==================== servo_pwm_gen
**servo_pwm_gen: cell placement**

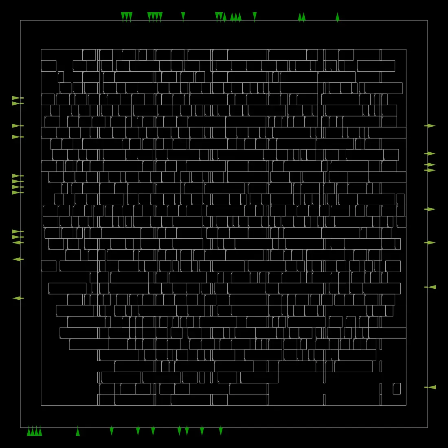

File: src/rtl/servo_pwm_gen.sv
// Hobby-servo PWM output stage: maps a signed PID correction to a 1-2 ms pulse in a fixed frame.
// New corrections are double-buffered and take effect only at frame start; sample_o kicks the next PID cycle.
module servo_pwm_gen #(
  parameter int WIDTH      = 12,
  parameter int CNT_W      = 20,
  parameter int PERIOD_CNT = 1000000,
  parameter int MIN_CNT    = 50000,
  parameter int MAX_CNT    = 100000,
  parameter int CENTER_CNT = 75000,
  parameter int SHIFT      = 4
) (
  input  logic               clk_i,
  input  logic               reset_n,
  input  logic               enable_i,
  input  logic [2*WIDTH-1:0] u_i,
  input  logic               u_valid_i,
  output logic               sample_o,
  output logic               pwm_o,
  output logic [CNT_W-1:0]   width_o,
  output logic               sat_o
);

  typedef enum logic {S_IDLE, S_RUN} state_t;

  localparam logic [CNT_W-1:0] LP_LAST   = CNT_W'(PERIOD_CNT - 1);
  localparam logic [CNT_W-1:0] LP_CENTER = CNT_W'(CENTER_CNT);

  state_t             r_state, w_state_nxt;
  logic [CNT_W-1:0]   r_cnt, w_cnt_nxt;
  logic [CNT_W-1:0]   r_active, w_active_nxt;
  logic [CNT_W-1:0]   r_shadow;
  logic               r_valid_q, r_pwm, r_sample, r_sat;
  logic               w_edge, w_load, w_map_sat;
  logic signed [31:0] w_u_ext, w_off, w_sum;
  logic [CNT_W-1:0]   w_map;

  assign w_edge  = u_valid_i & ~r_valid_q;
  assign w_u_ext = {{(32-2*WIDTH){u_i[2*WIDTH-1]}}, u_i};
  assign w_off   = w_u_ext >>> SHIFT;
  assign w_sum   = CENTER_CNT + w_off;

  always_comb begin
    w_map     = CNT_W'(w_sum);
    w_map_sat = 1'b0;
    if (w_sum > MAX_CNT) begin
      w_map     = CNT_W'(MAX_CNT);
      w_map_sat = 1'b1;
    end else if (w_sum < MIN_CNT) begin
      w_map     = CNT_W'(MIN_CNT);
      w_map_sat = 1'b1;
    end
  end

  always_comb begin
    w_state_nxt = r_state;
    w_cnt_nxt   = r_cnt;
    w_load      = 1'b0;
    case (r_state)
      S_IDLE: begin
        w_cnt_nxt = '0;
        if (enable_i) begin
          w_state_nxt = S_RUN;
          w_load      = 1'b1;
        end
      end
      S_RUN: begin
        if (r_cnt == LP_LAST) begin
          w_cnt_nxt = '0;
          // enable_i only matters here, so a frame is never cut short
          if (enable_i) w_load = 1'b1;
          else          w_state_nxt = S_IDLE;
        end else begin
          w_cnt_nxt = r_cnt + CNT_W'(1);
        end
      end
      default: w_state_nxt = S_IDLE;
    endcase
  end

  // A capture coinciding with the frame boundary goes straight to the new frame.
  always_comb begin
    w_active_nxt = r_active;
    if (w_load) w_active_nxt = w_edge ? w_map : r_shadow;
  end

  always_ff @(posedge clk_i or negedge reset_n) begin
    if (!reset_n) begin
      r_state <= S_IDLE;
      r_cnt   <= '0;
    end else begin
      r_state <= w_state_nxt;
      r_cnt   <= w_cnt_nxt;
    end
  end

  // Outputs are registered from next-state values so they line up with r_cnt.
  always_ff @(posedge clk_i or negedge reset_n) begin
    if (!reset_n) begin
      r_valid_q <= 1'b0;
      r_shadow  <= LP_CENTER;
      r_sat     <= 1'b0;
      r_active  <= LP_CENTER;
      r_pwm     <= 1'b0;
      r_sample  <= 1'b0;
    end else begin
      r_valid_q <= u_valid_i;
      if (w_edge) begin
        r_shadow <= w_map;
        r_sat    <= w_map_sat;
      end
      r_active <= w_active_nxt;
      r_pwm    <= (w_state_nxt == S_RUN) && (w_cnt_nxt < w_active_nxt);
      r_sample <= (w_state_nxt == S_RUN) && (w_cnt_nxt == '0);
    end
  end

  assign pwm_o    = r_pwm;
  assign sample_o = r_sample;
  assign width_o  = r_active;
  assign sat_o    = r_sat;

endmodule
File: config.mk
export PLATFORM = sky130hd
export DESIGN_NAME = servo_pwm_gen
export DESIGN_NICKNAME = d
export VERILOG_FILES = /design/src/rtl/servo_pwm_gen.sv
export SDC_FILE = /design/constraint.sdc
export NUM_CORES = 1
export LEC_CHECK = 0
export CORE_MARGIN = 5
export CORE_UTILIZATION = 51
export DETAILED_ROUTE_END_ITERATION = 10
export GPL_TIMING_DRIVEN = 1
export PLACE_DENSITY = 0.77
export SYNTH_ARGS = -nofsm -noshare
export SYNTH_HDL_FRONTEND = slang
export SYNTH_SLANG_ARGS = --single-unit
File: constraint.sdc
create_clock -name clk_i -period 3.8 [get_ports clk_i]
set_input_delay 0.76 -clock clk_i [delete_from_list [all_inputs] [get_ports clk_i]]
set_output_delay 0.76 -clock clk_i [all_outputs]
set_load 0.05 [all_outputs]
==================== control_unit
==> config.mk <==
export PLATFORM = sky130hd
export DESIGN_NAME = control_unit
export DESIGN_NICKNAME = d
export VERILOG_FILES = /design/src/rtl/cpu_defs.sv /design/src/rtl/control_decode.sv /design/src/rtl/control_unit.sv
export SDC_FILE = /design/constraint.sdc
export NUM_CORES = 1
export LEC_CHECK = 0
export CELL_PAD_IN_SITES_DETAIL_PLACEMENT = 1
export CELL_PAD_IN_SITES_GLOBAL_PLACEMENT = 2
export CORE_MARGIN = 4
export CORE_UTILIZATION = 16
export CTS_CLUSTER_DIAMETER = 80
export DETAILED_ROUTE_END_ITERATION = 8
export GPL_ROUTABILITY_DRIVEN = 0
export PLACE_DENSITY = 0.78
export SETUP_SLACK_MARGIN = 0.5
export SYNTH_ARGS = -nofsm -noshare
export SYNTH_HDL_FRONTEND = slang
export SYNTH_HIERARCHICAL = 1
export SYNTH_SLANG_ARGS = --single-unit
==> constraint.sdc <==
create_clock -name clock -period 2.7 [get_ports clock]
set_input_delay 0.54 -clock clock [delete_from_list [all_inputs] [get_ports clock]]
set_output_delay 0.54 -clock clock [all_outputs]
set_load 0.005 [all_outputs]
==> src/rtl/cpu_defs.sv <==
// Shared encodings for the hardwired control sequencer: T-state numbering,
// instruction opcodes, one-hot ALU selects and the decoded instruction class.
package cpu_defs;

  typedef enum logic [3:0] {
    ST_RST  = 4'd0,
    ST_T0   = 4'd1,
    ST_T1   = 4'd2,
    ST_T2   = 4'd3,
    ST_T3   = 4'd4,
    ST_T4   = 4'd5,
    ST_T5   = 4'd6,
    ST_HALT = 4'd7
  } state_t;

  localparam logic [4:0] OP_ADD  = 5'b00011;
  localparam logic [4:0] OP_SUB  = 5'b00100;
  localparam logic [4:0] OP_AND  = 5'b00101;
  localparam logic [4:0] OP_OR   = 5'b00110;
  localparam logic [4:0] OP_SHR  = 5'b00111;
  localparam logic [4:0] OP_SHL  = 5'b01000;
  localparam logic [4:0] OP_ADDI = 5'b01100;
  localparam logic [4:0] OP_ANDI = 5'b01101;
  localparam logic [4:0] OP_ORI  = 5'b01110;
  localparam logic [4:0] OP_NOP  = 5'b11010;
  localparam logic [4:0] OP_HALT = 5'b11011;

  localparam logic [7:0] ALU_NONE = 8'h00;
  localparam logic [7:0] ALU_ADD  = 8'h01;
  localparam logic [7:0] ALU_AND  = 8'h02;
  localparam logic [7:0] ALU_OR   = 8'h04;
  localparam logic [7:0] ALU_SUB  = 8'h08;
  localparam logic [7:0] ALU_SHR  = 8'h10;
  localparam logic [7:0] ALU_SHL  = 8'h20;

  // Execution path selected in T3.
  typedef enum logic [2:0] {
    CLS_REG  = 3'd0,   // register-register ALU op
    CLS_IMM  = 3'd1,   // register-immediate ALU op
    CLS_NOP  = 3'd2,
    CLS_HALT = 3'd3,
    CLS_ILL  = 3'd4    // undefined opcode
  } op_class_t;

endpackage

==> src/rtl/control_decode.sv <==
// Combinational opcode decoder: instruction class, ALU select and illegal flag.
module control_decode
  import cpu_defs::*;
(
  input  logic [4:0] opcode_i,
  output op_class_t  op_class_o,
  output logic [7:0] alu_ctrl_o,
  output logic       illegal_o
);

  // Map each opcode onto its execution path and ALU operation.
  always_comb begin
    op_class_o = CLS_ILL;
    alu_ctrl_o = ALU_NONE;
    illegal_o  = 1'b0;
    case (opcode_i)
      OP_ADD:  begin op_class_o = CLS_REG;  alu_ctrl_o = ALU_ADD; end
      OP_AND:  begin op_class_o = CLS_REG;  alu_ctrl_o = ALU_AND; end
      OP_OR:   begin op_class_o = CLS_REG;  alu_ctrl_o = ALU_OR;  end
      OP_SUB:  begin op_class_o = CLS_REG;  alu_ctrl_o = ALU_SUB; end
      OP_SHR:  begin op_class_o = CLS_REG;  alu_ctrl_o = ALU_SHR; end
      OP_SHL:  begin op_class_o = CLS_REG;  alu_ctrl_o = ALU_SHL; end
      OP_ADDI: begin op_class_o = CLS_IMM;  alu_ctrl_o = ALU_ADD; end
      OP_ANDI: begin op_class_o = CLS_IMM;  alu_ctrl_o = ALU_AND; end
      OP_ORI:  begin op_class_o = CLS_IMM;  alu_ctrl_o = ALU_OR;  end
      OP_NOP:  op_class_o = CLS_NOP;
      OP_HALT: op_class_o = CLS_HALT;
      default: begin op_class_o = CLS_ILL;  illegal_o  = 1'b1;    end
    endcase
  end

endmodule

==> src/rtl/control_unit.sv <==
// Hardwired fetch/decode/execute sequencer driving the datapath control lines.
// One T-state per clock; outputs are decoded from the state (and the IR
// opcode in T3..T5). A bounded T1 stall aborts the fetch and restarts at T0.
module control_unit
  import cpu_defs::*;
#(
  parameter int IMEM_WAIT_MAX = 15
) (
  input  logic        clock,
  input  logic        clear,
  input  logic [31:0] IR,
  input  logic        mem_ready,
  output logic        PCout,
  output logic        Zlowout,
  output logic        MDRout,
  output logic        Rout,
  output logic        Cout,
  output logic        MARin,
  output logic        Zin,
  output logic        PCin,
  output logic        MDRin,
  output logic        IRin,
  output logic        Yin,
  output logic        Rin,
  output logic        Gra,
  output logic        Grb,
  output logic        Grc,
  output logic        IncPC,
  output logic        read,
  output logic [7:0]  ALU_control,
  output logic        run,
  output logic        illegal_op,
  output logic [3:0]  state
);

  localparam int CNT_W = $clog2(IMEM_WAIT_MAX + 1);
  localparam logic [CNT_W-1:0] CNT_LAST = CNT_W'(IMEM_WAIT_MAX - 1);

  state_t           state_q, state_d;
  logic [CNT_W-1:0] wait_cnt_q, wait_cnt_d;
  logic             timeout_q, timeout_d;

  op_class_t  op_class;
  logic [7:0] alu_sel;
  logic       op_illegal;

  // Only the opcode field steers the sequencer; register fields go straight
  // to the datapath.
  logic unused_ir_fields;
  assign unused_ir_fields = ^IR[26:0];

  control_decode u_decode (
    .opcode_i   (IR[31:27]),
    .op_class_o (op_class),
    .alu_ctrl_o (alu_sel),
    .illegal_o  (op_illegal)
  );

  // State, stall counter and timeout pulse registers; clear forces RST at once.
  always_ff @(posedge clock or posedge clear) begin
    if (clear) begin
      state_q    <= ST_RST;
      wait_cnt_q <= '0;
      timeout_q  <= 1'b0;
    end else begin
      state_q    <= state_d;
      wait_cnt_q <= wait_cnt_d;
      timeout_q  <= timeout_d;
    end
  end

  // Next-state selection; the stall counter only runs while T1 waits.
  always_comb begin
    state_d    = ST_T0;
    wait_cnt_d = '0;
    timeout_d  = 1'b0;
    case (state_q)
      ST_RST: state_d = ST_T0;
      ST_T0:  state_d = ST_T1;
      ST_T1: begin
        if (mem_ready) begin
          state_d = ST_T2;
        end else if (wait_cnt_q == CNT_LAST) begin
          state_d   = ST_T0;
          timeout_d = 1'b1;
        end else begin
          state_d    = ST_T1;
          wait_cnt_d = wait_cnt_q + CNT_W'(1);
        end
      end
      ST_T2:  state_d = ST_T3;
      ST_T3: begin
        case (op_class)
          CLS_REG, CLS_IMM: state_d = ST_T4;
          CLS_HALT:         state_d = ST_HALT;
          default:          state_d = ST_T0;
        endcase
      end
      ST_T4: begin
        if (op_class == CLS_REG || op_class == CLS_IMM) state_d = ST_T5;
        else                                            state_d = ST_T0;
      end
      ST_T5:   state_d = ST_T0;
      ST_HALT: state_d = ST_HALT;
      default: state_d = ST_T0;
    endcase
  end

  // Control-line decode; everything defaults low, run stays high outside HALT.
  always_comb begin
    PCout       = 1'b0;
    Zlowout     = 1'b0;
    MDRout      = 1'b0;
    Rout        = 1'b0;
    Cout        = 1'b0;
    MARin       = 1'b0;
    Zin         = 1'b0;
    PCin        = 1'b0;
    MDRin       = 1'b0;
    IRin        = 1'b0;
    Yin         = 1'b0;
    Rin         = 1'b0;
    Gra         = 1'b0;
    Grb         = 1'b0;
    Grc         = 1'b0;
    IncPC       = 1'b0;
    read        = 1'b0;
    ALU_control = ALU_NONE;
    run         = (state_q != ST_HALT);
    illegal_op  = timeout_q;
    case (state_q)
      ST_T0: begin
        PCout = 1'b1;
        MARin = 1'b1;
        IncPC = 1'b1;
        Zin   = 1'b1;
      end
      ST_T1: begin
        Zlowout = 1'b1;
        read    = 1'b1;
        MDRin   = 1'b1;
        // A zero stall count marks the entry cycle, the only one that loads PC.
        PCin    = (wait_cnt_q == '0);
      end
      ST_T2: begin
        MDRout = 1'b1;
        IRin   = 1'b1;
      end
      ST_T3: begin
        if (op_class == CLS_REG || op_class == CLS_IMM) begin
          Grb  = 1'b1;
          Rout = 1'b1;
          Yin  = 1'b1;
        end
        illegal_op = op_illegal;
      end
      ST_T4: begin
        if (op_class == CLS_REG) begin
          Grc         = 1'b1;
          Rout        = 1'b1;
          ALU_control = alu_sel;
          Zin         = 1'b1;
        end else if (op_class == CLS_IMM) begin
          Cout        = 1'b1;
          ALU_control = alu_sel;
          Zin         = 1'b1;
        end
      end
      ST_T5: begin
        if (op_class == CLS_REG || op_class == CLS_IMM) begin
          Zlowout = 1'b1;
          Gra     = 1'b1;
          Rin     = 1'b1;
        end
      end
      default: ;
    endcase
  end

  assign state = state_q;

endmodule

==================== opamp_slew_array
`src/rtl/opamp_pkg.sv`:
```
// opamp_pkg: mode encoding and rail helpers shared by the op-amp slew model
package opamp_pkg;

    typedef enum logic {
        OPAMP_FOLLOW = 1'b0,
        OPAMP_DIFF   = 1'b1
    } opamp_mode_e;

    function automatic int out_max(input int width, input int headroom);
        return (1 << (width - 1)) - 1 - headroom;
    endfunction

    function automatic int out_min(input int width, input int headroom);
        return headroom - (1 << (width - 1));
    endfunction

endpackage

```
`src/rtl/opamp_slew_chan.sv`:
```
// opamp_slew_chan: one slew-limited amplifier channel (target, clamp, slew, settled, clip)
// OPAMP_CLIP_FLAG_EN builds the sticky clip flag; otherwise clip is tied low
module opamp_slew_chan
    import opamp_pkg::*;
#(
    parameter int WIDTH    = 12,
    parameter int SLEW     = 16,
    parameter int GAIN     = 1,
    parameter int HEADROOM = 0
) (
    input  logic             clk,
    input  logic             rst_n,
    input  logic             pwr_ok,
    input  logic             mode,
    input  logic             clip_clr,
    input  logic [WIDTH-1:0] in_p,
    input  logic [WIDTH-1:0] in_n,
    output logic [WIDTH-1:0] out,
    output logic             settled,
    output logic             clip
);

    // wide enough for GAIN*(in_p-in_n) without overflow
    localparam int TW = WIDTH + $clog2(GAIN) + 2;
    localparam logic signed [TW-1:0] HI   = TW'(out_max(WIDTH, HEADROOM));
    localparam logic signed [TW-1:0] LO   = TW'(out_min(WIDTH, HEADROOM));
    localparam logic signed [TW-1:0] STEP = TW'(SLEW);
    localparam logic signed [TW-1:0] G    = TW'(GAIN);

    logic signed [TW-1:0] p, n, raw, tgt, cur, d;
    logic [WIDTH-1:0] nxt;
    logic hi, lo, near;

    always_comb begin
        p    = TW'($signed(in_p));
        n    = TW'($signed(in_n));
        raw  = (mode == OPAMP_DIFF) ? (p - n) * G : p;
        hi   = raw > HI;
        lo   = raw < LO;
        tgt  = hi ? HI : lo ? LO : raw;
        cur  = TW'($signed(out));
        d    = tgt - cur;
        near = (d <= STEP) && (d >= -STEP);
        nxt  = near ? tgt[WIDTH-1:0] : WIDTH'(d[TW-1] ? cur - STEP : cur + STEP);
    end

    // supply loss collapses the output at once rather than slewing it
    always_ff @(posedge clk or negedge rst_n) begin
        if (!rst_n) begin
            out     <= '0;
            settled <= 1'b0;
        end else if (!pwr_ok) begin
            out     <= '0;
            settled <= 1'b0;
        end else begin
            out     <= nxt;
            settled <= near;
        end
    end

`ifdef OPAMP_CLIP_FLAG_EN
    // clamping at the edge outranks a clear request
    always_ff @(posedge clk or negedge rst_n) begin
        if (!rst_n) clip <= 1'b0;
        else        clip <= hi || lo || (clip && !clip_clr);
    end
`else
    logic unused_clip_clr;
    assign unused_clip_clr = clip_clr;
    assign clip = 1'b0;
`endif

endmodule

```
`src/rtl/opamp_slew_array.sv`:
```
// opamp_slew_array: multi-channel slew-limited op-amp model with rail clipping
// OPAMP_CLIP_FLAG_EN enables the per-channel sticky clip flags
module opamp_slew_array
    import opamp_pkg::*;
#(
    parameter int CHANNELS = 2,
    parameter int WIDTH    = 12,
    parameter int SLEW     = 16,
    parameter int GAIN     = 1,
    parameter int HEADROOM = 0
) (
    input  logic                      clk,
    input  logic                      rst_n,
    input  logic                      pwr_ok,
    input  logic [CHANNELS-1:0]       mode,
    input  logic [CHANNELS*WIDTH-1:0] in_p,
    input  logic [CHANNELS*WIDTH-1:0] in_n,
    input  logic                      clip_clr,
    output logic [CHANNELS*WIDTH-1:0] out,
    output logic [CHANNELS-1:0]       settled,
    output logic [CHANNELS-1:0]       clip
);

    for (genvar c = 0; c < CHANNELS; c++) begin : g_chan
        opamp_slew_chan #(
            .WIDTH    (WIDTH),
            .SLEW     (SLEW),
            .GAIN     (GAIN),
            .HEADROOM (HEADROOM)
        ) u_chan (
            .clk      (clk),
            .rst_n    (rst_n),
            .pwr_ok   (pwr_ok),
            .mode     (mode[c]),
            .clip_clr (clip_clr),
            .in_p     (in_p[c*WIDTH +: WIDTH]),
            .in_n     (in_n[c*WIDTH +: WIDTH]),
            .out      (out[c*WIDTH +: WIDTH]),
            .settled  (settled[c]),
            .clip     (clip[c])
        );
    end

endmodule

```
`config.mk`:
```
export PLATFORM = sky130hd
export DESIGN_NAME = opamp_slew_array
export DESIGN_NICKNAME = d
export VERILOG_FILES = /design/src/rtl/opamp_pkg.sv /design/src/rtl/opamp_slew_chan.sv /design/src/rtl/opamp_slew_array.sv
export SDC_FILE = /design/constraint.sdc
export NUM_CORES = 1
export LEC_CHECK = 0
export ABC_AREA = 1
export CORE_ASPECT_RATIO = 1.1
export CORE_MARGIN = 2
export CORE_UTILIZATION = 35
export CTS_BUF_LIST = sky130_fd_sc_hd__clkbuf_8 sky130_fd_sc_hd__clkbuf_16
export CTS_CLUSTER_DIAMETER = 150
export CTS_CLUSTER_SIZE = 14
export DETAILED_ROUTE_END_ITERATION = 6
export PLACE_DENSITY_LB_ADDON = 0.08
export SYNTH_ARGS = -nofsm -noshare
export SYNTH_HDL_FRONTEND = slang
export SYNTH_SLANG_ARGS = --single-unit
```
`constraint.sdc`:
```
create_clock -name clk -period 9 [get_ports clk]
set_input_delay 1.8 -clock clk [delete_from_list [all_inputs] [get_ports clk]]
set_output_delay 1.8 -clock clk [all_outputs]
set_load 0.005 [all_outputs]
```
**servo_pwm_gen: signal metal coverage by tile**

(4 px per um) The die is cut into 20 by 20 equal tiles; white is low, dark blue is high, scaled to the fullest tile. Values are wire area over tile area, all layers added.
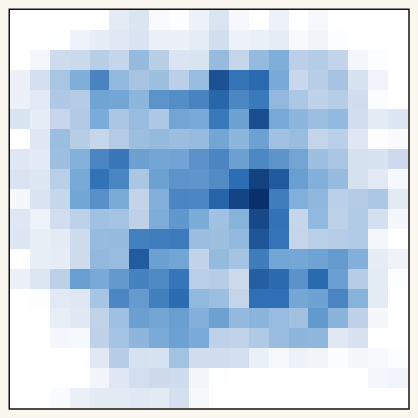
tiles over half the peak	23%
fullest tile	0.66
nearly empty tiles	18%
densest ninth of the die	center
mean over tiles	0.20
routed via count: 4145
gr usage total: 23.2%
final WL: 12.2 mm
average detailed-routed wire length per instance: 17.5 um

**servo_pwm_gen: placement by cell class**

(4 px per um)
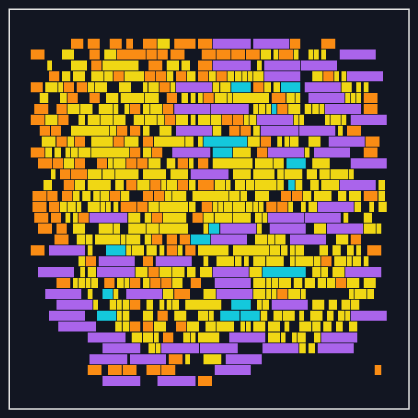
color	class	cells	share of their area
purple	registers	65	29%
yellow	remaining logic cells	370	46%
orange	remaining buffers and delay cells	145	21%
cyan	clock drivers and dummy loads	16	3.9%
Core Region: 7770 um^2
sequential share of cell area: 28.2%
final core utilization: 75.2%
Design Area, Final: 5840 um^2

About 'cell placement' of servo_pwm_gen:
standard-cell row count: 32
FILL cells: 529
sequential cell count of the final layout: 65

==> notes.md, servo_pwm_gen <==
- **Initial Util** 52.6%
- **Tap Count** 102
- **outcome** complete, but fails checks
- **comb. cell area** 2550 um^2
- **Period minus WS final** 4.26 ns
- **count of endpoints failing setup in the final report** 1
- **H-Tree Depth** 3
- **seq pwr** 0.735 mW
- **syn_nets** 505
- **most frequently used flop master after synthesis** sky130_fd_sc_hd__dfrtp_1
- **Post-layout nets** 640
- **Cell Area, Placed** 5280 um^2
- **cts repair resizes** 46
- **violations in the final reports** negative setup slack
- **antenna-violating nets left** 0
- **worst setup slack after layout** -0.461 ns
- **Antenna diodes** 0
- **unique cell type count in the Yosys netlist** 65
- **Top power group** registers
- **total I/O pin count** 51
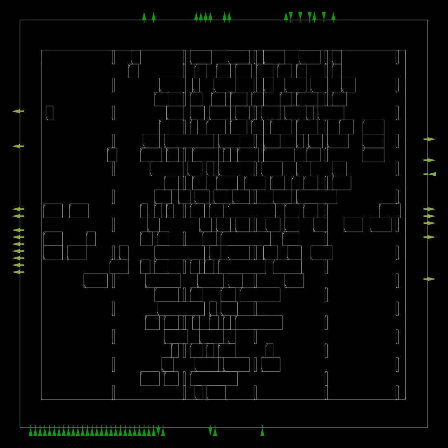
**Above:** control_unit (cell placement).
Tap Count: 67
sequential cell count of the final layout: 8
standard-cell row count: 25
Core Region: 4820 um^2
sequential share of cell area: 12.7%

==> notes.md, control_unit <==
- **Initial Util** 16.9%
- **comb. cell area** 634 um^2
- **share of cell area taken by multi-input logic gates** 39.6%
- **count of pins over their slew limit** 0
- **number of synthesized flops with an enable pin** 0
- **Clock Path Buffers** 2
- **outcome** complete, no violations
- **Setup Crit Path Kind** input pin to output pin
- **antenna violations before repair** 0
- **area fraction in and, or, nand and nor cells after synthesis** 41.1%
- **antenna-violating nets left** 0
- **Post-layout nets** 204
- **Detail Route met2 WL** 1.75 mm
- **most instantiated logic cells after routing** 30 x sky130_fd_sc_hd__buf_4, 17 x sky130_fd_sc_hd__buf_6, 12 x sky130_fd_sc_hd__clkdlybuf4s50_1, 10 x sky130_fd_sc_hd__buf_2
- **end of the critical path** Grc
- **CP startpoint kind** input pin
- **xor/xnor share of the synthesized area** 2.15%
- **Detailed Route Iter0 Violations** 23
- **highest clock frequency the design can meet** 389 MHz
**opamp_slew_array: met3 routing**

(2 px per um) Cells faint in the background.
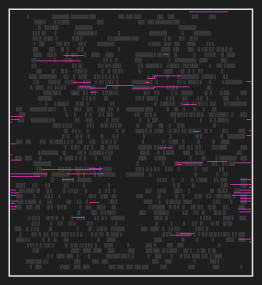
share of all routed wire	2.9%
longest straight run	29.9 um
wire length on this layer	426 um
nets with wire on the layer	53
met3 demand-to-capacity share in global routing: 2.24%
routed via count: 5642
final WL: 14.9 mm

==> notes.md, opamp_slew_array <==
- **total I/O pin count** 82
- **outcome** complete, no violations
- **unique cell type count in the Yosys netlist** 41
- **Cell Area, Placed** 6220 um^2
- **count of instantiated cells in the yosys netlist** 912
- **WP depth** 33
- **Antenna diodes** 0
- **most frequently used flop master after synthesis** sky130_fd_sc_hd__dfrtp_1
- **tool warning count** 27
- **standard-cell row count** 47
- **Sw Pwr** 0.772 mW
- **highest clock frequency the design can meet** 137 MHz
- **Detail Route met2 WL** 7.51 mm
- **xor/xnor share of the synthesized area** 4.47%
- **flip-flop count of the largest register, all copies and words added** 24
- **crit path DRT** 9.17 ns
- **sequential share of cell area** 10.3%
- **cell type of the slowest stage on the worst timing path** sky130_fd_sc_hd__ha_1
- **vias in the first global route** 5324
- **cts repair resizes** 0
- **RSZ-0062 raised after global routing** no
- **final-layout clock-cell area share** 1.66%
- **Logic family by area** simple AND/OR/NAND/NOR gates
- **Hold Violations, Final** 0
- **share of total power in sequential cells** 11.5%
- **clock sinks** 26
- **yosys stat chip area** 5260 um^2

==================== fetch_unit_flat
==> src/rtl/fetch_unit_pkg.sv <==
// Shared types for the rv32i instruction-fetch front end.
package fetch_types;

  typedef logic [31:0] rv32i_word;

  typedef struct packed {
    rv32i_word pc;
    rv32i_word instr;
  } fetch_entry_t;

  typedef enum logic [1:0] {IDLE, REQ, KILL} fetch_state_e;

  function automatic rv32i_word word_align(input rv32i_word a);
    return {a[31:2], 2'b00};
  endfunction

endpackage

==> src/rtl/fetch_unit_if.sv <==
// icache port plus IF/ID handshake; master is the fetch unit, slave is cache/consumer side.
interface fetch_unit_if;
  import fetch_types::*;

  logic      icache_read;
  logic      icache_write;
  logic [3:0] icache_byte_enable;
  rv32i_word icache_addr;
  rv32i_word icache_wdata;
  rv32i_word icache_rdata;
  logic      icache_resp;
  logic      redirect;
  rv32i_word redirect_pc;
  logic      out_valid;
  logic      out_ready;
  rv32i_word out_pc;
  rv32i_word out_instr;

  modport master (
    output icache_read, icache_write, icache_byte_enable, icache_addr, icache_wdata,
    input  icache_rdata, icache_resp,
    input  redirect, redirect_pc,
    output out_valid, out_pc, out_instr,
    input  out_ready
  );

  modport slave (
    input  icache_read, icache_write, icache_byte_enable, icache_addr, icache_wdata,
    output icache_rdata, icache_resp,
    output redirect, redirect_pc,
    input  out_valid, out_pc, out_instr,
    output out_ready
  );

endinterface

==> src/rtl/fetch_unit_queue.sv <==
// Registered FIFO of fetched {pc, instr} pairs; flush wins over push/pop.
module fetch_queue
  import fetch_types::*;
#(
  parameter int DEPTH = 4,
  localparam int AW = $clog2(DEPTH),
  localparam int CW = $clog2(DEPTH) + 1
) (
  input  logic         clk,
  input  logic         rst,
  input  logic         push_i,
  input  fetch_entry_t push_data_i,
  input  logic         pop_i,
  input  logic         flush_i,
  output fetch_entry_t head_o,
  output logic [CW-1:0] count_o,
  output logic         empty_o
);

  fetch_entry_t [DEPTH-1:0] mem_q;
  logic [AW-1:0] wr_q, rd_q;
  logic [CW-1:0] cnt_q;

  // AW-bit pointers wrap naturally because DEPTH is a power of two
  always_ff @(posedge clk or negedge rst) begin
    if (!rst) begin
      mem_q <= '0;
      wr_q  <= '0;
      rd_q  <= '0;
      cnt_q <= '0;
    end else if (flush_i) begin
      wr_q  <= '0;
      rd_q  <= '0;
      cnt_q <= '0;
    end else begin
      if (push_i) begin
        mem_q[wr_q] <= push_data_i;
        wr_q        <= wr_q + AW'(1);
      end
      if (pop_i) rd_q <= rd_q + AW'(1);
      cnt_q <= cnt_q + CW'(push_i) - CW'(pop_i);
    end
  end

  assign head_o  = mem_q[rd_q];
  assign count_o = cnt_q;
  assign empty_o = (cnt_q == '0);

endmodule

==> src/rtl/fetch_unit.sv <==
// Fetch PC owner: one outstanding icache read, queued results, redirect flush/kill.
module fetch_unit
  import fetch_types::*;
#(
  parameter int        DEPTH    = 4,
  parameter rv32i_word RESET_PC = 32'h0000_0060
) (
  input logic         clk,
  input logic         rst,
  fetch_unit_if.master bus
);

  localparam int CW = $clog2(DEPTH) + 1;

  fetch_state_e  state_q;
  rv32i_word     fetch_pc_q;
  rv32i_word     kill_addr_q;
  logic          read_q;

  fetch_entry_t  push_entry, head;
  logic [CW-1:0] count, count_after_push;
  logic          empty, push, pop;

  assign push       = (state_q == REQ) && bus.icache_resp && !bus.redirect;
  assign pop        = !empty && bus.out_ready && !bus.redirect;
  assign push_entry = '{pc: fetch_pc_q, instr: bus.icache_rdata};
  assign count_after_push = count + CW'(1) - CW'(pop);

  fetch_queue #(.DEPTH(DEPTH)) u_queue (
    .clk         (clk),
    .rst         (rst),
    .push_i      (push),
    .push_data_i (push_entry),
    .pop_i       (pop),
    .flush_i     (bus.redirect),
    .head_o      (head),
    .count_o     (count),
    .empty_o     (empty)
  );

  // Requests are only issued with a free slot reserved, so push never overflows
  always_ff @(posedge clk or negedge rst) begin
    if (!rst) begin
      state_q     <= IDLE;
      fetch_pc_q  <= RESET_PC;
      kill_addr_q <= '0;
      read_q      <= 1'b0;
    end else begin
      case (state_q)
        IDLE: begin
          if (bus.redirect) begin
            fetch_pc_q <= word_align(bus.redirect_pc);
            state_q    <= REQ;
            read_q     <= 1'b1;
          end else if (count < CW'(DEPTH)) begin
            state_q <= REQ;
            read_q  <= 1'b1;
          end
        end
        REQ: begin
          if (bus.redirect) begin
            fetch_pc_q <= word_align(bus.redirect_pc);
            if (!bus.icache_resp) begin
              // old read must still complete at its address; its data is dropped
              kill_addr_q <= fetch_pc_q;
              state_q     <= KILL;
            end
          end else if (bus.icache_resp) begin
            fetch_pc_q <= fetch_pc_q + 32'd4;
            if (count_after_push >= CW'(DEPTH)) begin
              state_q <= IDLE;
              read_q  <= 1'b0;
            end
          end
        end
        KILL: begin
          if (bus.redirect) fetch_pc_q <= word_align(bus.redirect_pc);
          if (bus.icache_resp) state_q <= REQ;
        end
        default: begin
          state_q <= IDLE;
          read_q  <= 1'b0;
        end
      endcase
    end
  end

  assign bus.icache_read        = read_q;
  assign bus.icache_write       = 1'b0;
  assign bus.icache_byte_enable = 4'hF;
  assign bus.icache_wdata       = '0;
  assign bus.icache_addr        = (state_q == KILL) ? kill_addr_q : word_align(fetch_pc_q);
  assign bus.out_valid          = !empty;
  assign bus.out_pc             = head.pc;
  assign bus.out_instr          = head.instr;

endmodule

==> src/flat_wrapper.sv <==
// flat-port wrapper written by rule: the top's interface ports become plain ports
module fetch_unit_flat import fetch_types::*;
#(
  parameter int        DEPTH    = 4,
  parameter rv32i_word RESET_PC = 32'h0000_0060
)
  (clk, rst, bus_icache_read, bus_icache_write, bus_icache_byte_enable, bus_icache_addr, bus_icache_wdata, bus_icache_rdata, bus_icache_resp, bus_redirect, bus_redirect_pc, bus_out_valid, bus_out_pc, bus_out_instr, bus_out_ready);
  fetch_unit_if bus_i ();
  input logic clk;
  input logic rst;
  output wire logic [$bits(bus_i.icache_read)-1:0] bus_icache_read;
  output wire logic [$bits(bus_i.icache_write)-1:0] bus_icache_write;
  output wire logic [$bits(bus_i.icache_byte_enable)-1:0] bus_icache_byte_enable;
  output wire logic [$bits(bus_i.icache_addr)-1:0] bus_icache_addr;
  output wire logic [$bits(bus_i.icache_wdata)-1:0] bus_icache_wdata;
  input wire logic [$bits(bus_i.icache_rdata)-1:0] bus_icache_rdata;
  input wire logic [$bits(bus_i.icache_resp)-1:0] bus_icache_resp;
  input wire logic [$bits(bus_i.redirect)-1:0] bus_redirect;
  input wire logic [$bits(bus_i.redirect_pc)-1:0] bus_redirect_pc;
  output wire logic [$bits(bus_i.out_valid)-1:0] bus_out_valid;
  output wire logic [$bits(bus_i.out_pc)-1:0] bus_out_pc;
  output wire logic [$bits(bus_i.out_instr)-1:0] bus_out_instr;
  input wire logic [$bits(bus_i.out_ready)-1:0] bus_out_ready;
  assign bus_icache_read = bus_i.icache_read;
  assign bus_icache_write = bus_i.icache_write;
  assign bus_icache_byte_enable = bus_i.icache_byte_enable;
  assign bus_icache_addr = bus_i.icache_addr;
  assign bus_icache_wdata = bus_i.icache_wdata;
  assign bus_i.icache_rdata = bus_icache_rdata;
  assign bus_i.icache_resp = bus_icache_resp;
  assign bus_i.redirect = bus_redirect;
  assign bus_i.redirect_pc = bus_redirect_pc;
  assign bus_out_valid = bus_i.out_valid;
  assign bus_out_pc = bus_i.out_pc;
  assign bus_out_instr = bus_i.out_instr;
  assign bus_i.out_ready = bus_out_ready;
  fetch_unit #(.DEPTH(DEPTH), .RESET_PC(RESET_PC)) u_core (.clk(clk), .rst(rst), .bus(bus_i));
endmodule
==> config.mk <==
export PLATFORM = sky130hd
export DESIGN_NAME = fetch_unit_flat
export DESIGN_NICKNAME = d
export VERILOG_FILES = /design/src/rtl/fetch_unit_pkg.sv /design/src/rtl/fetch_unit_if.sv /design/src/rtl/fetch_unit_queue.sv /design/src/rtl/fetch_unit.sv /design/src/flat_wrapper.sv
export SDC_FILE = /design/constraint.sdc
export NUM_CORES = 1
export LEC_CHECK = 0
export ABC_AREA = 1
export CORE_MARGIN = 2
export CORE_UTILIZATION = 40
export CTS_BUF_LIST = sky130_fd_sc_hd__clkbuf_16
export CTS_CLUSTER_SIZE = 25
export DETAILED_ROUTE_END_ITERATION = 16
export SLEW_MARGIN = 20
export SYNTH_ARGS = -nofsm -noshare
export SYNTH_HDL_FRONTEND = slang
export SYNTH_HIERARCHICAL = 1
export SYNTH_SLANG_ARGS = --single-unit
==> constraint.sdc <==
create_clock -name clk -period 2.8 [get_ports clk]
set_clock_uncertainty 0.1 [all_clocks]
set_input_delay 0.56 -clock clk [delete_from_list [all_inputs] [get_ports clk]]
set_output_delay 0.56 -clock clk [all_outputs]
set_load 0.03 [all_outputs]
==================== perf_counter_bank
--- src/rtl/perf_counter_bank.sv ---
// Multi-channel event counter bank with sticky overflow flags and a registered readout mux.
// Optional build macro PERF_SNAPSHOT_EN adds shadow registers so that reads of several channels see the same instant.
module perf_counter_bank #(
  parameter int                  WIDTH    = 16,
  parameter int                  CHANNELS = 4,
  parameter logic [CHANNELS-1:0] INV_MASK = '0,
  parameter bit                  SATURATE = 1'b0,
  parameter int                  SELW     = (CHANNELS > 1) ? $clog2(CHANNELS) : 1
) (
  input  logic                clk,
  input  logic                RST_N,
  input  logic                clr,
  input  logic                freeze,
  input  logic [CHANNELS-1:0] event_in,
  input  logic                snap,
  input  logic [SELW-1:0]     sel,
  output logic [WIDTH-1:0]    rd_data,
  output logic [CHANNELS-1:0] ovf
);

  localparam logic [WIDTH-1:0] CNT_MAX = '1;

  function automatic logic [WIDTH-1:0] cnt_step(input logic [WIDTH-1:0] cur);
    if (cur == CNT_MAX) begin
      return SATURATE ? CNT_MAX : '0;
    end
    return cur + 1'b1;
  endfunction

  logic [CHANNELS-1:0] hit;
  logic [WIDTH-1:0]    cnt_q [CHANNELS];
  logic [WIDTH-1:0]    cnt_d [CHANNELS];
  logic [CHANNELS-1:0] ovf_q, ovf_d;
  logic [WIDTH-1:0]    src   [CHANNELS];
  logic [WIDTH-1:0]    rd_q, rd_d;

  // Counter update: clr beats freeze, freeze beats counting.
  always_comb begin
    hit = event_in ^ INV_MASK;
    for (int i = 0; i < CHANNELS; i++) begin
      cnt_d[i] = cnt_q[i];
      ovf_d[i] = ovf_q[i];
      if (clr) begin
        cnt_d[i] = '0;
        ovf_d[i] = 1'b0;
      end else if (!freeze && hit[i]) begin
        cnt_d[i] = cnt_step(cnt_q[i]);
        if (cnt_q[i] == CNT_MAX) begin
          ovf_d[i] = 1'b1;
        end
      end
    end
  end

`ifdef PERF_SNAPSHOT_EN
  logic [WIDTH-1:0] shadow_q [CHANNELS];
  logic [WIDTH-1:0] shadow_d [CHANNELS];

  // Snapshots take the pre-update count regardless of clr/freeze.
  always_comb begin
    for (int i = 0; i < CHANNELS; i++) begin
      shadow_d[i] = snap ? cnt_q[i] : shadow_q[i];
      src[i]      = shadow_q[i];
    end
  end

  always_ff @(posedge clk) begin
    if (!RST_N) begin
      for (int i = 0; i < CHANNELS; i++) begin
        shadow_q[i] <= '0;
      end
    end else begin
      for (int i = 0; i < CHANNELS; i++) begin
        shadow_q[i] <= shadow_d[i];
      end
    end
  end
`else
  logic unused_snap;
  assign unused_snap = snap;

  always_comb begin
    for (int i = 0; i < CHANNELS; i++) begin
      src[i] = cnt_q[i];
    end
  end
`endif

  // Out-of-range selects read as zero.
  always_comb begin
    rd_d = '0;
    for (int i = 0; i < CHANNELS; i++) begin
      if (int'(sel) == i) begin
        rd_d = src[i];
      end
    end
  end

  always_ff @(posedge clk) begin
    if (!RST_N) begin
      for (int i = 0; i < CHANNELS; i++) begin
        cnt_q[i] <= '0;
      end
      ovf_q <= '0;
      rd_q  <= '0;
    end else begin
      for (int i = 0; i < CHANNELS; i++) begin
        cnt_q[i] <= cnt_d[i];
      end
      ovf_q <= ovf_d;
      rd_q  <= rd_d;
    end
  end

  assign rd_data = rd_q;
  assign ovf     = ovf_q;

endmodule

--- config.mk ---
export PLATFORM = sky130hd
export DESIGN_NAME = perf_counter_bank
export DESIGN_NICKNAME = d
export VERILOG_FILES = /design/src/rtl/perf_counter_bank.sv
export SDC_FILE = /design/constraint.sdc
export NUM_CORES = 1
export LEC_CHECK = 0
export CORE_ASPECT_RATIO = 1.4
export CORE_UTILIZATION = 42
export CTS_CLUSTER_DIAMETER = 120
export DETAILED_ROUTE_END_ITERATION = 10
export PLACE_DENSITY = 0.7
export SLEW_MARGIN = 20
export SYNTH_ARGS = -nofsm -noshare
export SYNTH_HDL_FRONTEND = slang
export SYNTH_SLANG_ARGS = --single-unit
--- constraint.sdc ---
create_clock -name clk -period 2.1 [get_ports clk]
set_clock_uncertainty 0.2 [all_clocks]
set_input_delay 0.63 -clock clk [delete_from_list [all_inputs] [get_ports clk]]
set_output_delay 0.63 -clock clk [all_outputs]
set_load 0.01 [all_outputs]
==================== mul_sequencer
File: src/rtl/mul_sequencer.sv
// Multi-cycle signed sign-magnitude shift-add multiplier with BUSY/DONE handshake.
// Define MUL_EARLY_EXIT_EN to finish as soon as the remaining multiplier bits are zero.
module mul_sequencer #(
  parameter int WIDTH = 8
) (
  input  logic               CLK,
  input  logic               RESET,
  input  logic               START,
  input  logic [WIDTH-1:0]   DATA1,
  input  logic [WIDTH-1:0]   DATA2,
  output logic               BUSY,
  output logic               DONE,
  output logic [2*WIDTH-1:0] PRODUCT,
  output logic [WIDTH-1:0]   RESULT,
  output logic               OVF
);

  localparam int PW = 2 * WIDTH;
  localparam int CW = $clog2(WIDTH);
  localparam logic [CW-1:0] LAST = CW'(WIDTH - 1);

  typedef enum logic [1:0] {
    IDLE = 2'd0,
    CALC = 2'd1,
    FIX  = 2'd2
  } state_t;

  state_t          state_q;
  logic [WIDTH-1:0] mcand_q;
  logic [WIDTH-1:0] mplr_q;
  logic            neg_q;
  logic [PW-1:0]   acc_q;
  logic [CW-1:0]   cnt_q;
  logic            busy_q;
  logic            done_q;
  logic [PW-1:0]   prod_q;
  logic [WIDTH-1:0] res_q;
  logic            ovf_q;

  logic [WIDTH-1:0] abs1_d;
  logic [WIDTH-1:0] abs2_d;
  logic [PW-1:0]   pp_d;
  logic [PW-1:0]   acc_d;
  logic [WIDTH-1:0] mplr_d;
  logic            last_d;
  logic [PW-1:0]   prod_d;
  logic [WIDTH:0]  top_d;
  logic            ovf_d;

  // |-128| wraps to 0x80, which is exactly 128 when read as unsigned
  assign abs1_d = DATA1[WIDTH-1] ? (~DATA1 + 1'b1) : DATA1;
  assign abs2_d = DATA2[WIDTH-1] ? (~DATA2 + 1'b1) : DATA2;

  assign pp_d   = {{WIDTH{1'b0}}, mcand_q} << cnt_q;
  assign acc_d  = mplr_q[0] ? (acc_q + pp_d) : acc_q;
  assign mplr_d = mplr_q >> 1;

`ifdef MUL_EARLY_EXIT_EN
  assign last_d = (cnt_q == LAST) || (mplr_d == '0);
`else
  assign last_d = (cnt_q == LAST);
`endif

  assign prod_d = neg_q ? (~acc_q + 1'b1) : acc_q;
  assign top_d  = prod_d[PW-1:WIDTH-1];
  assign ovf_d  = !((&top_d) || (~|top_d));

  always_ff @(posedge CLK or negedge RESET) begin
    if (!RESET) begin
      state_q <= IDLE;
      mcand_q <= '0;
      mplr_q  <= '0;
      neg_q   <= 1'b0;
      acc_q   <= '0;
      cnt_q   <= '0;
      busy_q  <= 1'b0;
      done_q  <= 1'b0;
      prod_q  <= '0;
      res_q   <= '0;
      ovf_q   <= 1'b0;
    end else begin
      done_q <= 1'b0;
      unique case (state_q)
        IDLE: begin
          if (START) begin
            mcand_q <= abs1_d;
            mplr_q  <= abs2_d;
            neg_q   <= DATA1[WIDTH-1] ^ DATA2[WIDTH-1];
            acc_q   <= '0;
            cnt_q   <= '0;
            busy_q  <= 1'b1;
            state_q <= CALC;
          end
        end
        CALC: begin
          acc_q  <= acc_d;
          mplr_q <= mplr_d;
          cnt_q  <= cnt_q + 1'b1;
          if (last_d) begin
            state_q <= FIX;
          end
        end
        FIX: begin
          prod_q  <= prod_d;
          res_q   <= prod_d[WIDTH-1:0];
          ovf_q   <= ovf_d;
          done_q  <= 1'b1;
          busy_q  <= 1'b0;
          state_q <= IDLE;
        end
        default: begin
          state_q <= IDLE;
          busy_q  <= 1'b0;
        end
      endcase
    end
  end

  assign BUSY    = busy_q;
  assign DONE    = done_q;
  assign PRODUCT = prod_q;
  assign RESULT  = res_q;
  assign OVF     = ovf_q;

endmodule

File: config.mk
export PLATFORM = sky130hd
export DESIGN_NAME = mul_sequencer
export DESIGN_NICKNAME = d
export VERILOG_FILES = /design/src/rtl/mul_sequencer.sv
export SDC_FILE = /design/constraint.sdc
export NUM_CORES = 1
export LEC_CHECK = 0
export CAP_MARGIN = 5
export CORE_MARGIN = 2
export CORE_UTILIZATION = 45
export DETAILED_ROUTE_END_ITERATION = 12
export GPL_TIMING_DRIVEN = 0
export PLACE_DENSITY = 0.66
export SLEW_MARGIN = 20
export SYNTH_ARGS = -nofsm -noshare
export SYNTH_HDL_FRONTEND = slang
export SYNTH_SLANG_ARGS = --single-unit
export TNS_END_PERCENT = 100
File: constraint.sdc
create_clock -name CLK -period 7 [get_ports CLK]
set_clock_uncertainty 0.2 [all_clocks]
set_input_delay 1.05 -clock CLK [delete_from_list [all_inputs] [get_ports CLK]]
set_output_delay 1.05 -clock CLK [all_outputs]
set_load 0.02 [all_outputs]
==================== dbus_periph
**config.mk**
```make
export PLATFORM = sky130hd
export DESIGN_NAME = dbus_periph
export DESIGN_NICKNAME = d
export VERILOG_FILES = /design/src/rtl/dbus_periph_pkg.sv /design/src/rtl/periph_fifo.sv /design/src/rtl/dbus_periph.sv
export SDC_FILE = /design/constraint.sdc
export NUM_CORES = 1
export LEC_CHECK = 0
export ABC_CLOCK_PERIOD_IN_PS = 4420
export CAP_MARGIN = 20
export CORE_MARGIN = 1.5
export CORE_UTILIZATION = 55
export DETAILED_ROUTE_END_ITERATION = 8
export PLACE_DENSITY = 0.92
export SETUP_SLACK_MARGIN = 0.05
export SYNTH_ARGS = -nofsm -noshare
export SYNTH_HDL_FRONTEND = slang
export SYNTH_HIERARCHICAL = 1
export SYNTH_SLANG_ARGS = --single-unit
```
**constraint.sdc**
```tcl
create_clock -name clk -period 4.42 [get_ports clk]
set_input_delay 0.442 -clock clk [delete_from_list [all_inputs] [get_ports clk]]
set_output_delay 0.442 -clock clk [all_outputs]
set_load 0.05 [all_outputs]
```
**src/rtl/dbus_periph_pkg.sv**
```systemverilog
// Shared register-map offsets and bit positions for the dbus_periph data-bus responder.
package dbus_periph_pkg;

    localparam logic [7:0] OFF_COUNT  = 8'h00;
    localparam logic [7:0] OFF_CMP    = 8'h04;
    localparam logic [7:0] OFF_STATUS = 8'h08;
    localparam logic [7:0] OFF_TXDATA = 8'h0C;
    localparam logic [7:0] OFF_CTRL   = 8'h10;

    localparam int unsigned ST_FLAG    = 0;
    localparam int unsigned ST_FULL    = 1;
    localparam int unsigned ST_EMPTY   = 2;
    localparam int unsigned ST_OVF     = 3;
    localparam int unsigned ST_CNT_LSB = 4;

    localparam int unsigned CTRL_CNT_EN = 0;
    localparam int unsigned CTRL_IRQ_EN = 1;

endpackage

```
**src/rtl/periph_fifo.sv**
```systemverilog
// Circular-buffer FIFO with wrap-bit pointers; the caller only asserts push when a slot is free.
module periph_fifo #(
    parameter int unsigned DEPTH = 4,
    parameter int unsigned WIDTH = 8
) (
    input  logic                   clk,
    input  logic                   reset,
    input  logic                   push,
    input  logic [WIDTH-1:0]       din,
    input  logic                   pop,
    output logic [WIDTH-1:0]       dout,
    output logic                   full,
    output logic                   empty,
    output logic [$clog2(DEPTH):0] count
);

    localparam int unsigned AW = $clog2(DEPTH);
    localparam logic [AW:0] PTR_ONE = 1;

    logic [AW:0]      wptr_q, wptr_d, rptr_q, rptr_d;
    logic [WIDTH-1:0] mem_q [DEPTH];
    logic [WIDTH-1:0] mem_d [DEPTH];

    always_comb begin
        wptr_d = wptr_q;
        rptr_d = rptr_q;
        mem_d  = mem_q;
        if (push) begin
            mem_d[wptr_q[AW-1:0]] = din;
            wptr_d                = wptr_q + PTR_ONE;
        end
        if (pop) begin
            rptr_d = rptr_q + PTR_ONE;
        end
    end

    always_ff @(posedge clk or posedge reset) begin
        if (reset) begin
            wptr_q <= '0;
            rptr_q <= '0;
        end else begin
            wptr_q <= wptr_d;
            rptr_q <= rptr_d;
        end
    end

    // Storage needs no reset: contents are unobservable while empty.
    always_ff @(posedge clk) begin
        mem_q <= mem_d;
    end

    assign count = wptr_q - rptr_q;
    assign empty = (wptr_q == rptr_q);
    assign full  = (wptr_q[AW] != rptr_q[AW]) && (wptr_q[AW-1:0] == rptr_q[AW-1:0]);
    assign dout  = mem_q[rptr_q[AW-1:0]];

endmodule

```
**src/rtl/dbus_periph.sv**
```systemverilog
// Data-bus responder: 32-bit compare timer with interrupt plus a byte TX FIFO on a
// valid/ready stream. Reads are combinational and side-effect free.
module dbus_periph
    import dbus_periph_pkg::*;
#(
    parameter logic [31:0] BASE  = 32'hFFFF_FF00,
    parameter int unsigned DEPTH = 4
) (
    input  logic        clk,
    input  logic        reset,
    input  logic        MemWrite,
    input  logic [31:0] DataAdr,
    input  logic [31:0] WriteData,
    output logic [31:0] ReadData,
    output logic        hit,
    output logic [7:0]  out_data,
    output logic        out_valid,
    input  logic        out_ready,
    output logic        irq
);

    localparam int unsigned CW = $clog2(DEPTH) + 1;

    logic [31:0]   count_q, count_d, cmp_q, cmp_d;
    logic [1:0]    ctrl_q, ctrl_d;
    logic          flag_q, flag_d, ovf_q, ovf_d;
    logic [7:0]    off;
    logic          wr_en;
    logic          fifo_full, fifo_empty, fifo_push, fifo_pop, tx_req;
    logic [CW-1:0] fifo_count;
    logic [31:0]   status;
    logic          unused_adr;

    assign hit        = (DataAdr[31:8] == BASE[31:8]);
    assign off        = {DataAdr[7:2], 2'b00};
    assign unused_adr = ^DataAdr[1:0];
    assign wr_en      = MemWrite & hit;

    assign tx_req    = wr_en && (off == OFF_TXDATA);
    assign out_valid = ~fifo_empty;
    assign fifo_pop  = out_valid & out_ready;
    // A pop in the same cycle frees the slot, so a push at full still lands.
    assign fifo_push = tx_req & (~fifo_full | fifo_pop);
    assign irq       = flag_q & ctrl_q[CTRL_IRQ_EN];

    always_comb begin
        status                      = '0;
        status[ST_FLAG]             = flag_q;
        status[ST_FULL]             = fifo_full;
        status[ST_EMPTY]            = fifo_empty;
        status[ST_OVF]              = ovf_q;
        status[ST_CNT_LSB +: 4]     = 4'(fifo_count);
    end

    always_comb begin
        ReadData = '0;
        if (hit) begin
            case (off)
                OFF_COUNT:  ReadData = count_q;
                OFF_CMP:    ReadData = cmp_q;
                OFF_STATUS: ReadData = status;
                OFF_CTRL:   ReadData = {30'd0, ctrl_q};
                default:    ReadData = '0;
            endcase
        end
    end

    always_comb begin
        count_d = count_q + {31'd0, ctrl_q[CTRL_CNT_EN]};
        cmp_d   = cmp_q;
        ctrl_d  = ctrl_q;
        flag_d  = flag_q;
        ovf_d   = ovf_q;
        if (wr_en) begin
            case (off)
                OFF_COUNT: count_d = WriteData;
                OFF_CMP:   cmp_d   = WriteData;
                OFF_CTRL:  ctrl_d  = WriteData[1:0];
                OFF_STATUS: begin
                    if (WriteData[ST_FLAG]) flag_d = 1'b0;
                    if (WriteData[ST_OVF])  ovf_d  = 1'b0;
                end
                default: ;
            endcase
        end
        // Sets follow the clears so a coincident set wins.
        if (ctrl_q[CTRL_CNT_EN] && (count_q == cmp_q)) flag_d = 1'b1;
        if (tx_req && fifo_full && !fifo_pop)          ovf_d  = 1'b1;
    end

    always_ff @(posedge clk or posedge reset) begin
        if (reset) begin
            count_q <= '0;
            cmp_q   <= 32'hFFFF_FFFF;
            ctrl_q  <= '0;
            flag_q  <= 1'b0;
            ovf_q   <= 1'b0;
        end else begin
            count_q <= count_d;
            cmp_q   <= cmp_d;
            ctrl_q  <= ctrl_d;
            flag_q  <= flag_d;
            ovf_q   <= ovf_d;
        end
    end

    periph_fifo #(
        .DEPTH (DEPTH),
        .WIDTH (8)
    ) u_fifo (
        .clk   (clk),
        .reset (reset),
        .push  (fifo_push),
        .din   (WriteData[7:0]),
        .pop   (fifo_pop),
        .dout  (out_data),
        .full  (fifo_full),
        .empty (fifo_empty),
        .count (fifo_count)
    );

endmodule
```
**perf_counter_bank: cell sizes after repair**

(3 px per um)
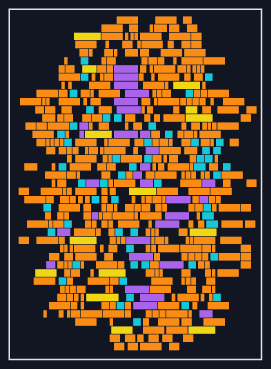
color	size	cells	share
purple	x2	30	6.1%
yellow	x6 and larger	14	2.8%
cyan	x3 and x4	54	11%
orange	x1 and smaller	394	80%

==> notes.md, perf_counter_bank <==
- **antenna-violating nets left** 0
- **WP depth** 5
- **met1 routing resource usage after global routing** 23.1%
- **startpoint of the most critical hold path** ovf[0]$_SDFFE_PP0P_
- **H-Tree Depth** 3
- **final non-filler cell total** 599
- **Core Region** 9030 um^2
- **syn_nets** 426
- **detailed-route vias per instance** 5.65
- **cell chain of the critical path** dlygate4sd2_1 -> nand4b_1 -> or3_4 -> or4_4 -> a21oi_2
- **worst r2r dst** cnt_q[0][15]$_SDFFE_PP0P_
- **Logic family by area** simple AND/OR/NAND/NOR gates
- **HPWL after detailed placement** 7.51 mm
- **xor/xnor share of the synthesized area** 11.2%
- **Hold Worst Slack** 0.265 ns
- **die height** 116 um
- **fraction of final layout cells sized beyond drive strength 1** 19.9%
- **outcome** complete, no violations
- **share of total power in sequential cells** 48.6%
- **flip-flop count of the largest register, all copies and words added** 64
- **arrival time at the worst endpoint** 2.13 ns
- **CTS tree** done
- **area fraction in and, or, nand and nor cells after synthesis** 26.7%
**fetch_unit_flat: cell placement**

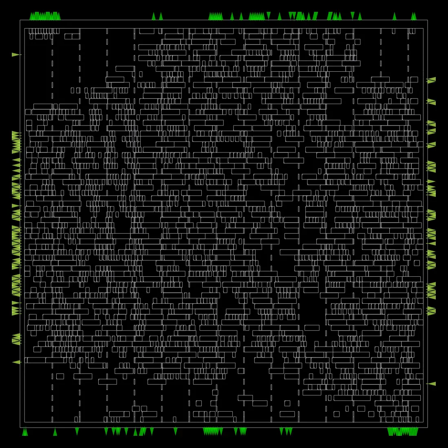
final core utilization: 49.1%
FILL cells: 3900
sequential share of cell area: 41.6%
Tap Count: 525

==> notes.md, fetch_unit_flat <==
- **synthesized flop and latch total** 326
- **total leakage power** 9.96 nW
- **Late-Pin Clk Latency** 0.52 ns
- **buffer count excluding the clock tree in the final layout** 205
- **CTS clk-pin slew, worst paths** 0.06 ns
- **post-route clock period utilization** 96.6%
- **fraction of final layout cells sized beyond drive strength 1** 9.86%
- **layer carrying the most global-route usage** met2
- **share of cell area taken by multi-input logic gates** 32.6%
- **sequential cell count of the final layout** 326
- **pre-CTS setup slack** 0.118 ns
- **Detailed Route Iter0 Violations** 1174
- **Antenna diodes** 0
- **average detailed-routed wire length per instance** 15.0 um
- **seq pwr** 6.95 mW
- **tool warning count** 31
- **transition time at the pin with the least slew margin** 0.528 ns
- **HPWL after detailed placement** 26.5 mm
- **Comb power frac** 44.3%
- **growth of design area from synthesis to finish** 20.8%
- **Yosys warning count** 6
- **die height** 206 um
- **share of total power in sequential cells** 33.6%
- **Initial Util** 40.7%
- **Setup Crit Path Kind** register to output pin
- **Top power group** combinational cells
- **Hold Violations, Final** 0
- **post-CTS setup buffer count** 2
- **Storage cell area** 8160 um^2
- **top-area cell type share of the netlist area** 49.9%
- **outcome** complete, no violations
- **CTS hold repair buffers** 1
- **Worst setup EP type** output pin
- **standard-cell row count** 73
- **biggest area consumer among synthesized cells** sky130_fd_sc_hd__dfrtp_1
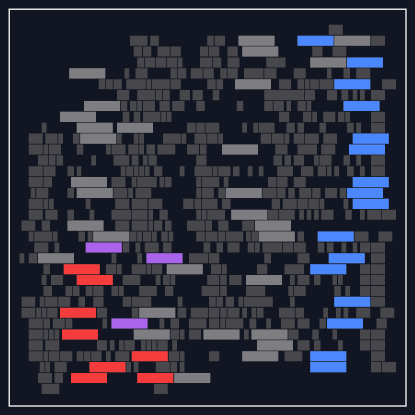
**Above:** mul_sequencer (where the registers sit).
(4 px per um)
color	signal	placed flops
blue	PRODUCT	16
purple	cnt_q	3
red	mplr_q	8
not colored	30

**mul_sequencer: met3 routing**

(3 px per um) Cells faint in the background.
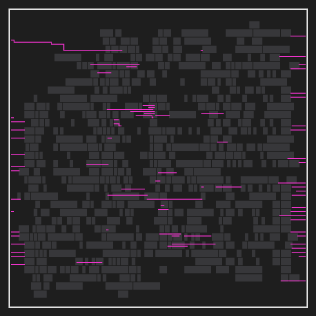
longest straight run	19.3 um
wire length on this layer	407 um
final WL: 9.19 mm
met3 demand-to-capacity share in global routing: 2.91%
routed via count: 3476

==> notes.md, mul_sequencer <==
- **outcome** complete, no violations
- **Power Internal** 1.25 mW
- **top cells by area in the synthesized netlist** sky130_fd_sc_hd__dfrtp_1 35%, sky130_fd_sc_hd__o21ai_0 6.6%, sky130_fd_sc_hd__ha_1 6.2%, sky130_fd_sc_hd__nand2_1 5.6%, sky130_fd_sc_hd__xor2_1 5.2%
- **Yosys warning count** 0
- **worst-case vdd ir drop** 153 uV
- **H-Tree Depth** 3
- **startpoint of the most critical hold path** PRODUCT[10]$_DFFE_PN0P_
- **cts repair resizes** 0
- **Power Clock** 0.252 mW
- **final core utilization** 54.5%
- **Initial Util** 46.4%
- **FILL cells** 828
- **count of pins over their slew limit** 0
- **post-route clock period utilization** 56.2%
- **Clock Path Buffers** 2
- **share of total power in sequential cells** 25.7%
- **register share after synthesis** 35.3%
- **die height** 98.8 um
- **clock buf count** 10
- **standard-cell row count** 34
- **Hold Violations, Final** 0
- **CTS clk-pin slew, worst paths** 0.07 ns
- **comb. cell area** 2380 um^2
**dbus_periph: cell placement**

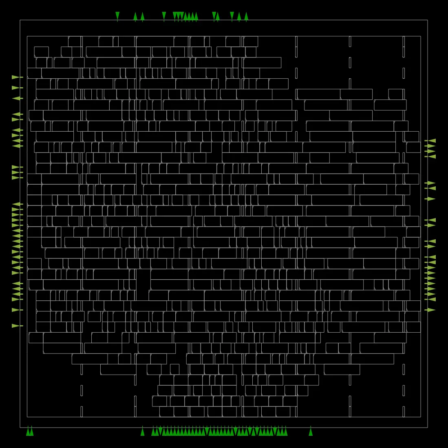
final core utilization: 71.3%
standard-cell row count: 36
sequential share of cell area: 40.4%
Tap Count: 133
sequential cell count of the final layout: 106

**dbus_periph: cell sizes after repair**

(4 px per um)
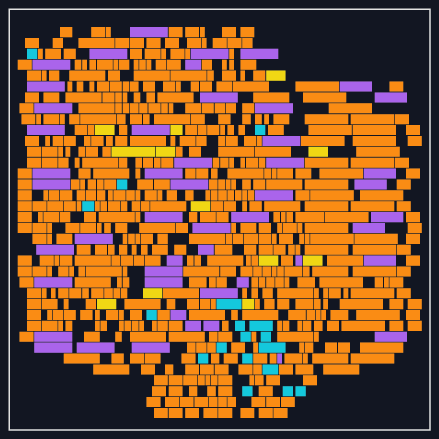
color	size	cells	share
purple	x2	49	7.9%
yellow	x6 and larger	12	1.9%
cyan	x3 and x4	18	2.9%
orange	x1 and smaller	542	87%
growth of design area from synthesis to finish: 23.9%
buffer count excluding the clock tree in the final layout: 116
Design Area, Final: 7060 um^2
worst setup slack after layout: 0.725 ns

==> notes.md, dbus_periph <==
- **outcome** complete, no violations
- **Detailed Route Iter0 Violations** 293
- **share of total power in sequential cells** 49.6%
- **Period minus WS final** 3.69 ns
- **Power Dens Cells** 306 nW/um^2
- **slowest cell delay on critical path** 0.84 ns
- **total design power** 2.16 mW
- **FILL cells** 687
- **sum of negative setup slack** 0 ns
- **reg2reg path depth** 7
- **average detailed-routed wire length per instance** 17.6 um
- **Yosys top cell by instances** sky130_fd_sc_hd__nor2_1
- **count of endpoints failing setup in the final report** 0
- **Post-synth top cells** 75 x sky130_fd_sc_hd__nor2_1, 42 x sky130_fd_sc_hd__dfrtp_1, 38 x sky130_fd_sc_hd__a21oi_1
- **gr usage total** 24.9%
- **cell chain of the critical path** clkdlybuf4s50_1 -> or4_4 -> nor3b_4 -> buf_4 -> a22oi_1 -> nor2_1 -> clkdlybuf4s50_1
- **routed via count** 4428
- **Clock Path Buffers** 2
- **buffer cell driving the clock tree root** sky130_fd_sc_hd__clkbuf_8
- **unique cell type count in the Yosys netlist** 38
- **post-route clock period utilization** 83.6%
- **fraction of final layout cells sized beyond drive strength 1** 12.7%
- **portion of netlist area occupied by mux cells** 11.1%
- **met2 demand-to-capacity share in global routing** 43.9%
- **number of synthesized flops with an enable pin** 32
- **CTS hold repair buffers** 0
- **worst r2r dst** u_fifo/mem_q[2]$_DFFE_PP_
- **HPWL after detailed placement** 9.42 mm
- **count of pins over their slew limit** 0
- **leading cell type in the layout, fill and taps excluded** sky130_fd_sc_hd__clkdlybuf4s50_1
- **most frequently used flop master after synthesis** sky130_fd_sc_hd__dfrtp_1
- **xor/xnor share of the synthesized area** 10.4%
- **tool warning count** 32
- **register share after synthesis** 50.0%
- **die height** 105 um
- **DR top layer** met4
- **Biggest Area Class** flip-flops and latches
- **met3 demand-to-capacity share in global routing** 4.62%
- **total routed wire length on the met1 layer** 5.26 mm
- **top-area cell type share of the netlist area** 18.4%
- **non-clock buffer share of cell area** 16.1%
- **WP depth** 7
- **FF-to-FF Start** u_fifo/rptr_q[0]$_DFFE_PP0P_

==> layout pictures side by side <==
Placement by cell class.
(a)
(4 px per um)
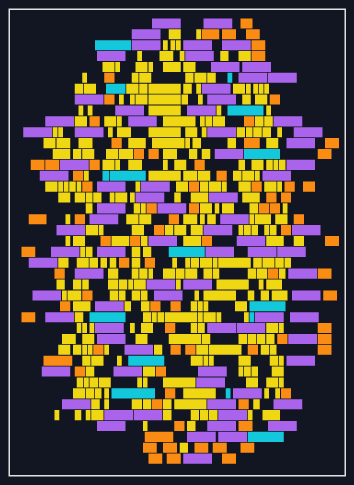
(b)
(2 px per um)
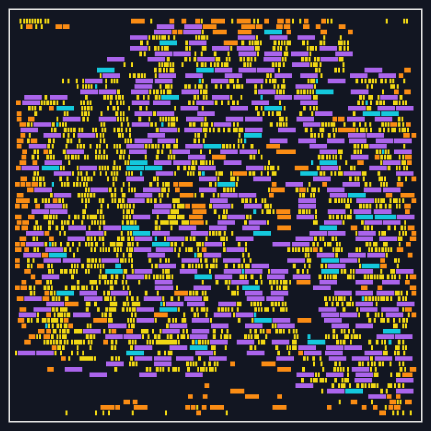
(c)
(4 px per um)
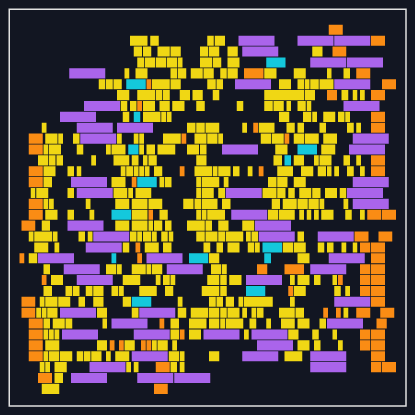
(d)
(4 px per um)
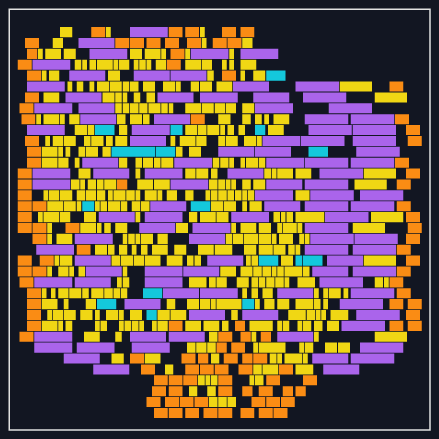
(c) comes from mul_sequencer.
(a) comes from perf_counter_bank.
(b) comes from fetch_unit_flat.
(d) comes from dbus_periph.
- largest die: (b)
- fewest sequential cells: (c)

Key to (a):
color	class	cells	share of their area
orange	remaining buffers and delay cells	83	15%
cyan	clock drivers and dummy loads	15	5.8%
yellow	remaining logic cells	310	45%
purple	registers	84	34%


==================== demux_dispatch_ctrl
**demux_dispatch_ctrl: placement by cell class**

(4 px per um)
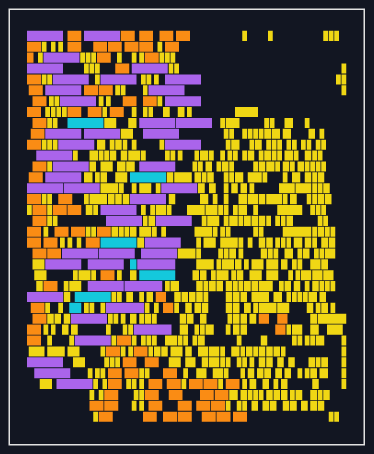

[src/rtl/demux_dispatch_ctrl.sv]
// Dispatch sequencer in front of the 16-lane demux: addressed or round-robin lane pick, per-lane valid with timeout.
// Optional macro DISPATCH_SENT_COUNT_EN builds the delivered-word counter; otherwise sent_count is tied to 0.
//
// state | meaning
// IDLE  | in_ready high, waiting for an upstream word
// ARB   | one cycle: choose the target lane and register the selector
// SEND  | lane_valid asserted to the selected lane until accept or timeout
module demux_dispatch_ctrl #(
  parameter int WIDTH   = 16,
  parameter int TIMEOUT = 255
) (
  input  logic             clk,
  input  logic             rst_n,
  input  logic [WIDTH-1:0] in_data,
  input  logic [3:0]       in_dest,
  input  logic             in_mode,
  input  logic             in_valid,
  output logic             in_ready,
  output logic [3:0]       selector,
  output logic [WIDTH-1:0] data_out,
  output logic [15:0]      lane_valid,
  input  logic [15:0]      lane_ready,
  output logic             busy,
  output logic [7:0]       drop_count,
  output logic [15:0]      sent_count
);

  localparam logic [7:0] TMO = 8'(TIMEOUT);

  typedef enum logic [1:0] {
    IDLE = 2'd0,
    ARB  = 2'd1,
    SEND = 2'd2
  } state_t;

  state_t           state_q, state_d;
  logic [3:0]       selector_q, selector_d;
  logic [WIDTH-1:0] data_q, data_d;
  logic [3:0]       dest_q, dest_d;
  logic             mode_q, mode_d;
  logic [3:0]       rr_ptr_q, rr_ptr_d;
  logic [7:0]       wait_q, wait_d;
  logic [7:0]       drop_q, drop_d;
  logic [3:0]       rr_target;
  logic             rr_hit;
  logic             deliver;

  // Round-robin search starts one past the last lane served; falls back to rr_ptr+1 when nobody is ready.
  always_comb begin
    rr_hit    = 1'b0;
    rr_target = rr_ptr_q + 4'd1;
    for (int i = 1; i <= 16; i++) begin
      if (!rr_hit && lane_ready[rr_ptr_q + 4'(i)]) begin
        rr_hit    = 1'b1;
        rr_target = rr_ptr_q + 4'(i);
      end
    end
  end

  assign deliver = (state_q == SEND) && lane_ready[selector_q];

  always_comb begin
    state_d    = state_q;
    selector_d = selector_q;
    data_d     = data_q;
    dest_d     = dest_q;
    mode_d     = mode_q;
    rr_ptr_d   = rr_ptr_q;
    wait_d     = wait_q;
    drop_d     = drop_q;
    case (state_q)
      IDLE: begin
        if (in_valid) begin
          data_d  = in_data;
          dest_d  = in_dest;
          mode_d  = in_mode;
          state_d = ARB;
        end
      end
      ARB: begin
        selector_d = mode_q ? rr_target : dest_q;
        wait_d     = 8'd0;
        state_d    = SEND;
      end
      SEND: begin
        if (deliver) begin
          if (mode_q) rr_ptr_d = selector_q;
          state_d = IDLE;
        end else begin
          wait_d = wait_q + 8'd1;
          if (wait_d == TMO) begin
            if (drop_q != 8'hFF) drop_d = drop_q + 8'd1;
            state_d = IDLE;
          end
        end
      end
      default: state_d = IDLE;
    endcase
  end

  always_ff @(posedge clk or negedge rst_n) begin
    if (!rst_n) begin
      state_q    <= IDLE;
      selector_q <= 4'd0;
      data_q     <= '0;
      dest_q     <= 4'd0;
      mode_q     <= 1'b0;
      rr_ptr_q   <= 4'd15;
      wait_q     <= 8'd0;
      drop_q     <= 8'd0;
    end else begin
      state_q    <= state_d;
      selector_q <= selector_d;
      data_q     <= data_d;
      dest_q     <= dest_d;
      mode_q     <= mode_d;
      rr_ptr_q   <= rr_ptr_d;
      wait_q     <= wait_d;
      drop_q     <= drop_d;
    end
  end

`ifdef DISPATCH_SENT_COUNT_EN
  logic [15:0] sent_q, sent_d;

  always_comb begin
    sent_d = sent_q;
    if (deliver) sent_d = sent_q + 16'd1;
  end

  always_ff @(posedge clk or negedge rst_n) begin
    if (!rst_n) sent_q <= 16'd0;
    else        sent_q <= sent_d;
  end

  assign sent_count = sent_q;
`else
  assign sent_count = 16'd0;
`endif

  assign in_ready   = (state_q == IDLE);
  assign busy       = (state_q != IDLE);
  assign selector   = selector_q;
  assign data_out   = data_q;
  assign drop_count = drop_q;
  assign lane_valid = (state_q == SEND) ? (16'd1 << selector_q) : 16'd0;

endmodule

[config.mk]
export PLATFORM = sky130hd
export DESIGN_NAME = demux_dispatch_ctrl
export DESIGN_NICKNAME = d
export VERILOG_FILES = /design/src/rtl/demux_dispatch_ctrl.sv
export SDC_FILE = /design/constraint.sdc
export NUM_CORES = 1
export LEC_CHECK = 0
export ABC_AREA = 1
export CAP_MARGIN = 10
export CORE_ASPECT_RATIO = 1.25
export CORE_MARGIN = 4
export CORE_UTILIZATION = 51
export CTS_BUF_LIST = sky130_fd_sc_hd__clkbuf_16
export DETAILED_ROUTE_END_ITERATION = 16
export PLACE_DENSITY = 0.82
export SETUP_SLACK_MARGIN = 0.2
export SLEW_MARGIN = 0
export SYNTH_ARGS = -nofsm -noshare
export SYNTH_HDL_FRONTEND = slang
export SYNTH_SLANG_ARGS = --single-unit
[constraint.sdc]
create_clock -name clk -period 4.4 [get_ports clk]
set_input_delay 0.88 -clock clk [delete_from_list [all_inputs] [get_ports clk]]
set_output_delay 0.88 -clock clk [all_outputs]
set_load 0.1 [all_outputs]
==================== mem_stage_ctrl_flat
--- config.mk ---
export PLATFORM = sky130hd
export DESIGN_NAME = mem_stage_ctrl_flat
export DESIGN_NICKNAME = d
export VERILOG_FILES = /design/src/rtl/mem_stage_if.sv /design/src/rtl/mem_stage_ctrl.sv /design/src/flat_wrapper.sv
export SDC_FILE = /design/constraint.sdc
export NUM_CORES = 1
export LEC_CHECK = 0
export CORE_AREA = 8 8 128 130
export CTS_BUF_LIST = sky130_fd_sc_hd__clkbuf_4
export CTS_CLUSTER_DIAMETER = 150
export DETAILED_ROUTE_END_ITERATION = 6
export DIE_AREA = 0 0 136 138
export PLACE_DENSITY = 0.61
export SETUP_SLACK_MARGIN = 0.3
export SYNTH_ARGS = -nofsm -noshare
export SYNTH_HDL_FRONTEND = slang
export SYNTH_SLANG_ARGS = --single-unit
--- constraint.sdc ---
create_clock -name clka -period 3 [get_ports clka]
set_input_delay 0.6 -clock clka [delete_from_list [all_inputs] [get_ports clka]]
set_output_delay 0.6 -clock clka [all_outputs]
set_load 0.01 [all_outputs]
--- src/rtl/mem_stage_if.sv ---
// Request/response and RAM-port bundle for the memory-stage load/store controller.
// slave = the controller, master = the CPU stage plus RAM side.
interface mem_stage_if;
  logic        req_valid;
  logic        req_ready;
  logic        req_we;
  logic [31:0] req_addr;
  logic [31:0] req_wdata;
  logic        resp_valid;
  logic        resp_ready;
  logic [31:0] resp_rdata;
  logic        resp_err;
  logic        ram_we;
  logic [31:0] ram_addr;
  logic [31:0] ram_din;
  logic [31:0] ram_dout;

  modport slave (
    input  req_valid, req_we, req_addr, req_wdata, resp_ready, ram_dout,
    output req_ready, resp_valid, resp_rdata, resp_err, ram_we, ram_addr, ram_din
  );

  modport master (
    output req_valid, req_we, req_addr, req_wdata, resp_ready, ram_dout,
    input  req_ready, resp_valid, resp_rdata, resp_err, ram_we, ram_addr, ram_din
  );
endinterface

--- src/rtl/mem_stage_ctrl.sv ---
// Single-outstanding word load/store controller in front of a synchronous data RAM.
// Traps misaligned/out-of-range requests and returns data or completion via valid/ready.
module mem_stage_ctrl #(
  parameter int RD_LATENCY = 1,
  parameter int ADDR_WORDS = 16
) (
  input  logic        clka,
  input  logic        rst_n,
  mem_stage_if.slave  bus
);

  typedef enum logic [1:0] {IDLE, WR, RD_WAIT, RESP} state_t;

  state_t      state_q, state_d;
  logic [2:0]  cnt_q, cnt_d;
  logic        ram_we_q, ram_we_d;
  logic [31:0] ram_addr_q, ram_addr_d;
  logic [31:0] ram_din_q, ram_din_d;
  logic        resp_valid_q, resp_valid_d;
  logic [31:0] resp_rdata_q, resp_rdata_d;
  logic        resp_err_q, resp_err_d;

  logic [31:0] widx;
  logic        bad_req;

  // Full 30-bit index compare so high address bits can never alias into the RAM.
  assign widx    = {2'b00, bus.req_addr[31:2]};
  assign bad_req = (bus.req_addr[1:0] != 2'b00) || (widx >= 32'(ADDR_WORDS));

  assign bus.req_ready  = (state_q == IDLE) & rst_n;
  assign bus.ram_we     = ram_we_q;
  assign bus.ram_addr   = ram_addr_q;
  assign bus.ram_din    = ram_din_q;
  assign bus.resp_valid = resp_valid_q;
  assign bus.resp_rdata = resp_rdata_q;
  assign bus.resp_err   = resp_err_q;

  always_comb begin
    state_d      = state_q;
    cnt_d        = cnt_q;
    ram_we_d     = 1'b0;
    ram_addr_d   = ram_addr_q;
    ram_din_d    = ram_din_q;
    resp_valid_d = resp_valid_q;
    resp_rdata_d = resp_rdata_q;
    resp_err_d   = resp_err_q;
    unique case (state_q)
      IDLE: begin
        if (bus.req_valid && bus.req_ready) begin
          if (bad_req) begin
            state_d      = RESP;
            resp_err_d   = 1'b1;
            resp_rdata_d = '0;
          end else if (bus.req_we) begin
            state_d    = WR;
            ram_we_d   = 1'b1;
            ram_addr_d = widx;
            ram_din_d  = bus.req_wdata;
          end else begin
            state_d    = RD_WAIT;
            ram_addr_d = widx;
            cnt_d      = 3'(RD_LATENCY);
          end
        end
      end
      WR: begin
        state_d      = RESP;
        resp_rdata_d = '0;
        resp_err_d   = 1'b0;
      end
      RD_WAIT: begin
        // Counter reaches zero on the edge where douta holds the addressed word.
        if (cnt_q == 3'd0) begin
          state_d      = RESP;
          resp_rdata_d = bus.ram_dout;
          resp_err_d   = 1'b0;
        end else begin
          cnt_d = cnt_q - 3'd1;
        end
      end
      RESP: begin
        if (!resp_valid_q) begin
          resp_valid_d = 1'b1;
        end else if (bus.resp_ready) begin
          resp_valid_d = 1'b0;
          state_d      = IDLE;
        end
      end
      default: state_d = IDLE;
    endcase
  end

  always_ff @(posedge clka or negedge rst_n) begin
    if (!rst_n) begin
      state_q      <= IDLE;
      cnt_q        <= '0;
      ram_we_q     <= 1'b0;
      ram_addr_q   <= '0;
      ram_din_q    <= '0;
      resp_valid_q <= 1'b0;
      resp_rdata_q <= '0;
      resp_err_q   <= 1'b0;
    end else begin
      state_q      <= state_d;
      cnt_q        <= cnt_d;
      ram_we_q     <= ram_we_d;
      ram_addr_q   <= ram_addr_d;
      ram_din_q    <= ram_din_d;
      resp_valid_q <= resp_valid_d;
      resp_rdata_q <= resp_rdata_d;
      resp_err_q   <= resp_err_d;
    end
  end

endmodule

--- src/flat_wrapper.sv ---
// flat-port wrapper written by rule: the top's interface ports become plain ports
module mem_stage_ctrl_flat 
#(
  parameter int RD_LATENCY = 1,
  parameter int ADDR_WORDS = 16
)
  (clka, rst_n, bus_req_valid, bus_req_we, bus_req_addr, bus_req_wdata, bus_resp_ready, bus_ram_dout, bus_req_ready, bus_resp_valid, bus_resp_rdata, bus_resp_err, bus_ram_we, bus_ram_addr, bus_ram_din);
  mem_stage_if bus_i ();
  input  logic clka;
  input  logic rst_n;
  input wire logic [$bits(bus_i.req_valid)-1:0] bus_req_valid;
  input wire logic [$bits(bus_i.req_we)-1:0] bus_req_we;
  input wire logic [$bits(bus_i.req_addr)-1:0] bus_req_addr;
  input wire logic [$bits(bus_i.req_wdata)-1:0] bus_req_wdata;
  input wire logic [$bits(bus_i.resp_ready)-1:0] bus_resp_ready;
  input wire logic [$bits(bus_i.ram_dout)-1:0] bus_ram_dout;
  output wire logic [$bits(bus_i.req_ready)-1:0] bus_req_ready;
  output wire logic [$bits(bus_i.resp_valid)-1:0] bus_resp_valid;
  output wire logic [$bits(bus_i.resp_rdata)-1:0] bus_resp_rdata;
  output wire logic [$bits(bus_i.resp_err)-1:0] bus_resp_err;
  output wire logic [$bits(bus_i.ram_we)-1:0] bus_ram_we;
  output wire logic [$bits(bus_i.ram_addr)-1:0] bus_ram_addr;
  output wire logic [$bits(bus_i.ram_din)-1:0] bus_ram_din;
  assign bus_i.req_valid = bus_req_valid;
  assign bus_i.req_we = bus_req_we;
  assign bus_i.req_addr = bus_req_addr;
  assign bus_i.req_wdata = bus_req_wdata;
  assign bus_i.resp_ready = bus_resp_ready;
  assign bus_i.ram_dout = bus_ram_dout;
  assign bus_req_ready = bus_i.req_ready;
  assign bus_resp_valid = bus_i.resp_valid;
  assign bus_resp_rdata = bus_i.resp_rdata;
  assign bus_resp_err = bus_i.resp_err;
  assign bus_ram_we = bus_i.ram_we;
  assign bus_ram_addr = bus_i.ram_addr;
  assign bus_ram_din = bus_i.ram_din;
  mem_stage_ctrl #(.RD_LATENCY(RD_LATENCY), .ADDR_WORDS(ADDR_WORDS)) u_core (.clka(clka), .rst_n(rst_n), .bus(bus_i));
endmodule
==================== cmt_irq_sched
`src/rtl/cmt_irq_sched_pkg.sv`:
```
// Shared cause codes, FSM state encoding and priority helper for the commit-stage interrupt scheduler.
package cmt_irq_sched_pkg;

   localparam logic [3:0] IRQ_CAUSE_EXT = 4'd11;
   localparam logic [3:0] IRQ_CAUSE_SFT = 4'd3;
   localparam logic [3:0] IRQ_CAUSE_TMR = 4'd7;

   typedef enum logic [1:0] {
      ST_IDLE      = 2'd0,
      ST_IRQ_REQ   = 2'd1,
      ST_WFI_HALT  = 2'd2,
      ST_WFI_SLEEP = 2'd3
   } irq_state_e;

   // Bit order matches the {ext, sft, tmr} concatenation used by the top.
   typedef struct packed {
      logic ext;
      logic sft;
      logic tmr;
   } irq_vec_t;

   // Fixed priority ext > sft > tmr; only meaningful when at least one bit is set.
   function automatic logic [3:0] irq_pick_cause(irq_vec_t pend);
      if (pend.ext) begin
         return IRQ_CAUSE_EXT;
      end else if (pend.sft) begin
         return IRQ_CAUSE_SFT;
      end else begin
         return IRQ_CAUSE_TMR;
      end
   endfunction

endpackage

```
`src/rtl/cmt_irq_sched_sync.sv`:
```
// Two-stage synchronizer bank for the asynchronous interrupt lines (used under CMT_IRQ_SYNC_EN).
module cmt_irq_sync #(
   parameter int unsigned WIDTH = 3
) (
   input  logic             clk,
   input  logic             rst,
   input  logic [WIDTH-1:0] d,
   output logic [WIDTH-1:0] q
);

   logic [WIDTH-1:0] meta_q;
   logic [WIDTH-1:0] sync_q;

   always_ff @(posedge clk) begin
      if (rst) begin
         meta_q <= '0;
         sync_q <= '0;
      end else begin
         meta_q <= d;
         sync_q <= meta_q;
      end
   end

   assign q = sync_q;

endmodule

```
`src/rtl/cmt_irq_sched.sv`:
```
// Interrupt scheduler and WFI sequencer for the commit stage.
// Define CMT_IRQ_SYNC_EN to pass the interrupt lines through 2-flop synchronizers (+2 cycles latency).
module cmt_irq_sched
   import cmt_irq_sched_pkg::*;
#(
   parameter int unsigned IRQ_SHADOW = 1
) (
   input  logic       clk,
   input  logic       rst,
   input  logic       ext_irq_i,
   input  logic       sft_irq_i,
   input  logic       tmr_irq_i,
   input  logic       status_mie_r,
   input  logic       meie_r,
   input  logic       msie_r,
   input  logic       mtie_r,
   input  logic       dbg_mode,
   input  logic       cmt_ena,
   input  logic       wfi_req,
   input  logic       halt_ack,
   input  logic       irq_taken,
   output logic       irq_req,
   output logic [3:0] irq_cause,
   output logic       halt_req,
   output logic       core_wfi
);

   localparam logic [1:0] SHADOW_INIT = 2'(IRQ_SHADOW);

   irq_state_e state_q, state_n;
   logic [1:0] shadow_q, shadow_n;
   logic [3:0] cause_q, cause_n;

   logic [2:0] line_raw;
   logic [2:0] line_s;
   irq_vec_t   pend;
   logic       wake;
   logic       eligible;
   logic       wfi_commit;

   assign line_raw = {ext_irq_i, sft_irq_i, tmr_irq_i};

`ifdef CMT_IRQ_SYNC_EN
   logic [2:0] line_sync;

   cmt_irq_sync #(
      .WIDTH (3)
   ) u_sync (
      .clk (clk),
      .rst (rst),
      .d   (line_raw),
      .q   (line_sync)
   );

   assign line_s = line_sync;
`else
   assign line_s = line_raw;
`endif

   assign pend       = line_s & {meie_r, msie_r, mtie_r};
   assign wake       = |pend;
   assign eligible   = wake & status_mie_r & ~dbg_mode & (shadow_q == 2'd0);
   assign wfi_commit = cmt_ena & wfi_req & ~dbg_mode;

   always_ff @(posedge clk) begin
      // NOTE: non-blocking assignments so every flop samples pre-edge values.
      if (rst) begin
         state_q  <= ST_IDLE;
         shadow_q <= 2'd0;
         cause_q  <= 4'd0;
      end else begin
         state_q  <= state_n;
         shadow_q <= shadow_n;
         cause_q  <= cause_n;
      end
   end

   always_comb begin
      // NOTE: defaults first so no branch leaves a variable unassigned (no inferred latch).
      state_n  = state_q;
      cause_n  = cause_q;
      shadow_n = (shadow_q != 2'd0) ? shadow_q - 2'd1 : 2'd0;

      unique case (state_q)
         ST_IDLE: begin
            // An eligible interrupt beats a WFI committing in the same cycle.
            if (eligible) begin
               state_n = ST_IRQ_REQ;
               cause_n = irq_pick_cause(pend);
            end else if (wfi_commit) begin
               state_n = ST_WFI_HALT;
            end
         end

         ST_IRQ_REQ: begin
            if (irq_taken) begin
               state_n  = ST_IDLE;
               shadow_n = SHADOW_INIT;
            end
         end

         ST_WFI_HALT, ST_WFI_SLEEP: begin
            // Wake ignores mie; without eligibility execution simply resumes after the WFI.
            if (wake) begin
               if (eligible) begin
                  state_n = ST_IRQ_REQ;
                  cause_n = irq_pick_cause(pend);
               end else begin
                  state_n = ST_IDLE;
               end
            end else if (state_q == ST_WFI_HALT && halt_ack) begin
               state_n = ST_WFI_SLEEP;
            end
         end
      endcase
   end

   assign irq_req   = (state_q == ST_IRQ_REQ);
   assign irq_cause = cause_q;
   assign halt_req  = (state_q == ST_WFI_HALT) || (state_q == ST_WFI_SLEEP);
   assign core_wfi  = (state_q == ST_WFI_SLEEP);

endmodule

```
`config.mk`:
```
export PLATFORM = sky130hd
export DESIGN_NAME = cmt_irq_sched
export DESIGN_NICKNAME = d
export VERILOG_FILES = /design/src/rtl/cmt_irq_sched_pkg.sv /design/src/rtl/cmt_irq_sched_sync.sv /design/src/rtl/cmt_irq_sched.sv
export SDC_FILE = /design/constraint.sdc
export NUM_CORES = 1
export LEC_CHECK = 0
export CAP_MARGIN = 40
export CORE_AREA = 2 2 39 41
export DETAILED_ROUTE_END_ITERATION = 6
export DIE_AREA = 0 0 41 43
export PLACE_DENSITY = 0.59
export SYNTH_ARGS = -nofsm -noshare
export SYNTH_HDL_FRONTEND = slang
export SYNTH_HIERARCHICAL = 1
export SYNTH_SLANG_ARGS = --single-unit
```
`constraint.sdc`:
```
create_clock -name clk -period 1.98 [get_ports clk]
set_input_delay 0.396 -clock clk [delete_from_list [all_inputs] [get_ports clk]]
set_output_delay 0.396 -clock clk [all_outputs]
set_load 0.005 [all_outputs]
```
**cmt_irq_sched: where the registers sit**

(8 px per um)
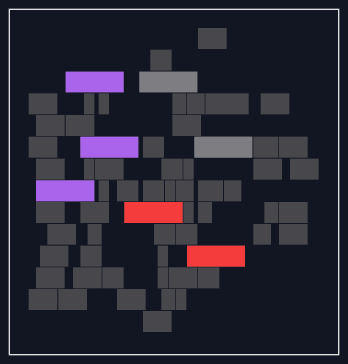
color	signal	placed flops
red	state_q	2
purple	irq_cause	3
not colored	2
final core utilization: 43.8%
sequential share of cell area: 23.1%
Storage cell area: 140 um^2

==> notes.md, cmt_irq_sched <==
- **FF-to-FF Start** shadow_q[1]$_SDFF_PP0_
- **CP startpoint kind** register
- **syn_nets** 53
- **horizontal die size** 41 um
- **unique cell type count in the Yosys netlist** 21
- **HPWL after detailed placement** 639 um
- **startpoint of the most critical hold path** shadow_q[1]$_SDFF_PP0_
- **Adder Area Share** 0%
- **Synth Area per Inst** 8.85 um^2
- **flip-flop count of the largest register, all copies and words added** 3
- **antenna violations before repair** 0
- **Clock Path Buffers** 2
- **endpoint of the worst hold-timing path** shadow_q[0]$_SDFF_PP0_
- **Core Region** 1380 um^2
- **Hold Crit Class** register to register
- **outcome** complete, no violations
- **Biggest Area Class** non-clock buffers
- **1st-pass router iterations** 4
- **Detailed Route Iter0 Violations** 7
- **cell count after synthesis** 39
- **inverter count** 0
- **Detail Route met2 WL** 348 um
- **post-route clock period utilization** 90.5%
- **Yosys warning count** 6
- **Met3 Wirelength** 105 um
- **clock sinks** 7
- **multi-input gates** 30
- **cell chain of the critical path** nor2b_2 -> clkdlybuf4s50_1
- **FILL cells** 145
- **standard-cell row count** 14
- **share of cell area taken by multi-input logic gates** 32.4%
- **Post-synth top cells** 8 x sky130_fd_sc_hd__nor2_1, 7 x sky130_fd_sc_hd__dfxtp_1, 3 x sky130_fd_sc_hd__a21oi_1
- **Yosys top cell by instances** sky130_fd_sc_hd__nor2_1
- **count of endpoints failing setup in the final report** 0
- **highest clock frequency the design can meet** 558 MHz
**mem_stage_ctrl_flat: met3 routing**

(2 px per um) Cells faint in the background.
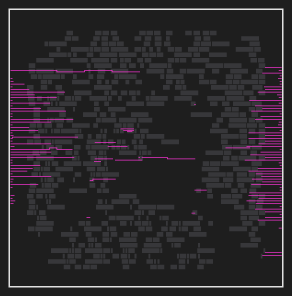
longest straight run	32.7 um
main direction	horizontal

==> notes.md, mem_stage_ctrl_flat <==
- **count of instantiated cells in the yosys netlist** 343
- **gr usage total** 13.0%
- **inverter count** 40
- **Design Area, Final** 6870 um^2
- **Crit Path Max Fanout** 8
- **Buf+Inv Stages, Crit Path** 3
- **outcome** complete, no violations
- **Tap Count** 184
- **met3 demand-to-capacity share in global routing** 4.82%
- **aoi/oai-family share of the synthesized area** 3.24%
- **buffer cell driving the clock tree root** sky130_fd_sc_hd__clkbuf_4
- **number of CTS-inserted buffers** 9
- **Core Region** 14300 um^2
- **total I/O pin count** 201
- **highest clock frequency the design can meet** 369 MHz
- **CTS hold repair buffers** 1
- **CTS clk-pin slew, worst paths** 0.17 ns
- **remaining routing DRC violations** 0
- **pin count of the biggest net entering global routing** 66
- **leading cell type in the layout, fill and taps excluded** sky130_fd_sc_hd__clkdlybuf4s50_1
- **most instantiated logic cells after routing** 196 x sky130_fd_sc_hd__clkdlybuf4s50_1, 102 x sky130_fd_sc_hd__dfrtp_1, 38 x sky130_fd_sc_hd__inv_1, 36 x sky130_fd_sc_hd__nand2_1, 33 x sky130_fd_sc_hd__mux2i_1
- **share of cell area taken by multi-input logic gates** 22.7%
- **RSZ-0062 raised after global routing** yes
- **timing startpoint of the critical path** bus_req_addr[1]
- **ys async rst share** 100%
- **Post-layout nets** 665
- **1st-pass router iterations** 4
- **antenna-violating nets left** 0
- **register share after synthesis** 60.2%
- **Post-synth top cells** 102 x sky130_fd_sc_hd__dfrtp_1, 40 x sky130_fd_sc_hd__inv_1, 36 x sky130_fd_sc_hd__nand2_1
- **Hold Worst Slack** 0.496 ns
- **buffer count excluding the clock tree in the final layout** 220
- **area fraction in and, or, nand and nor cells after synthesis** 11.7%
- **DR top layer** met4
- **detailed-route vias per instance** 4.42
- **cts repair resizes** 0
- **Biggest Area Class** flip-flops and latches
**demux_dispatch_ctrl: cell sizes after repair**

(3 px per um)
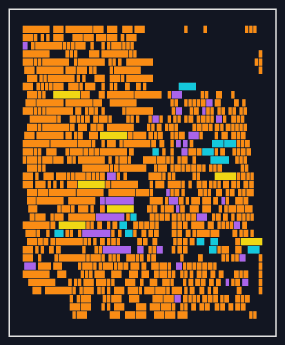
color	size	cells	share
purple	x2	31	4.4%
yellow	x6 and larger	7	0.99%
orange	x1 and smaller	655	93%
cyan	x3 and x4	14	2.0%

## Picture notes: 'placement by cell class' of demux_dispatch_ctrl
color	class	cells	share of their area
yellow	remaining logic cells	563	56%
purple	registers	47	24%
cyan	clock drivers and dummy loads	7	2.8%
orange	remaining buffers and delay cells	90	18%

==> notes.md, demux_dispatch_ctrl <==
- **timing startpoint of the critical path** rr_ptr_q[2]$_DFFE_PN1P_
- **comb. cell area** 2520 um^2
- **Clock Path Buffers** 2
- **Hold Worst Slack** 0.483 ns
- **Detail Route met2 WL** 5.95 mm
- **inverter count** 65
- **met2 demand-to-capacity share in global routing** 44.7%
- **Logic family by area** simple AND/OR/NAND/NOR gates
- **pin count of the biggest net entering global routing** 48
- **Initial Util** 52.6%
- **worst setup slack after layout** 0.541 ns
- **number of synthesized flops with an enable pin** 0
- **standard-cell row count** 36
- **register-to-register setup slack** 0.54 ns
- **final-layout clock-cell area share** 2.73%
- **DR top layer** met4
- **clock buf count** 5
- **CTS clk-pin slew, worst paths** 0.06 ns
- **outcome** complete, no violations
- **Yosys top cell by instances** sky130_fd_sc_hd__nand2_1
- **FILL cells** 678
- **clock tree skew after final layout** 0.00509 ns
- **CP most frequent cell** sky130_fd_sc_hd__nand2_2
- **first-pass GRT wire length** 19.9 mm
- **synthesized flop and latch total** 47
- **aoi/oai-family share of the synthesized area** 10.1%
- **Setup Crit Path Kind** register to register
- **reg2reg path depth** 24
- **Post-layout nets** 758
- **cell type of the slowest stage on the worst timing path** sky130_fd_sc_hd__dfstp_2
- **Design Area, Final** 5100 um^2

==================== ctrl_pipe
**ctrl_pipe: where the registers sit**

(4 px per um)
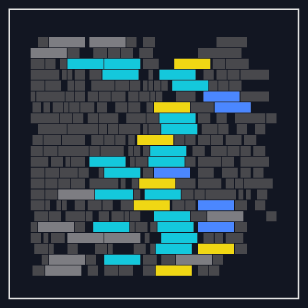

[config.mk]
export PLATFORM = sky130hd
export DESIGN_NAME = ctrl_pipe
export DESIGN_NICKNAME = d
export VERILOG_FILES = /design/src/rtl/ctrl_pipe.sv
export SDC_FILE = /design/constraint.sdc
export NUM_CORES = 1
export LEC_CHECK = 0
export CAP_MARGIN = 15
export CORE_MARGIN = 5
export CORE_UTILIZATION = 49
export CTS_BUF_LIST = sky130_fd_sc_hd__clkbuf_2 sky130_fd_sc_hd__clkbuf_4 sky130_fd_sc_hd__clkbuf_8
export DETAILED_ROUTE_END_ITERATION = 7
export PLACE_DENSITY = 0.82
export REMOVE_ABC_BUFFERS = 1
export SYNTH_ARGS = -nofsm -noshare
export SYNTH_HDL_FRONTEND = slang
export SYNTH_SLANG_ARGS = --single-unit
[constraint.sdc]
create_clock -name clk -period 2.4 [get_ports clk]
set_input_delay 0.48 -clock clk [delete_from_list [all_inputs] [get_ports clk]]
set_output_delay 0.48 -clock clk [all_outputs]
set_load 0.1 [all_outputs]
[src/rtl/ctrl_pipe.sv]
// ctrl_pipe: control-path pipeline for a 5-stage in-order core.
//   Carries decoded controls from ID through the ID/EX, EX/MEM and MEM/WB
//   registers. Also resolves the three control hazards: load-use stall,
//   taken branch and jump. Selects ALU operand forwarding sources.
// Ports:
//   clk, rst_n              clock, async active-low reset
//   id_*                    decoder controls and register fields of the ID instruction
//   ex_zero                 ALU zero flag of the EX instruction
//   stall, flush_ifid       front-end hold / IF/ID squash (combinational)
//   pc_sel                  00 PC+4, 01 branch target, 10 jump target (combinational)
//   ex_*, mem_*, wb_*       stage controls (registered)
//   fwd_a, fwd_b            00 regfile, 10 EX/MEM, 01 MEM/WB (combinational)
module ctrl_pipe (
  input  logic       clk,
  input  logic       rst_n,
  input  logic       id_jump,
  input  logic       id_regdst,
  input  logic       id_branch,
  input  logic       id_memr,
  input  logic       id_mem2r,
  input  logic       id_memw,
  input  logic       id_regw,
  input  logic       id_alusrc,
  input  logic [1:0] id_extop,
  input  logic [1:0] id_aluctrl,
  input  logic [4:0] id_rs,
  input  logic [4:0] id_rt,
  input  logic [4:0] id_rd,
  input  logic       ex_zero,
  output logic       stall,
  output logic       flush_ifid,
  output logic [1:0] pc_sel,
  output logic       ex_regdst,
  output logic       ex_alusrc,
  output logic       ex_branch,
  output logic [1:0] ex_aluctrl,
  output logic [1:0] ex_extop,
  output logic       mem_memr,
  output logic       mem_memw,
  output logic       wb_regw,
  output logic       wb_mem2r,
  output logic [4:0] wb_wreg,
  output logic [1:0] fwd_a,
  output logic [1:0] fwd_b
);

  typedef struct packed {
    logic       regdst, alusrc, branch, memr, memw, regw, mem2r;
    logic [1:0] aluctrl, extop;
    logic [4:0] rs, rt, wreg;
  } idex_t;

  typedef struct packed {
    logic       memr, memw, regw, mem2r;
    logic [4:0] wreg;
  } exmem_t;

  typedef struct packed {
    logic       regw, mem2r;
    logic [4:0] wreg;
  } memwb_t;

  idex_t  idex, idex_d;
  exmem_t exmem;
  memwb_t memwb;

  logic uses_rt, load_use, taken, bubble;

  // Nearest producer wins; $0 is never forwarded.
  function automatic logic [1:0] fwd_sel(input logic [4:0] r,
                                         input exmem_t m, input memwb_t w);
    if (r != 5'd0 && m.regw && m.wreg == r)      return 2'b10;
    else if (r != 5'd0 && w.regw && w.wreg == r) return 2'b01;
    else                                         return 2'b00;
  endfunction

  always_comb begin
    uses_rt  = id_regdst | id_memw | id_branch;
    load_use = idex.memr && (idex.wreg != 5'd0) &&
               ((idex.wreg == id_rs) || (uses_rt && (idex.wreg == id_rt)));
    taken    = idex.branch & ex_zero;
    // Taken branch outranks the stall; a jump only redirects when nothing else does.
    stall      = rst_n & load_use & ~taken;
    flush_ifid = rst_n & (taken | (id_jump & ~load_use));
    if (!rst_n)        pc_sel = 2'b00;
    else if (taken)    pc_sel = 2'b01;
    else if (load_use) pc_sel = 2'b00;
    else if (id_jump)  pc_sel = 2'b10;
    else               pc_sel = 2'b00;
    fwd_a = fwd_sel(idex.rs, exmem, memwb);
    fwd_b = fwd_sel(idex.rt, exmem, memwb);
  end

  // Any redirect or stall turns the ID slot into a bubble. rs/rt are zeroed
  // too, so a bubble in EX can never request forwarding.
  always_comb begin
    bubble = taken | load_use | id_jump;
    idex_d = '0;
    if (!bubble) begin
      idex_d.regdst  = id_regdst;
      idex_d.alusrc  = id_alusrc;
      idex_d.branch  = id_branch;
      idex_d.memr    = id_memr;
      idex_d.memw    = id_memw;
      idex_d.regw    = id_regw;
      idex_d.mem2r   = id_mem2r;
      idex_d.aluctrl = id_aluctrl;
      idex_d.extop   = id_extop;
      idex_d.rs      = id_rs;
      idex_d.rt      = id_rt;
      idex_d.wreg    = id_regdst ? id_rd : id_rt;
    end
  end

  always_ff @(posedge clk or negedge rst_n) begin
    if (!rst_n) begin
      idex  <= '0;
      exmem <= '0;
      memwb <= '0;
    end else begin
      idex  <= idex_d;
      exmem <= '{memr: idex.memr, memw: idex.memw, regw: idex.regw,
                 mem2r: idex.mem2r, wreg: idex.wreg};
      memwb <= '{regw: exmem.regw, mem2r: exmem.mem2r, wreg: exmem.wreg};
    end
  end

  assign ex_regdst  = idex.regdst;
  assign ex_alusrc  = idex.alusrc;
  assign ex_branch  = idex.branch;
  assign ex_aluctrl = idex.aluctrl;
  assign ex_extop   = idex.extop;
  assign mem_memr   = exmem.memr;
  assign mem_memw   = exmem.memw;
  assign wb_regw    = memwb.regw;
  assign wb_mem2r   = memwb.mem2r;
  assign wb_wreg    = memwb.wreg;

endmodule

==================== reorder_tag_dispatcher
===== config.mk =====
export PLATFORM = sky130hd
export DESIGN_NAME = reorder_tag_dispatcher
export DESIGN_NICKNAME = d
export VERILOG_FILES = /design/src/rtl/reorder_test_pkg.sv /design/src/rtl/bsg_circular_ptr.sv /design/src/rtl/reorder_tag_dispatcher.sv
export SDC_FILE = /design/constraint.sdc
export NUM_CORES = 1
export LEC_CHECK = 0
export CAP_MARGIN = 0
export CORE_MARGIN = 5
export CORE_UTILIZATION = 40
export CTS_BUF_LIST = sky130_fd_sc_hd__clkbuf_16
export CTS_CLUSTER_DIAMETER = 150
export DETAILED_ROUTE_END_ITERATION = 10
export GPL_TIMING_DRIVEN = 0
export MAX_ROUTING_LAYER = met4
export PLACE_DENSITY_LB_ADDON = 0.25
export SETUP_SLACK_MARGIN = 0.02
export SYNTH_ARGS = -nofsm -noshare
export SYNTH_HDL_FRONTEND = slang
export SYNTH_SLANG_ARGS = --single-unit

===== constraint.sdc =====
create_clock -name clk_i -period 2.7 [get_ports clk_i]
set_clock_uncertainty 0.1 [all_clocks]
set_input_delay 0.675 -clock clk_i [delete_from_list [all_inputs] [get_ports clk_i]]
set_output_delay 0.675 -clock clk_i [all_outputs]
set_load 0.02 [all_outputs]

===== src/rtl/reorder_test_pkg.sv =====
// Shared types for the remote-node reorder test fabric.
// Latency: n/a (types and default sizes only).
// Backpressure: n/a.
// Contents: default payload width, node count and tag pool size, plus the
// tagged request layout {tag, payload} seen by the remote nodes and the
// reorder buffer.
package reorder_test_pkg;

  localparam int req_width_lp     = 32;
  localparam int req_nodes_lp     = 4;
  localparam int req_els_lp       = 8;
  localparam int req_tag_width_lp = $clog2(req_els_lp);

  typedef struct packed {
    logic [req_tag_width_lp-1:0] tag;
    logic [req_width_lp-1:0]     payload;
  } tagged_req_t;

endpackage


===== src/rtl/bsg_circular_ptr.sv =====
// Circular pointer over slots_p slots, advancing by one when add_i is high.
// Latency: o reflects an add on the clock edge after add_i.
// Backpressure: none; the owner decides when to add.
// Ports: clk_i, reset_n_i (async, active low), add_i, o (current slot).
module bsg_circular_ptr #(
  parameter int slots_p = 4,
  localparam int ptr_width_lp = (slots_p > 1) ? $clog2(slots_p) : 1
) (
  input  logic                    clk_i,
  input  logic                    reset_n_i,
  input  logic                    add_i,
  output logic [ptr_width_lp-1:0] o
);

  logic [ptr_width_lp-1:0] ptr_q, ptr_d;

  // Explicit wrap so non-power-of-two slot counts work as well.
  always_comb begin
    ptr_d = ptr_q;
    if (add_i) begin
      if (ptr_q == ptr_width_lp'(slots_p - 1)) ptr_d = '0;
      else                                     ptr_d = ptr_q + ptr_width_lp'(1);
    end
  end

  always_ff @(posedge clk_i or negedge reset_n_i) begin
    if (!reset_n_i) ptr_q <= '0;
    else            ptr_q <= ptr_d;
  end

  assign o = ptr_q;

endmodule


===== src/rtl/reorder_tag_dispatcher.sv =====
// Tags in-order requests from a pool of els_p tags and sprays them round-robin
// to num_nodes_p remote nodes; checks in-order tag retirement.
// Latency: 1 cycle accept -> node_v_o. Backpressure: ready_o drops while the
// staged request is not taken or all els_p tags are outstanding.
// Ports: clk_i/reset_n_i; upstream v_i/data_i/ready_o; node_v_o (one-hot),
// node_data_o {tag,payload}, node_yumi_i; dealloc_v_i/dealloc_tag_i;
// outstanding_o (tags in flight); error_o (sticky protocol error).
module reorder_tag_dispatcher
  import reorder_test_pkg::*;
#(
  parameter int width_p     = req_width_lp,
  parameter int num_nodes_p = req_nodes_lp,
  parameter int els_p       = req_els_lp,
  localparam int lg_els_lp   = $clog2(els_p),
  localparam int lg_nodes_lp = $clog2(num_nodes_p)
) (
  input  logic                         clk_i,
  input  logic                         reset_n_i,
  input  logic                         v_i,
  input  logic [width_p-1:0]           data_i,
  output logic                         ready_o,
  output logic [num_nodes_p-1:0]       node_v_o,
  output logic [lg_els_lp+width_p-1:0] node_data_o,
  input  logic [num_nodes_p-1:0]       node_yumi_i,
  input  logic                         dealloc_v_i,
  input  logic [lg_els_lp-1:0]         dealloc_tag_i,
  output logic [lg_els_lp:0]           outstanding_o,
  output logic                         error_o
);

  logic                   v_q, v_d;
  logic [lg_els_lp-1:0]   tag_q, tag_d;
  logic [width_p-1:0]     data_q, data_d;
  logic [lg_els_lp:0]     cnt_q, cnt_d;
  logic                   err_q, err_d;

  logic [lg_els_lp-1:0]   wr_ptr, rd_ptr;
  logic [lg_nodes_lp-1:0] rr;

  logic fire, accept, pool_full, cnt_zero, dealloc_ok, yumi_err;

  assign pool_full  = (cnt_q == (lg_els_lp+1)'(els_p));
  assign cnt_zero   = (cnt_q == '0);
  assign fire       = v_q & node_yumi_i[rr];
  // Registered count only: a dealloc this cycle does not open the pool yet.
  assign ready_o    = reset_n_i & ~pool_full & (~v_q | fire);
  assign accept     = v_i & ready_o;
  // A dealloc with nothing in flight is an error and retires nothing.
  assign dealloc_ok = dealloc_v_i & ~cnt_zero;

  assign node_v_o    = v_q ? (num_nodes_p'(1) << rr) : '0;
  assign node_data_o = v_q ? {tag_q, data_q} : '0;
  assign yumi_err    = |(node_yumi_i & ~node_v_o);

  bsg_circular_ptr #(.slots_p(els_p)) wr_ptr_u (
    .clk_i(clk_i), .reset_n_i(reset_n_i), .add_i(accept), .o(wr_ptr)
  );

  // The expected retire pointer advances even on a tag mismatch.
  bsg_circular_ptr #(.slots_p(els_p)) rd_ptr_u (
    .clk_i(clk_i), .reset_n_i(reset_n_i), .add_i(dealloc_ok), .o(rd_ptr)
  );

  // Rotates on every offered cycle so a stalled node is skipped next cycle.
  bsg_circular_ptr #(.slots_p(num_nodes_p)) rr_u (
    .clk_i(clk_i), .reset_n_i(reset_n_i), .add_i(v_q), .o(rr)
  );

  always_comb begin
    v_d    = v_q;
    tag_d  = tag_q;
    data_d = data_q;
    cnt_d  = cnt_q;
    err_d  = err_q;

    if (accept) begin
      v_d    = 1'b1;
      tag_d  = wr_ptr;
      data_d = data_i;
    end else if (fire) begin
      v_d = 1'b0;
    end

    case ({accept, dealloc_ok})
      2'b10:   cnt_d = cnt_q + (lg_els_lp+1)'(1);
      2'b01:   cnt_d = cnt_q - (lg_els_lp+1)'(1);
      default: cnt_d = cnt_q;
    endcase

    if ((dealloc_v_i & cnt_zero) |
        (dealloc_v_i & (dealloc_tag_i != rd_ptr)) |
        yumi_err)
      err_d = 1'b1;
  end

  always_ff @(posedge clk_i or negedge reset_n_i) begin
    if (!reset_n_i) begin
      v_q    <= 1'b0;
      tag_q  <= '0;
      data_q <= '0;
      cnt_q  <= '0;
      err_q  <= 1'b0;
    end else begin
      v_q    <= v_d;
      tag_q  <= tag_d;
      data_q <= data_d;
      cnt_q  <= cnt_d;
      err_q  <= err_d;
    end
  end

  assign outstanding_o = cnt_q;
  assign error_o       = err_q;

endmodule


==================== collision_manager_flat
### config.mk
export PLATFORM = sky130hd
export DESIGN_NAME = collision_manager_flat
export DESIGN_NICKNAME = d
export VERILOG_FILES = /design/src/rtl/collision_manager_if.sv /design/src/rtl/collision_manager.sv /design/src/flat_wrapper.sv
export SDC_FILE = /design/constraint.sdc
export NUM_CORES = 1
export LEC_CHECK = 0
export ABC_AREA = 1
export CAP_MARGIN = 40
export CELL_PAD_IN_SITES_DETAIL_PLACEMENT = 0
export CELL_PAD_IN_SITES_GLOBAL_PLACEMENT = 1
export CORE_UTILIZATION = 35
export DETAILED_ROUTE_END_ITERATION = 8
export PLACE_DENSITY = 0.86
export REMOVE_ABC_BUFFERS = 1
export SLEW_MARGIN = 20
export SYNTH_ARGS = -nofsm -noshare
export SYNTH_HDL_FRONTEND = slang
export SYNTH_SLANG_ARGS = --single-unit
### constraint.sdc
create_clock -name clk -period 2.51 [get_ports clk]
set_input_delay 0.502 -clock clk [delete_from_list [all_inputs] [get_ports clk]]
set_output_delay 0.502 -clock clk [all_outputs]
set_load 0.01 [all_outputs]
### src/rtl/collision_manager_if.sv
// Bundle of pacman/ghost positions, the restart request and the round-state
// outputs exchanged between the collision manager and the rest of the game.
interface collision_manager_if #(
   parameter int NUM_GHOSTS = 2
);
   logic [9:0]              pac_x;
   logic [9:0]              pac_y;
   logic [10*NUM_GHOSTS-1:0] ghost_xs;
   logic [10*NUM_GHOSTS-1:0] ghost_ys;
   logic                    restart;
   logic                    soft_reset;
   logic                    hit_pulse;
   logic [1:0]              hit_ghost;
   logic [2:0]              lives;
   logic                    game_over;

   // Game side: supplies positions and restart, observes the round state.
   modport master (
      output pac_x, pac_y, ghost_xs, ghost_ys, restart,
      input  soft_reset, hit_pulse, hit_ghost, lives, game_over
   );

   // Collision manager side.
   modport slave (
      input  pac_x, pac_y, ghost_xs, ghost_ys, restart,
      output soft_reset, hit_pulse, hit_ghost, lives, game_over
   );
endinterface

### src/rtl/collision_manager.sv
// Pacman/ghost contact detection with debounce, life accounting and the
// PLAY/HIT/GRACE/GAME_OVER round machine that drives the movers' soft reset.
module collision_manager #(
   parameter int NUM_GHOSTS     = 2,
   parameter int HIT_DIST       = 12,
   parameter int CONFIRM_CYCLES = 2,
   parameter int RESET_HOLD     = 4,
   parameter int GRACE_CYCLES   = 25_000_000,
   parameter int INIT_LIVES     = 3
) (
   input  logic                clk,
   input  logic                rst,
   collision_manager_if.slave  bus
);

   localparam int CONF_W  = (CONFIRM_CYCLES > 1) ? $clog2(CONFIRM_CYCLES) : 1;
   localparam int HOLD_W  = (RESET_HOLD > 1)     ? $clog2(RESET_HOLD)     : 1;
   localparam int GRACE_W = (GRACE_CYCLES > 1)   ? $clog2(GRACE_CYCLES)   : 1;

   localparam logic [CONF_W-1:0]  CONF_LAST  = CONF_W'(CONFIRM_CYCLES - 1);
   localparam logic [HOLD_W-1:0]  HOLD_LAST  = HOLD_W'(RESET_HOLD - 1);
   localparam logic [GRACE_W-1:0] GRACE_LAST = GRACE_W'(GRACE_CYCLES - 1);
   localparam logic [2:0]         LIVES_INIT = 3'(INIT_LIVES);
   localparam logic [10:0]        DIST_LIM   = 11'(HIT_DIST);

   typedef enum logic [1:0] {
      PLAY      = 2'd0,
      HIT       = 2'd1,
      GRACE     = 2'd2,
      GAME_OVER = 2'd3
   } state_e;

   state_e               state_q, state_d;
   logic                 overlap_q, overlap_d;
   logic [1:0]           idx_q, idx_d;
   logic [CONF_W-1:0]    confirm_cnt_q, confirm_cnt_d;
   logic [HOLD_W-1:0]    hold_cnt_q, hold_cnt_d;
   logic [GRACE_W-1:0]   grace_cnt_q, grace_cnt_d;
   logic [2:0]           lives_q, lives_d;
   logic [1:0]           hit_ghost_q, hit_ghost_d;
   logic                 hit_pulse_q, hit_pulse_d;
   logic                 soft_reset_q, soft_reset_d;
   logic                 game_over_q, game_over_d;
   logic [NUM_GHOSTS-1:0] ghost_hit;

   // Positions are unsigned 0..1023, so an 11-bit signed difference never overflows.
   function automatic logic [10:0] abs_diff(input logic [9:0] a, input logic [9:0] b);
      logic signed [10:0] d;
      d = $signed({1'b0, a}) - $signed({1'b0, b});
      return d[10] ? $unsigned(-d) : $unsigned(d);
   endfunction

   always_comb begin
      ghost_hit = '0;
      for (int i = 0; i < NUM_GHOSTS; i++) begin
         ghost_hit[i] = (abs_diff(bus.pac_x, bus.ghost_xs[10*i +: 10]) < DIST_LIM) &&
                        (abs_diff(bus.pac_y, bus.ghost_ys[10*i +: 10]) < DIST_LIM);
      end
   end

   // Scanning downward leaves the lowest overlapping index in idx_d.
   always_comb begin
      idx_d     = '0;
      overlap_d = |ghost_hit;
      for (int i = NUM_GHOSTS - 1; i >= 0; i--) begin
         if (ghost_hit[i]) idx_d = 2'(i);
      end
   end

   always_comb begin
      // NOTE: every _d starts from a default so no branch can leave it unassigned and infer a latch.
      state_d       = state_q;
      confirm_cnt_d = confirm_cnt_q;
      hold_cnt_d    = hold_cnt_q;
      grace_cnt_d   = grace_cnt_q;
      lives_d       = lives_q;
      hit_ghost_d   = hit_ghost_q;
      hit_pulse_d   = 1'b0;

      unique case (state_q)
         PLAY: begin
            if (!overlap_q) begin
               confirm_cnt_d = '0;
            end else if (confirm_cnt_q == CONF_LAST) begin
               state_d       = HIT;
               hit_pulse_d   = 1'b1;
               hit_ghost_d   = idx_q;
               lives_d       = lives_q - 3'd1;
               hold_cnt_d    = '0;
               confirm_cnt_d = '0;
            end else begin
               confirm_cnt_d = confirm_cnt_q + CONF_W'(1);
            end
         end

         HIT: begin
            confirm_cnt_d = '0;
            if (hold_cnt_q == HOLD_LAST) begin
               hold_cnt_d = '0;
               if (lives_q == 3'd0) begin
                  state_d = GAME_OVER;
               end else begin
                  state_d     = GRACE;
                  grace_cnt_d = '0;
               end
            end else begin
               hold_cnt_d = hold_cnt_q + HOLD_W'(1);
            end
         end

         GRACE: begin
            confirm_cnt_d = '0;
            if (grace_cnt_q == GRACE_LAST) begin
               state_d     = PLAY;
               grace_cnt_d = '0;
            end else begin
               grace_cnt_d = grace_cnt_q + GRACE_W'(1);
            end
         end

         GAME_OVER: begin
            confirm_cnt_d = '0;
            // A restart reuses HIT so the movers get their spawn-point reset.
            if (bus.restart) begin
               state_d    = HIT;
               lives_d    = LIVES_INIT;
               hold_cnt_d = '0;
            end
         end

         default: state_d = PLAY;
      endcase

      soft_reset_d = (state_d == HIT);
      game_over_d  = (state_d == GAME_OVER);
   end

   always_ff @(posedge clk) begin
      // NOTE: sequential state takes non-blocking assignments only, so every flop sees pre-edge values.
      if (rst) begin
         state_q       <= PLAY;
         overlap_q     <= 1'b0;
         idx_q         <= '0;
         confirm_cnt_q <= '0;
         hold_cnt_q    <= '0;
         grace_cnt_q   <= '0;
         lives_q       <= LIVES_INIT;
         hit_ghost_q   <= '0;
         hit_pulse_q   <= 1'b0;
         soft_reset_q  <= 1'b0;
         game_over_q   <= 1'b0;
      end else begin
         state_q       <= state_d;
         overlap_q     <= overlap_d;
         idx_q         <= idx_d;
         confirm_cnt_q <= confirm_cnt_d;
         hold_cnt_q    <= hold_cnt_d;
         grace_cnt_q   <= grace_cnt_d;
         lives_q       <= lives_d;
         hit_ghost_q   <= hit_ghost_d;
         hit_pulse_q   <= hit_pulse_d;
         soft_reset_q  <= soft_reset_d;
         game_over_q   <= game_over_d;
      end
   end

   assign bus.soft_reset = soft_reset_q;
   assign bus.hit_pulse  = hit_pulse_q;
   assign bus.hit_ghost  = hit_ghost_q;
   assign bus.lives      = lives_q;
   assign bus.game_over  = game_over_q;

endmodule

### src/flat_wrapper.sv
// flat-port wrapper written by rule: the top's interface ports become plain ports
module collision_manager_flat 
#(
   parameter int NUM_GHOSTS     = 2,
   parameter int HIT_DIST       = 12,
   parameter int CONFIRM_CYCLES = 2,
   parameter int RESET_HOLD     = 4,
   parameter int GRACE_CYCLES   = 25_000_000,
   parameter int INIT_LIVES     = 3
)
  (clk, rst, bus_pac_x, bus_pac_y, bus_ghost_xs, bus_ghost_ys, bus_restart, bus_soft_reset, bus_hit_pulse, bus_hit_ghost, bus_lives, bus_game_over);
  collision_manager_if #(.NUM_GHOSTS(NUM_GHOSTS)) bus_i ();
  input  logic clk;
  input  logic rst;
  input wire logic [$bits(bus_i.pac_x)-1:0] bus_pac_x;
  input wire logic [$bits(bus_i.pac_y)-1:0] bus_pac_y;
  input wire logic [$bits(bus_i.ghost_xs)-1:0] bus_ghost_xs;
  input wire logic [$bits(bus_i.ghost_ys)-1:0] bus_ghost_ys;
  input wire logic [$bits(bus_i.restart)-1:0] bus_restart;
  output wire logic [$bits(bus_i.soft_reset)-1:0] bus_soft_reset;
  output wire logic [$bits(bus_i.hit_pulse)-1:0] bus_hit_pulse;
  output wire logic [$bits(bus_i.hit_ghost)-1:0] bus_hit_ghost;
  output wire logic [$bits(bus_i.lives)-1:0] bus_lives;
  output wire logic [$bits(bus_i.game_over)-1:0] bus_game_over;
  assign bus_i.pac_x = bus_pac_x;
  assign bus_i.pac_y = bus_pac_y;
  assign bus_i.ghost_xs = bus_ghost_xs;
  assign bus_i.ghost_ys = bus_ghost_ys;
  assign bus_i.restart = bus_restart;
  assign bus_soft_reset = bus_i.soft_reset;
  assign bus_hit_pulse = bus_i.hit_pulse;
  assign bus_hit_ghost = bus_i.hit_ghost;
  assign bus_lives = bus_i.lives;
  assign bus_game_over = bus_i.game_over;
  collision_manager #(.NUM_GHOSTS(NUM_GHOSTS), .HIT_DIST(HIT_DIST), .CONFIRM_CYCLES(CONFIRM_CYCLES), .RESET_HOLD(RESET_HOLD), .GRACE_CYCLES(GRACE_CYCLES), .INIT_LIVES(INIT_LIVES)) u_core (.clk(clk), .rst(rst), .bus(bus_i));
endmodule

==> screenshots <==
Cell placement.
picture 1
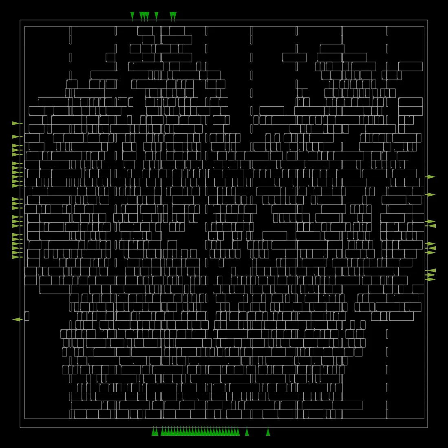
picture 2
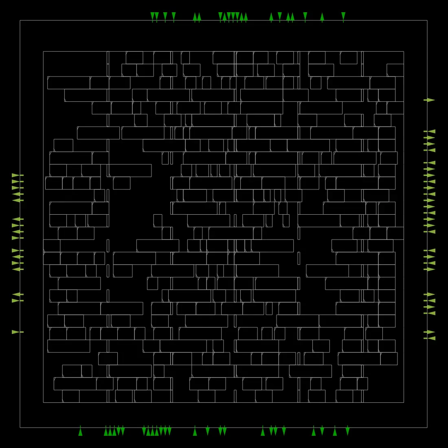
picture 3
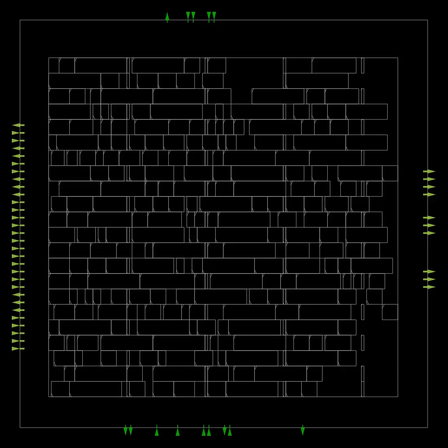
- picture 2 = reorder_tag_dispatcher
- picture 3 = ctrl_pipe
- picture 1 = collision_manager_flat
- highest utilization: picture 3

**collision_manager_flat: where the registers sit**

(3 px per um)
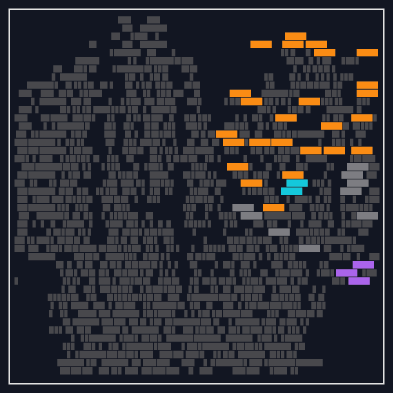
color	signal	placed flops
purple	u_core.bus.lives	3
cyan	u_core.state_q	2
orange	u_core.grace_cnt_q	25

**collision_manager_flat: placement by cell class**

(4 px per um)
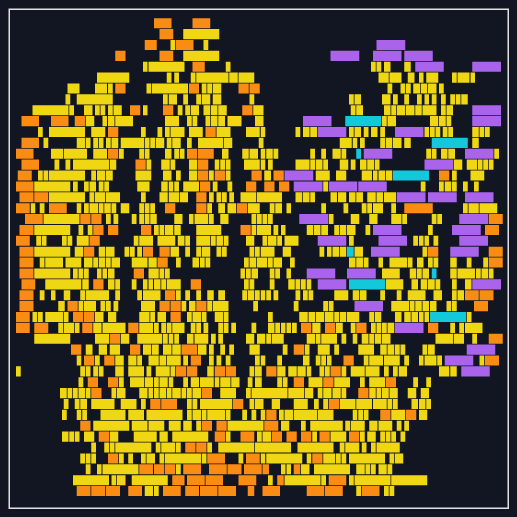
color	class	cells	share of their area
yellow	remaining logic cells	890	69%
purple	registers	39	9.8%
orange	remaining buffers and delay cells	174	19%
cyan	clock drivers and dummy loads	8	1.7%

==> notes.md, collision_manager_flat <==
- **final core utilization** 56.4%
- **Comb power frac** 58.5%
- **sequential share of cell area** 9.48%
- **final non-filler cell total** 1295
- **end of the critical path** u_core.idx_q[0]$_SDFF_PP0_
- **Antenna diodes** 0
- **antenna violations before repair** 0
- **arrival time at the worst endpoint** 2.55 ns
- **Met3 Wirelength** 241 um
- **timing startpoint of the critical path** bus_ghost_ys[6]
- **DR top layer** met4
- **Initial Util** 35.9%
- **number of CTS-inserted buffers** 5
- **FILL cells** 1404
- **worst-case vdd ir drop** 229 uV
- **cell count after synthesis** 930
- **met2 demand-to-capacity share in global routing** 30.3%
- **total routed wire length on the met1 layer** 7.40 mm
- **count of endpoints failing setup in the final report** 0
- **number of placed cells counting well taps** 1268
- **area fraction in and, or, nand and nor cells after synthesis** 48.0%
- **leading cell type in the layout, fill and taps excluded** sky130_fd_sc_hd__nand2_1
- **Power Dens Cells** 363 nW/um^2
- **outcome** complete, no violations
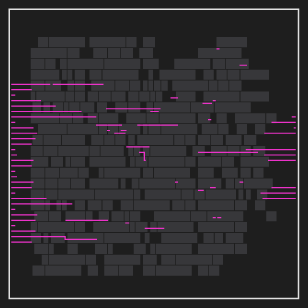
**Above:** ctrl_pipe (met3 routing).
(4 px per um) Cells faint in the background.
main direction	horizontal
wire length on this layer	348 um
share of all routed wire	6.6%
longest straight run	20.9 um
nets with wire on the layer	54
routed via count: 1586
final WL: 5.24 mm
met3 demand-to-capacity share in global routing: 5.68%

Notes on 'where the registers sit' of ctrl_pipe above:
color	signal	placed flops
blue	wb_wreg	5
cyan	idex	19
yellow	exmem	7
not colored	11
Storage cell area: 1050 um^2
final core utilization: 81.1%

==> notes.md, ctrl_pipe <==
- **worst setup slack after layout** -0.125 ns
- **outcome** complete, but fails checks
- **DR top layer** met4
- **reg2reg path depth** 4
- **violations in the final reports** negative setup slack
- **Hold Crit Class** input pin to async pin
- **portion of netlist area occupied by mux cells** 2.66%
- **total leakage power** 1.36 nW
- **arrival time at the worst endpoint** 2.04 ns
- **multi-input gates** 112
- **cell area after synthesis** 1880 um^2
- **transition time at the pin with the least slew margin** 0.421 ns
- **leftover overflow at the end of global routing** 0
- **sequential share of cell area** 35.2%
- **unique cell type count in the Yosys netlist** 24
- **cell type of the slowest stage on the worst timing path** sky130_fd_sc_hd__nor4_4
- **standard-cell row count** 22
- **met1 routing resource usage after global routing** 21.6%
- **most instantiated logic cells after routing** 49 x sky130_fd_sc_hd__buf_4, 41 x sky130_fd_sc_hd__dfrtp_1, 26 x sky130_fd_sc_hd__nand2_1, 20 x sky130_fd_sc_hd__xnor2_1, 18 x sky130_fd_sc_hd__clkdlybuf4s50_1
- **area fraction in and, or, nand and nor cells after synthesis** 11.4%
- **total routed wire length on the met1 layer** 1.88 mm
- **Worst setup EP type** output pin
- **clock buf count** 5
- **count of endpoints failing setup in the final report** 3
- **total design power** 1.89 mW
- **Period minus WS final** 2.52 ns
- **Yosys warning count** 0
- **Sw Pwr** 0.618 mW
- **cell count after synthesis** 167
- **gr usage total** 19.5%
**reorder_tag_dispatcher: cell sizes after repair**

(4 px per um)
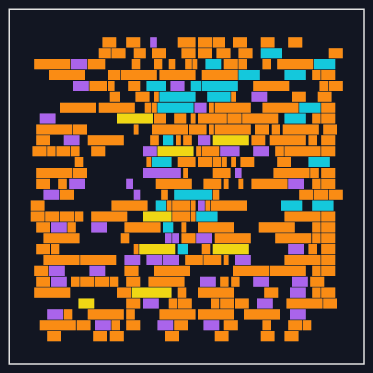
color	size	cells	share
cyan	x3 and x4	23	7.7%
yellow	x6 and larger	8	2.7%
orange	x1 and smaller	222	75%
purple	x2	44	15%
growth of design area from synthesis to finish: 51.8%
Design Area, Final: 3730 um^2
worst setup slack after layout: 0.0747 ns
buffer count excluding the clock tree in the final layout: 100

==> notes.md, reorder_tag_dispatcher <==
- **outcome** complete, no violations
- **biggest area consumer among synthesized cells** sky130_fd_sc_hd__dfrtp_1
- **unique cell type count in the Yosys netlist** 30
- **Power Internal** 2.68 mW
- **number of placed cells counting well taps** 360
- **Yosys top cell by instances** sky130_fd_sc_hd__dfrtp_1
- **Worst path top cell family by delay** simple AND/OR/NAND/NOR gates
- **Storage cell area** 1230 um^2
- **slowest cell delay on critical path** 0.57 ns
- **Top power group** combinational cells
- **Tap Count** 75
- **final core utilization** 62.6%
- **layer carrying the most global-route usage** met2
- **pre-CTS setup slack** -0.650 ns
- **Hold Worst Slack** 0.108 ns
- **most instantiated logic cells after routing** 81 x sky130_fd_sc_hd__clkdlybuf4s50_1, 48 x sky130_fd_sc_hd__dfrtp_1, 35 x sky130_fd_sc_hd__and2_1, 31 x sky130_fd_sc_hd__mux2_2, 14 x sky130_fd_sc_hd__inv_1
- **Yosys warning count** 0
- **yosys stat chip area** 2450 um^2
- **Cell Area, Placed** 3470 um^2
- **Biggest Area Class** combinational gates
- **Core Region** 5960 um^2
- **gr usage total** 15.1%
- **xor/xnor share of the synthesized area** 2.14%
- **vias in the first global route** 1832
- **syn_nets** 252
- **Comb group** 2.22 mW
- **Initial Util** 41.2%
- **register-to-register setup slack** 0.07 ns
- **sum of negative setup slack** 0 ns
- **antenna violations before repair** 0
- **cts repair resizes** 13
- **horizontal die size** 88.3 um
- **inverter count** 11
- **aoi/oai-family share of the synthesized area** 2.65%
- **arrival time at the worst endpoint** 2.69 ns
- **tally of buffers added on design ports** 87

==================== control_loop_sequencer
**control_loop_sequencer: signal metal coverage by tile**

(1 px per um) The die is cut into 31 by 31 equal tiles; white is low, dark blue is high, scaled to the fullest tile. Values are wire area over tile area, all layers added.
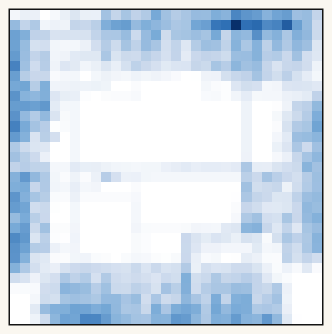

File: src/rtl/control_loop_sequencer.sv
// Initiator-side sequencer for the two-channel PI control loop: latches operands,
// pulses the loop start, waits for done with a timeout and commits the results.
module control_loop_sequencer #(
  parameter int unsigned TIMEOUT = 64
) (
  input  logic        clk,
  input  logic        rst,
  input  logic        step_req,
  input  logic [63:0] ref_1,
  input  logic [63:0] meas_1,
  input  logic [63:0] ref_2,
  input  logic [63:0] meas_2,
  output logic [63:0] loop_in_1,
  output logic [63:0] loop_in_2,
  output logic [63:0] loop_in_3,
  output logic [63:0] loop_in_4,
  output logic        loop_sta,
  input  logic        loop_done,
  input  logic [63:0] loop_out_1,
  input  logic [63:0] loop_out_2,
  output logic        loop_valuation,
  output logic [63:0] ctrl_1,
  output logic [63:0] ctrl_2,
  output logic        step_done,
  output logic        step_busy,
  output logic        timeout_err,
  output logic [15:0] lat_count
);

  localparam logic [15:0] TIMEOUT_C = 16'(TIMEOUT);

  typedef enum logic [1:0] {IDLE, ISSUE, WAIT, COMMIT} state_e;

  state_e      state_q, state_d;
  logic [15:0] cnt_q, cnt_d, cnt_now;
  logic [15:0] lat_q, lat_d;
  logic [63:0] in_1_q, in_1_d, in_2_q, in_2_d, in_3_q, in_3_d, in_4_q, in_4_d;
  logic [63:0] ctrl_1_q, ctrl_1_d, ctrl_2_q, ctrl_2_d;
  logic        terr_q, terr_d;

  always_comb begin
    state_d = state_q;
    cnt_d   = cnt_q;
    lat_d   = lat_q;
    in_1_d  = in_1_q;
    in_2_d  = in_2_q;
    in_3_d  = in_3_q;
    in_4_d  = in_4_q;
    ctrl_1_d = ctrl_1_q;
    ctrl_2_d = ctrl_2_q;
    terr_d  = terr_q;
    // cnt_now is the count of the current WAIT cycle (first WAIT cycle reads 1)
    cnt_now = (cnt_q >= TIMEOUT_C) ? TIMEOUT_C : cnt_q + 16'd1;

    case (state_q)
      IDLE: begin
        if (step_req) begin
          in_1_d  = ref_1;
          in_2_d  = meas_1;
          in_3_d  = ref_2;
          in_4_d  = meas_2;
          state_d = ISSUE;
        end
      end
      ISSUE: begin
        cnt_d   = 16'd0;
        state_d = WAIT;
      end
      WAIT: begin
        cnt_d = cnt_now;
        // Done in the final allowed cycle still wins over the timeout
        if (loop_done) begin
          ctrl_1_d = loop_out_1;
          ctrl_2_d = loop_out_2;
          lat_d    = cnt_now;
          state_d  = COMMIT;
        end else if (cnt_now == TIMEOUT_C) begin
          terr_d  = 1'b1;
          state_d = IDLE;
        end
      end
      COMMIT: begin
        state_d = IDLE;
      end
      default: begin
        state_d = IDLE;
      end
    endcase
  end

  always_ff @(posedge clk) begin
    if (rst) begin
      state_q  <= IDLE;
      cnt_q    <= '0;
      lat_q    <= '0;
      in_1_q   <= '0;
      in_2_q   <= '0;
      in_3_q   <= '0;
      in_4_q   <= '0;
      ctrl_1_q <= '0;
      ctrl_2_q <= '0;
      terr_q   <= 1'b0;
    end else begin
      state_q  <= state_d;
      cnt_q    <= cnt_d;
      lat_q    <= lat_d;
      in_1_q   <= in_1_d;
      in_2_q   <= in_2_d;
      in_3_q   <= in_3_d;
      in_4_q   <= in_4_d;
      ctrl_1_q <= ctrl_1_d;
      ctrl_2_q <= ctrl_2_d;
      terr_q   <= terr_d;
    end
  end

  assign loop_in_1      = in_1_q;
  assign loop_in_2      = in_2_q;
  assign loop_in_3      = in_3_q;
  assign loop_in_4      = in_4_q;
  assign loop_sta       = (state_q == ISSUE);
  assign loop_valuation = (state_q == COMMIT);
  assign step_done      = (state_q == COMMIT);
  assign step_busy      = (state_q != IDLE);
  assign ctrl_1         = ctrl_1_q;
  assign ctrl_2         = ctrl_2_q;
  assign lat_count      = lat_q;
  assign timeout_err    = terr_q;

endmodule
File: config.mk
export PLATFORM = sky130hd
export DESIGN_NAME = control_loop_sequencer
export DESIGN_NICKNAME = d
export VERILOG_FILES = /design/src/rtl/control_loop_sequencer.sv
export SDC_FILE = /design/constraint.sdc
export NUM_CORES = 1
export LEC_CHECK = 0
export CORE_AREA = 2 2 310 312
export CTS_CLUSTER_SIZE = 16
export DETAILED_ROUTE_END_ITERATION = 10
export DIE_AREA = 0 0 312 314
export HOLD_SLACK_MARGIN = 0.12
export PLACE_DENSITY = 0.47
export SLEW_MARGIN = 20
export SYNTH_ARGS = -nofsm -noshare
export SYNTH_HDL_FRONTEND = slang
export SYNTH_SLANG_ARGS = --single-unit
File: constraint.sdc
create_clock -name clk -period 4.5 [get_ports clk]
set_input_delay 0.675 -clock clk [delete_from_list [all_inputs] [get_ports clk]]
set_output_delay 0.675 -clock clk [all_outputs]
set_load 0.03 [all_outputs]
==================== mul_share_arbiter
File: config.mk
export PLATFORM = sky130hd
export DESIGN_NAME = mul_share_arbiter
export DESIGN_NICKNAME = d
export VERILOG_FILES = /design/src/rtl/mul_share_arbiter.sv
export SDC_FILE = /design/constraint.sdc
export NUM_CORES = 1
export LEC_CHECK = 0
export CORE_MARGIN = 3
export CORE_UTILIZATION = 37
export DETAILED_ROUTE_END_ITERATION = 8
export HOLD_SLACK_MARGIN = 0.02
export PLACE_DENSITY = 0.91
export RECOVER_POWER = 100
export SKIP_LAST_GASP = 1
export SLEW_MARGIN = 20
export SYNTH_ARGS = -nofsm -noshare
export SYNTH_HDL_FRONTEND = slang
export SYNTH_SLANG_ARGS = --single-unit
File: constraint.sdc
create_clock -name clk_i -period 1.9 [get_ports clk_i]
set_clock_uncertainty 0.2 [all_clocks]
set_input_delay 0.38 -clock clk_i [delete_from_list [all_inputs] [get_ports clk_i]]
set_output_delay 0.38 -clock clk_i [all_outputs]
set_load 0.02 [all_outputs]
File: src/rtl/mul_share_arbiter.sv
// Round-robin arbiter that time-shares one multiplier among num_req_p requesters.
// One operation is in flight at a time; the product is routed back to its issuer.
module mul_share_arbiter #(
  parameter int width_p    = 4,
  parameter int num_req_p  = 4,
  parameter int id_width_p = $clog2(num_req_p)
) (
  input  logic                           clk_i,
  input  logic                           reset_ni,
  input  logic [num_req_p-1:0]           req_valid_i,
  output logic [num_req_p-1:0]           req_ready_o,
  input  logic [num_req_p*width_p-1:0]   req_a_i,
  input  logic [num_req_p*width_p-1:0]   req_b_i,
  output logic [num_req_p-1:0]           resp_valid_o,
  input  logic [num_req_p-1:0]           resp_ready_i,
  output logic [2*width_p-1:0]           resp_result_o,
  output logic                           mul_valid_o,
  input  logic                           mul_ready_i,
  output logic [width_p-1:0]             mul_a_o,
  output logic [width_p-1:0]             mul_b_o,
  input  logic                           mul_valid_i,
  output logic                           mul_ready_o,
  input  logic [2*width_p-1:0]           mul_result_i
);

  typedef enum logic [1:0] {IDLE, ISSUE, WAIT, RESP} state_e;

  state_e                            state_q, state_d;
  logic [id_width_p-1:0]             owner_q, rr_ptr_q, grant_id;
  logic                              grant_vld;
  logic [width_p-1:0]                a_q, b_q;
  logic [2*width_p-1:0]              res_q;
  logic [num_req_p-1:0][width_p-1:0] req_a, req_b;
  logic [num_req_p-1:0]              one_hot;
  logic                              resp_acc;

  assign req_a    = req_a_i;
  assign req_b    = req_b_i;
  assign one_hot  = {{(num_req_p-1){1'b0}}, 1'b1};
  assign resp_acc = resp_ready_i[owner_q];

  // Scan starts at rr_ptr so the last-served requester is checked last.
  always_comb begin
    int idx;
    idx       = 0;
    grant_vld = 1'b0;
    grant_id  = '0;
    for (int i = 0; i < num_req_p; i++) begin
      idx = int'(rr_ptr_q) + i;
      if (idx >= num_req_p) idx = idx - num_req_p;
      if (!grant_vld && req_valid_i[idx]) begin
        grant_vld = 1'b1;
        grant_id  = id_width_p'(idx);
      end
    end
  end

  always_ff @(posedge clk_i) begin
    if (!reset_ni) state_q <= IDLE;
    else           state_q <= state_d;
  end

  always_comb begin
    state_d = state_q;
    case (state_q)
      IDLE:    if (grant_vld)   state_d = ISSUE;
      ISSUE:   if (mul_ready_i) state_d = WAIT;
      WAIT:    if (mul_valid_i) state_d = RESP;
      RESP:    if (resp_acc)    state_d = IDLE;
      default:                  state_d = IDLE;
    endcase
  end

  always_comb begin
    req_ready_o  = '0;
    resp_valid_o = '0;
    mul_valid_o  = 1'b0;
    mul_ready_o  = 1'b0;
    case (state_q)
      IDLE:    if (grant_vld) req_ready_o = one_hot << grant_id;
      ISSUE:   mul_valid_o  = 1'b1;
      WAIT:    mul_ready_o  = 1'b1;
      RESP:    resp_valid_o = one_hot << owner_q;
      default: ;
    endcase
  end

  assign mul_a_o       = a_q;
  assign mul_b_o       = b_q;
  assign resp_result_o = res_q;

  always_ff @(posedge clk_i) begin
    if (!reset_ni) begin
      a_q      <= '0;
      b_q      <= '0;
      res_q    <= '0;
      owner_q  <= '0;
      rr_ptr_q <= '0;
    end else begin
      if (state_q == IDLE && grant_vld) begin
        a_q     <= req_a[grant_id];
        b_q     <= req_b[grant_id];
        owner_q <= grant_id;
      end
      if (state_q == WAIT && mul_valid_i) res_q <= mul_result_i;
      if (state_q == RESP && resp_acc)
        rr_ptr_q <= (owner_q == id_width_p'(num_req_p-1)) ? '0 : owner_q + 1'b1;
    end
  end

endmodule


==> screenshots <==
Cell placement.
shot_01.png
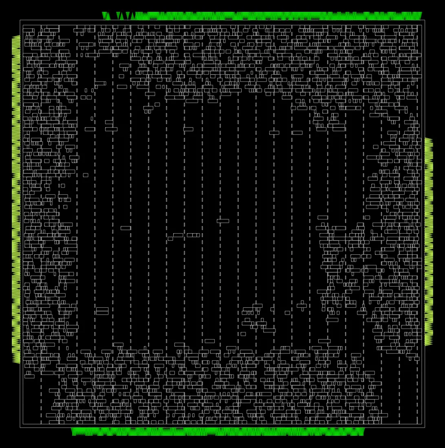
shot_02.png
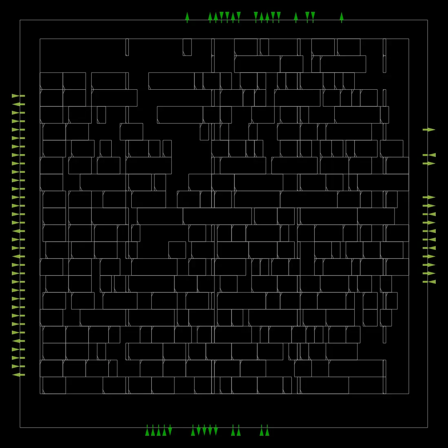
Of these, most cells: shot_01.png
Of these, most sequential cells: shot_01.png
shot_01.png is control_loop_sequencer.
shot_02.png is mul_share_arbiter.

**control_loop_sequencer: placement by cell class**

(1.5 px per um)
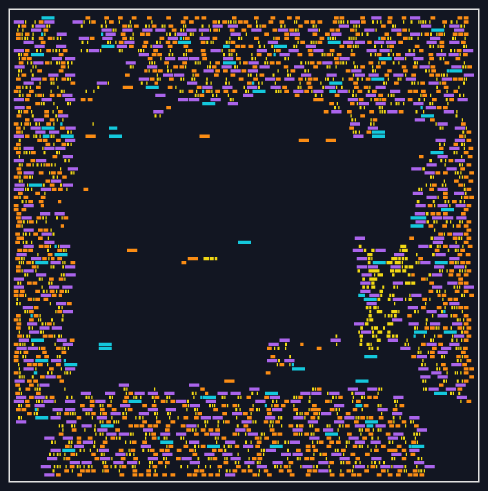
color	class	cells	share of their area
yellow	remaining logic cells	1267	23%
purple	registers	419	35%
cyan	clock drivers and dummy loads	85	6.6%
orange	remaining buffers and delay cells	815	35%
Design Area, Final: 25400 um^2
Core Region: 94400 um^2

## Picture notes: 'signal metal coverage by tile' of control_loop_sequencer
emptiest ninth of the die	center
fullest tile	0.57
nearly empty tiles	26%
tiles over half the peak	6.5%
routed via count: 14600
average detailed-routed wire length per instance: 16.7 um
final WL: 64.4 mm
gr usage total: 12.5%

==> notes.md, control_loop_sequencer <==
- **CTS clk-pin slew, worst paths** 0.05 ns
- **Worst path top cell family by delay** buffers and inverters
- **startpoint of the most critical hold path** loop_in_3[48]$_SDFFE_PP0P_
- **register-to-register setup slack** 2.25 ns
- **FF-to-FF Start** state_q[0]$_SDFFE_PP0P_
- **endpoint of the worst hold-timing path** loop_in_3[48]$_SDFFE_PP0P_
- **total design power** 10.9 mW
- **buffer count excluding the clock tree in the final layout** 815
- **sum of negative setup slack** 0 ns
- **inverter count** 6
- **remaining routing DRC violations** 0
- **Yosys warning count** 0
- **top-area cell type share of the netlist area** 57.9%
- **Clock Path Buffers** 3
- **aoi/oai-family share of the synthesized area** 14.4%
- **cell depth of the worst hold path** 2
- **tool warning count** 34
- **Sw Pwr** 3.46 mW
- **outcome** complete, no violations
- **register share after synthesis** 57.9%
- **most frequently used flop master after synthesis** sky130_fd_sc_hd__dfxtp_1
**mul_share_arbiter: where the registers sit**

(6 px per um)
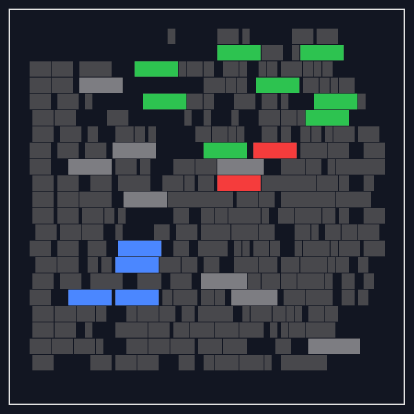
color	signal	placed flops
green	resp_result_o	8
blue	mul_a_o	4
red	state_q	2
not colored	8

==> notes.md, mul_share_arbiter <==
- **outcome** complete, but fails checks
- **Power Clock** 0.365 mW
- **sequential cell count of the final layout** 22
- **Initial Util** 38.8%
- **reg2reg path depth** 7
- **end of the critical path** req_ready_o[0]
- **arrival time at the worst endpoint** 1.65 ns
- **register-to-register setup slack** -0.04 ns
- **clock sinks** 22
- **final non-filler cell total** 294
- **total routed wire length on the met1 layer** 1.57 mm
- **violations in the final reports** negative setup slack
- **buffer count excluding the clock tree in the final layout** 102
- **flip-flop count of the largest register, all copies and words added** 8
- **Logic family by area** simple AND/OR/NAND/NOR gates
- **number of max-cap violations** 0
- **Hold Violations, Final** 0
- **Late-Pin Clk Latency** 0.31 ns
- **Detailed Route Iter0 Violations** 45
- **worst setup slack after layout** -0.331 ns
- **fraction of power spent switching nets** 38.3%
- **Post-layout nets** 309
- **leading cell type in the layout, fill and taps excluded** sky130_fd_sc_hd__clkdlybuf4s50_1
- **count of pins over their slew limit** 0
- **ys async rst share** 0%
- **multi-input gates** 109
- **worst r2r dst** state_q[0]$_SDFFE_PN0P_
- **pre-CTS setup slack** -1.05 ns
- **worst slew slack as a fraction of its limit** 68.3%
- **yosys stat chip area** 1310 um^2
- **count of endpoints failing setup in the final report** 10
- **CP startpoint kind** register
- **gr usage total** 18.4%
- **Clock Path Buffers** 2
- **Hold Crit Class** register to register
- **tally of buffers added on design ports** 77
- **RSZ-0062 raised after global routing** yes

==================== gene_net_analyzer_flat
**gene_net_analyzer_flat: where the registers sit**

(2 px per um)
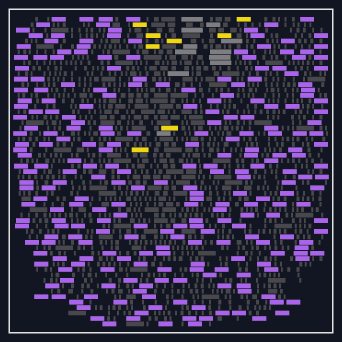

**src/rtl/gene_net_if.sv**
```systemverilog
// Bus between the sweep harness and the gene-network stepper.
//   status_in   : current network state applied by the harness
//   next_status : registered successor state f(status_in)
//   is_fixed    : latest sample equals the previous sample
//   is_cycle    : sticky; some sample was revisited since reset
// Gene x0 is the MSB of an 8-bit literal, so gene xi sits in bit (7 - i).
interface gene_net_if;
  logic [7:0] status_in;
  logic [7:0] next_status;
  logic       is_fixed;
  logic       is_cycle;

  modport master (
    output status_in,
    input  next_status,
    input  is_fixed,
    input  is_cycle
  );

  modport slave (
    input  status_in,
    output next_status,
    output is_fixed,
    output is_cycle
  );
endinterface

```
**src/rtl/gene_net_analyzer.sv**
```systemverilog
// Eight-gene synchronous Boolean network stepper with attractor detection.
// Each edge registers f(status_in). Two monitors watch the registered state:
// a fixed-point detector (sample equals previous sample) and a sticky cycle
// detector (some sample was already seen since reset).
// Ports:
//   clk   : sole clock, rising edge
//   reset : synchronous, active-high; clears monitor history only
//   bus   : gene_net_if slave (status_in in; next_status, is_fixed, is_cycle out)
module gene_net_analyzer (
  input  logic       clk,
  input  logic       reset,
  gene_net_if.slave  bus
);

  logic [7:0]   f_next;
  logic [7:0]   state_q;
  logic [7:0]   prev_q;
  logic         prev_valid_q;
  logic         is_fixed_q;
  logic         is_cycle_q;
  logic [255:0] visited_q;

  // Update rule with gene xi in bit (7 - i): a rotate toward the LSB end,
  // except gene x4 also switches on when x0 and x7 are both active.
  always_comb begin
    f_next    = '0;
    f_next[7] = bus.status_in[0];
    f_next[6] = bus.status_in[7];
    f_next[5] = bus.status_in[6];
    f_next[4] = bus.status_in[5];
    f_next[3] = bus.status_in[4] | (bus.status_in[7] & bus.status_in[0]);
    f_next[2] = bus.status_in[3];
    f_next[1] = bus.status_in[2];
    f_next[0] = bus.status_in[1];
  end

  // Network register is not reset so a seed applied during reset propagates.
  always_ff @(posedge clk) begin
    state_q <= f_next;
  end

  // Monitors sample the pre-edge network state; the seed itself is never recorded.
  always_ff @(posedge clk) begin
    if (reset) begin
      prev_valid_q <= 1'b0;
      is_fixed_q   <= 1'b0;
      is_cycle_q   <= 1'b0;
      visited_q    <= '0;
    end else begin
      is_fixed_q   <= prev_valid_q & (state_q == prev_q);
      prev_q       <= state_q;
      prev_valid_q <= 1'b1;
      // Read of visited_q sees the pre-edge value, so a first visit never flags.
      if (visited_q[state_q]) begin
        is_cycle_q <= 1'b1;
      end
      visited_q[state_q] <= 1'b1;
    end
  end

  assign bus.next_status = state_q;
  assign bus.is_fixed    = is_fixed_q;
  assign bus.is_cycle    = is_cycle_q;

endmodule

```
**src/flat_wrapper.sv**
```systemverilog
// flat-port wrapper written by rule: the top's interface ports become plain ports
module gene_net_analyzer_flat 
  (clk, reset, bus_status_in, bus_next_status, bus_is_fixed, bus_is_cycle);
  gene_net_if bus_i ();
  input  logic clk;
  input  logic reset;
  input wire logic [$bits(bus_i.status_in)-1:0] bus_status_in;
  output wire logic [$bits(bus_i.next_status)-1:0] bus_next_status;
  output wire logic [$bits(bus_i.is_fixed)-1:0] bus_is_fixed;
  output wire logic [$bits(bus_i.is_cycle)-1:0] bus_is_cycle;
  assign bus_i.status_in = bus_status_in;
  assign bus_next_status = bus_i.next_status;
  assign bus_is_fixed = bus_i.is_fixed;
  assign bus_is_cycle = bus_i.is_cycle;
  gene_net_analyzer u_core (.clk(clk), .reset(reset), .bus(bus_i));
endmodule
```
**config.mk**
```make
export PLATFORM = sky130hd
export DESIGN_NAME = gene_net_analyzer_flat
export DESIGN_NICKNAME = d
export VERILOG_FILES = /design/src/rtl/gene_net_if.sv /design/src/rtl/gene_net_analyzer.sv /design/src/flat_wrapper.sv
export SDC_FILE = /design/constraint.sdc
export NUM_CORES = 1
export LEC_CHECK = 0
export ABC_AREA = 1
export CELL_PAD_IN_SITES_DETAIL_PLACEMENT = 1
export CELL_PAD_IN_SITES_GLOBAL_PLACEMENT = 1
export CORE_UTILIZATION = 45
export CTS_CLUSTER_SIZE = 40
export DETAILED_ROUTE_END_ITERATION = 6
export GPL_ROUTABILITY_DRIVEN = 0
export PLACE_DENSITY_LB_ADDON = 0.2
export SLEW_MARGIN = 20
export SYNTH_ARGS = -nofsm -noshare
export SYNTH_HDL_FRONTEND = slang
export SYNTH_SLANG_ARGS = --single-unit
```
**constraint.sdc**
```tcl
create_clock -name clk -period 1.9 [get_ports clk]
set_input_delay 0.19 -clock clk [delete_from_list [all_inputs] [get_ports clk]]
set_output_delay 0.19 -clock clk [all_outputs]
set_load 0.03 [all_outputs]
```
==================== qc_ldpc_decoder_control_path
### src/rtl/qc_ldpc_pkg.sv
// qc_ldpc_pkg
//   Shared constants and types for the layered QC-LDPC decoder control path.
//   Holds the base-matrix geometry (NB block columns, MB layers, KB
//   information blocks, lifting size Z), the derived counter widths and the
//   sequencer state encoding.
//   No ports; imported by the control path and its counter sub-module.
package qc_ldpc_pkg;

  localparam int NB           = 41;
  localparam int MB           = 17;
  localparam int KB           = 24;
  localparam int Z            = 87;
  localparam int MAX_ITER_DEF = 10;

  localparam int COL_W   = $clog2(NB);
  localparam int LAYER_W = $clog2(MB);
  localparam int ITER_W  = $clog2(MAX_ITER_DEF + 1);

  typedef enum logic [2:0] {
    ST_IDLE  = 3'd0,
    ST_LOAD  = 3'd1,
    ST_READ  = 3'd2,
    ST_WRITE = 3'd3,
    ST_SYN   = 3'd4,
    ST_OUT   = 3'd5,
    ST_DONE  = 3'd6
  } state_t;

endpackage

### src/rtl/qc_ldpc_mod_counter.sv
// qc_ldpc_mod_counter
//   Registered modulo counter used for the column, layer and iteration
//   indices of the decoder sequencer. Counts 0..TERM; an increment while at
//   TERM returns to 0, so the count never goes past its terminal value.
//   Ports:
//     i_clk      rising-edge clock
//     i_rst_n    asynchronous active-low reset (count -> 0)
//     i_clear    synchronous clear, has priority over i_inc
//     i_inc      advance the count by one
//     o_count    current count (WIDTH bits)
//     o_at_term  count equals TERM exactly
module qc_ldpc_mod_counter
  import qc_ldpc_pkg::*;
#(
  parameter int WIDTH = 4,
  parameter int TERM  = 1
) (
  input  logic             i_clk,
  input  logic             i_rst_n,
  input  logic             i_clear,
  input  logic             i_inc,
  output logic [WIDTH-1:0] o_count,
  output logic             o_at_term
);

  localparam logic [WIDTH-1:0] TERM_V = WIDTH'(TERM);

  logic [WIDTH-1:0] r_count;
  logic             w_at_term;

  assign w_at_term = (r_count == TERM_V);

  always_ff @(posedge i_clk or negedge i_rst_n) begin
    if (!i_rst_n) begin
      r_count <= '0;
    end else if (i_clear) begin
      r_count <= '0;
    end else if (i_inc) begin
      r_count <= w_at_term ? '0 : r_count + 1'b1;
    end
  end

  assign o_count   = r_count;
  assign o_at_term = w_at_term;

endmodule

### src/rtl/qc_ldpc_decoder_control_path.sv
// qc_ldpc_decoder_control_path
//   Moore sequencer for a layered QC-LDPC decoder. For each codeword it loads
//   NB channel-LLR blocks, runs layered read/write sweeps over all NB block
//   columns of each of the MB layers, evaluates the MB syndrome rows with
//   early termination, and finally streams NB hard-decision blocks out.
//   It only produces strobes and addresses; the datapath lives elsewhere.
//   Ports:
//     i_clk, i_rst_n        clock, asynchronous active-low reset
//     i_start               begin a codeword (only honoured in IDLE)
//     i_in_valid/o_in_ready channel-LLR block handshake
//     o_llr_wr_en           write LLR block at o_col_addr
//     o_col_addr            current block column
//     o_layer_addr          current layer / syndrome row
//     o_vn_rd_en/o_vn_wr_en layered sweep read / write strobes
//     o_syn_en              evaluate syndrome row o_layer_addr
//     i_syndrome_fail       that row is unsatisfied (same cycle as o_syn_en)
//     o_out_valid/i_out_ready hard-decision block handshake
//     o_iter_count          completed iterations
//     o_decode_ok           all parity rows satisfied at exit
//     o_busy, o_done        activity flag, one-cycle completion pulse
module qc_ldpc_decoder_control_path #(
  parameter int NB       = qc_ldpc_pkg::NB,
  parameter int MB       = qc_ldpc_pkg::MB,
  parameter int MAX_ITER = qc_ldpc_pkg::MAX_ITER_DEF
) (
  input  logic                          i_clk,
  input  logic                          i_rst_n,
  input  logic                          i_start,
  input  logic                          i_in_valid,
  output logic                          o_in_ready,
  output logic                          o_llr_wr_en,
  output logic [$clog2(NB)-1:0]         o_col_addr,
  output logic [$clog2(MB)-1:0]         o_layer_addr,
  output logic                          o_vn_rd_en,
  output logic                          o_vn_wr_en,
  output logic                          o_syn_en,
  input  logic                          i_syndrome_fail,
  output logic                          o_out_valid,
  input  logic                          i_out_ready,
  output logic [$clog2(MAX_ITER+1)-1:0] o_iter_count,
  output logic                          o_decode_ok,
  output logic                          o_busy,
  output logic                          o_done
);

  import qc_ldpc_pkg::*;

  localparam int CW = $clog2(NB);
  localparam int LW = $clog2(MB);
  localparam int IW = $clog2(MAX_ITER + 1);

  state_t          r_state;
  state_t          w_next;
  logic            r_fail;
  logic            r_decode_ok;

  logic [CW-1:0]   w_col;
  logic [LW-1:0]   w_layer;
  logic [IW-1:0]   w_iter;
  logic            w_col_term;
  logic            w_layer_term;
  logic            w_iter_term;

  logic            w_start;
  logic            w_in_xfer;
  logic            w_out_xfer;
  logic            w_col_inc;
  logic            w_layer_inc;
  logic            w_iter_inc;
  logic            w_syn_last;
  logic            w_fail_any;

  assign w_start    = (r_state == ST_IDLE) && i_start;
  assign w_in_xfer  = (r_state == ST_LOAD) && i_in_valid;
  assign w_out_xfer = (r_state == ST_OUT) && i_out_ready;

  // The column counter wraps to 0 at NB-1, which is exactly the column
  // value every phase transition needs, so no extra clears are required.
  assign w_col_inc = w_in_xfer || w_out_xfer ||
                     (r_state == ST_READ) || (r_state == ST_WRITE);

  // Layer advances once per completed write sweep, and once per syndrome
  // row; both wrap back to 0 at MB-1.
  assign w_layer_inc = ((r_state == ST_WRITE) && w_col_term) ||
                       (r_state == ST_SYN);

  assign w_iter_inc = (r_state == ST_WRITE) && w_col_term && w_layer_term;

  assign w_syn_last = (r_state == ST_SYN) && w_layer_term;

  // Include the current row so the last syndrome row is not lost.
  assign w_fail_any = r_fail || i_syndrome_fail;

  qc_ldpc_mod_counter #(.WIDTH(CW), .TERM(NB - 1)) u_col_cnt (
    .i_clk     (i_clk),
    .i_rst_n   (i_rst_n),
    .i_clear   (w_start),
    .i_inc     (w_col_inc),
    .o_count   (w_col),
    .o_at_term (w_col_term)
  );

  qc_ldpc_mod_counter #(.WIDTH(LW), .TERM(MB - 1)) u_layer_cnt (
    .i_clk     (i_clk),
    .i_rst_n   (i_rst_n),
    .i_clear   (w_start),
    .i_inc     (w_layer_inc),
    .o_count   (w_layer),
    .o_at_term (w_layer_term)
  );

  // The iteration count only increments while below MAX_ITER: at MAX_ITER
  // the syndrome phase always exits to OUT, so it never wraps.
  qc_ldpc_mod_counter #(.WIDTH(IW), .TERM(MAX_ITER)) u_iter_cnt (
    .i_clk     (i_clk),
    .i_rst_n   (i_rst_n),
    .i_clear   (w_start),
    .i_inc     (w_iter_inc),
    .o_count   (w_iter),
    .o_at_term (w_iter_term)
  );

  always_comb begin
    w_next = r_state;
    case (r_state)
      ST_IDLE:  if (i_start) w_next = ST_LOAD;
      ST_LOAD:  if (i_in_valid && w_col_term) w_next = ST_READ;
      ST_READ:  if (w_col_term) w_next = ST_WRITE;
      ST_WRITE: if (w_col_term) w_next = w_layer_term ? ST_SYN : ST_READ;
      ST_SYN: begin
        if (w_layer_term) begin
          if (!w_fail_any || w_iter_term) w_next = ST_OUT;
          else                            w_next = ST_READ;
        end
      end
      ST_OUT:   if (i_out_ready && w_col_term) w_next = ST_DONE;
      ST_DONE:  w_next = ST_IDLE;
      default:  w_next = ST_IDLE;
    endcase
  end

  always_ff @(posedge i_clk or negedge i_rst_n) begin
    if (!i_rst_n) begin
      r_state <= ST_IDLE;
    end else begin
      r_state <= w_next;
    end
  end

  // Sticky per-iteration syndrome failure, cleared as the iteration's last
  // write sweep finishes so each syndrome pass starts clean.
  always_ff @(posedge i_clk or negedge i_rst_n) begin
    if (!i_rst_n) begin
      r_fail <= 1'b0;
    end else if (w_iter_inc) begin
      r_fail <= 1'b0;
    end else if (r_state == ST_SYN) begin
      r_fail <= r_fail | i_syndrome_fail;
    end
  end

  always_ff @(posedge i_clk or negedge i_rst_n) begin
    if (!i_rst_n) begin
      r_decode_ok <= 1'b0;
    end else if (w_start) begin
      r_decode_ok <= 1'b0;
    end else if (w_syn_last) begin
      r_decode_ok <= !w_fail_any;
    end
  end

  assign o_in_ready   = (r_state == ST_LOAD);
  assign o_llr_wr_en  = w_in_xfer;
  assign o_col_addr   = w_col;
  assign o_layer_addr = w_layer;
  assign o_vn_rd_en   = (r_state == ST_READ);
  assign o_vn_wr_en   = (r_state == ST_WRITE);
  assign o_syn_en     = (r_state == ST_SYN);
  assign o_out_valid  = (r_state == ST_OUT);
  assign o_iter_count = w_iter;
  assign o_decode_ok  = r_decode_ok;
  assign o_busy       = (r_state != ST_IDLE);
  assign o_done       = (r_state == ST_DONE);

endmodule

### config.mk
export PLATFORM = sky130hd
export DESIGN_NAME = qc_ldpc_decoder_control_path
export DESIGN_NICKNAME = d
export VERILOG_FILES = /design/src/rtl/qc_ldpc_pkg.sv /design/src/rtl/qc_ldpc_mod_counter.sv /design/src/rtl/qc_ldpc_decoder_control_path.sv
export SDC_FILE = /design/constraint.sdc
export NUM_CORES = 1
export LEC_CHECK = 0
export CAP_MARGIN = 25
export CORE_ASPECT_RATIO = 1.2
export CORE_UTILIZATION = 36
export DETAILED_ROUTE_END_ITERATION = 10
export HOLD_SLACK_MARGIN = 0.02
export PLACE_DENSITY = 0.58
export SETUP_SLACK_MARGIN = 0.02
export SLEW_MARGIN = 20
export SYNTH_ARGS = -nofsm -noshare
export SYNTH_HDL_FRONTEND = slang
export SYNTH_SLANG_ARGS = --single-unit
export TNS_END_PERCENT = 1
### constraint.sdc
create_clock -name i_clk -period 5.7 [get_ports i_clk]
set_clock_uncertainty 0.2 [all_clocks]
set_input_delay 1.71 -clock i_clk [delete_from_list [all_inputs] [get_ports i_clk]]
set_output_delay 1.71 -clock i_clk [all_outputs]
set_load 0.02 [all_outputs]
**qc_ldpc_decoder_control_path: cell placement**

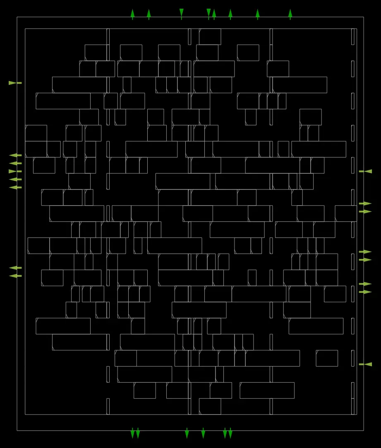
FILL cells: 378
final non-filler cell total: 224
Tap Count: 52
standard-cell row count: 24
Core Region: 3660 um^2

==> notes.md, qc_ldpc_decoder_control_path <==
- **end of the critical path** o_llr_wr_en
- **slowest cell delay on critical path** 0.59 ns
- **buffer count excluding the clock tree in the final layout** 29
- **Worst path top cell family by delay** buffers and inverters
- **unique cell type count in the Yosys netlist** 47
- **FF-to-FF Start** r_state[0]$_DFFE_PN0P_
- **WP depth** 3
- **count of pins over their slew limit** 0
- **Clock Power Share** 14.3%
- **met3 demand-to-capacity share in global routing** 2.41%
- **Biggest Area Class** combinational gates
- **CTS tree** done
- **vias in the first global route** 1130
- **Design Area, Final** 1740 um^2
- **Buf+Inv Stages, Crit Path** 2
- **Sw Pwr** 0.327 mW
- **outcome** complete, no violations
- **post-CTS setup buffer count** 0
- **Worst setup EP type** output pin
- **register-to-register setup slack** 3.44 ns
- **inverter count** 10
- **Detail Route met2 WL** 1.56 mm
- **final WL** 3.09 mm
- **share of total power in sequential cells** 36.9%
- **clock buf count** 4
- **final-layout clock-cell area share** 3.17%
- **biggest area consumer among synthesized cells** sky130_fd_sc_hd__dfrtp_1
- **Logic family by area** simple AND/OR/NAND/NOR gates
- **worst-case vdd ir drop** 218 uV
- **antenna violations before repair** 0
- **flip-flop count of the largest register, all copies and words added** 6
- **cts repair resizes** 0
- **most instantiated logic cells after routing** 29 x sky130_fd_sc_hd__clkdlybuf4s50_1, 20 x sky130_fd_sc_hd__dfrtp_1, 14 x sky130_fd_sc_hd__nand3_1, 11 x sky130_fd_sc_hd__a21oi_1, 10 x sky130_fd_sc_hd__inv_1
- **transition time at the pin with the least slew margin** 0.912 ns
- **Late-Pin Clk Latency** 0.25 ns
- **sequential cell count of the final layout** 20
- **gr usage total** 16.7%
- **non-clock buffer share of cell area** 16.7%
- **layer carrying the most global-route usage** met2
- **horizontal die size** 58.7 um
- **Cell Area, Placed** 1680 um^2
- **leftover overflow at the end of global routing** 0
- **aoi/oai-family share of the synthesized area** 19.4%
**gene_net_analyzer_flat: placement by cell class**

(3 px per um)
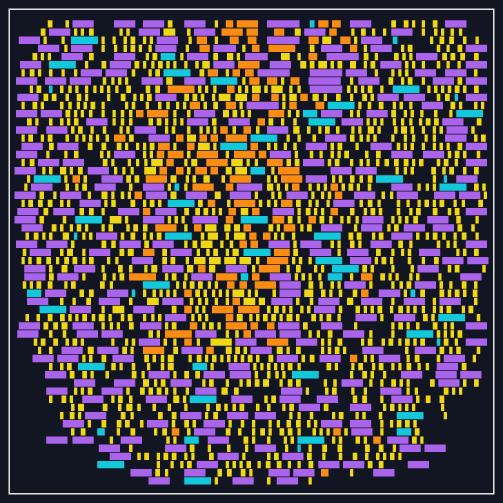
color	class	cells	share of their area
yellow	remaining logic cells	1233	40%
purple	registers	275	42%
cyan	clock drivers and dummy loads	53	7.3%
orange	remaining buffers and delay cells	123	10%
Design Area, Final: 13800 um^2
sequential share of cell area: 40.6%
final core utilization: 56.1%

About 'where the registers sit' of gene_net_analyzer_flat:
color	signal	placed flops
purple	u_core.visited_q	256
yellow	u_core.bus.next_status	8
Storage cell area: 5600 um^2
seq pwr: 5.87 mW

==> notes.md, gene_net_analyzer_flat <==
- **portion of netlist area occupied by mux cells** 0%
- **tool warning count** 30
- **growth of design area from synthesis to finish** 21.0%
- **average detailed-routed wire length per instance** 20.9 um
- **leading cell type in the layout, fill and taps excluded** sky130_fd_sc_hd__nand2_1
- **CP startpoint kind** register
- **crit path DRT** 2.32 ns
- **post-route clock period utilization** 120%
- **number of placed cells counting well taps** 1941
- **number of max-cap violations** 0
- **worst setup slack after layout** -0.386 ns
- **Comb power frac** 7.3%
- **Met3 Wirelength** 2.17 mm
- **clock buf count** 47
- **Top power group** registers
- **register-to-register setup slack** -0.39 ns
- **violations in the final reports** negative setup slack
- **flip-flop count of the largest register, all copies and words added** 256
- **die height** 161 um
- **first-pass GRT wire length** 61.8 mm
- **CTS hold repair buffers** 0
- **standard-cell row count** 57
- **Detail Route met2 WL** 20.3 mm
- **worst slew slack as a fraction of its limit** 41.0%
- **Setup Crit Path Kind** register to register
- **total routed wire length on the met1 layer** 17.9 mm
- **outcome** complete, but fails checks
- **met1 routing resource usage after global routing** 38.4%
- **ys async rst share** 0%
- **startpoint of the most critical hold path** reset
- **count of endpoints failing setup in the final report** 65
- **xor/xnor share of the synthesized area** 0.154%
- **Crit Path Max Fanout** 4
- **FILL cells** 3113
- **antenna violations before repair** 0

==================== x_mem_loader
File: src/rtl/x_mem_loader.sv
// x_mem_loader: stream-fed X register file with a combinational read port.
// Counts accepted words and raises loaded once every entry has been written.
module x_mem_loader #(
   parameter int WIDTH  = 32,
   parameter int DEPTH  = 4,
   parameter int ADDR_W = 2
) (
   input  logic              clk,
   input  logic              rst,
   input  logic              start,
   input  logic              in_valid,
   output logic              in_ready,
   input  logic [WIDTH-1:0]  in_data,
   input  logic              read_en,
   input  logic [ADDR_W-1:0] addr,
   output logic [WIDTH-1:0]  val_out,
   output logic              loaded,
   output logic [ADDR_W:0]   count,
   output logic              ovf
);

   typedef enum logic [1:0] {
      IDLE = 2'd0,
      LOAD = 2'd1,
      FULL = 2'd2
   } state_t;

   localparam logic [ADDR_W:0] LAST = (ADDR_W+1)'(DEPTH-1);
   localparam logic [ADDR_W:0] ONE  = (ADDR_W+1)'(1);

   state_t           state;
   logic [WIDTH-1:0] mem [DEPTH];
   logic             accept;

   // Words are only taken while loading and never in a restart cycle.
   always_comb begin
      in_ready = (state == LOAD) && !start;
      accept   = in_ready && in_valid;
   end

   // Load state machine, write counter, status flags and storage.
   always_ff @(posedge clk) begin
      if (rst) begin
         state  <= IDLE;
         count  <= '0;
         loaded <= 1'b0;
         ovf    <= 1'b0;
         for (int i = 0; i < DEPTH; i++) begin
            mem[i] <= '0;
         end
      end else begin
         unique case (state)
            IDLE: begin
               if (start) begin
                  state <= LOAD;
                  count <= '0;
                  ovf   <= 1'b0;
               end
            end
            LOAD: begin
               if (start) begin
                  count <= '0;
               end else if (accept) begin
                  mem[count[ADDR_W-1:0]] <= in_data;
                  count <= count + ONE;
                  if (count == LAST) begin
                     state  <= FULL;
                     loaded <= 1'b1;
                  end
               end
            end
            FULL: begin
               if (start) begin
                  state  <= LOAD;
                  count  <= '0;
                  loaded <= 1'b0;
                  ovf    <= 1'b0;
               end else if (in_valid) begin
                  ovf <= 1'b1;
               end
            end
            default: begin
               state <= IDLE;
            end
         endcase
      end
   end

   // Combinational read; a same-cycle write is seen only from the next cycle.
   always_comb begin
      val_out = read_en ? mem[addr] : '0;
   end

endmodule

File: config.mk
export PLATFORM = sky130hd
export DESIGN_NAME = x_mem_loader
export DESIGN_NICKNAME = d
export VERILOG_FILES = /design/src/rtl/x_mem_loader.sv
export SDC_FILE = /design/constraint.sdc
export NUM_CORES = 1
export LEC_CHECK = 0
export ABC_AREA = 1
export CAP_MARGIN = 30
export CORE_AREA = 3 3 117 108
export CTS_CLUSTER_DIAMETER = 80
export DETAILED_ROUTE_END_ITERATION = 7
export DIE_AREA = 0 0 120 111
export HOLD_SLACK_MARGIN = 0.12
export PLACE_DENSITY = 0.82
export RECOVER_POWER = 100
export SLEW_MARGIN = 5
export SYNTH_ARGS = -nofsm -noshare
export SYNTH_HDL_FRONTEND = slang
export SYNTH_SLANG_ARGS = --single-unit
File: constraint.sdc
create_clock -name clk -period 5.25 [get_ports clk]
set_input_delay 1.05 -clock clk [delete_from_list [all_inputs] [get_ports clk]]
set_output_delay 1.05 -clock clk [all_outputs]
set_load 0.01 [all_outputs]
==================== tla_adc_decim
[config.mk]
export PLATFORM = sky130hd
export DESIGN_NAME = tla_adc_decim
export DESIGN_NICKNAME = d
export VERILOG_FILES = /design/src/rtl/tla_adc_decim.sv
export SDC_FILE = /design/constraint.sdc
export NUM_CORES = 1
export LEC_CHECK = 0
export CAP_MARGIN = 20
export CELL_PAD_IN_SITES_DETAIL_PLACEMENT = 0
export CELL_PAD_IN_SITES_GLOBAL_PLACEMENT = 1
export CORE_AREA = 3 3 194 196
export DETAILED_ROUTE_END_ITERATION = 16
export DIE_AREA = 0 0 197 199
export PLACE_DENSITY_LB_ADDON = 0.1
export SETUP_SLACK_MARGIN = 0.3
export SLEW_MARGIN = 10
export SYNTH_ARGS = -nofsm -noshare
export SYNTH_HDL_FRONTEND = slang
export SYNTH_SLANG_ARGS = --single-unit
[constraint.sdc]
create_clock -name Gc_clk125 -period 6.86 [get_ports Gc_clk125]
set_input_delay 2.058 -clock Gc_clk125 [delete_from_list [all_inputs] [get_ports Gc_clk125]]
set_output_delay 2.058 -clock Gc_clk125 [all_outputs]
set_load 0.1 [all_outputs]
[src/rtl/tla_adc_decim.sv]
// tla_adc_decim: multi-channel ADC decimator for the 125 MHz capture domain.
// Emits one vector per 2^k valid beats, either the first sample or the floor average.
module tla_adc_decim #(
  parameter int CH_NUM   = 4,
  parameter int ADC_W    = 14,
  parameter int MAX_LOG2 = 4,
  parameter int LOG2_W   = 3
) (
  input  logic                      Gc_clk125,
  input  logic                      Gc_rst_n,
  input  logic                      Gc_en,
  input  logic                      Gc_mode,
  input  logic [LOG2_W-1:0]         Gc_dec_log2,
  input  logic                      Gc_in_vld,
  input  logic [CH_NUM-1:0]         Gc_in_of,
  input  logic [CH_NUM*ADC_W-1:0]   Gc_in_data,
  output logic                      Gc_out_vld,
  output logic [CH_NUM-1:0]         Gc_out_of,
  output logic [CH_NUM*ADC_W-1:0]   Gc_out_data,
  input  logic                      Gc_of_clr,
  output logic [CH_NUM-1:0]         Gc_of_sticky
);

  localparam int ACC_W  = ADC_W + MAX_LOG2;
  localparam int SPAN_W = MAX_LOG2 + 1;

  localparam logic [0:0] ST_IDLE = 1'b0;
  localparam logic [0:0] ST_ACC  = 1'b1;

  logic                     run_q;
  logic [0:0]               state_q;
  logic [MAX_LOG2-1:0]      cnt_q;
  logic                     mode_q;
  logic [LOG2_W-1:0]        k_q;
  logic signed [ACC_W-1:0]  acc_q [CH_NUM];
  logic [CH_NUM-1:0]        of_acc_q;

  logic [LOG2_W-1:0]        k_clamp;
  logic [LOG2_W-1:0]        k_eff;
  logic                     mode_eff;
  logic                     first;
  logic                     last;
  logic                     beat;
  logic [SPAN_W-1:0]        span_m1;
  logic [CH_NUM-1:0]        of_sum;
  logic signed [ACC_W-1:0]  sum_c [CH_NUM];
  logic signed [ACC_W-1:0]  shifted_c [CH_NUM];
  logic [CH_NUM*ADC_W-1:0]  res;

  // Reset release is retimed so every other register starts on a clean edge.
  always_ff @(posedge Gc_clk125 or negedge Gc_rst_n) begin
    if (!Gc_rst_n) begin
      run_q <= 1'b0;
    end else begin
      run_q <= 1'b1;
    end
  end

  // The first beat of a window sees the live config, later beats the latched one.
  always_comb begin
    k_clamp  = (Gc_dec_log2 > LOG2_W'(MAX_LOG2)) ? LOG2_W'(MAX_LOG2) : Gc_dec_log2;
    first    = (cnt_q == '0);
    k_eff    = first ? k_clamp : k_q;
    mode_eff = first ? Gc_mode : mode_q;
    span_m1  = (SPAN_W'(1) << k_eff) - SPAN_W'(1);
    last     = ({1'b0, cnt_q} == span_m1);
    beat     = run_q && (state_q == ST_ACC) && Gc_en && Gc_in_vld;
    of_sum   = first ? Gc_in_of : (of_acc_q | Gc_in_of);
    res      = '0;
    for (int c = 0; c < CH_NUM; c++) begin
      sum_c[c]     = '0;
      shifted_c[c] = '0;
    end
    for (int c = 0; c < CH_NUM; c++) begin
      if (first) begin
        sum_c[c] = ACC_W'(signed'(Gc_in_data[c*ADC_W +: ADC_W]));
      end else if (mode_eff) begin
        sum_c[c] = acc_q[c] + ACC_W'(signed'(Gc_in_data[c*ADC_W +: ADC_W]));
      end else begin
        sum_c[c] = acc_q[c];
      end
      shifted_c[c] = mode_eff ? (sum_c[c] >>> k_eff) : sum_c[c];
      res[c*ADC_W +: ADC_W] = shifted_c[c][ADC_W-1:0];
    end
  end

  // Dropping enable discards the partial window and rewinds the counter.
  always_ff @(posedge Gc_clk125 or negedge Gc_rst_n) begin
    if (!Gc_rst_n) begin
      state_q <= ST_IDLE;
      cnt_q   <= '0;
      mode_q  <= 1'b0;
      k_q     <= '0;
    end else if (run_q) begin
      case (state_q)
        ST_IDLE: begin
          cnt_q <= '0;
          if (Gc_en) begin
            state_q <= ST_ACC;
          end
        end
        default: begin
          if (!Gc_en) begin
            state_q <= ST_IDLE;
            cnt_q   <= '0;
          end else if (beat) begin
            if (first) begin
              mode_q <= Gc_mode;
              k_q    <= k_clamp;
            end
            cnt_q <= last ? '0 : cnt_q + MAX_LOG2'(1);
          end
        end
      endcase
    end
  end

  always_ff @(posedge Gc_clk125 or negedge Gc_rst_n) begin
    if (!Gc_rst_n) begin
      for (int c = 0; c < CH_NUM; c++) begin
        acc_q[c] <= '0;
      end
      of_acc_q <= '0;
    end else if (run_q && beat) begin
      for (int c = 0; c < CH_NUM; c++) begin
        acc_q[c] <= sum_c[c];
      end
      of_acc_q <= of_sum;
    end
  end

  // Output registers hold the last result between strobes.
  always_ff @(posedge Gc_clk125 or negedge Gc_rst_n) begin
    if (!Gc_rst_n) begin
      Gc_out_vld  <= 1'b0;
      Gc_out_of   <= '0;
      Gc_out_data <= '0;
    end else if (run_q) begin
      Gc_out_vld <= beat && last;
      if (beat && last) begin
        Gc_out_of   <= of_sum;
        Gc_out_data <= res;
      end
    end
  end

  // A new overflow strobe wins over a simultaneous clear.
  always_ff @(posedge Gc_clk125 or negedge Gc_rst_n) begin
    if (!Gc_rst_n) begin
      Gc_of_sticky <= '0;
    end else if (run_q) begin
      Gc_of_sticky <= (Gc_of_sticky & ~{CH_NUM{Gc_of_clr}}) |
                      (Gc_out_vld ? Gc_out_of : '0);
    end
  end

endmodule

==================== seg_scan_scheduler
<file path="src/rtl/seg_scan_scheduler.sv">
// seg_scan_scheduler: round-robin 7-segment scan with per-slot blanking and frame-aligned update commit.
// Define LEADING_ZERO_BLANK_EN to blank leading zero digits above digit 0.
module seg_scan_scheduler #(
    parameter int NUM_DIGITS   = 3,
    parameter int PRESCALE     = 1000,
    parameter int BLANK_CYCLES = 16
) (
    input  logic                    clk,
    input  logic                    rst_n,
    input  logic                    en,
    input  logic                    upd_valid,
    output logic                    upd_ready,
    input  logic [4*NUM_DIGITS-1:0] bcd_in,
    output logic [6:0]              seg_out,
    output logic [NUM_DIGITS-1:0]   digit_sel,
    output logic                    frame_tick
);
    localparam int TW = $clog2(PRESCALE);
    localparam int IW = $clog2(NUM_DIGITS);
    localparam logic [TW-1:0] LAST_T  = TW'(PRESCALE - 1);
    localparam logic [TW-1:0] BLANK_T = TW'(BLANK_CYCLES);
    localparam logic [IW-1:0] LAST_I  = IW'(NUM_DIGITS - 1);

    typedef enum logic {BLANK, SHOW} state_t;

    state_t                  state, state_n;
    logic [TW-1:0]           timer, timer_n;
    logic [IW-1:0]           idx, idx_n;
    logic [4*NUM_DIGITS-1:0] buffer, shadow;
    logic                    pending, frame_end, commit, xfer, blank_digit, show;
    logic [3:0]              cur;
    logic [6:0]              seg_d;
    logic [NUM_DIGITS-1:0]   sel_d;

    function automatic logic [6:0] decode(input logic [3:0] v);
        case (v)
            4'd0:    decode = 7'h3F;
            4'd1:    decode = 7'h06;
            4'd2:    decode = 7'h5B;
            4'd3:    decode = 7'h4F;
            4'd4:    decode = 7'h66;
            4'd5:    decode = 7'h6D;
            4'd6:    decode = 7'h7D;
            4'd7:    decode = 7'h07;
            4'd8:    decode = 7'h7F;
            4'd9:    decode = 7'h6F;
            default: decode = 7'h00;
        endcase
    endfunction

    // Disabled cycles also count as commit points so a dark display never strands an update.
    assign pending   = !upd_ready;
    assign frame_end = en && timer == LAST_T && idx == LAST_I;
    assign commit    = pending && (frame_end || !en);
    assign xfer      = upd_valid && upd_ready;
    assign cur       = buffer[{idx, 2'b00} +: 4];

    always_ff @(posedge clk or negedge rst_n) begin
        if (!rst_n) begin
            timer <= '0;
            idx   <= '0;
            state <= BLANK;
        end else begin
            timer <= timer_n;
            idx   <= idx_n;
            state <= state_n;
        end
    end

    always_comb begin
        timer_n = (!en || timer == LAST_T) ? '0 : timer + 1'b1;
        idx_n   = !en ? '0 : timer != LAST_T ? idx : idx == LAST_I ? '0 : idx + 1'b1;
        state_n = timer_n < BLANK_T ? BLANK : SHOW;
    end

    always_ff @(posedge clk or negedge rst_n) begin
        if (!rst_n) begin
            shadow    <= '0;
            buffer    <= '0;
            upd_ready <= 1'b1;
        end else if (xfer) begin
            shadow    <= bcd_in;
            upd_ready <= 1'b0;
        end else if (commit) begin
            buffer    <= shadow;
            upd_ready <= 1'b1;
        end
    end

`ifdef LEADING_ZERO_BLANK_EN
    logic [NUM_DIGITS-1:0] lead_zero;
    logic                  zero_run;

    always_comb begin
        lead_zero = '0;
        zero_run  = 1'b1;
        for (int k = NUM_DIGITS - 1; k > 0; k--) begin
            zero_run     = zero_run && buffer[4*k +: 4] == 4'd0;
            lead_zero[k] = zero_run;
        end
    end

    assign blank_digit = lead_zero[idx];
`else
    assign blank_digit = 1'b0;
`endif

    always_comb begin
        show  = en && state == SHOW;
        sel_d = show ? NUM_DIGITS'(1) << idx : '0;
        seg_d = (show && !blank_digit) ? decode(cur) : 7'h00;
    end

    always_ff @(posedge clk or negedge rst_n) begin
        if (!rst_n) begin
            seg_out    <= '0;
            digit_sel  <= '0;
            frame_tick <= 1'b0;
        end else begin
            seg_out    <= seg_d;
            digit_sel  <= sel_d;
            frame_tick <= frame_end;
        end
    end
endmodule

</file>
<file path="config.mk">
export PLATFORM = sky130hd
export DESIGN_NAME = seg_scan_scheduler
export DESIGN_NICKNAME = d
export VERILOG_FILES = /design/src/rtl/seg_scan_scheduler.sv
export SDC_FILE = /design/constraint.sdc
export NUM_CORES = 1
export LEC_CHECK = 0
export CORE_ASPECT_RATIO = 0.9
export CORE_UTILIZATION = 45
export CTS_CLUSTER_DIAMETER = 50
export DETAILED_ROUTE_END_ITERATION = 8
export HOLD_SLACK_MARGIN = 0.02
export PLACE_DENSITY = 0.67
export SLEW_MARGIN = 5
export SYNTH_ARGS = -nofsm -noshare
export SYNTH_HDL_FRONTEND = slang
export SYNTH_SLANG_ARGS = --single-unit
</file>
<file path="constraint.sdc">
create_clock -name clk -period 3.57 [get_ports clk]
set_input_delay 0.357 -clock clk [delete_from_list [all_inputs] [get_ports clk]]
set_output_delay 0.357 -clock clk [all_outputs]
set_load 0.02 [all_outputs]
</file>
==================== instr_encoder
File: src/rtl/instr_encoder_pkg.sv
// instr_encoder_pkg: instruction classes, opcodes and immediate limits shared with decode
package instr_encoder_pkg;
   typedef enum logic [3:0] {
      K_LOAD, K_STORE, K_RTYPE, K_ITYPE, K_BRANCH, K_LUI, K_AUIPC, K_JAL, K_JALR
   } kind_e;
   typedef enum logic [1:0] {S_IDLE, S_ENC, S_WR} state_e;
   localparam logic [6:0] OP_LOAD   = 7'b0000011;
   localparam logic [6:0] OP_STORE  = 7'b0100011;
   localparam logic [6:0] OP_RTYPE  = 7'b0110011;
   localparam logic [6:0] OP_ITYPE  = 7'b0010011;
   localparam logic [6:0] OP_BRANCH = 7'b1100011;
   localparam logic [6:0] OP_LUI    = 7'b0110111;
   localparam logic [6:0] OP_AUIPC  = 7'b0010111;
   localparam logic [6:0] OP_JAL    = 7'b1101111;
   localparam logic [6:0] OP_JALR   = 7'b1100111;
   localparam int I_BITS = 12;
   localparam int B_BITS = 13;
   localparam int J_BITS = 21;
   function automatic logic fits(input logic [31:0] v, input int nbits);
      int lim;
      lim = 1 << (nbits - 1);
      return $signed(v) >= -lim && $signed(v) < lim;
   endfunction
   function automatic logic [6:0] opcode_of(input logic [3:0] k);
      return k == K_LOAD   ? OP_LOAD   :
             k == K_STORE  ? OP_STORE  :
             k == K_RTYPE  ? OP_RTYPE  :
             k == K_ITYPE  ? OP_ITYPE  :
             k == K_BRANCH ? OP_BRANCH :
             k == K_LUI    ? OP_LUI    :
             k == K_AUIPC  ? OP_AUIPC  :
             k == K_JAL    ? OP_JAL    :
             k == K_JALR   ? OP_JALR   : 7'b0;
   endfunction
endpackage

File: src/rtl/instr_encoder_imm_pack.sv
// imm_pack: places immediate bits at their instruction positions and checks range
module imm_pack
   import instr_encoder_pkg::*;
(
   input  logic [3:0]  kind,
   input  logic [31:0] imm,
   output logic [31:0] ibits,
   output logic        legal
);
   always_comb begin
      ibits = '0;
      legal = 1'b1;
      case (kind)
         K_LOAD, K_ITYPE, K_JALR: begin
            ibits = {imm[11:0], 20'b0};
            legal = fits(imm, I_BITS);
         end
         K_STORE: begin
            ibits = {imm[11:5], 13'b0, imm[4:0], 7'b0};
            legal = fits(imm, I_BITS);
         end
         K_BRANCH: begin
            ibits = {imm[12], imm[10:5], 13'b0, imm[4:1], imm[11], 7'b0};
            legal = fits(imm, B_BITS) && !imm[0];
         end
         K_LUI, K_AUIPC: ibits = {imm[31:12], 12'b0};
         K_JAL: begin
            ibits = {imm[20], imm[10:1], imm[11], imm[19:12], 12'b0};
            legal = fits(imm, J_BITS) && !imm[0];
         end
         K_RTYPE: legal = 1'b1;
         default: legal = 1'b0;
      endcase
   end
endmodule

File: src/rtl/instr_encoder.sv
// instr_encoder: encodes RV32I requests and writes them to consecutive instruction-memory words
module instr_encoder
   import instr_encoder_pkg::*;
(
   input  logic        clk,
   input  logic        reset,
   input  logic        clear,
   input  logic        req_valid,
   output logic        req_ready,
   input  logic [3:0]  req_kind,
   input  logic [2:0]  req_funct3,
   input  logic        req_funct7b5,
   input  logic [4:0]  req_rd,
   input  logic [4:0]  req_rs1,
   input  logic [4:0]  req_rs2,
   input  logic [31:0] req_imm,
   output logic        mem_we,
   output logic [31:0] mem_addr,
   output logic [31:0] mem_wdata,
   output logic [15:0] instr_count,
   output logic        err
);
   state_e state, nxt;
   logic [3:0] kind;
   logic [2:0] f3;
   logic f7b5, legal, f7_sel, no_rd, upper, has_rs2;
   logic [4:0] rd, rs1, rs2;
   logic [31:0] imm, ibits, raw, word;
   imm_pack u_imm (.kind(kind), .imm(imm), .ibits(ibits), .legal(legal));
   assign no_rd   = kind == K_STORE || kind == K_BRANCH;
   assign upper   = kind == K_LUI || kind == K_AUIPC || kind == K_JAL;
   assign has_rs2 = kind == K_RTYPE || no_rd;
   assign f7_sel  = kind == K_RTYPE || (kind == K_ITYPE && f3[1:0] == 2'b01);
   assign raw = ibits
              | (no_rd ? 32'b0 : {20'b0, rd, 7'b0})
              | (upper ? 32'b0 : {12'b0, rs1, (kind == K_JALR ? 3'b0 : f3), 12'b0})
              | (has_rs2 ? {7'b0, rs2, 20'b0} : 32'b0)
              | {25'b0, opcode_of(kind)};
   assign word = {raw[31], f7_sel ? f7b5 : raw[30], raw[29:0]};
   always_ff @(posedge clk or posedge reset)
      if (reset) state <= S_IDLE;
      else state <= nxt;
   always_comb begin
      nxt = clear ? S_IDLE :
            state == S_IDLE ? (req_valid ? S_ENC : S_IDLE) :
            state == S_ENC && legal ? S_WR : S_IDLE;
   end
   always_comb begin
      req_ready = state == S_IDLE && !clear && !reset;
      mem_we    = state == S_WR && !clear && !reset;
   end
   always_ff @(posedge clk)
      if (req_valid && req_ready) begin
         kind <= req_kind;
         f3   <= req_funct3;
         f7b5 <= req_funct7b5;
         rd   <= req_rd;
         rs1  <= req_rs1;
         rs2  <= req_rs2;
         imm  <= req_imm;
      end
   always_ff @(posedge clk or posedge reset)
      if (reset) begin
         mem_addr    <= '0;
         mem_wdata   <= '0;
         instr_count <= '0;
         err         <= 1'b0;
      end else if (clear) begin
         mem_addr    <= '0;
         instr_count <= '0;
         err         <= 1'b0;
      end else if (state == S_ENC) begin
         mem_wdata <= word;
         err       <= err | !legal;
      end else if (state == S_WR) begin
         mem_addr    <= mem_addr + 32'd4;
         instr_count <= instr_count + {15'b0, instr_count != 16'hFFFF};
      end
endmodule

File: config.mk
export PLATFORM = sky130hd
export DESIGN_NAME = instr_encoder
export DESIGN_NICKNAME = d
export VERILOG_FILES = /design/src/rtl/instr_encoder_pkg.sv /design/src/rtl/instr_encoder_imm_pack.sv /design/src/rtl/instr_encoder.sv
export SDC_FILE = /design/constraint.sdc
export NUM_CORES = 1
export LEC_CHECK = 0
export ABC_CLOCK_PERIOD_IN_PS = 3000
export CAP_MARGIN = 5
export CORE_UTILIZATION = 35
export CTS_BUF_LIST = sky130_fd_sc_hd__clkbuf_4
export CTS_CLUSTER_DIAMETER = 50
export DETAILED_ROUTE_END_ITERATION = 8
export PLACE_DENSITY_LB_ADDON = 0.08
export SKIP_CTS_REPAIR_TIMING = 1
export SYNTH_ARGS = -nofsm -noshare
export SYNTH_HDL_FRONTEND = slang
export SYNTH_SLANG_ARGS = --single-unit
File: constraint.sdc
create_clock -name clk -period 3 [get_ports clk]
set_clock_uncertainty 0.05 [all_clocks]
set_input_delay 0.9 -clock clk [delete_from_list [all_inputs] [get_ports clk]]
set_output_delay 0.9 -clock clk [all_outputs]
set_load 0.005 [all_outputs]
==================== systolic_feeder
<file path="src/rtl/systolic_feeder.sv">
// Operand buffer and skew generator in front of an N x N systolic MAC array.
// Loads A row-wise and B column-wise over valid/ready, feeds the array edges with a
// diagonal skew, holds the result until acknowledged, then clears the accumulators.
module systolic_feeder #(
  parameter int unsigned BITWIDTH = 4,
  parameter int unsigned N        = 4
) (
  input  logic                  i_clk,
  input  logic                  i_srst,
  input  logic                  i_valid,
  output logic                  o_ready,
  input  logic [N*BITWIDTH-1:0] i_aRow,
  input  logic [N*BITWIDTH-1:0] i_bCol,
  output logic [N*BITWIDTH-1:0] o_a,
  output logic [N*BITWIDTH-1:0] o_b,
  output logic                  o_doProcess,
  output logic                  o_resultValid,
  input  logic                  i_resultAck
);

  localparam int unsigned BeatW = (N > 1) ? $clog2(N) : 1;
  localparam int unsigned FeedW = $clog2(3 * N - 1);
  localparam logic [BeatW-1:0] LastBeat = BeatW'(N - 1);
  localparam logic [FeedW-1:0] LastFeed = FeedW'(3 * N - 3);

  typedef enum logic [1:0] {StLoad, StFeed, StHold, StClear} state_e;

  state_e             state_q, state_d;
  logic [BeatW-1:0]   beat_q, beat_d;
  logic [FeedW-1:0]   feed_q, feed_d;

  // a_mem[row][col] holds A, b_mem[row][col] holds B
  logic [BITWIDTH-1:0] a_mem [N][N];
  logic [BITWIDTH-1:0] b_mem [N][N];

  logic                  accept;
  logic                  ready_d;
  logic                  do_process_d;
  logic                  result_valid_d;
  logic [N*BITWIDTH-1:0] a_d;
  logic [N*BITWIDTH-1:0] b_d;

  assign accept = (state_q == StLoad) && i_valid && o_ready;

  // State, counters and registered outputs; reset aborts any operation in flight
  always_ff @(posedge i_clk) begin
    if (i_srst) begin
      state_q       <= StLoad;
      beat_q        <= '0;
      feed_q        <= '0;
      o_ready       <= 1'b0;
      o_doProcess   <= 1'b0;
      o_resultValid <= 1'b0;
      o_a           <= '0;
      o_b           <= '0;
    end else begin
      state_q       <= state_d;
      beat_q        <= beat_d;
      feed_q        <= feed_d;
      o_ready       <= ready_d;
      o_doProcess   <= do_process_d;
      o_resultValid <= result_valid_d;
      o_a           <= a_d;
      o_b           <= b_d;
    end
  end

  // Operand capture: beat k carries row k of A and column k of B
  always_ff @(posedge i_clk) begin
    if (accept) begin
      for (int j = 0; j < N; j++) begin
        a_mem[beat_q][j] <= i_aRow[j*BITWIDTH +: BITWIDTH];
        b_mem[j][beat_q] <= i_bCol[j*BITWIDTH +: BITWIDTH];
      end
    end
  end

  // Next-state and counter logic; counters stop by state change, never by wrapping
  always_comb begin
    state_d = state_q;
    beat_d  = beat_q;
    feed_d  = feed_q;
    unique case (state_q)
      StLoad: begin
        if (accept) begin
          if (beat_q == LastBeat) begin
            state_d = StFeed;
            beat_d  = '0;
            feed_d  = '0;
          end else begin
            beat_d = beat_q + 1'b1;
          end
        end
      end
      StFeed: begin
        if (feed_q == LastFeed) begin
          state_d = StHold;
          feed_d  = '0;
        end else begin
          feed_d = feed_q + 1'b1;
        end
      end
      StHold: begin
        if (i_resultAck) state_d = StClear;
      end
      StClear: state_d = StLoad;
      default: state_d = StLoad;
    endcase
  end

  // Output values for the coming cycle, derived from the next state so they line up with it
  always_comb begin
    ready_d        = (state_d == StLoad);
    do_process_d   = (state_d == StFeed) || (state_d == StHold);
    result_valid_d = (state_d == StHold);
    a_d            = '0;
    b_d            = '0;
    if (state_d == StFeed) begin
      // Lane r carries element k = t - r, so PE(r,c) meets A[r][k] and B[k][c] at t = k+r+c
      for (int r = 0; r < N; r++) begin
        for (int k = 0; k < N; k++) begin
          if (int'(feed_d) == r + k) begin
            a_d[r*BITWIDTH +: BITWIDTH] = a_mem[r][k];
            b_d[r*BITWIDTH +: BITWIDTH] = b_mem[k][r];
          end
        end
      end
    end
  end

endmodule
</file>
<file path="config.mk">
export PLATFORM = sky130hd
export DESIGN_NAME = systolic_feeder
export DESIGN_NICKNAME = d
export VERILOG_FILES = /design/src/rtl/systolic_feeder.sv
export SDC_FILE = /design/constraint.sdc
export NUM_CORES = 1
export LEC_CHECK = 0
export CAP_MARGIN = 20
export CORE_MARGIN = 2
export CORE_UTILIZATION = 30
export CTS_BUF_LIST = sky130_fd_sc_hd__clkbuf_4
export DETAILED_ROUTE_END_ITERATION = 10
export GPL_ROUTABILITY_DRIVEN = 0
export GPL_TIMING_DRIVEN = 0
export PLACE_DENSITY = 0.55
export SYNTH_ARGS = -nofsm -noshare
export SYNTH_HDL_FRONTEND = slang
export SYNTH_SLANG_ARGS = --single-unit
</file>
<file path="constraint.sdc">
create_clock -name i_clk -period 2.57 [get_ports i_clk]
set_input_delay 0.771 -clock i_clk [delete_from_list [all_inputs] [get_ports i_clk]]
set_output_delay 0.771 -clock i_clk [all_outputs]
set_load 0.01 [all_outputs]
</file>
**systolic_feeder: cell placement**

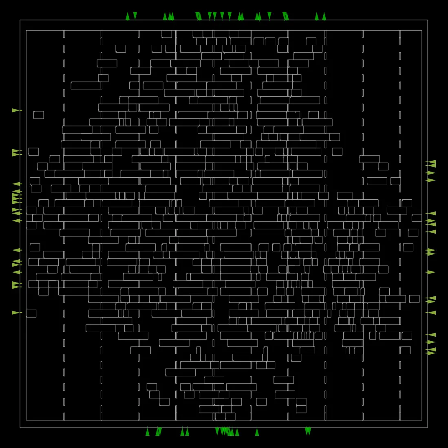
FILL cells: 2016
sequential cell count of the final layout: 171
sequential share of cell area: 58.7%
Core Region: 21100 um^2
final non-filler cell total: 792

**systolic_feeder: cell sizes after repair**

(2 px per um)
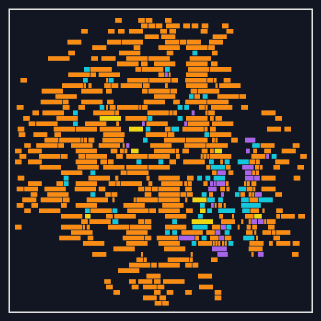
color	size	cells	share
cyan	x3 and x4	59	11%
orange	x1 and smaller	419	81%
purple	x2	29	5.6%
yellow	x6 and larger	9	1.7%
worst setup slack after layout: 0.00198 ns
buffer count excluding the clock tree in the final layout: 104

==> notes.md, systolic_feeder <==
- **count of endpoints failing setup in the final report** 0
- **total leakage power** 2.76 nW
- **final WL** 16.5 mm
- **Clock Path Buffers** 2
- **Tap Count** 275
- **Period minus WS final** 2.57 ns
- **portion of netlist area occupied by mux cells** 4.22%
- **count of instantiated cells in the yosys netlist** 400
- **cell chain of the critical path** clkdlybuf4s50_1 -> a31oi_1 -> o31a_1 -> o32ai_2 -> a21oi_4 -> or3_1 -> buf_2 -> o22ai_1
- **fraction of power spent switching nets** 21.6%
- **Yosys top cell by instances** sky130_fd_sc_hd__edfxtp_1
- **Power Dens Cells** 589 nW/um^2
- **Crit Path Max Fanout** 8
- **met3 demand-to-capacity share in global routing** 3.36%
- **DR top layer** met4
- **yosys stat chip area** 6460 um^2
- **share of cell area taken by multi-input logic gates** 21.1%
- **horizontal die size** 151 um
- **Worst path top cell family by delay** AND-OR/OR-AND gates
- **cell count after synthesis** 400
- **RSZ-0062 raised after global routing** yes
- **WP depth** 8
- **detailed-route vias per instance** 4.84
- **HPWL after detailed placement** 10.2 mm
- **transition time at the pin with the least slew margin** 0.845 ns
- **Post-layout nets** 548
- **Late-Pin Clk Latency** 0.56 ns
- **cell depth of the worst hold path** 1
- **Sw Pwr** 1.02 mW
- **pre-CTS setup slack** -1.19 ns
- **xor/xnor share of the synthesized area** 0%
- **Logic family by area** AND-OR/OR-AND gates
- **antenna violations before repair** 1
- **worst r2r dst** o_b[14]$_SDFF_PP0_
- **clock sinks** 171
- **synthesized flop and latch total** 171
- **outcome** complete, no violations
- **top cells by area in the synthesized netlist** sky130_fd_sc_hd__edfxtp_1 60%, sky130_fd_sc_hd__dfxtp_1 13%, sky130_fd_sc_hd__mux2i_1 3.9%, sky130_fd_sc_hd__o211a_1 2.2%, sky130_fd_sc_hd__a2bb2oi_1 1.9%
- **vias in the first global route** 3865
- **ys async rst share** 0%
- **cell type of the slowest stage on the worst timing path** sky130_fd_sc_hd__clkdlybuf4s50_1
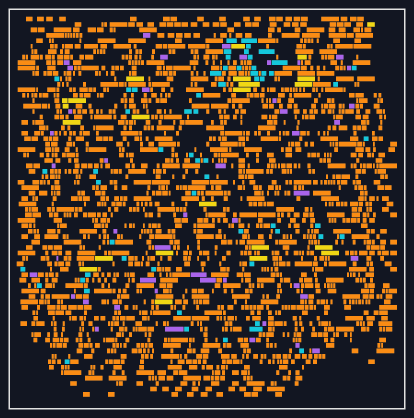
**Above:** tla_adc_decim (cell sizes after repair).
(2 px per um)
color	size	cells	share
purple	x2	45	2.2%
yellow	x6 and larger	23	1.1%
cyan	x3 and x4	60	3.0%
orange	x1 and smaller	1877	94%

==> notes.md, tla_adc_decim <==
- **outcome** complete, no violations
- **cell area after synthesis** 14400 um^2
- **synthesized flop and latch total** 151
- **antenna-violating nets left** 0
- **leading cell type in the layout, fill and taps excluded** sky130_fd_sc_hd__nand2_1
- **number of synthesized flops with an enable pin** 0
- **total design power** 4.76 mW
- **crit path DRT** 7.20 ns
- **largest registers ranked by flip-flop count** acc_q x72, Gc_out_data x56
- **seq pwr** 1.24 mW
- **timing startpoint of the critical path** Gc_dec_log2[2]
- **worst r2r dst** Gc_out_data[52]$_DFFE_PN0P_
- **Late-Pin Clk Latency** 0.45 ns
- **post-CTS setup buffer count** 0
- **CP most frequent cell** sky130_fd_sc_hd__nand2_1
- **die height** 199 um
- **remaining routing DRC violations** 0
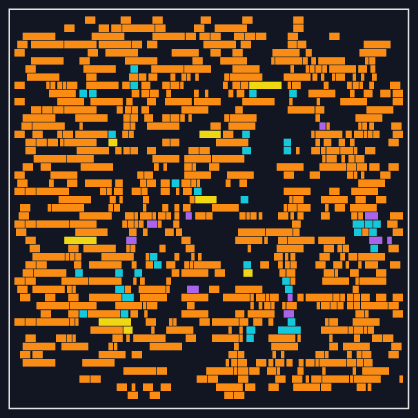
**Above:** instr_encoder (cell sizes after repair).
(3 px per um)
color	size	cells	share
cyan	x3 and x4	36	5.4%
orange	x1 and smaller	617	92%
purple	x2	10	1.5%
yellow	x6 and larger	8	1.2%
growth of design area from synthesis to finish: 33.2%
Design Area, Final: 7950 um^2
worst setup slack after layout: 0.157 ns
buffer count excluding the clock tree in the final layout: 150

**instr_encoder: cell placement**

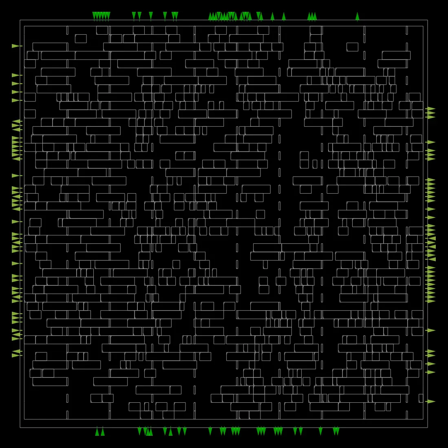
standard-cell row count: 47
Tap Count: 220
sequential share of cell area: 46.0%
sequential cell count of the final layout: 135
FILL cells: 1549

==> notes.md, instr_encoder <==
- **Hold Worst Slack** 0.441 ns
- **multi-input gates** 345
- **pin count of the biggest net entering global routing** 81
- **clock sinks** 135
- **inverter count** 9
- **final-layout clock-cell area share** 3.84%
- **gr usage total** 17.2%
- **Late-Pin Clk Latency** 0.53 ns
- **startpoint of the most critical hold path** mem_wdata[4]$_DFFE_PP0P_
- **H-Tree Depth** 4
- **largest registers ranked by flip-flop count** imm x32, mem_wdata x31, mem_addr x30
- **Worst setup EP type** output pin
- **Post-layout nets** 720
- **Power Clock** 1.28 mW
- **Setup Crit Path Kind** register to output pin
- **final WL** 14.2 mm
- **met3 demand-to-capacity share in global routing** 4.14%
- **transition time at the pin with the least slew margin** 1.04 ns
- **Period minus WS final** 2.84 ns
- **register share after synthesis** 61.2%
- **Crit Path Max Fanout** 5
- **DR top layer** met4
- **Clock Power Share** 34.2%
- **Power Internal** 2.83 mW
- **Detail Route met2 WL** 7.07 mm
- **number of placed cells counting well taps** 859
- **portion of netlist area occupied by mux cells** 2.20%
- **share of total power in sequential cells** 55.4%
- **register-to-register setup slack** 0.33 ns
- **outcome** complete, no violations
- **count of pins over their slew limit** 0
**x_mem_loader: where the registers sit**

(3 px per um)
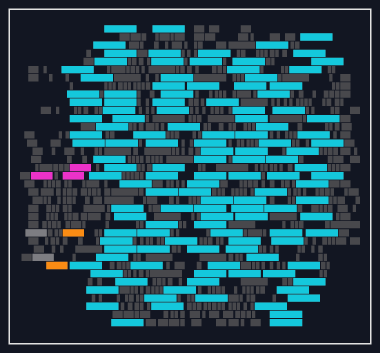
color	signal	placed flops
cyan	mem	128
magenta	count	3
orange	state	2
not colored	2

**x_mem_loader: cell placement**

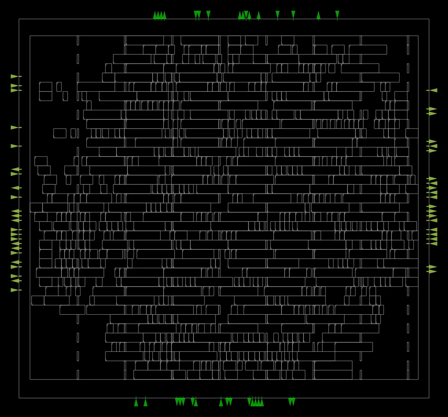
Tap Count: 156
sequential cell count of the final layout: 135
FILL cells: 826

==> notes.md, x_mem_loader <==
- **Post-layout nets** 759
- **WP depth** 7
- **growth of design area from synthesis to finish** 22.8%
- **Storage cell area** 3980 um^2
- **Post-synth top cells** 167 x sky130_fd_sc_hd__nor2_1, 146 x sky130_fd_sc_hd__nand2_1, 128 x sky130_fd_sc_hd__edfxtp_1
- **Antenna diodes** 0
- **total design power** 2.82 mW
- **register-to-register setup slack** 1.88 ns
- **Adder Area Share** 0.399%
- **violations in the final reports** max-capacitance violations, max-slew violations
- **first-pass GRT wire length** 23.5 mm
- **seq pwr** 1.24 mW
- **Met3 Wirelength** 1.06 mm
- **Comb power frac** 8.4%
- **cell chain of the critical path** clkdlybuf4s50_1 -> inv_2 -> clkbuf_1 -> nor2_1 -> o21ai_0 -> a21oi_1 -> dlygate4sd3_1
- **worst slew slack as a fraction of its limit** -49.8%
- **share of cell area taken by multi-input logic gates** 23.7%
- **Hold Crit Class** register to register
- **count of pins over their slew limit** 113
- **number of max-cap violations** 4
- **Period minus WS final** 4.74 ns
- **outcome** complete, but fails checks
- **CP startpoint kind** input pin
- **average detailed-routed wire length per instance** 16.6 um
- **biggest area consumer among synthesized cells** sky130_fd_sc_hd__edfxtp_1
- **buffer cell driving the clock tree root** sky130_fd_sc_hd__clkbuf_16
- **detailed-route vias per instance** 5.43
- **number of CTS-inserted buffers** 17
**seg_scan_scheduler: where the registers sit**

(4 px per um)
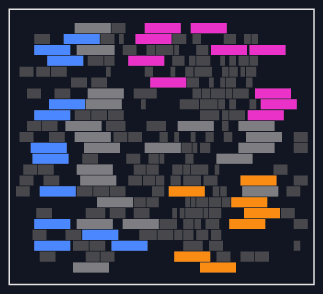
color	signal	placed flops
orange	seg_out	7
blue	shadow	12
magenta	timer	10
not colored	20

**seg_scan_scheduler: cell sizes after repair**

(4 px per um)
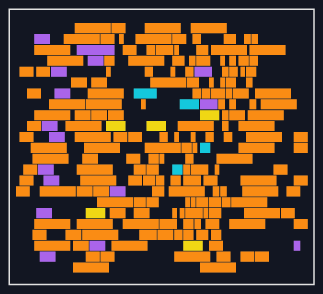
color	size	cells	share
purple	x2	16	7.9%
cyan	x3 and x4	4	2.0%
yellow	x6 and larger	5	2.5%
orange	x1 and smaller	177	88%
worst setup slack after layout: 1.29 ns
buffer count excluding the clock tree in the final layout: 27
Design Area, Final: 2610 um^2
growth of design area from synthesis to finish: 18.2%

==> notes.md, seg_scan_scheduler <==
- **register-to-register setup slack** 1.29 ns
- **Buf+Inv Stages, Crit Path** 0
- **CTS clk-pin slew, worst paths** 0.09 ns
- **clock sinks** 49
- **layer carrying the most global-route usage** met2
- **aoi/oai-family share of the synthesized area** 10.6%
- **cell area after synthesis** 2210 um^2
- **Cell Area, Placed** 2520 um^2
- **clock tree skew after final layout** 0.00350 ns
- **first-pass GRT wire length** 6.42 mm
- **WP depth** 5
- **Worst path top cell family by delay** simple AND/OR/NAND/NOR gates
- **outcome** complete, no violations
- **H-Tree Depth** 2
- **fraction of power spent switching nets** 29.2%
- **sum of negative setup slack** 0 ns
- **Power Internal** 0.933 mW
- **worst-case vdd ir drop** 307 uV
- **final-layout clock-cell area share** 3.35%
- **register share after synthesis** 55.6%
- **met3 demand-to-capacity share in global routing** 4.86%
- **multi-input gates** 115
- **DR top layer** met4
- **cell count after synthesis** 172
- **Biggest Area Class** flip-flops and latches
- **area fraction in and, or, nand and nor cells after synthesis** 11.2%
- **sequential cell count of the final layout** 49
- **Met3 Wirelength** 200 um
- **comb. cell area** 942 um^2
- **leading cell type in the layout, fill and taps excluded** sky130_fd_sc_hd__dfrtp_1
- **1st-pass router iterations** 5
- **Setup Crit Path Kind** register to register
- **sequential share of cell area** 47.0%
- **met1 routing resource usage after global routing** 22.7%
- **Power Clock** 0.319 mW

==================== hipass_toll_ctrl
**hipass_toll_ctrl: where the registers sit**

(4 px per um)
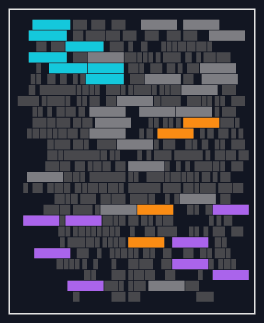

===== config.mk =====
export PLATFORM = sky130hd
export DESIGN_NAME = hipass_toll_ctrl
export DESIGN_NICKNAME = d
export VERILOG_FILES = /design/src/rtl/toll_pkg.sv /design/src/rtl/toll_lane_fsm.sv /design/src/rtl/hipass_toll_ctrl.sv
export SDC_FILE = /design/constraint.sdc
export NUM_CORES = 1
export LEC_CHECK = 0
export ABC_AREA = 1
export CORE_ASPECT_RATIO = 1.25
export CORE_UTILIZATION = 49
export DETAILED_ROUTE_END_ITERATION = 10
export PLACE_DENSITY = 0.76
export SYNTH_ARGS = -nofsm -noshare
export SYNTH_HDL_FRONTEND = slang
export SYNTH_SLANG_ARGS = --single-unit

===== constraint.sdc =====
create_clock -name clk -period 2.6 [get_ports clk]
set_input_delay 0.39 -clock clk [delete_from_list [all_inputs] [get_ports clk]]
set_output_delay 0.39 -clock clk [all_outputs]
set_load 0.05 [all_outputs]

===== src/rtl/toll_pkg.sv =====
// Shared lane state encoding, 7-segment table and hi-pass tag decode helpers.
package toll_pkg;

    typedef enum logic [1:0] {
        ST_IDLE     = 2'd0,
        ST_WAIT_TAG = 2'd1,
        ST_PASS     = 2'd2,
        ST_VIOL     = 2'd3
    } lane_state_e;

    localparam int unsigned SEG_W      = 7;
    localparam int unsigned DIGIT_W    = 4;
    localparam int unsigned NUM_DIGITS = 10;

    // Index 0 is the rightmost entry; bit0 of each entry is segment a.
    localparam logic [NUM_DIGITS-1:0][SEG_W-1:0] SEG_TABLE = {
        7'h6F, 7'h7F, 7'h07, 7'h7D, 7'h6D,
        7'h66, 7'h4F, 7'h5B, 7'h06, 7'h3F
    };

    // Nonzero tag with MSB set: valid tag with sufficient balance.
    function automatic logic is_valid(input logic nonzero, input logic msb);
        return nonzero && msb;
    endfunction

    // Nonzero tag with MSB clear: tag present but balance too low.
    function automatic logic is_low(input logic nonzero, input logic msb);
        return nonzero && !msb;
    endfunction

    // Digit to segment pattern; out-of-range digits blank the display.
    function automatic logic [SEG_W-1:0] seg_of(input logic [DIGIT_W-1:0] digit);
        return (digit < DIGIT_W'(NUM_DIGITS)) ? SEG_TABLE[digit] : SEG_W'(0);
    endfunction

endpackage


===== src/rtl/toll_lane_fsm.sv =====
// One toll lane: car edge detect, tag wait timer, gate control and event strobes.
module toll_lane_fsm
    import toll_pkg::*;
#(
    parameter int unsigned TAG_W   = 4,
    parameter int unsigned TIMEOUT = 16
) (
    input  logic             clk,
    input  logic             rst,
    input  logic             car,
    input  logic [TAG_W-1:0] tag,
    output logic             gate,
    output logic             pass_ev_c,
    output logic             viol_ev_c
);

    localparam int unsigned     TMR_W    = $clog2(TIMEOUT);
    localparam logic [TMR_W-1:0] TMR_LOAD = TMR_W'(TIMEOUT - 1);

    lane_state_e      state_q, state_d;
    logic [TMR_W-1:0] timer_q, timer_d;
    logic             car_q;
    logic             tag_nz;
    logic             tag_msb;

    assign tag_nz  = |tag;
    assign tag_msb = tag[TAG_W-1];

    // State, timer, edge detector and gate registers.
    always_ff @(posedge clk or negedge rst) begin
        if (!rst) begin
            state_q <= ST_IDLE;
            timer_q <= '0;
            car_q   <= 1'b0;
            gate    <= 1'b0;
        end else begin
            state_q <= state_d;
            timer_q <= timer_d;
            car_q   <= car;
            gate    <= (state_d == ST_PASS);
        end
    end

    // Next-state, timer update and 1-cycle event strobes.
    always_comb begin
        state_d   = state_q;
        timer_d   = timer_q;
        pass_ev_c = 1'b0;
        viol_ev_c = 1'b0;
        case (state_q)
            ST_IDLE: begin
                if (car && !car_q) begin
                    state_d = ST_WAIT_TAG;
                    timer_d = TMR_LOAD;
                end
            end
            ST_WAIT_TAG: begin
                if (!car) begin
                    state_d   = ST_VIOL;
                    viol_ev_c = 1'b1;
                end else if (is_valid(tag_nz, tag_msb)) begin
                    state_d   = ST_PASS;
                    pass_ev_c = 1'b1;
                end else if (is_low(tag_nz, tag_msb)) begin
                    state_d   = ST_VIOL;
                    viol_ev_c = 1'b1;
                end else if (timer_q == '0) begin
                    state_d   = ST_VIOL;
                    viol_ev_c = 1'b1;
                end else begin
                    timer_d = timer_q - TMR_W'(1);
                end
            end
            ST_PASS: begin
                if (!car) state_d = ST_IDLE;
            end
            ST_VIOL: begin
                if (!car) state_d = ST_IDLE;
            end
            default: state_d = ST_IDLE;
        endcase
    end

endmodule


===== src/rtl/hipass_toll_ctrl.sv =====
// Multi-lane hi-pass toll controller: per-lane FSMs plus shared pass digit,
// saturating violation counter and retriggerable buzzer.
module hipass_toll_ctrl
    import toll_pkg::*;
#(
    parameter int unsigned LANES     = 2,
    parameter int unsigned TAG_W     = 4,
    parameter int unsigned CNT_W     = 8,
    parameter int unsigned TIMEOUT   = 16,
    parameter int unsigned SOUND_CYC = 4
) (
    input  logic                     clk,
    input  logic                     rst,
    input  logic [LANES-1:0]         car,
    input  logic [LANES*TAG_W-1:0]   hipass_out,
    output logic [LANES-1:0]         gate,
    output logic [6:0]               out,
    output logic                     sound,
    output logic [CNT_W-1:0]         viol_cnt
);

    localparam int unsigned PC_W   = $clog2(LANES + 1);
    localparam int unsigned VSUM_W = ((CNT_W > PC_W) ? CNT_W : PC_W) + 1;
    localparam int unsigned SND_W  = $clog2(SOUND_CYC + 1);
    localparam int unsigned DSUM_W = DIGIT_W + 1;
    localparam logic [VSUM_W-1:0] CNT_MAX = VSUM_W'({CNT_W{1'b1}});

    logic [LANES-1:0]   pass_ev;
    logic [LANES-1:0]   viol_ev;
    logic [PC_W-1:0]    pass_pc;
    logic [PC_W-1:0]    viol_pc;
    logic [DIGIT_W-1:0] digit_q, digit_d;
    logic [DSUM_W-1:0]  digit_sum;
    logic [VSUM_W-1:0]  viol_sum;
    logic [CNT_W-1:0]   viol_d;
    logic [SND_W-1:0]   snd_q, snd_d;

    for (genvar i = 0; i < LANES; i++) begin : g_lane
        toll_lane_fsm #(
            .TAG_W   (TAG_W),
            .TIMEOUT (TIMEOUT)
        ) u_lane (
            .clk       (clk),
            .rst       (rst),
            .car       (car[i]),
            .tag       (hipass_out[i*TAG_W +: TAG_W]),
            .gate      (gate[i]),
            .pass_ev_c (pass_ev[i]),
            .viol_ev_c (viol_ev[i])
        );
    end

    // Count this cycle's pass and violation strobes across all lanes.
    always_comb begin
        pass_pc = '0;
        viol_pc = '0;
        for (int i = 0; i < LANES; i++) begin
            pass_pc = pass_pc + PC_W'(pass_ev[i]);
            viol_pc = viol_pc + PC_W'(viol_ev[i]);
        end
    end

    // Next digit (mod 10), saturating violation count and buzzer counter.
    always_comb begin
        digit_sum = DSUM_W'(digit_q) + DSUM_W'(pass_pc);
        digit_d   = (digit_sum >= DSUM_W'(NUM_DIGITS)) ?
                    DIGIT_W'(digit_sum - DSUM_W'(NUM_DIGITS)) : DIGIT_W'(digit_sum);
        viol_sum  = VSUM_W'(viol_cnt) + VSUM_W'(viol_pc);
        viol_d    = (viol_sum > CNT_MAX) ? {CNT_W{1'b1}} : CNT_W'(viol_sum);
        snd_d     = snd_q;
        if (|viol_ev) begin
            snd_d = SND_W'(SOUND_CYC);
        end else if (snd_q != '0) begin
            snd_d = snd_q - SND_W'(1);
        end
    end

    // Shared counters and registered display/buzzer outputs.
    always_ff @(posedge clk or negedge rst) begin
        if (!rst) begin
            digit_q  <= '0;
            out      <= SEG_TABLE[0];
            viol_cnt <= '0;
            snd_q    <= '0;
            sound    <= 1'b0;
        end else begin
            digit_q  <= digit_d;
            out      <= seg_of(digit_d);
            viol_cnt <= viol_d;
            snd_q    <= snd_d;
            sound    <= (snd_d != '0);
        end
    end

endmodule


==================== pipeline_stage_reg_flat
**config.mk**
```make
export PLATFORM = sky130hd
export DESIGN_NAME = pipeline_stage_reg_flat
export DESIGN_NICKNAME = d
export VERILOG_FILES = /design/src/rtl/pipeline_stage_reg_pkg.sv /design/src/rtl/pipeline_stage_reg_if.sv /design/src/rtl/pipeline_stage_reg_skid_buf.sv /design/src/rtl/pipeline_stage_reg.sv /design/src/flat_wrapper.sv
export SDC_FILE = /design/constraint.sdc
export NUM_CORES = 1
export LEC_CHECK = 0
export CAP_MARGIN = 20
export CORE_UTILIZATION = 45
export CTS_BUF_LIST = sky130_fd_sc_hd__clkbuf_4
export DETAILED_ROUTE_END_ITERATION = 10
export PLACE_DENSITY = 0.87
export SYNTH_ARGS = -nofsm -noshare
export SYNTH_HDL_FRONTEND = slang
export SYNTH_HIERARCHICAL = 1
export SYNTH_SLANG_ARGS = --single-unit
```
**constraint.sdc**
```tcl
create_clock -name CLK -period 3.95 [get_ports CLK]
set_clock_uncertainty 0.05 [all_clocks]
set_input_delay 0.5925 -clock CLK [delete_from_list [all_inputs] [get_ports CLK]]
set_output_delay 0.5925 -clock CLK [all_outputs]
set_load 0.005 [all_outputs]
```
**src/rtl/pipeline_stage_reg_pkg.sv**
```systemverilog
// Shared types for the pipeline stage register: skid-buffer state encoding and
// an example packed stage payload with its bubble encoding.
package pipeline_stage_reg_pkg;

    typedef enum logic [1:0] {
        SK_EMPTY = 2'd0,
        SK_ONE   = 2'd1,
        SK_FULL  = 2'd2
    } skid_state_e;

    typedef struct packed {
        logic [31:0] instr;
        logic [31:0] pc_plus4;
    } if_id_t;

    // ORI $0,$0,0 : writes nothing, so it is a safe bubble for the decode stage
    localparam if_id_t IF_ID_NOP = '{instr: 32'h3400_0000, pc_plus4: 32'h0000_0000};

endpackage

```
**src/rtl/pipeline_stage_reg_if.sv**
```systemverilog
// Valid/ready payload channel between pipeline stages.
interface pipeline_stage_reg_if #(
    parameter int unsigned DATA_W = 64
);
    logic              valid;
    logic              ready;
    logic [DATA_W-1:0] data;

    modport master (output valid, output data, input ready);
    modport slave  (input valid, input data, output ready);
endinterface

```
**src/rtl/pipeline_stage_reg_skid_buf.sv**
```systemverilog
// Skid entry and occupancy state for the two-entry mode; in_ready comes straight
// from a flop so the upstream ready path is cut.
module pipeline_skid_buf
    import pipeline_stage_reg_pkg::*;
#(
    parameter int unsigned       DATA_W    = 64,
    parameter logic [DATA_W-1:0] NOP_VALUE = '0
) (
    input  logic              CLK,
    input  logic              nRST,
    input  logic              i_flush,
    input  logic              i_acc,
    input  logic              i_pop,
    input  logic [DATA_W-1:0] i_data,
    output skid_state_e       o_state,
    output logic [DATA_W-1:0] o_skid_data,
    output logic              o_ready
);

    skid_state_e       r_state;
    logic [DATA_W-1:0] r_skid_data;
    logic              r_ready;

    always_ff @(posedge CLK or negedge nRST) begin
        if (!nRST) begin
            r_state     <= SK_EMPTY;
            r_skid_data <= NOP_VALUE;
            r_ready     <= 1'b1;
        end else if (i_flush) begin
            r_state     <= SK_EMPTY;
            r_skid_data <= NOP_VALUE;
            r_ready     <= 1'b1;
        end else begin
            case (r_state)
                SK_EMPTY: begin
                    if (i_acc) r_state <= SK_ONE;
                end
                SK_ONE: begin
                    if (i_acc && !i_pop) begin
                        r_skid_data <= i_data;
                        r_state     <= SK_FULL;
                        r_ready     <= 1'b0;
                    end else if (i_pop && !i_acc) begin
                        r_state <= SK_EMPTY;
                    end
                end
                SK_FULL: begin
                    if (i_pop) begin
                        r_skid_data <= NOP_VALUE;
                        r_state     <= SK_ONE;
                        r_ready     <= 1'b1;
                    end
                end
                default: begin
                    r_state <= SK_EMPTY;
                    r_ready <= 1'b1;
                end
            endcase
        end
    end

    assign o_state     = r_state;
    assign o_skid_data = r_skid_data;
    assign o_ready     = r_ready;

endmodule

```
**src/rtl/pipeline_stage_reg.sv**
```systemverilog
// Generic inter-stage pipeline register with valid/ready handshake, flush to
// bubble, optional skid buffer and a saturating stall counter.
module pipeline_stage_reg
    import pipeline_stage_reg_pkg::*;
#(
    parameter int unsigned       DATA_W    = 64,
    parameter logic [DATA_W-1:0] NOP_VALUE = '0,
    parameter int unsigned       SKID      = 0,
    parameter int unsigned       CNT_W     = 16
) (
    input  logic                 CLK,
    input  logic                 nRST,
    input  logic                 i_flush,
    pipeline_stage_reg_if.slave  s_in,
    pipeline_stage_reg_if.master m_out,
    input  logic                 i_clr_stats,
    output logic [CNT_W-1:0]     o_stall_cnt
);

    localparam logic [CNT_W-1:0] CNT_ONE = CNT_W'(1);
    localparam logic [CNT_W-1:0] CNT_MAX = '1;

    logic              r_out_valid;
    logic [DATA_W-1:0] r_out_data;
    logic [CNT_W-1:0]  r_stall_cnt;

    logic              w_in_ready;
    logic              w_acc;
    logic              w_pop;
    logic              w_m_load;
    logic              w_m_valid_nxt;
    logic [DATA_W-1:0] w_m_data_nxt;

    assign w_acc = s_in.valid & w_in_ready;
    assign w_pop = r_out_valid & m_out.ready;

    generate
        if (SKID != 0) begin : g_skid
            skid_state_e       w_state;
            logic [DATA_W-1:0] w_skid_data;

            pipeline_skid_buf #(
                .DATA_W   (DATA_W),
                .NOP_VALUE(NOP_VALUE)
            ) u_skid (
                .CLK        (CLK),
                .nRST       (nRST),
                .i_flush    (i_flush),
                .i_acc      (w_acc),
                .i_pop      (w_pop),
                .i_data     (s_in.data),
                .o_state    (w_state),
                .o_skid_data(w_skid_data),
                .o_ready    (w_in_ready)
            );

            // M is always the older entry; S only refills M when M drains
            always_comb begin
                w_m_load      = 1'b0;
                w_m_valid_nxt = r_out_valid;
                w_m_data_nxt  = r_out_data;
                case (w_state)
                    SK_EMPTY: begin
                        if (w_acc) begin
                            w_m_load      = 1'b1;
                            w_m_valid_nxt = 1'b1;
                            w_m_data_nxt  = s_in.data;
                        end
                    end
                    SK_ONE: begin
                        if (w_acc && w_pop) begin
                            w_m_load      = 1'b1;
                            w_m_valid_nxt = 1'b1;
                            w_m_data_nxt  = s_in.data;
                        end else if (w_pop && !w_acc) begin
                            w_m_load      = 1'b1;
                            w_m_valid_nxt = 1'b0;
                            w_m_data_nxt  = NOP_VALUE;
                        end
                    end
                    SK_FULL: begin
                        if (w_pop) begin
                            w_m_load      = 1'b1;
                            w_m_valid_nxt = 1'b1;
                            w_m_data_nxt  = w_skid_data;
                        end
                    end
                    default: ;
                endcase
            end
        end else begin : g_single
            assign w_in_ready = ~r_out_valid | m_out.ready;

            always_comb begin
                w_m_load      = 1'b0;
                w_m_valid_nxt = r_out_valid;
                w_m_data_nxt  = r_out_data;
                if (w_acc) begin
                    w_m_load      = 1'b1;
                    w_m_valid_nxt = 1'b1;
                    w_m_data_nxt  = s_in.data;
                end else if (w_pop) begin
                    w_m_load      = 1'b1;
                    w_m_valid_nxt = 1'b0;
                    w_m_data_nxt  = NOP_VALUE;
                end
            end
        end
    endgenerate

    always_ff @(posedge CLK or negedge nRST) begin
        if (!nRST) begin
            r_out_valid <= 1'b0;
            r_out_data  <= NOP_VALUE;
        end else if (i_flush) begin
            r_out_valid <= 1'b0;
            r_out_data  <= NOP_VALUE;
        end else if (w_m_load) begin
            r_out_valid <= w_m_valid_nxt;
            r_out_data  <= w_m_data_nxt;
        end
    end

    always_ff @(posedge CLK or negedge nRST) begin
        if (!nRST) begin
            r_stall_cnt <= '0;
        end else if (i_clr_stats) begin
            r_stall_cnt <= '0;
        end else if (r_out_valid && !m_out.ready && !i_flush && (r_stall_cnt != CNT_MAX)) begin
            r_stall_cnt <= r_stall_cnt + CNT_ONE;
        end
    end

    assign s_in.ready   = w_in_ready;
    assign m_out.valid  = r_out_valid;
    assign m_out.data   = r_out_data;
    assign o_stall_cnt  = r_stall_cnt;

endmodule

```
**src/flat_wrapper.sv**
```systemverilog
// flat-port wrapper written by rule: the top's interface ports become plain ports
module pipeline_stage_reg_flat import pipeline_stage_reg_pkg::*;
#(
    parameter int unsigned       DATA_W    = 64,
    parameter logic [DATA_W-1:0] NOP_VALUE = '0,
    parameter int unsigned       SKID      = 0,
    parameter int unsigned       CNT_W     = 16
)
  (CLK, nRST, i_flush, i_clr_stats, o_stall_cnt, s_in_valid, s_in_data, s_in_ready, m_out_valid, m_out_data, m_out_ready);
  pipeline_stage_reg_if #(.DATA_W(DATA_W)) s_in_i ();
  pipeline_stage_reg_if #(.DATA_W(DATA_W)) m_out_i ();
  input  logic CLK;
  input  logic nRST;
  input  logic i_flush;
  input  logic i_clr_stats;
  output logic [CNT_W-1:0] o_stall_cnt;
  input wire logic [$bits(s_in_i.valid)-1:0] s_in_valid;
  input wire logic [$bits(s_in_i.data)-1:0] s_in_data;
  output wire logic [$bits(s_in_i.ready)-1:0] s_in_ready;
  output wire logic [$bits(m_out_i.valid)-1:0] m_out_valid;
  output wire logic [$bits(m_out_i.data)-1:0] m_out_data;
  input wire logic [$bits(m_out_i.ready)-1:0] m_out_ready;
  assign s_in_i.valid = s_in_valid;
  assign s_in_i.data = s_in_data;
  assign s_in_ready = s_in_i.ready;
  assign m_out_valid = m_out_i.valid;
  assign m_out_data = m_out_i.data;
  assign m_out_i.ready = m_out_ready;
  pipeline_stage_reg #(.DATA_W(DATA_W), .NOP_VALUE(NOP_VALUE), .SKID(SKID), .CNT_W(CNT_W)) u_core (.CLK(CLK), .nRST(nRST), .i_flush(i_flush), .s_in(s_in_i), .m_out(m_out_i), .i_clr_stats(i_clr_stats), .o_stall_cnt(o_stall_cnt));
endmodule
```
==================== pipe_adder
--- config.mk ---
export PLATFORM = sky130hd
export DESIGN_NAME = pipe_adder
export DESIGN_NICKNAME = d
export VERILOG_FILES = /design/src/rtl/pipe_adder_pkg.sv /design/src/rtl/adder_stage.sv /design/src/rtl/pipe_adder.sv
export SDC_FILE = /design/constraint.sdc
export NUM_CORES = 1
export LEC_CHECK = 0
export CORE_UTILIZATION = 30
export DETAILED_ROUTE_END_ITERATION = 10
export REMOVE_ABC_BUFFERS = 1
export SLEW_MARGIN = 40
export SYNTH_ARGS = -nofsm -noshare
export SYNTH_HDL_FRONTEND = slang
export SYNTH_SLANG_ARGS = --single-unit
--- constraint.sdc ---
create_clock -name clk -period 4.9 [get_ports clk]
set_clock_uncertainty 0.15 [all_clocks]
set_input_delay 0.735 -clock clk [delete_from_list [all_inputs] [get_ports clk]]
set_output_delay 0.735 -clock clk [all_outputs]
set_load 0.01 [all_outputs]
--- src/rtl/pipe_adder_pkg.sv ---
// pipe_adder_pkg: shared constants and helpers for the pipelined adder.
//   EXT_W    : operand-MSB bits carried alongside the data (2 with
//              PIPE_ADDER_OVF_EN defined, 0 otherwise).
//   chunk_w  : bits added per pipeline stage (WIDTH / STAGES).
//   split_ok : true when WIDTH divides evenly into STAGES slices.
package pipe_adder_pkg;

`ifdef PIPE_ADDER_OVF_EN
  localparam int EXT_W = 2;
`else
  localparam int EXT_W = 0;
`endif

  function automatic int chunk_w(input int width, input int stages);
    return width / stages;
  endfunction

  function automatic bit split_ok(input int width, input int stages);
    return (stages > 0) && ((width % stages) == 0);
  endfunction

endpackage

--- src/rtl/adder_stage.sv ---
// adder_stage: one pipeline slice of the ripple adder.
//   Adds the low CHUNK bits of the incoming a/b fields plus cin with a chain
//   of full-adder cells, then registers the sum chunk, carry and valid when
//   en is high (en low holds the register).
//   d_in layout, LSB first : [a_rem (RI) | b_rem (RI) | rest (REST)]
//   d    layout, LSB first : [a_rem (RI-CHUNK) | b_rem (RI-CHUNK) | rest | sum chunk]
//   "rest" is the operand-MSB side band followed by the already-computed
//   lower sum bits, so the finished sum grows upward from the top of rest.
// Ports:
//   clk, rst   clock, async active-high reset
//   en         load enable (hold when low)
//   vld_in     valid from upstream
//   cin        carry into this slice
//   d_in       operands still to add plus forwarded bits
//   vld, cout  registered valid and carry out
//   d          registered forwarded bits plus this slice's sum
module adder_stage #(
  parameter int CHUNK = 4,
  parameter int RI    = 8,
  parameter int REST  = 0
) (
  input  logic                              clk,
  input  logic                              rst,
  input  logic                              en,
  input  logic                              vld_in,
  input  logic                              cin,
  input  logic [2*RI+REST-1:0]              d_in,
  output logic                              vld,
  output logic                              cout,
  output logic [2*(RI-CHUNK)+REST+CHUNK-1:0] d
);

  localparam int RO  = RI - CHUNK;
  localparam int DOW = 2*RO + REST + CHUNK;

  logic [CHUNK-1:0] s;
  logic             c;
  logic [DOW-1:0]   d_next;

  always_comb begin
    s      = '0;
    c      = cin;
    d_next = '0;
    // full-adder cells, carry rippling LSB to MSB
    for (int i = 0; i < CHUNK; i++) begin
      s[i] = d_in[i] ^ d_in[RI+i] ^ c;
      c    = (d_in[i] & d_in[RI+i]) | (c & (d_in[i] ^ d_in[RI+i]));
    end
    // upper operand bits shift down to become the next slice's low chunk
    for (int i = 0; i < RO; i++) begin
      d_next[i]    = d_in[CHUNK+i];
      d_next[RO+i] = d_in[RI+CHUNK+i];
    end
    for (int i = 0; i < REST; i++)
      d_next[2*RO+i] = d_in[2*RI+i];
    for (int i = 0; i < CHUNK; i++)
      d_next[2*RO+REST+i] = s[i];
  end

  always_ff @(posedge clk or posedge rst) begin
    if (rst) begin
      vld  <= 1'b0;
      cout <= 1'b0;
      d    <= '0;
    end else if (en) begin
      vld  <= vld_in;
      cout <= c;
      d    <= d_next;
    end
  end

endmodule

--- src/rtl/pipe_adder.sv ---
// pipe_adder: pipelined ripple-carry adder, {cout,sum} = a + b + cin.
//   STAGES slices of CHUNK = WIDTH/STAGES bits; carry registered between
//   slices. Valid/ready on both sides, one result per cycle when not
//   stalled. The accepting edge loads slice 0, so the result is presented
//   after STAGES edges counting the accepting one.
//   Optional feature macro: PIPE_ADDER_OVF_EN -- when defined, the operand
//   MSBs ride along the pipeline and ovf reports two's-complement overflow;
//   when undefined, ovf is tied to 0 and no extra flops exist.
// Ports:
//   clk, rst             clock, async active-high reset
//   in_valid, in_ready   input handshake (a, b, cin)
//   out_valid, out_ready output handshake (sum, cout, ovf)
module pipe_adder #(
  parameter int WIDTH  = 8,
  parameter int STAGES = 2
) (
  input  logic             clk,
  input  logic             rst,
  input  logic             in_valid,
  output logic             in_ready,
  input  logic [WIDTH-1:0] a,
  input  logic [WIDTH-1:0] b,
  input  logic             cin,
  output logic             out_valid,
  input  logic             out_ready,
  output logic [WIDTH-1:0] sum,
  output logic             cout,
  output logic             ovf
);
  import pipe_adder_pkg::*;

  localparam int CHUNK = chunk_w(WIDTH, STAGES);
  localparam int LAST  = STAGES - 1;

  if (!split_ok(WIDTH, STAGES)) begin : g_bad_split
    $error("pipe_adder: WIDTH must be an exact multiple of STAGES");
  end

  logic [STAGES-1:0]        vld;
  logic [STAGES-1:0]        en;
  logic [STAGES:0]          carry;
  logic [2*WIDTH+EXT_W-1:0] d0;
  logic [WIDTH+EXT_W-1:0]   tail;

`ifdef PIPE_ADDER_OVF_EN
  assign d0 = {b[WIDTH-1], a[WIDTH-1], b, a};
`else
  assign d0 = {b, a};
`endif

  // A slice loads when it is empty or its contents move on this cycle;
  // walking from the output back lets bubbles collapse under a stall.
  always_comb begin
    logic go;
    go      = !vld[LAST] | out_ready;
    en      = '0;
    en[LAST] = go;
    for (int k = LAST - 1; k >= 0; k--) begin
      go    = !vld[k] | go;
      en[k] = go;
    end
  end

  assign in_ready  = en[0];
  assign out_valid = vld[LAST];
  assign carry[0]  = cin;
  assign cout      = carry[STAGES];

  for (genvar k = 0; k < STAGES; k++) begin : g_st
    localparam int RI   = WIDTH - k*CHUNK;
    localparam int REST = EXT_W + k*CHUNK;
    localparam int DOW  = 2*(RI-CHUNK) + REST + CHUNK;

    logic [2*RI+REST-1:0] d_in;
    logic [DOW-1:0]       d_q;
    logic                 v_in;

    if (k == 0) begin : g_head
      assign d_in = d0;
      assign v_in = in_valid;
    end else begin : g_body
      assign d_in = g_st[k-1].d_q;
      assign v_in = vld[k-1];
    end

    adder_stage #(.CHUNK(CHUNK), .RI(RI), .REST(REST)) u_stage (
      .clk    (clk),
      .rst    (rst),
      .en     (en[k]),
      .vld_in (v_in),
      .cin    (carry[k]),
      .d_in   (d_in),
      .vld    (vld[k]),
      .cout   (carry[k+1]),
      .d      (d_q)
    );
  end

  // last slice holds [a_msb, b_msb (if enabled) | full sum]
  assign tail = g_st[LAST].d_q;
  assign sum  = tail[EXT_W +: WIDTH];

`ifdef PIPE_ADDER_OVF_EN
  assign ovf = (tail[0] == tail[1]) & (sum[WIDTH-1] != tail[0]);
`else
  assign ovf = 1'b0;
`endif

endmodule


==> gallery <==
Cell sizes after repair.
image #1
(4 px per um)
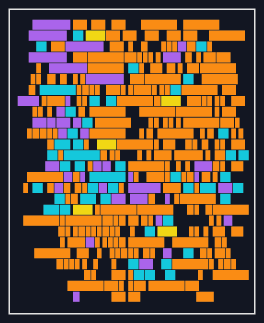
image #2
(4 px per um)
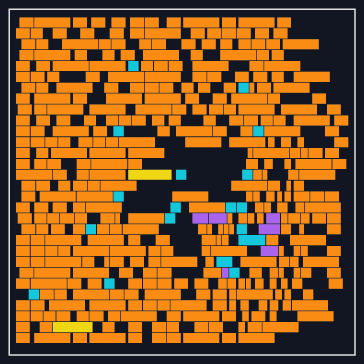
image #3
(6 px per um)
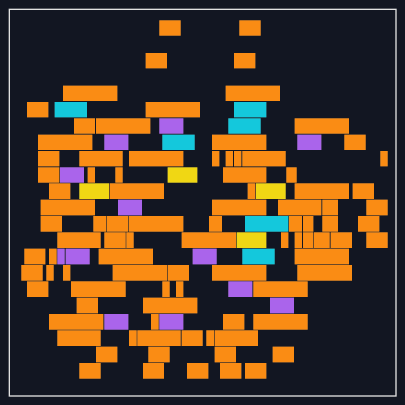
| from | picture |
|---|---|
| pipeline_stage_reg_flat | image #2 |
| hipass_toll_ctrl | image #1 |
| pipe_adder | image #3 |
- fewest cells: image #3
- most cells: image #2

**pipeline_stage_reg_flat: where the registers sit**

(4 px per um)
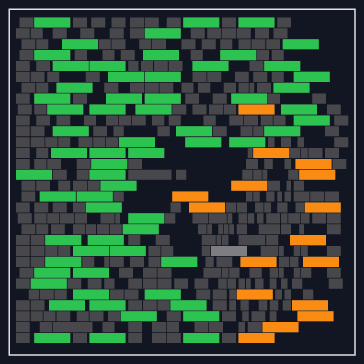
color	signal	placed flops
green	u_core/m_out.data	64
orange	u_core/o_stall_cnt	16
not colored	1
seq pwr: 0.892 mW
sequential share of cell area: 40.9%
Storage cell area: 2030 um^2
final core utilization: 72.9%

**pipeline_stage_reg_flat: placement by cell class**

(6 px per um)
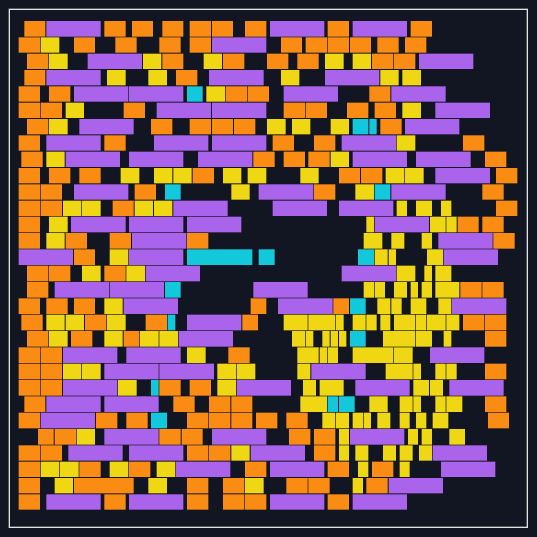
color	class	cells	share of their area
cyan	clock drivers and dummy loads	16	2.7%
purple	registers	81	42%
orange	remaining buffers and delay cells	157	33%
yellow	remaining logic cells	147	23%
Core Region: 6790 um^2
Design Area, Final: 4950 um^2
standard-cell row count: 30

==> notes.md, pipeline_stage_reg_flat <==
- **outcome** complete, no violations
- **non-clock buffer share of cell area** 31.8%
- **first-pass GRT wire length** 13.5 mm
- **fraction of power spent switching nets** 24.4%
- **worst slew slack as a fraction of its limit** 33.1%
- **buffer count excluding the clock tree in the final layout** 157
- **final WL** 8.66 mm
- **tally of buffers added on design ports** 151
- **most frequently used flop master after synthesis** sky130_fd_sc_hd__dfrtp_1
- **total leakage power** 2.12 nW
- **Synth Area per Inst** 13.0 um^2
- **CTS tree** done
- **comb. cell area** 1090 um^2
- **yosys stat chip area** 3180 um^2
- **worst-case vdd ir drop** 204 uV
- **worst r2r dst** u_core/o_stall_cnt[0]$_DFFE_PN0P_
- **cell chain of the critical path** clkdlybuf4s50_1 -> nor2b_1 -> inv_1 -> clkdlybuf4s50_1
- **Detailed Route Iter0 Violations** 117
- **Worst setup EP type** output pin
- **count of endpoints failing setup in the final report** 0
- **top-area cell type share of the netlist area** 63.7%
- **Cell Area, Placed** 4790 um^2
- **tool warning count** 26
- **number of placed cells counting well taps** 479
- **total routed wire length on the met1 layer** 3.49 mm
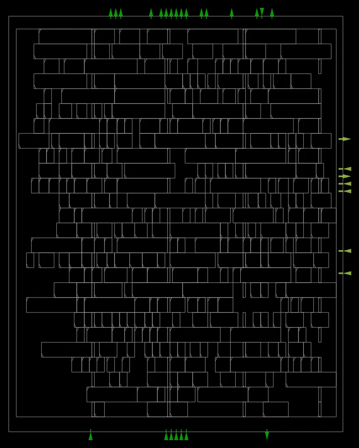
**Above:** hipass_toll_ctrl (cell placement).
sequential cell count of the final layout: 39
final core utilization: 70.7%

Notes on 'where the registers sit' of hipass_toll_ctrl above:
color	signal	placed flops
purple	g_lane.u_lane.timer_q	8
orange	g_lane.u_lane.state_q	4
cyan	out	7
not colored	20
Storage cell area: 983 um^2
seq pwr: 1.08 mW

==> notes.md, hipass_toll_ctrl <==
- **leftover overflow at the end of global routing** 0
- **buffer cell driving the clock tree root** sky130_fd_sc_hd__clkbuf_8
- **Clock Power Share** 10.4%
- **slowest cell delay on critical path** 0.43 ns
- **yosys stat chip area** 2130 um^2
- **post-CTS setup buffer count** 5
- **ys async rst share** 100%
- **growth of design area from synthesis to finish** 37.0%
- **clock sinks** 39
- **count of endpoints failing setup in the final report** 0
- **first-pass GRT wire length** 7.04 mm
- **most instantiated logic cells after routing** 61 x sky130_fd_sc_hd__nand2_1, 41 x sky130_fd_sc_hd__inv_1, 37 x sky130_fd_sc_hd__buf_4, 33 x sky130_fd_sc_hd__dfrtp_1, 24 x sky130_fd_sc_hd__clkdlybuf4s50_1
- **number of max-cap violations** 0
- **Top power group** combinational cells
- **Cell Area, Placed** 2690 um^2
- **Hold Crit Class** input pin to async pin
- **outcome** complete, no violations
- **routed via count** 1851
- **horizontal die size** 61.0 um
- **timing startpoint of the critical path** g_lane[0].u_lane.state_q[1]$_DFF_PN0_
- **H-Tree Depth** 2
- **CP startpoint kind** register
**pipe_adder: met3 routing**

(4 px per um) Cells faint in the background.
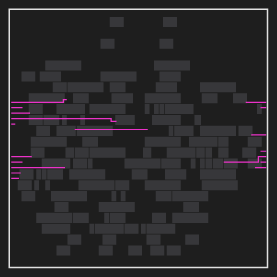
wire length on this layer	117 um
main direction	horizontal
longest straight run	24.8 um
final WL: 1.91 mm
met3 demand-to-capacity share in global routing: 4.64%
routed via count: 675

==> notes.md, pipe_adder <==
- **non-clock buffer share of cell area** 19.9%
- **Yosys warning count** 0
- **cts repair resizes** 0
- **pre-CTS setup slack** 1.84 ns
- **biggest area consumer among synthesized cells** sky130_fd_sc_hd__dfrtp_1
- **vias in the first global route** 727
- **post-route clock period utilization** 62.8%
- **outcome** complete, no violations
- **Synth Area per Inst** 14.0 um^2
- **seq pwr** 0.261 mW
- **Initial Util** 31.5%
- **final core utilization** 42.4%
- **largest register by flop count** g_st.u_stage.d
- **Adder Area Share** 13.8%
- **leading cell type in the layout, fill and taps excluded** sky130_fd_sc_hd__clkdlybuf4s50_1

==================== fc_bias_prep_flat
**fc_bias_prep_flat: met3 routing**

(1 px per um) Cells faint in the background.
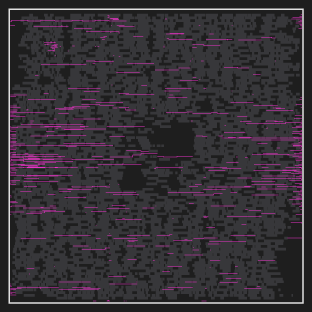

File: src/rtl/fc_bias_prep_pkg.sv
// Shared constants and FSM encoding for the FC bias supplier.
// DDR_AXIS_DATA_WIDTH may be overridden by a global define before this file is compiled.
`ifndef DDR_AXIS_DATA_WIDTH
`define DDR_AXIS_DATA_WIDTH 64
`endif

package fc_bias_prep_pkg;

  localparam int DDR_AXIS_DATA_WIDTH = `DDR_AXIS_DATA_WIDTH;
  localparam int BIAS_W              = DDR_AXIS_DATA_WIDTH / 8 * 32;

  typedef enum logic [1:0] {
    FBP_IDLE  = 2'd0,
    FBP_LOAD  = 2'd1,
    FBP_DRAIN = 2'd2
  } fbp_state_e;

  // Width of one assembled bias vector for a given beat width.
  function automatic int bias_vec_w(input int data_w);
    return data_w / 8 * 32;
  endfunction

endpackage

File: src/rtl/fc_bias_prep_if.sv
// AXI-Stream bias input bundle: master drives data/valid/last, slave returns ready.

interface fc_bias_prep_if #(
  parameter int DATA_W = 64
) ();

  logic [DATA_W-1:0] tdata;
  logic              tvalid;
  logic              tready;
  logic              tlast;

  modport master (output tdata, output tvalid, output tlast, input tready);
  modport slave  (input tdata, input tvalid, input tlast, output tready);

endinterface

File: src/rtl/fc_bias_fifo.sv
// Show-ahead register FIFO: dout is always the head entry (zero when empty).
// Simultaneous push and pop on a full FIFO is accepted; flush empties it.

module fc_bias_fifo #(
  parameter int W     = 256,
  parameter int DEPTH = 4
) (
  input  logic                   clk,
  input  logic                   rst_n,
  input  logic                   flush_i,
  input  logic                   push_i,
  input  logic [W-1:0]           din_i,
  input  logic                   pop_i,
  output logic [W-1:0]           dout_o,
  output logic [$clog2(DEPTH):0] count_o,
  output logic                   full_o,
  output logic                   empty_o
);

  localparam int PTR_W = $clog2(DEPTH);
  localparam int CNT_W = PTR_W + 1;

  logic [W-1:0]     mem_q [DEPTH];
  logic [PTR_W-1:0] wr_ptr_q, rd_ptr_q;
  logic [CNT_W-1:0] count_q;
  logic             do_push, do_pop;

  assign empty_o = (count_q == '0);
  assign full_o  = (count_q == CNT_W'(DEPTH));
  assign do_pop  = pop_i && !empty_o;
  assign do_push = push_i && (!full_o || do_pop);
  assign count_o = count_q;
  assign dout_o  = empty_o ? '0 : mem_q[rd_ptr_q];

  always_ff @(posedge clk or negedge rst_n) begin
    if (!rst_n) begin
      wr_ptr_q <= '0;
      rd_ptr_q <= '0;
      count_q  <= '0;
    end else if (flush_i) begin
      wr_ptr_q <= '0;
      rd_ptr_q <= '0;
      count_q  <= '0;
    end else begin
      if (do_push) wr_ptr_q <= wr_ptr_q + 1'b1;
      if (do_pop)  rd_ptr_q <= rd_ptr_q + 1'b1;
      count_q <= count_q + CNT_W'(do_push) - CNT_W'(do_pop);
    end
  end

  // Storage needs no reset: entries are only visible through the count.
  always_ff @(posedge clk) begin
    if (do_push && !flush_i) mem_q[wr_ptr_q] <= din_i;
  end

endmodule

File: src/rtl/fc_bias_prep.sv
// Bias supplier: assembles AXIS beats into bias vectors and serves them on read_next_bias.
// Optional protocol checking is built when FC_BIAS_PREP_CHK_EN is defined.

module fc_bias_prep
  import fc_bias_prep_pkg::*;
#(
  parameter int DATA_W     = DDR_AXIS_DATA_WIDTH,
  parameter int BIAS_BEATS = 4,
  parameter int FIFO_DEPTH = 4,
  parameter int NVEC_W     = 16
) (
  input  logic                   clk,
  input  logic                   rst_n,
  input  logic                   start_i,
  input  logic [NVEC_W-1:0]      n_vec_i,
  fc_bias_prep_if.slave          s_axis,
  input  logic                   read_next_bias_i,
  output logic [DATA_W/8*32-1:0] bias_o,
  output logic                   bias_vld_o,
  output logic                   busy_o,
  output logic                   err_o
);

  localparam int VEC_W  = bias_vec_w(DATA_W);
  localparam int BEAT_W = (BIAS_BEATS > 1) ? $clog2(BIAS_BEATS) : 1;
  localparam int CNT_W  = $clog2(FIFO_DEPTH) + 1;
  localparam logic [BEAT_W-1:0] LAST_BEAT = BEAT_W'(BIAS_BEATS - 1);

  fbp_state_e        state_q, state_d;
  logic [BEAT_W-1:0] beat_cnt_q, beat_cnt_d;
  logic [NVEC_W-1:0] vec_cnt_q, vec_cnt_d;
  logic [NVEC_W-1:0] n_vec_q, n_vec_d;

  logic [VEC_W-1:0]  push_vec;
  logic [CNT_W-1:0]  fifo_cnt;
  logic              fifo_full, fifo_empty, fifo_pop;
  logic              tready, beat_acc, last_beat, final_vec, final_beat, push;

  always_comb begin
    fifo_pop   = read_next_bias_i && (fifo_cnt >= CNT_W'(2));
    last_beat  = (beat_cnt_q == LAST_BEAT);
    final_vec  = (vec_cnt_q == n_vec_q - 1'b1);
    // Only a beat that would complete a vector with no room is refused.
    tready     = (state_q == FBP_LOAD) && !(fifo_full && last_beat && !fifo_pop);
    beat_acc   = tready && s_axis.tvalid;
    push       = beat_acc && last_beat;
    final_beat = push && final_vec;
  end

  assign s_axis.tready = tready;

  // Earlier beats are staged; the completing beat feeds the FIFO directly.
  for (genvar gi = 0; gi < BIAS_BEATS; gi++) begin : g_lane
    if (gi < BIAS_BEATS - 1) begin : g_stage
      logic [DATA_W-1:0] stage_q;
      always_ff @(posedge clk or negedge rst_n) begin
        if (!rst_n) stage_q <= '0;
        else if (beat_acc && beat_cnt_q == BEAT_W'(gi)) stage_q <= s_axis.tdata;
      end
      assign push_vec[gi*DATA_W +: DATA_W] = stage_q;
    end else begin : g_tail
      assign push_vec[gi*DATA_W +: DATA_W] = s_axis.tdata;
    end
  end

  always_comb begin
    state_d    = state_q;
    beat_cnt_d = beat_cnt_q;
    vec_cnt_d  = vec_cnt_q;
    n_vec_d    = n_vec_q;
    case (state_q)
      FBP_LOAD: begin
        if (beat_acc) begin
          beat_cnt_d = last_beat ? '0 : beat_cnt_q + 1'b1;
          if (last_beat) vec_cnt_d = vec_cnt_q + 1'b1;
          if (final_beat) state_d = FBP_DRAIN;
        end
      end
      FBP_DRAIN: if (fifo_cnt <= CNT_W'(1)) state_d = FBP_IDLE;
      default: ;
    endcase
    if (start_i) begin
      state_d    = FBP_LOAD;
      n_vec_d    = (n_vec_i == '0) ? NVEC_W'(1) : n_vec_i;
      beat_cnt_d = '0;
      vec_cnt_d  = '0;
    end
  end

  always_ff @(posedge clk or negedge rst_n) begin
    if (!rst_n) begin
      state_q    <= FBP_IDLE;
      beat_cnt_q <= '0;
      vec_cnt_q  <= '0;
      n_vec_q    <= '0;
    end else begin
      state_q    <= state_d;
      beat_cnt_q <= beat_cnt_d;
      vec_cnt_q  <= vec_cnt_d;
      n_vec_q    <= n_vec_d;
    end
  end

  fc_bias_fifo #(
    .W     (VEC_W),
    .DEPTH (FIFO_DEPTH)
  ) u_fifo (
    .clk     (clk),
    .rst_n   (rst_n),
    .flush_i (start_i),
    .push_i  (push),
    .din_i   (push_vec),
    .pop_i   (fifo_pop),
    .dout_o  (bias_o),
    .count_o (fifo_cnt),
    .full_o  (fifo_full),
    .empty_o (fifo_empty)
  );

  assign bias_vld_o = !fifo_empty;
  assign busy_o     = (state_q != FBP_IDLE);

`ifdef FC_BIAS_PREP_CHK_EN
  logic err_q, err_d;

  always_comb begin
    err_d = err_q;
    if (read_next_bias_i && fifo_cnt <= CNT_W'(1) && busy_o) err_d = 1'b1;
    if (beat_acc && s_axis.tlast && !final_beat)              err_d = 1'b1;
    if (final_beat && !s_axis.tlast)                          err_d = 1'b1;
    if (start_i)                                              err_d = 1'b0;
  end

  always_ff @(posedge clk or negedge rst_n) begin
    if (!rst_n) err_q <= 1'b0;
    else        err_q <= err_d;
  end

  assign err_o = err_q;
`else
  logic unused_tlast;
  assign unused_tlast = s_axis.tlast;
  assign err_o        = 1'b0;
`endif

endmodule

File: src/flat_wrapper.sv
// flat-port wrapper written by rule: the top's interface ports become plain ports
module fc_bias_prep_flat import fc_bias_prep_pkg::*;
#(
  parameter int DATA_W     = DDR_AXIS_DATA_WIDTH,
  parameter int BIAS_BEATS = 4,
  parameter int FIFO_DEPTH = 4,
  parameter int NVEC_W     = 16
)
  (clk, rst_n, start_i, n_vec_i, read_next_bias_i, bias_o, bias_vld_o, busy_o, err_o, s_axis_tdata, s_axis_tvalid, s_axis_tlast, s_axis_tready);
  fc_bias_prep_if #(.DATA_W(DATA_W)) s_axis_i ();
  input  logic clk;
  input  logic rst_n;
  input  logic start_i;
  input  logic [NVEC_W-1:0] n_vec_i;
  input  logic read_next_bias_i;
  output logic [DATA_W/8*32-1:0] bias_o;
  output logic bias_vld_o;
  output logic busy_o;
  output logic err_o;
  input wire logic [$bits(s_axis_i.tdata)-1:0] s_axis_tdata;
  input wire logic [$bits(s_axis_i.tvalid)-1:0] s_axis_tvalid;
  input wire logic [$bits(s_axis_i.tlast)-1:0] s_axis_tlast;
  output wire logic [$bits(s_axis_i.tready)-1:0] s_axis_tready;
  assign s_axis_i.tdata = s_axis_tdata;
  assign s_axis_i.tvalid = s_axis_tvalid;
  assign s_axis_i.tlast = s_axis_tlast;
  assign s_axis_tready = s_axis_i.tready;
  fc_bias_prep #(.DATA_W(DATA_W), .BIAS_BEATS(BIAS_BEATS), .FIFO_DEPTH(FIFO_DEPTH), .NVEC_W(NVEC_W)) u_core (.clk(clk), .rst_n(rst_n), .start_i(start_i), .n_vec_i(n_vec_i), .s_axis(s_axis_i), .read_next_bias_i(read_next_bias_i), .bias_o(bias_o), .bias_vld_o(bias_vld_o), .busy_o(busy_o), .err_o(err_o));
endmodule
File: config.mk
export PLATFORM = sky130hd
export DESIGN_NAME = fc_bias_prep_flat
export DESIGN_NICKNAME = d
export VERILOG_FILES = /design/src/rtl/fc_bias_prep_pkg.sv /design/src/rtl/fc_bias_prep_if.sv /design/src/rtl/fc_bias_fifo.sv /design/src/rtl/fc_bias_prep.sv /design/src/flat_wrapper.sv
export SDC_FILE = /design/constraint.sdc
export NUM_CORES = 1
export LEC_CHECK = 0
export CAP_MARGIN = 0
export CORE_MARGIN = 2
export CORE_UTILIZATION = 58
export CTS_CLUSTER_SIZE = 14
export DETAILED_ROUTE_END_ITERATION = 10
export GPL_ROUTABILITY_DRIVEN = 0
export PLACE_DENSITY_LB_ADDON = 0.15
export SYNTH_ARGS = -nofsm -noshare
export SYNTH_HDL_FRONTEND = slang
export SYNTH_SLANG_ARGS = --single-unit
File: constraint.sdc
create_clock -name clk -period 8.8 [get_ports clk]
set_input_delay 2.64 -clock clk [delete_from_list [all_inputs] [get_ports clk]]
set_output_delay 2.64 -clock clk [all_outputs]
set_load 0.005 [all_outputs]
==================== z80_bus_master
--- src/rtl/z80_bus_pkg.sv ---
// z80_bus_pkg: shared definitions for the Z80-style bus initiator.
//   - FSM state encoding (9 states, 4-bit)
//   - cycle-type codes for the latched request
//   - data returned on an aborted or timed-out cycle
//   - small decode helpers used by the master
package z80_bus_pkg;

  localparam logic [3:0] ST_IDLE = 4'd0;
  localparam logic [3:0] ST_ARB  = 4'd1;
  localparam logic [3:0] ST_T1   = 4'd2;
  localparam logic [3:0] ST_T2   = 4'd3;
  localparam logic [3:0] ST_TWA  = 4'd4;
  localparam logic [3:0] ST_TW   = 4'd5;
  localparam logic [3:0] ST_T3   = 4'd6;
  localparam logic [3:0] ST_HOLD = 4'd7;
  localparam logic [3:0] ST_REL  = 4'd8;

  localparam logic [1:0] CYC_MEM_RD = 2'b00;
  localparam logic [1:0] CYC_MEM_WR = 2'b01;
  localparam logic [1:0] CYC_IO_RD  = 2'b10;
  localparam logic [1:0] CYC_IO_WR  = 2'b11;

  localparam logic [7:0] RD_ABORT_DATA = 8'hFF;

  localparam int HOLD_CNT_W = 8;

  typedef struct packed {
    logic [1:0]  cyc;
    logic [15:0] addr;
    logic [7:0]  wdata;
  } bus_req_t;

  function automatic logic cyc_is_io(input logic [1:0] cyc);
    return (cyc == CYC_IO_RD) || (cyc == CYC_IO_WR);
  endfunction

  function automatic logic cyc_is_write(input logic [1:0] cyc);
    return (cyc == CYC_MEM_WR) || (cyc == CYC_IO_WR);
  endfunction

  // Bus is owned from T1 through HOLD (busack seen, busreq still low).
  function automatic logic st_owned(input logic [3:0] st);
    return st inside {ST_T1, ST_T2, ST_TWA, ST_TW, ST_T3, ST_HOLD};
  endfunction

  // A bus cycle is in flight; an abort here must produce a response.
  function automatic logic st_in_cycle(input logic [3:0] st);
    return st inside {ST_T1, ST_T2, ST_TWA, ST_TW, ST_T3};
  endfunction

  // Command strobes (MREQ/IORQ + RD/WR) are asserted in these states.
  function automatic logic st_strobe(input logic [3:0] st);
    return st inside {ST_T2, ST_TWA, ST_TW, ST_T3};
  endfunction

endpackage

--- src/rtl/z80_bus_hold_timer.sv ---
// z80_bus_hold_timer: loadable down-counter timing the bus-hold window.
// Ports:
//   clk_cpu   in   CPU clock, posedge
//   reset_cpu in   synchronous active-low reset
//   load      in   load load_val (takes priority over en)
//   load_val  in   W-bit reload value
//   en        in   decrement while nonzero
//   expire    out  counter is at zero
module z80_bus_hold_timer
  import z80_bus_pkg::*;
#(
  parameter int W = HOLD_CNT_W
) (
  input  logic         clk_cpu,
  input  logic         reset_cpu,
  input  logic         load,
  input  logic [W-1:0] load_val,
  input  logic         en,
  output logic         expire
);

  logic [W-1:0] cnt_q, cnt_d;

  always_comb begin
    cnt_d = cnt_q;
    if (load) begin
      cnt_d = load_val;
    end else if (en && (cnt_q != '0)) begin
      cnt_d = cnt_q - 1'b1;
    end
  end

  always_ff @(posedge clk_cpu) begin
    if (!reset_cpu) begin
      cnt_q <= '0;
    end else begin
      cnt_q <= cnt_d;
    end
  end

  assign expire = (cnt_q == '0);

endmodule

--- src/rtl/z80_bus_master.sv ---
// z80_bus_master: Z80-style bus initiator. Arbitrates with BUSREQ/BUSACK,
// runs single memory/IO read/write cycles (T1/T2/TWA/TW/T3) for a simple
// request/response client, holds the bus for back-to-back requests and
// releases it after HOLD_CYCLES idle cycles.
//
// Optional feature: define Z80_BUS_MASTER_WAIT_TIMEOUT_EN to bound TW states
// at WAIT_TIMEOUT per cycle (response then carries rsp_err, rdata 8'hFF).
// Without the macro the WAIT_TIMEOUT parameter and its counter do not exist.
//
// Ports:
//   clk_cpu, reset_cpu           clock, synchronous active-low reset
//   req_valid/ready/write/io     client request handshake and cycle type
//   req_addr, req_wdata          cycle address, write data
//   rsp_valid, rsp_rdata, rsp_err  one-cycle response
//   busreq_n, busack_n           bus arbitration
//   wait_n                       bus wait input
//   bus_oe, a_out                address/strobe pad enable, address
//   d_out, d_oe, d_in            data bus
//   mreq_n, iorq_n, rd_n, wr_n   command strobes
//
// state | meaning
// IDLE  | bus not owned, waiting for a request
// ARB   | busreq_n low, waiting for busack_n
// T1    | address driven, strobes high
// T2    | strobes asserted
// TWA   | automatic IO wait state
// TW    | wait_n-requested wait state
// T3    | last strobe cycle, data sampled at exit
// HOLD  | bus kept owned, accepts back-to-back requests
// REL   | bus released, returning to IDLE
module z80_bus_master
  import z80_bus_pkg::*;
#(
  parameter int HOLD_CYCLES = 4
`ifdef Z80_BUS_MASTER_WAIT_TIMEOUT_EN
  ,
  parameter int WAIT_TIMEOUT = 255
`endif
) (
  input  logic        clk_cpu,
  input  logic        reset_cpu,
  input  logic        req_valid,
  output logic        req_ready,
  input  logic        req_write,
  input  logic        req_io,
  input  logic [15:0] req_addr,
  input  logic [7:0]  req_wdata,
  output logic        rsp_valid,
  output logic [7:0]  rsp_rdata,
  output logic        rsp_err,
  output logic        busreq_n,
  input  logic        busack_n,
  input  logic        wait_n,
  output logic        bus_oe,
  output logic [15:0] a_out,
  output logic [7:0]  d_out,
  output logic        d_oe,
  input  logic [7:0]  d_in,
  output logic        mreq_n,
  output logic        iorq_n,
  output logic        rd_n,
  output logic        wr_n
);

  localparam logic [HOLD_CNT_W-1:0] HOLD_LOAD =
    HOLD_CNT_W'(HOLD_CYCLES > 0 ? HOLD_CYCLES - 1 : 0);

  logic [3:0] state_q, state_d;
  bus_req_t   req_q, req_d;

  logic busreq_n_q, busreq_n_d;
  logic bus_oe_q, bus_oe_d;
  logic mreq_n_q, mreq_n_d;
  logic iorq_n_q, iorq_n_d;
  logic rd_n_q, rd_n_d;
  logic wr_n_q, wr_n_d;
  logic d_oe_q, d_oe_d;
  logic rsp_valid_q, rsp_valid_d;
  logic rsp_err_q, rsp_err_d;
  logic [7:0] rsp_rdata_q, rsp_rdata_d;

  logic accept, abort, strobe;
  logic hold_load, hold_expire;
  logic wait_tmo, done_err;

  // busack loss in HOLD must not swallow a request, so ready drops with it.
  assign req_ready = (state_q == ST_IDLE) ||
                     ((state_q == ST_HOLD) && (HOLD_CYCLES != 0) && !busack_n);
  assign accept    = req_valid && req_ready;
  assign abort     = st_owned(state_q) && busack_n;

`ifdef Z80_BUS_MASTER_WAIT_TIMEOUT_EN
  localparam logic [7:0] WAIT_LIMIT = 8'(WAIT_TIMEOUT);

  // wait_cnt_q holds the ordinal of the current TW state (1 = first).
  logic [7:0] wait_cnt_q, wait_cnt_d;
  logic       timeout_q, timeout_d;

  assign wait_tmo = !wait_n && (wait_cnt_q >= WAIT_LIMIT);
  assign done_err = timeout_q;

  always_comb begin
    wait_cnt_d = wait_cnt_q;
    timeout_d  = timeout_q;
    if (state_d == ST_T1) begin
      timeout_d = 1'b0;
    end
    if (state_d == ST_TW) begin
      wait_cnt_d = (state_q == ST_TW) ? wait_cnt_q + 8'd1 : 8'd1;
    end
    if ((state_q == ST_TW) && (state_d == ST_T3) && wait_tmo) begin
      timeout_d = 1'b1;
    end
  end

  always_ff @(posedge clk_cpu) begin
    if (!reset_cpu) begin
      wait_cnt_q <= 8'd0;
      timeout_q  <= 1'b0;
    end else begin
      wait_cnt_q <= wait_cnt_d;
      timeout_q  <= timeout_d;
    end
  end
`else
  assign wait_tmo = 1'b0;
  assign done_err = 1'b0;
`endif

  always_comb begin
    state_d = state_q;
    req_d   = req_q;
    if (accept) begin
      req_d.cyc   = req_io ? (req_write ? CYC_IO_WR  : CYC_IO_RD)
                           : (req_write ? CYC_MEM_WR : CYC_MEM_RD);
      req_d.addr  = req_addr;
      req_d.wdata = req_wdata;
    end
    case (state_q)
      ST_IDLE: if (accept) state_d = ST_ARB;
      ST_ARB:  if (!busack_n) state_d = ST_T1;
      ST_T1:   state_d = ST_T2;
      ST_T2: begin
        if (cyc_is_io(req_q.cyc)) state_d = ST_TWA;
        else                      state_d = wait_n ? ST_T3 : ST_TW;
      end
      ST_TWA:  state_d = wait_n ? ST_T3 : ST_TW;
      ST_TW:   if (wait_n || wait_tmo) state_d = ST_T3;
      ST_T3:   state_d = ST_HOLD;
      ST_HOLD: begin
        if (accept)           state_d = ST_T1;
        else if (hold_expire) state_d = ST_REL;
      end
      ST_REL:  state_d = ST_IDLE;
      default: state_d = ST_IDLE;
    endcase
    if (abort) state_d = ST_IDLE;
  end

  assign hold_load = (state_q == ST_T3) && (state_d == ST_HOLD);

  z80_bus_hold_timer #(.W(HOLD_CNT_W)) u_hold_timer (
    .clk_cpu   (clk_cpu),
    .reset_cpu (reset_cpu),
    .load      (hold_load),
    .load_val  (HOLD_LOAD),
    .en        (state_q == ST_HOLD),
    .expire    (hold_expire)
  );

  // Pin values are registered from the next state so the pads see clean,
  // edge-aligned strobes.
  always_comb begin
    strobe      = st_strobe(state_d);
    busreq_n_d  = !((state_d == ST_ARB) || st_owned(state_d));
    bus_oe_d    = st_owned(state_d);
    mreq_n_d    = !(strobe && !cyc_is_io(req_d.cyc));
    iorq_n_d    = !(strobe && cyc_is_io(req_d.cyc));
    rd_n_d      = !(strobe && !cyc_is_write(req_d.cyc));
    wr_n_d      = !(strobe && cyc_is_write(req_d.cyc));
    d_oe_d      = st_in_cycle(state_d) && cyc_is_write(req_d.cyc);

    rsp_valid_d = 1'b0;
    rsp_err_d   = 1'b0;
    rsp_rdata_d = rsp_rdata_q;
    if (abort) begin
      if (st_in_cycle(state_q)) begin
        rsp_valid_d = 1'b1;
        rsp_err_d   = 1'b1;
        rsp_rdata_d = RD_ABORT_DATA;
      end
    end else if (state_q == ST_T3) begin
      rsp_valid_d = 1'b1;
      rsp_err_d   = done_err;
      if (done_err)                     rsp_rdata_d = RD_ABORT_DATA;
      else if (cyc_is_write(req_q.cyc)) rsp_rdata_d = 8'h00;
      else                              rsp_rdata_d = d_in;
    end
  end

  always_ff @(posedge clk_cpu) begin
    if (!reset_cpu) begin
      state_q     <= ST_IDLE;
      req_q       <= '0;
      busreq_n_q  <= 1'b1;
      bus_oe_q    <= 1'b0;
      mreq_n_q    <= 1'b1;
      iorq_n_q    <= 1'b1;
      rd_n_q      <= 1'b1;
      wr_n_q      <= 1'b1;
      d_oe_q      <= 1'b0;
      rsp_valid_q <= 1'b0;
      rsp_err_q   <= 1'b0;
      rsp_rdata_q <= 8'h00;
    end else begin
      state_q     <= state_d;
      req_q       <= req_d;
      busreq_n_q  <= busreq_n_d;
      bus_oe_q    <= bus_oe_d;
      mreq_n_q    <= mreq_n_d;
      iorq_n_q    <= iorq_n_d;
      rd_n_q      <= rd_n_d;
      wr_n_q      <= wr_n_d;
      d_oe_q      <= d_oe_d;
      rsp_valid_q <= rsp_valid_d;
      rsp_err_q   <= rsp_err_d;
      rsp_rdata_q <= rsp_rdata_d;
    end
  end

  assign busreq_n  = busreq_n_q;
  assign bus_oe    = bus_oe_q;
  assign mreq_n    = mreq_n_q;
  assign iorq_n    = iorq_n_q;
  assign rd_n      = rd_n_q;
  assign wr_n      = wr_n_q;
  assign d_oe      = d_oe_q;
  assign a_out     = req_q.addr;
  assign d_out     = req_q.wdata;
  assign rsp_valid = rsp_valid_q;
  assign rsp_err   = rsp_err_q;
  assign rsp_rdata = rsp_rdata_q;

endmodule

--- config.mk ---
export PLATFORM = sky130hd
export DESIGN_NAME = z80_bus_master
export DESIGN_NICKNAME = d
export VERILOG_FILES = /design/src/rtl/z80_bus_pkg.sv /design/src/rtl/z80_bus_hold_timer.sv /design/src/rtl/z80_bus_master.sv
export SDC_FILE = /design/constraint.sdc
export NUM_CORES = 1
export LEC_CHECK = 0
export CORE_MARGIN = 2
export CORE_UTILIZATION = 50
export DETAILED_ROUTE_END_ITERATION = 16
export PLACE_DENSITY = 0.87
export RECOVER_POWER = 50
export SLEW_MARGIN = 20
export SYNTH_ARGS = -nofsm -noshare
export SYNTH_HDL_FRONTEND = slang
export SYNTH_HIERARCHICAL = 1
export SYNTH_SLANG_ARGS = --single-unit
--- constraint.sdc ---
create_clock -name clk_cpu -period 3.85 [get_ports clk_cpu]
set_input_delay 0.77 -clock clk_cpu [delete_from_list [all_inputs] [get_ports clk_cpu]]
set_output_delay 0.77 -clock clk_cpu [all_outputs]
set_load 0.02 [all_outputs]
**fc_bias_prep_flat: placement by cell class**

(1.5 px per um)
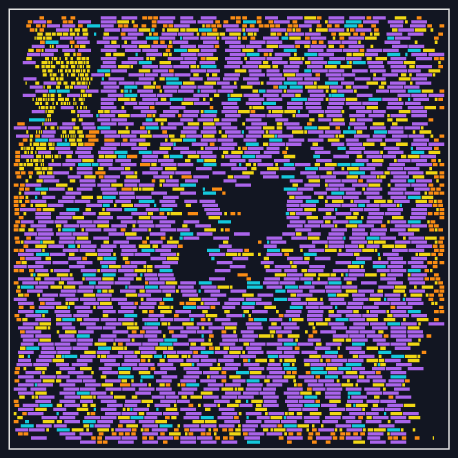
color	class	cells	share of their area
purple	registers	1259	65%
yellow	remaining logic cells	921	20%
orange	remaining buffers and delay cells	367	6.8%
cyan	clock drivers and dummy loads	242	7.9%

## Picture notes: 'met3 routing' of fc_bias_prep_flat
wire length on this layer	5600 um
longest straight run	102 um
final WL: 97.5 mm
routed via count: 22800

==> notes.md, fc_bias_prep_flat <==
- **outcome** complete, no violations
- **sequential cell count of the final layout** 1259
- **met1 routing resource usage after global routing** 32.4%
- **Comb power frac** 24.2%
- **average detailed-routed wire length per instance** 25.3 um
- **Detailed Route Iter0 Violations** 1893
- **first-pass GRT wire length** 148 mm
- **top-area cell type share of the netlist area** 63.9%
- **Clock Power Share** 32.1%
- **Clock Path Buffers** 3
- **area fraction in and, or, nand and nor cells after synthesis** 4.45%
- **inverter count** 14
- **remaining routing DRC violations** 0
- **aoi/oai-family share of the synthesized area** 0.364%
- **worst r2r dst** u_core.u_fifo.mem_q[0][242]$_DFFE_PP_
- **Initial Util** 58.6%
- **antenna-violating nets left** 0
- **pin count of the biggest net entering global routing** 152
- **CP most frequent cell** sky130_fd_sc_hd__clkdlybuf4s50_1
- **met3 demand-to-capacity share in global routing** 4.19%
- **cell chain of the critical path** clkdlybuf4s50_1 -> nor2b_1 -> o21a_1 -> clkdlybuf4s50_1
- **Antenna diodes** 1
**z80_bus_master: cell sizes after repair**

(4 px per um)
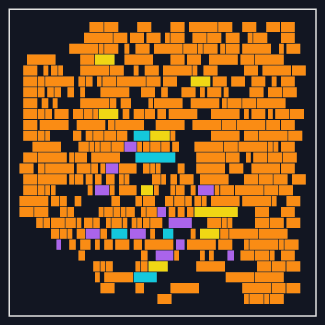
color	size	cells	share
purple	x2	12	3.4%
cyan	x3 and x4	5	1.4%
yellow	x6 and larger	8	2.3%
orange	x1 and smaller	328	93%
growth of design area from synthesis to finish: 30.3%
worst setup slack after layout: 0.754 ns
buffer count excluding the clock tree in the final layout: 82
Design Area, Final: 3410 um^2

==> notes.md, z80_bus_master <==
- **leading cell type in the layout, fill and taps excluded** sky130_fd_sc_hd__dfxtp_1
- **outcome** complete, no violations
- **CTS tree** done
- **met3 demand-to-capacity share in global routing** 5.09%
- **Hold Violations, Final** 0
- **cell area after synthesis** 2620 um^2
- **CP most frequent cell** sky130_fd_sc_hd__nor2_1
- **FILL cells** 429
- **routed via count** 2168
- **fraction of power spent switching nets** 28.5%
- **antenna-violating nets left** 0
- **die height** 76.3 um
- **biggest area consumer among synthesized cells** sky130_fd_sc_hd__dfxtp_1
- **Detail Route met2 WL** 2.57 mm
- **tool warning count** 27
- **Storage cell area** 1100 um^2
- **Setup Crit Path Kind** input pin to output pin
- **pin count of the biggest net entering global routing** 33
- **Yosys top cell by instances** sky130_fd_sc_hd__dfxtp_1

==> layout pictures side by side <==
Cell placement.
Plate I
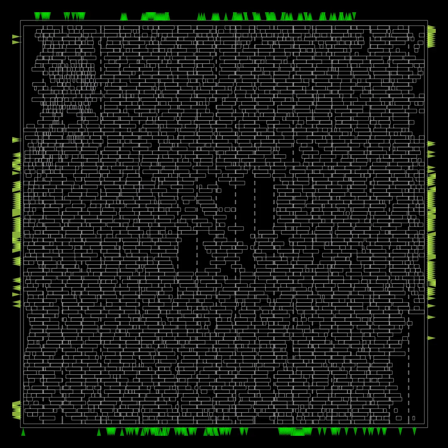
Plate II
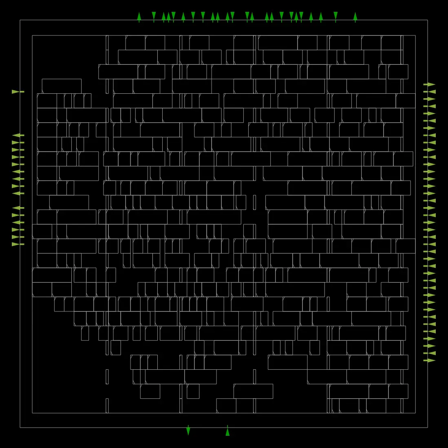
Of these, most sequential cells: Plate I
Of these, most cells: Plate I
Plate II -> z80_bus_master
Plate I -> fc_bias_prep_flat



==> screenshots <==
Cell placement.
panel A
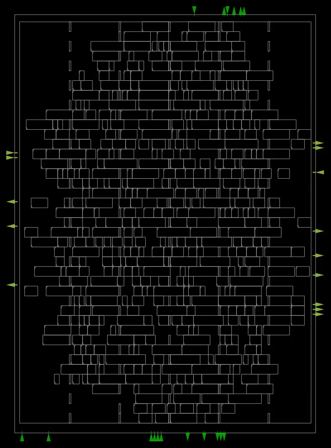
panel B
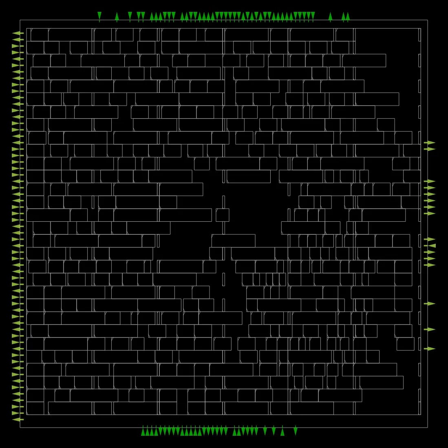
panel C
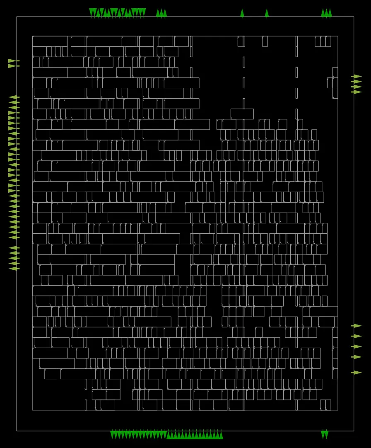
panel D
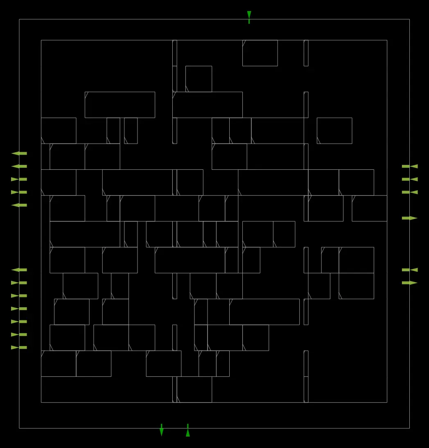
panel E
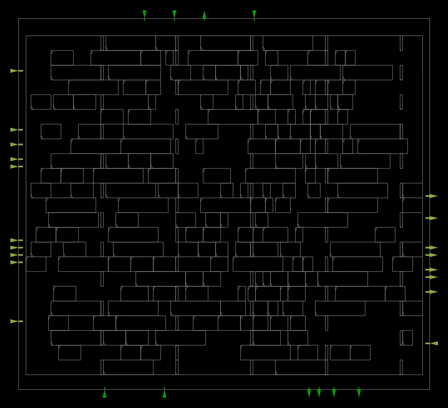
panel F
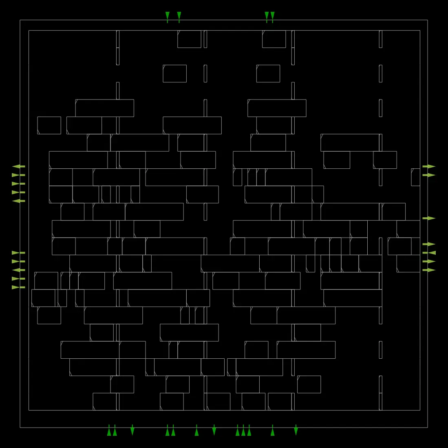
- fewest sequential cells: panel D
- most cells: panel C
panel D -> cmt_irq_sched
panel C -> demux_dispatch_ctrl
panel A -> perf_counter_bank
panel B -> pipeline_stage_reg_flat
panel F -> pipe_adder
panel E -> seg_scan_scheduler


==> screenshots <==
Met3 routing.
shot_01.png
(3 px per um) Cells faint in the background.
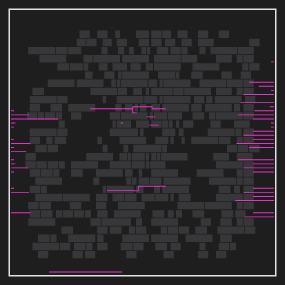
shot_02.png
(1.5 px per um) Cells faint in the background.
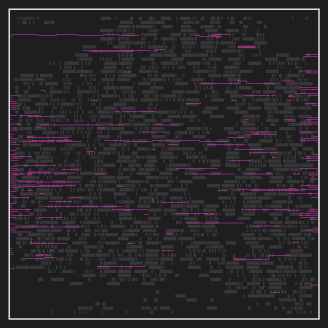
shot_03.png
(4 px per um) Cells faint in the background.
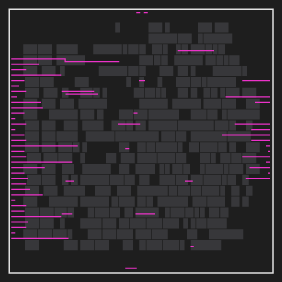
shot_04.png
(4 px per um) Cells faint in the background.
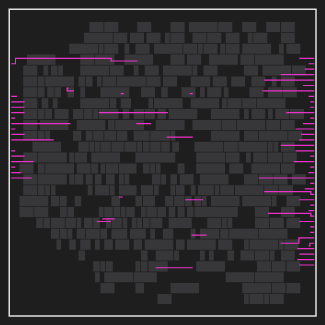
shot_05.png
(3 px per um) Cells faint in the background.
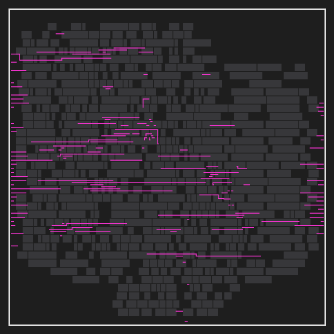
shot_06.png
(1.5 px per um) Cells faint in the background.
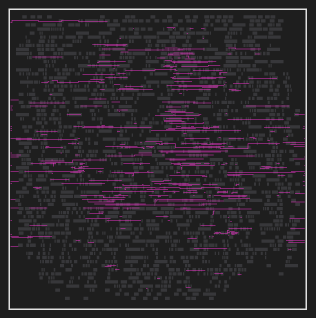
- shot_03.png = mul_share_arbiter
- shot_06.png = tla_adc_decim
- shot_01.png = reorder_tag_dispatcher
- shot_04.png = z80_bus_master
- shot_05.png = dbus_periph
- shot_02.png = fetch_unit_flat
The one with the smallest die is shot_03.png.

No activity file was given, so power comes from the tool's default toggle rates.
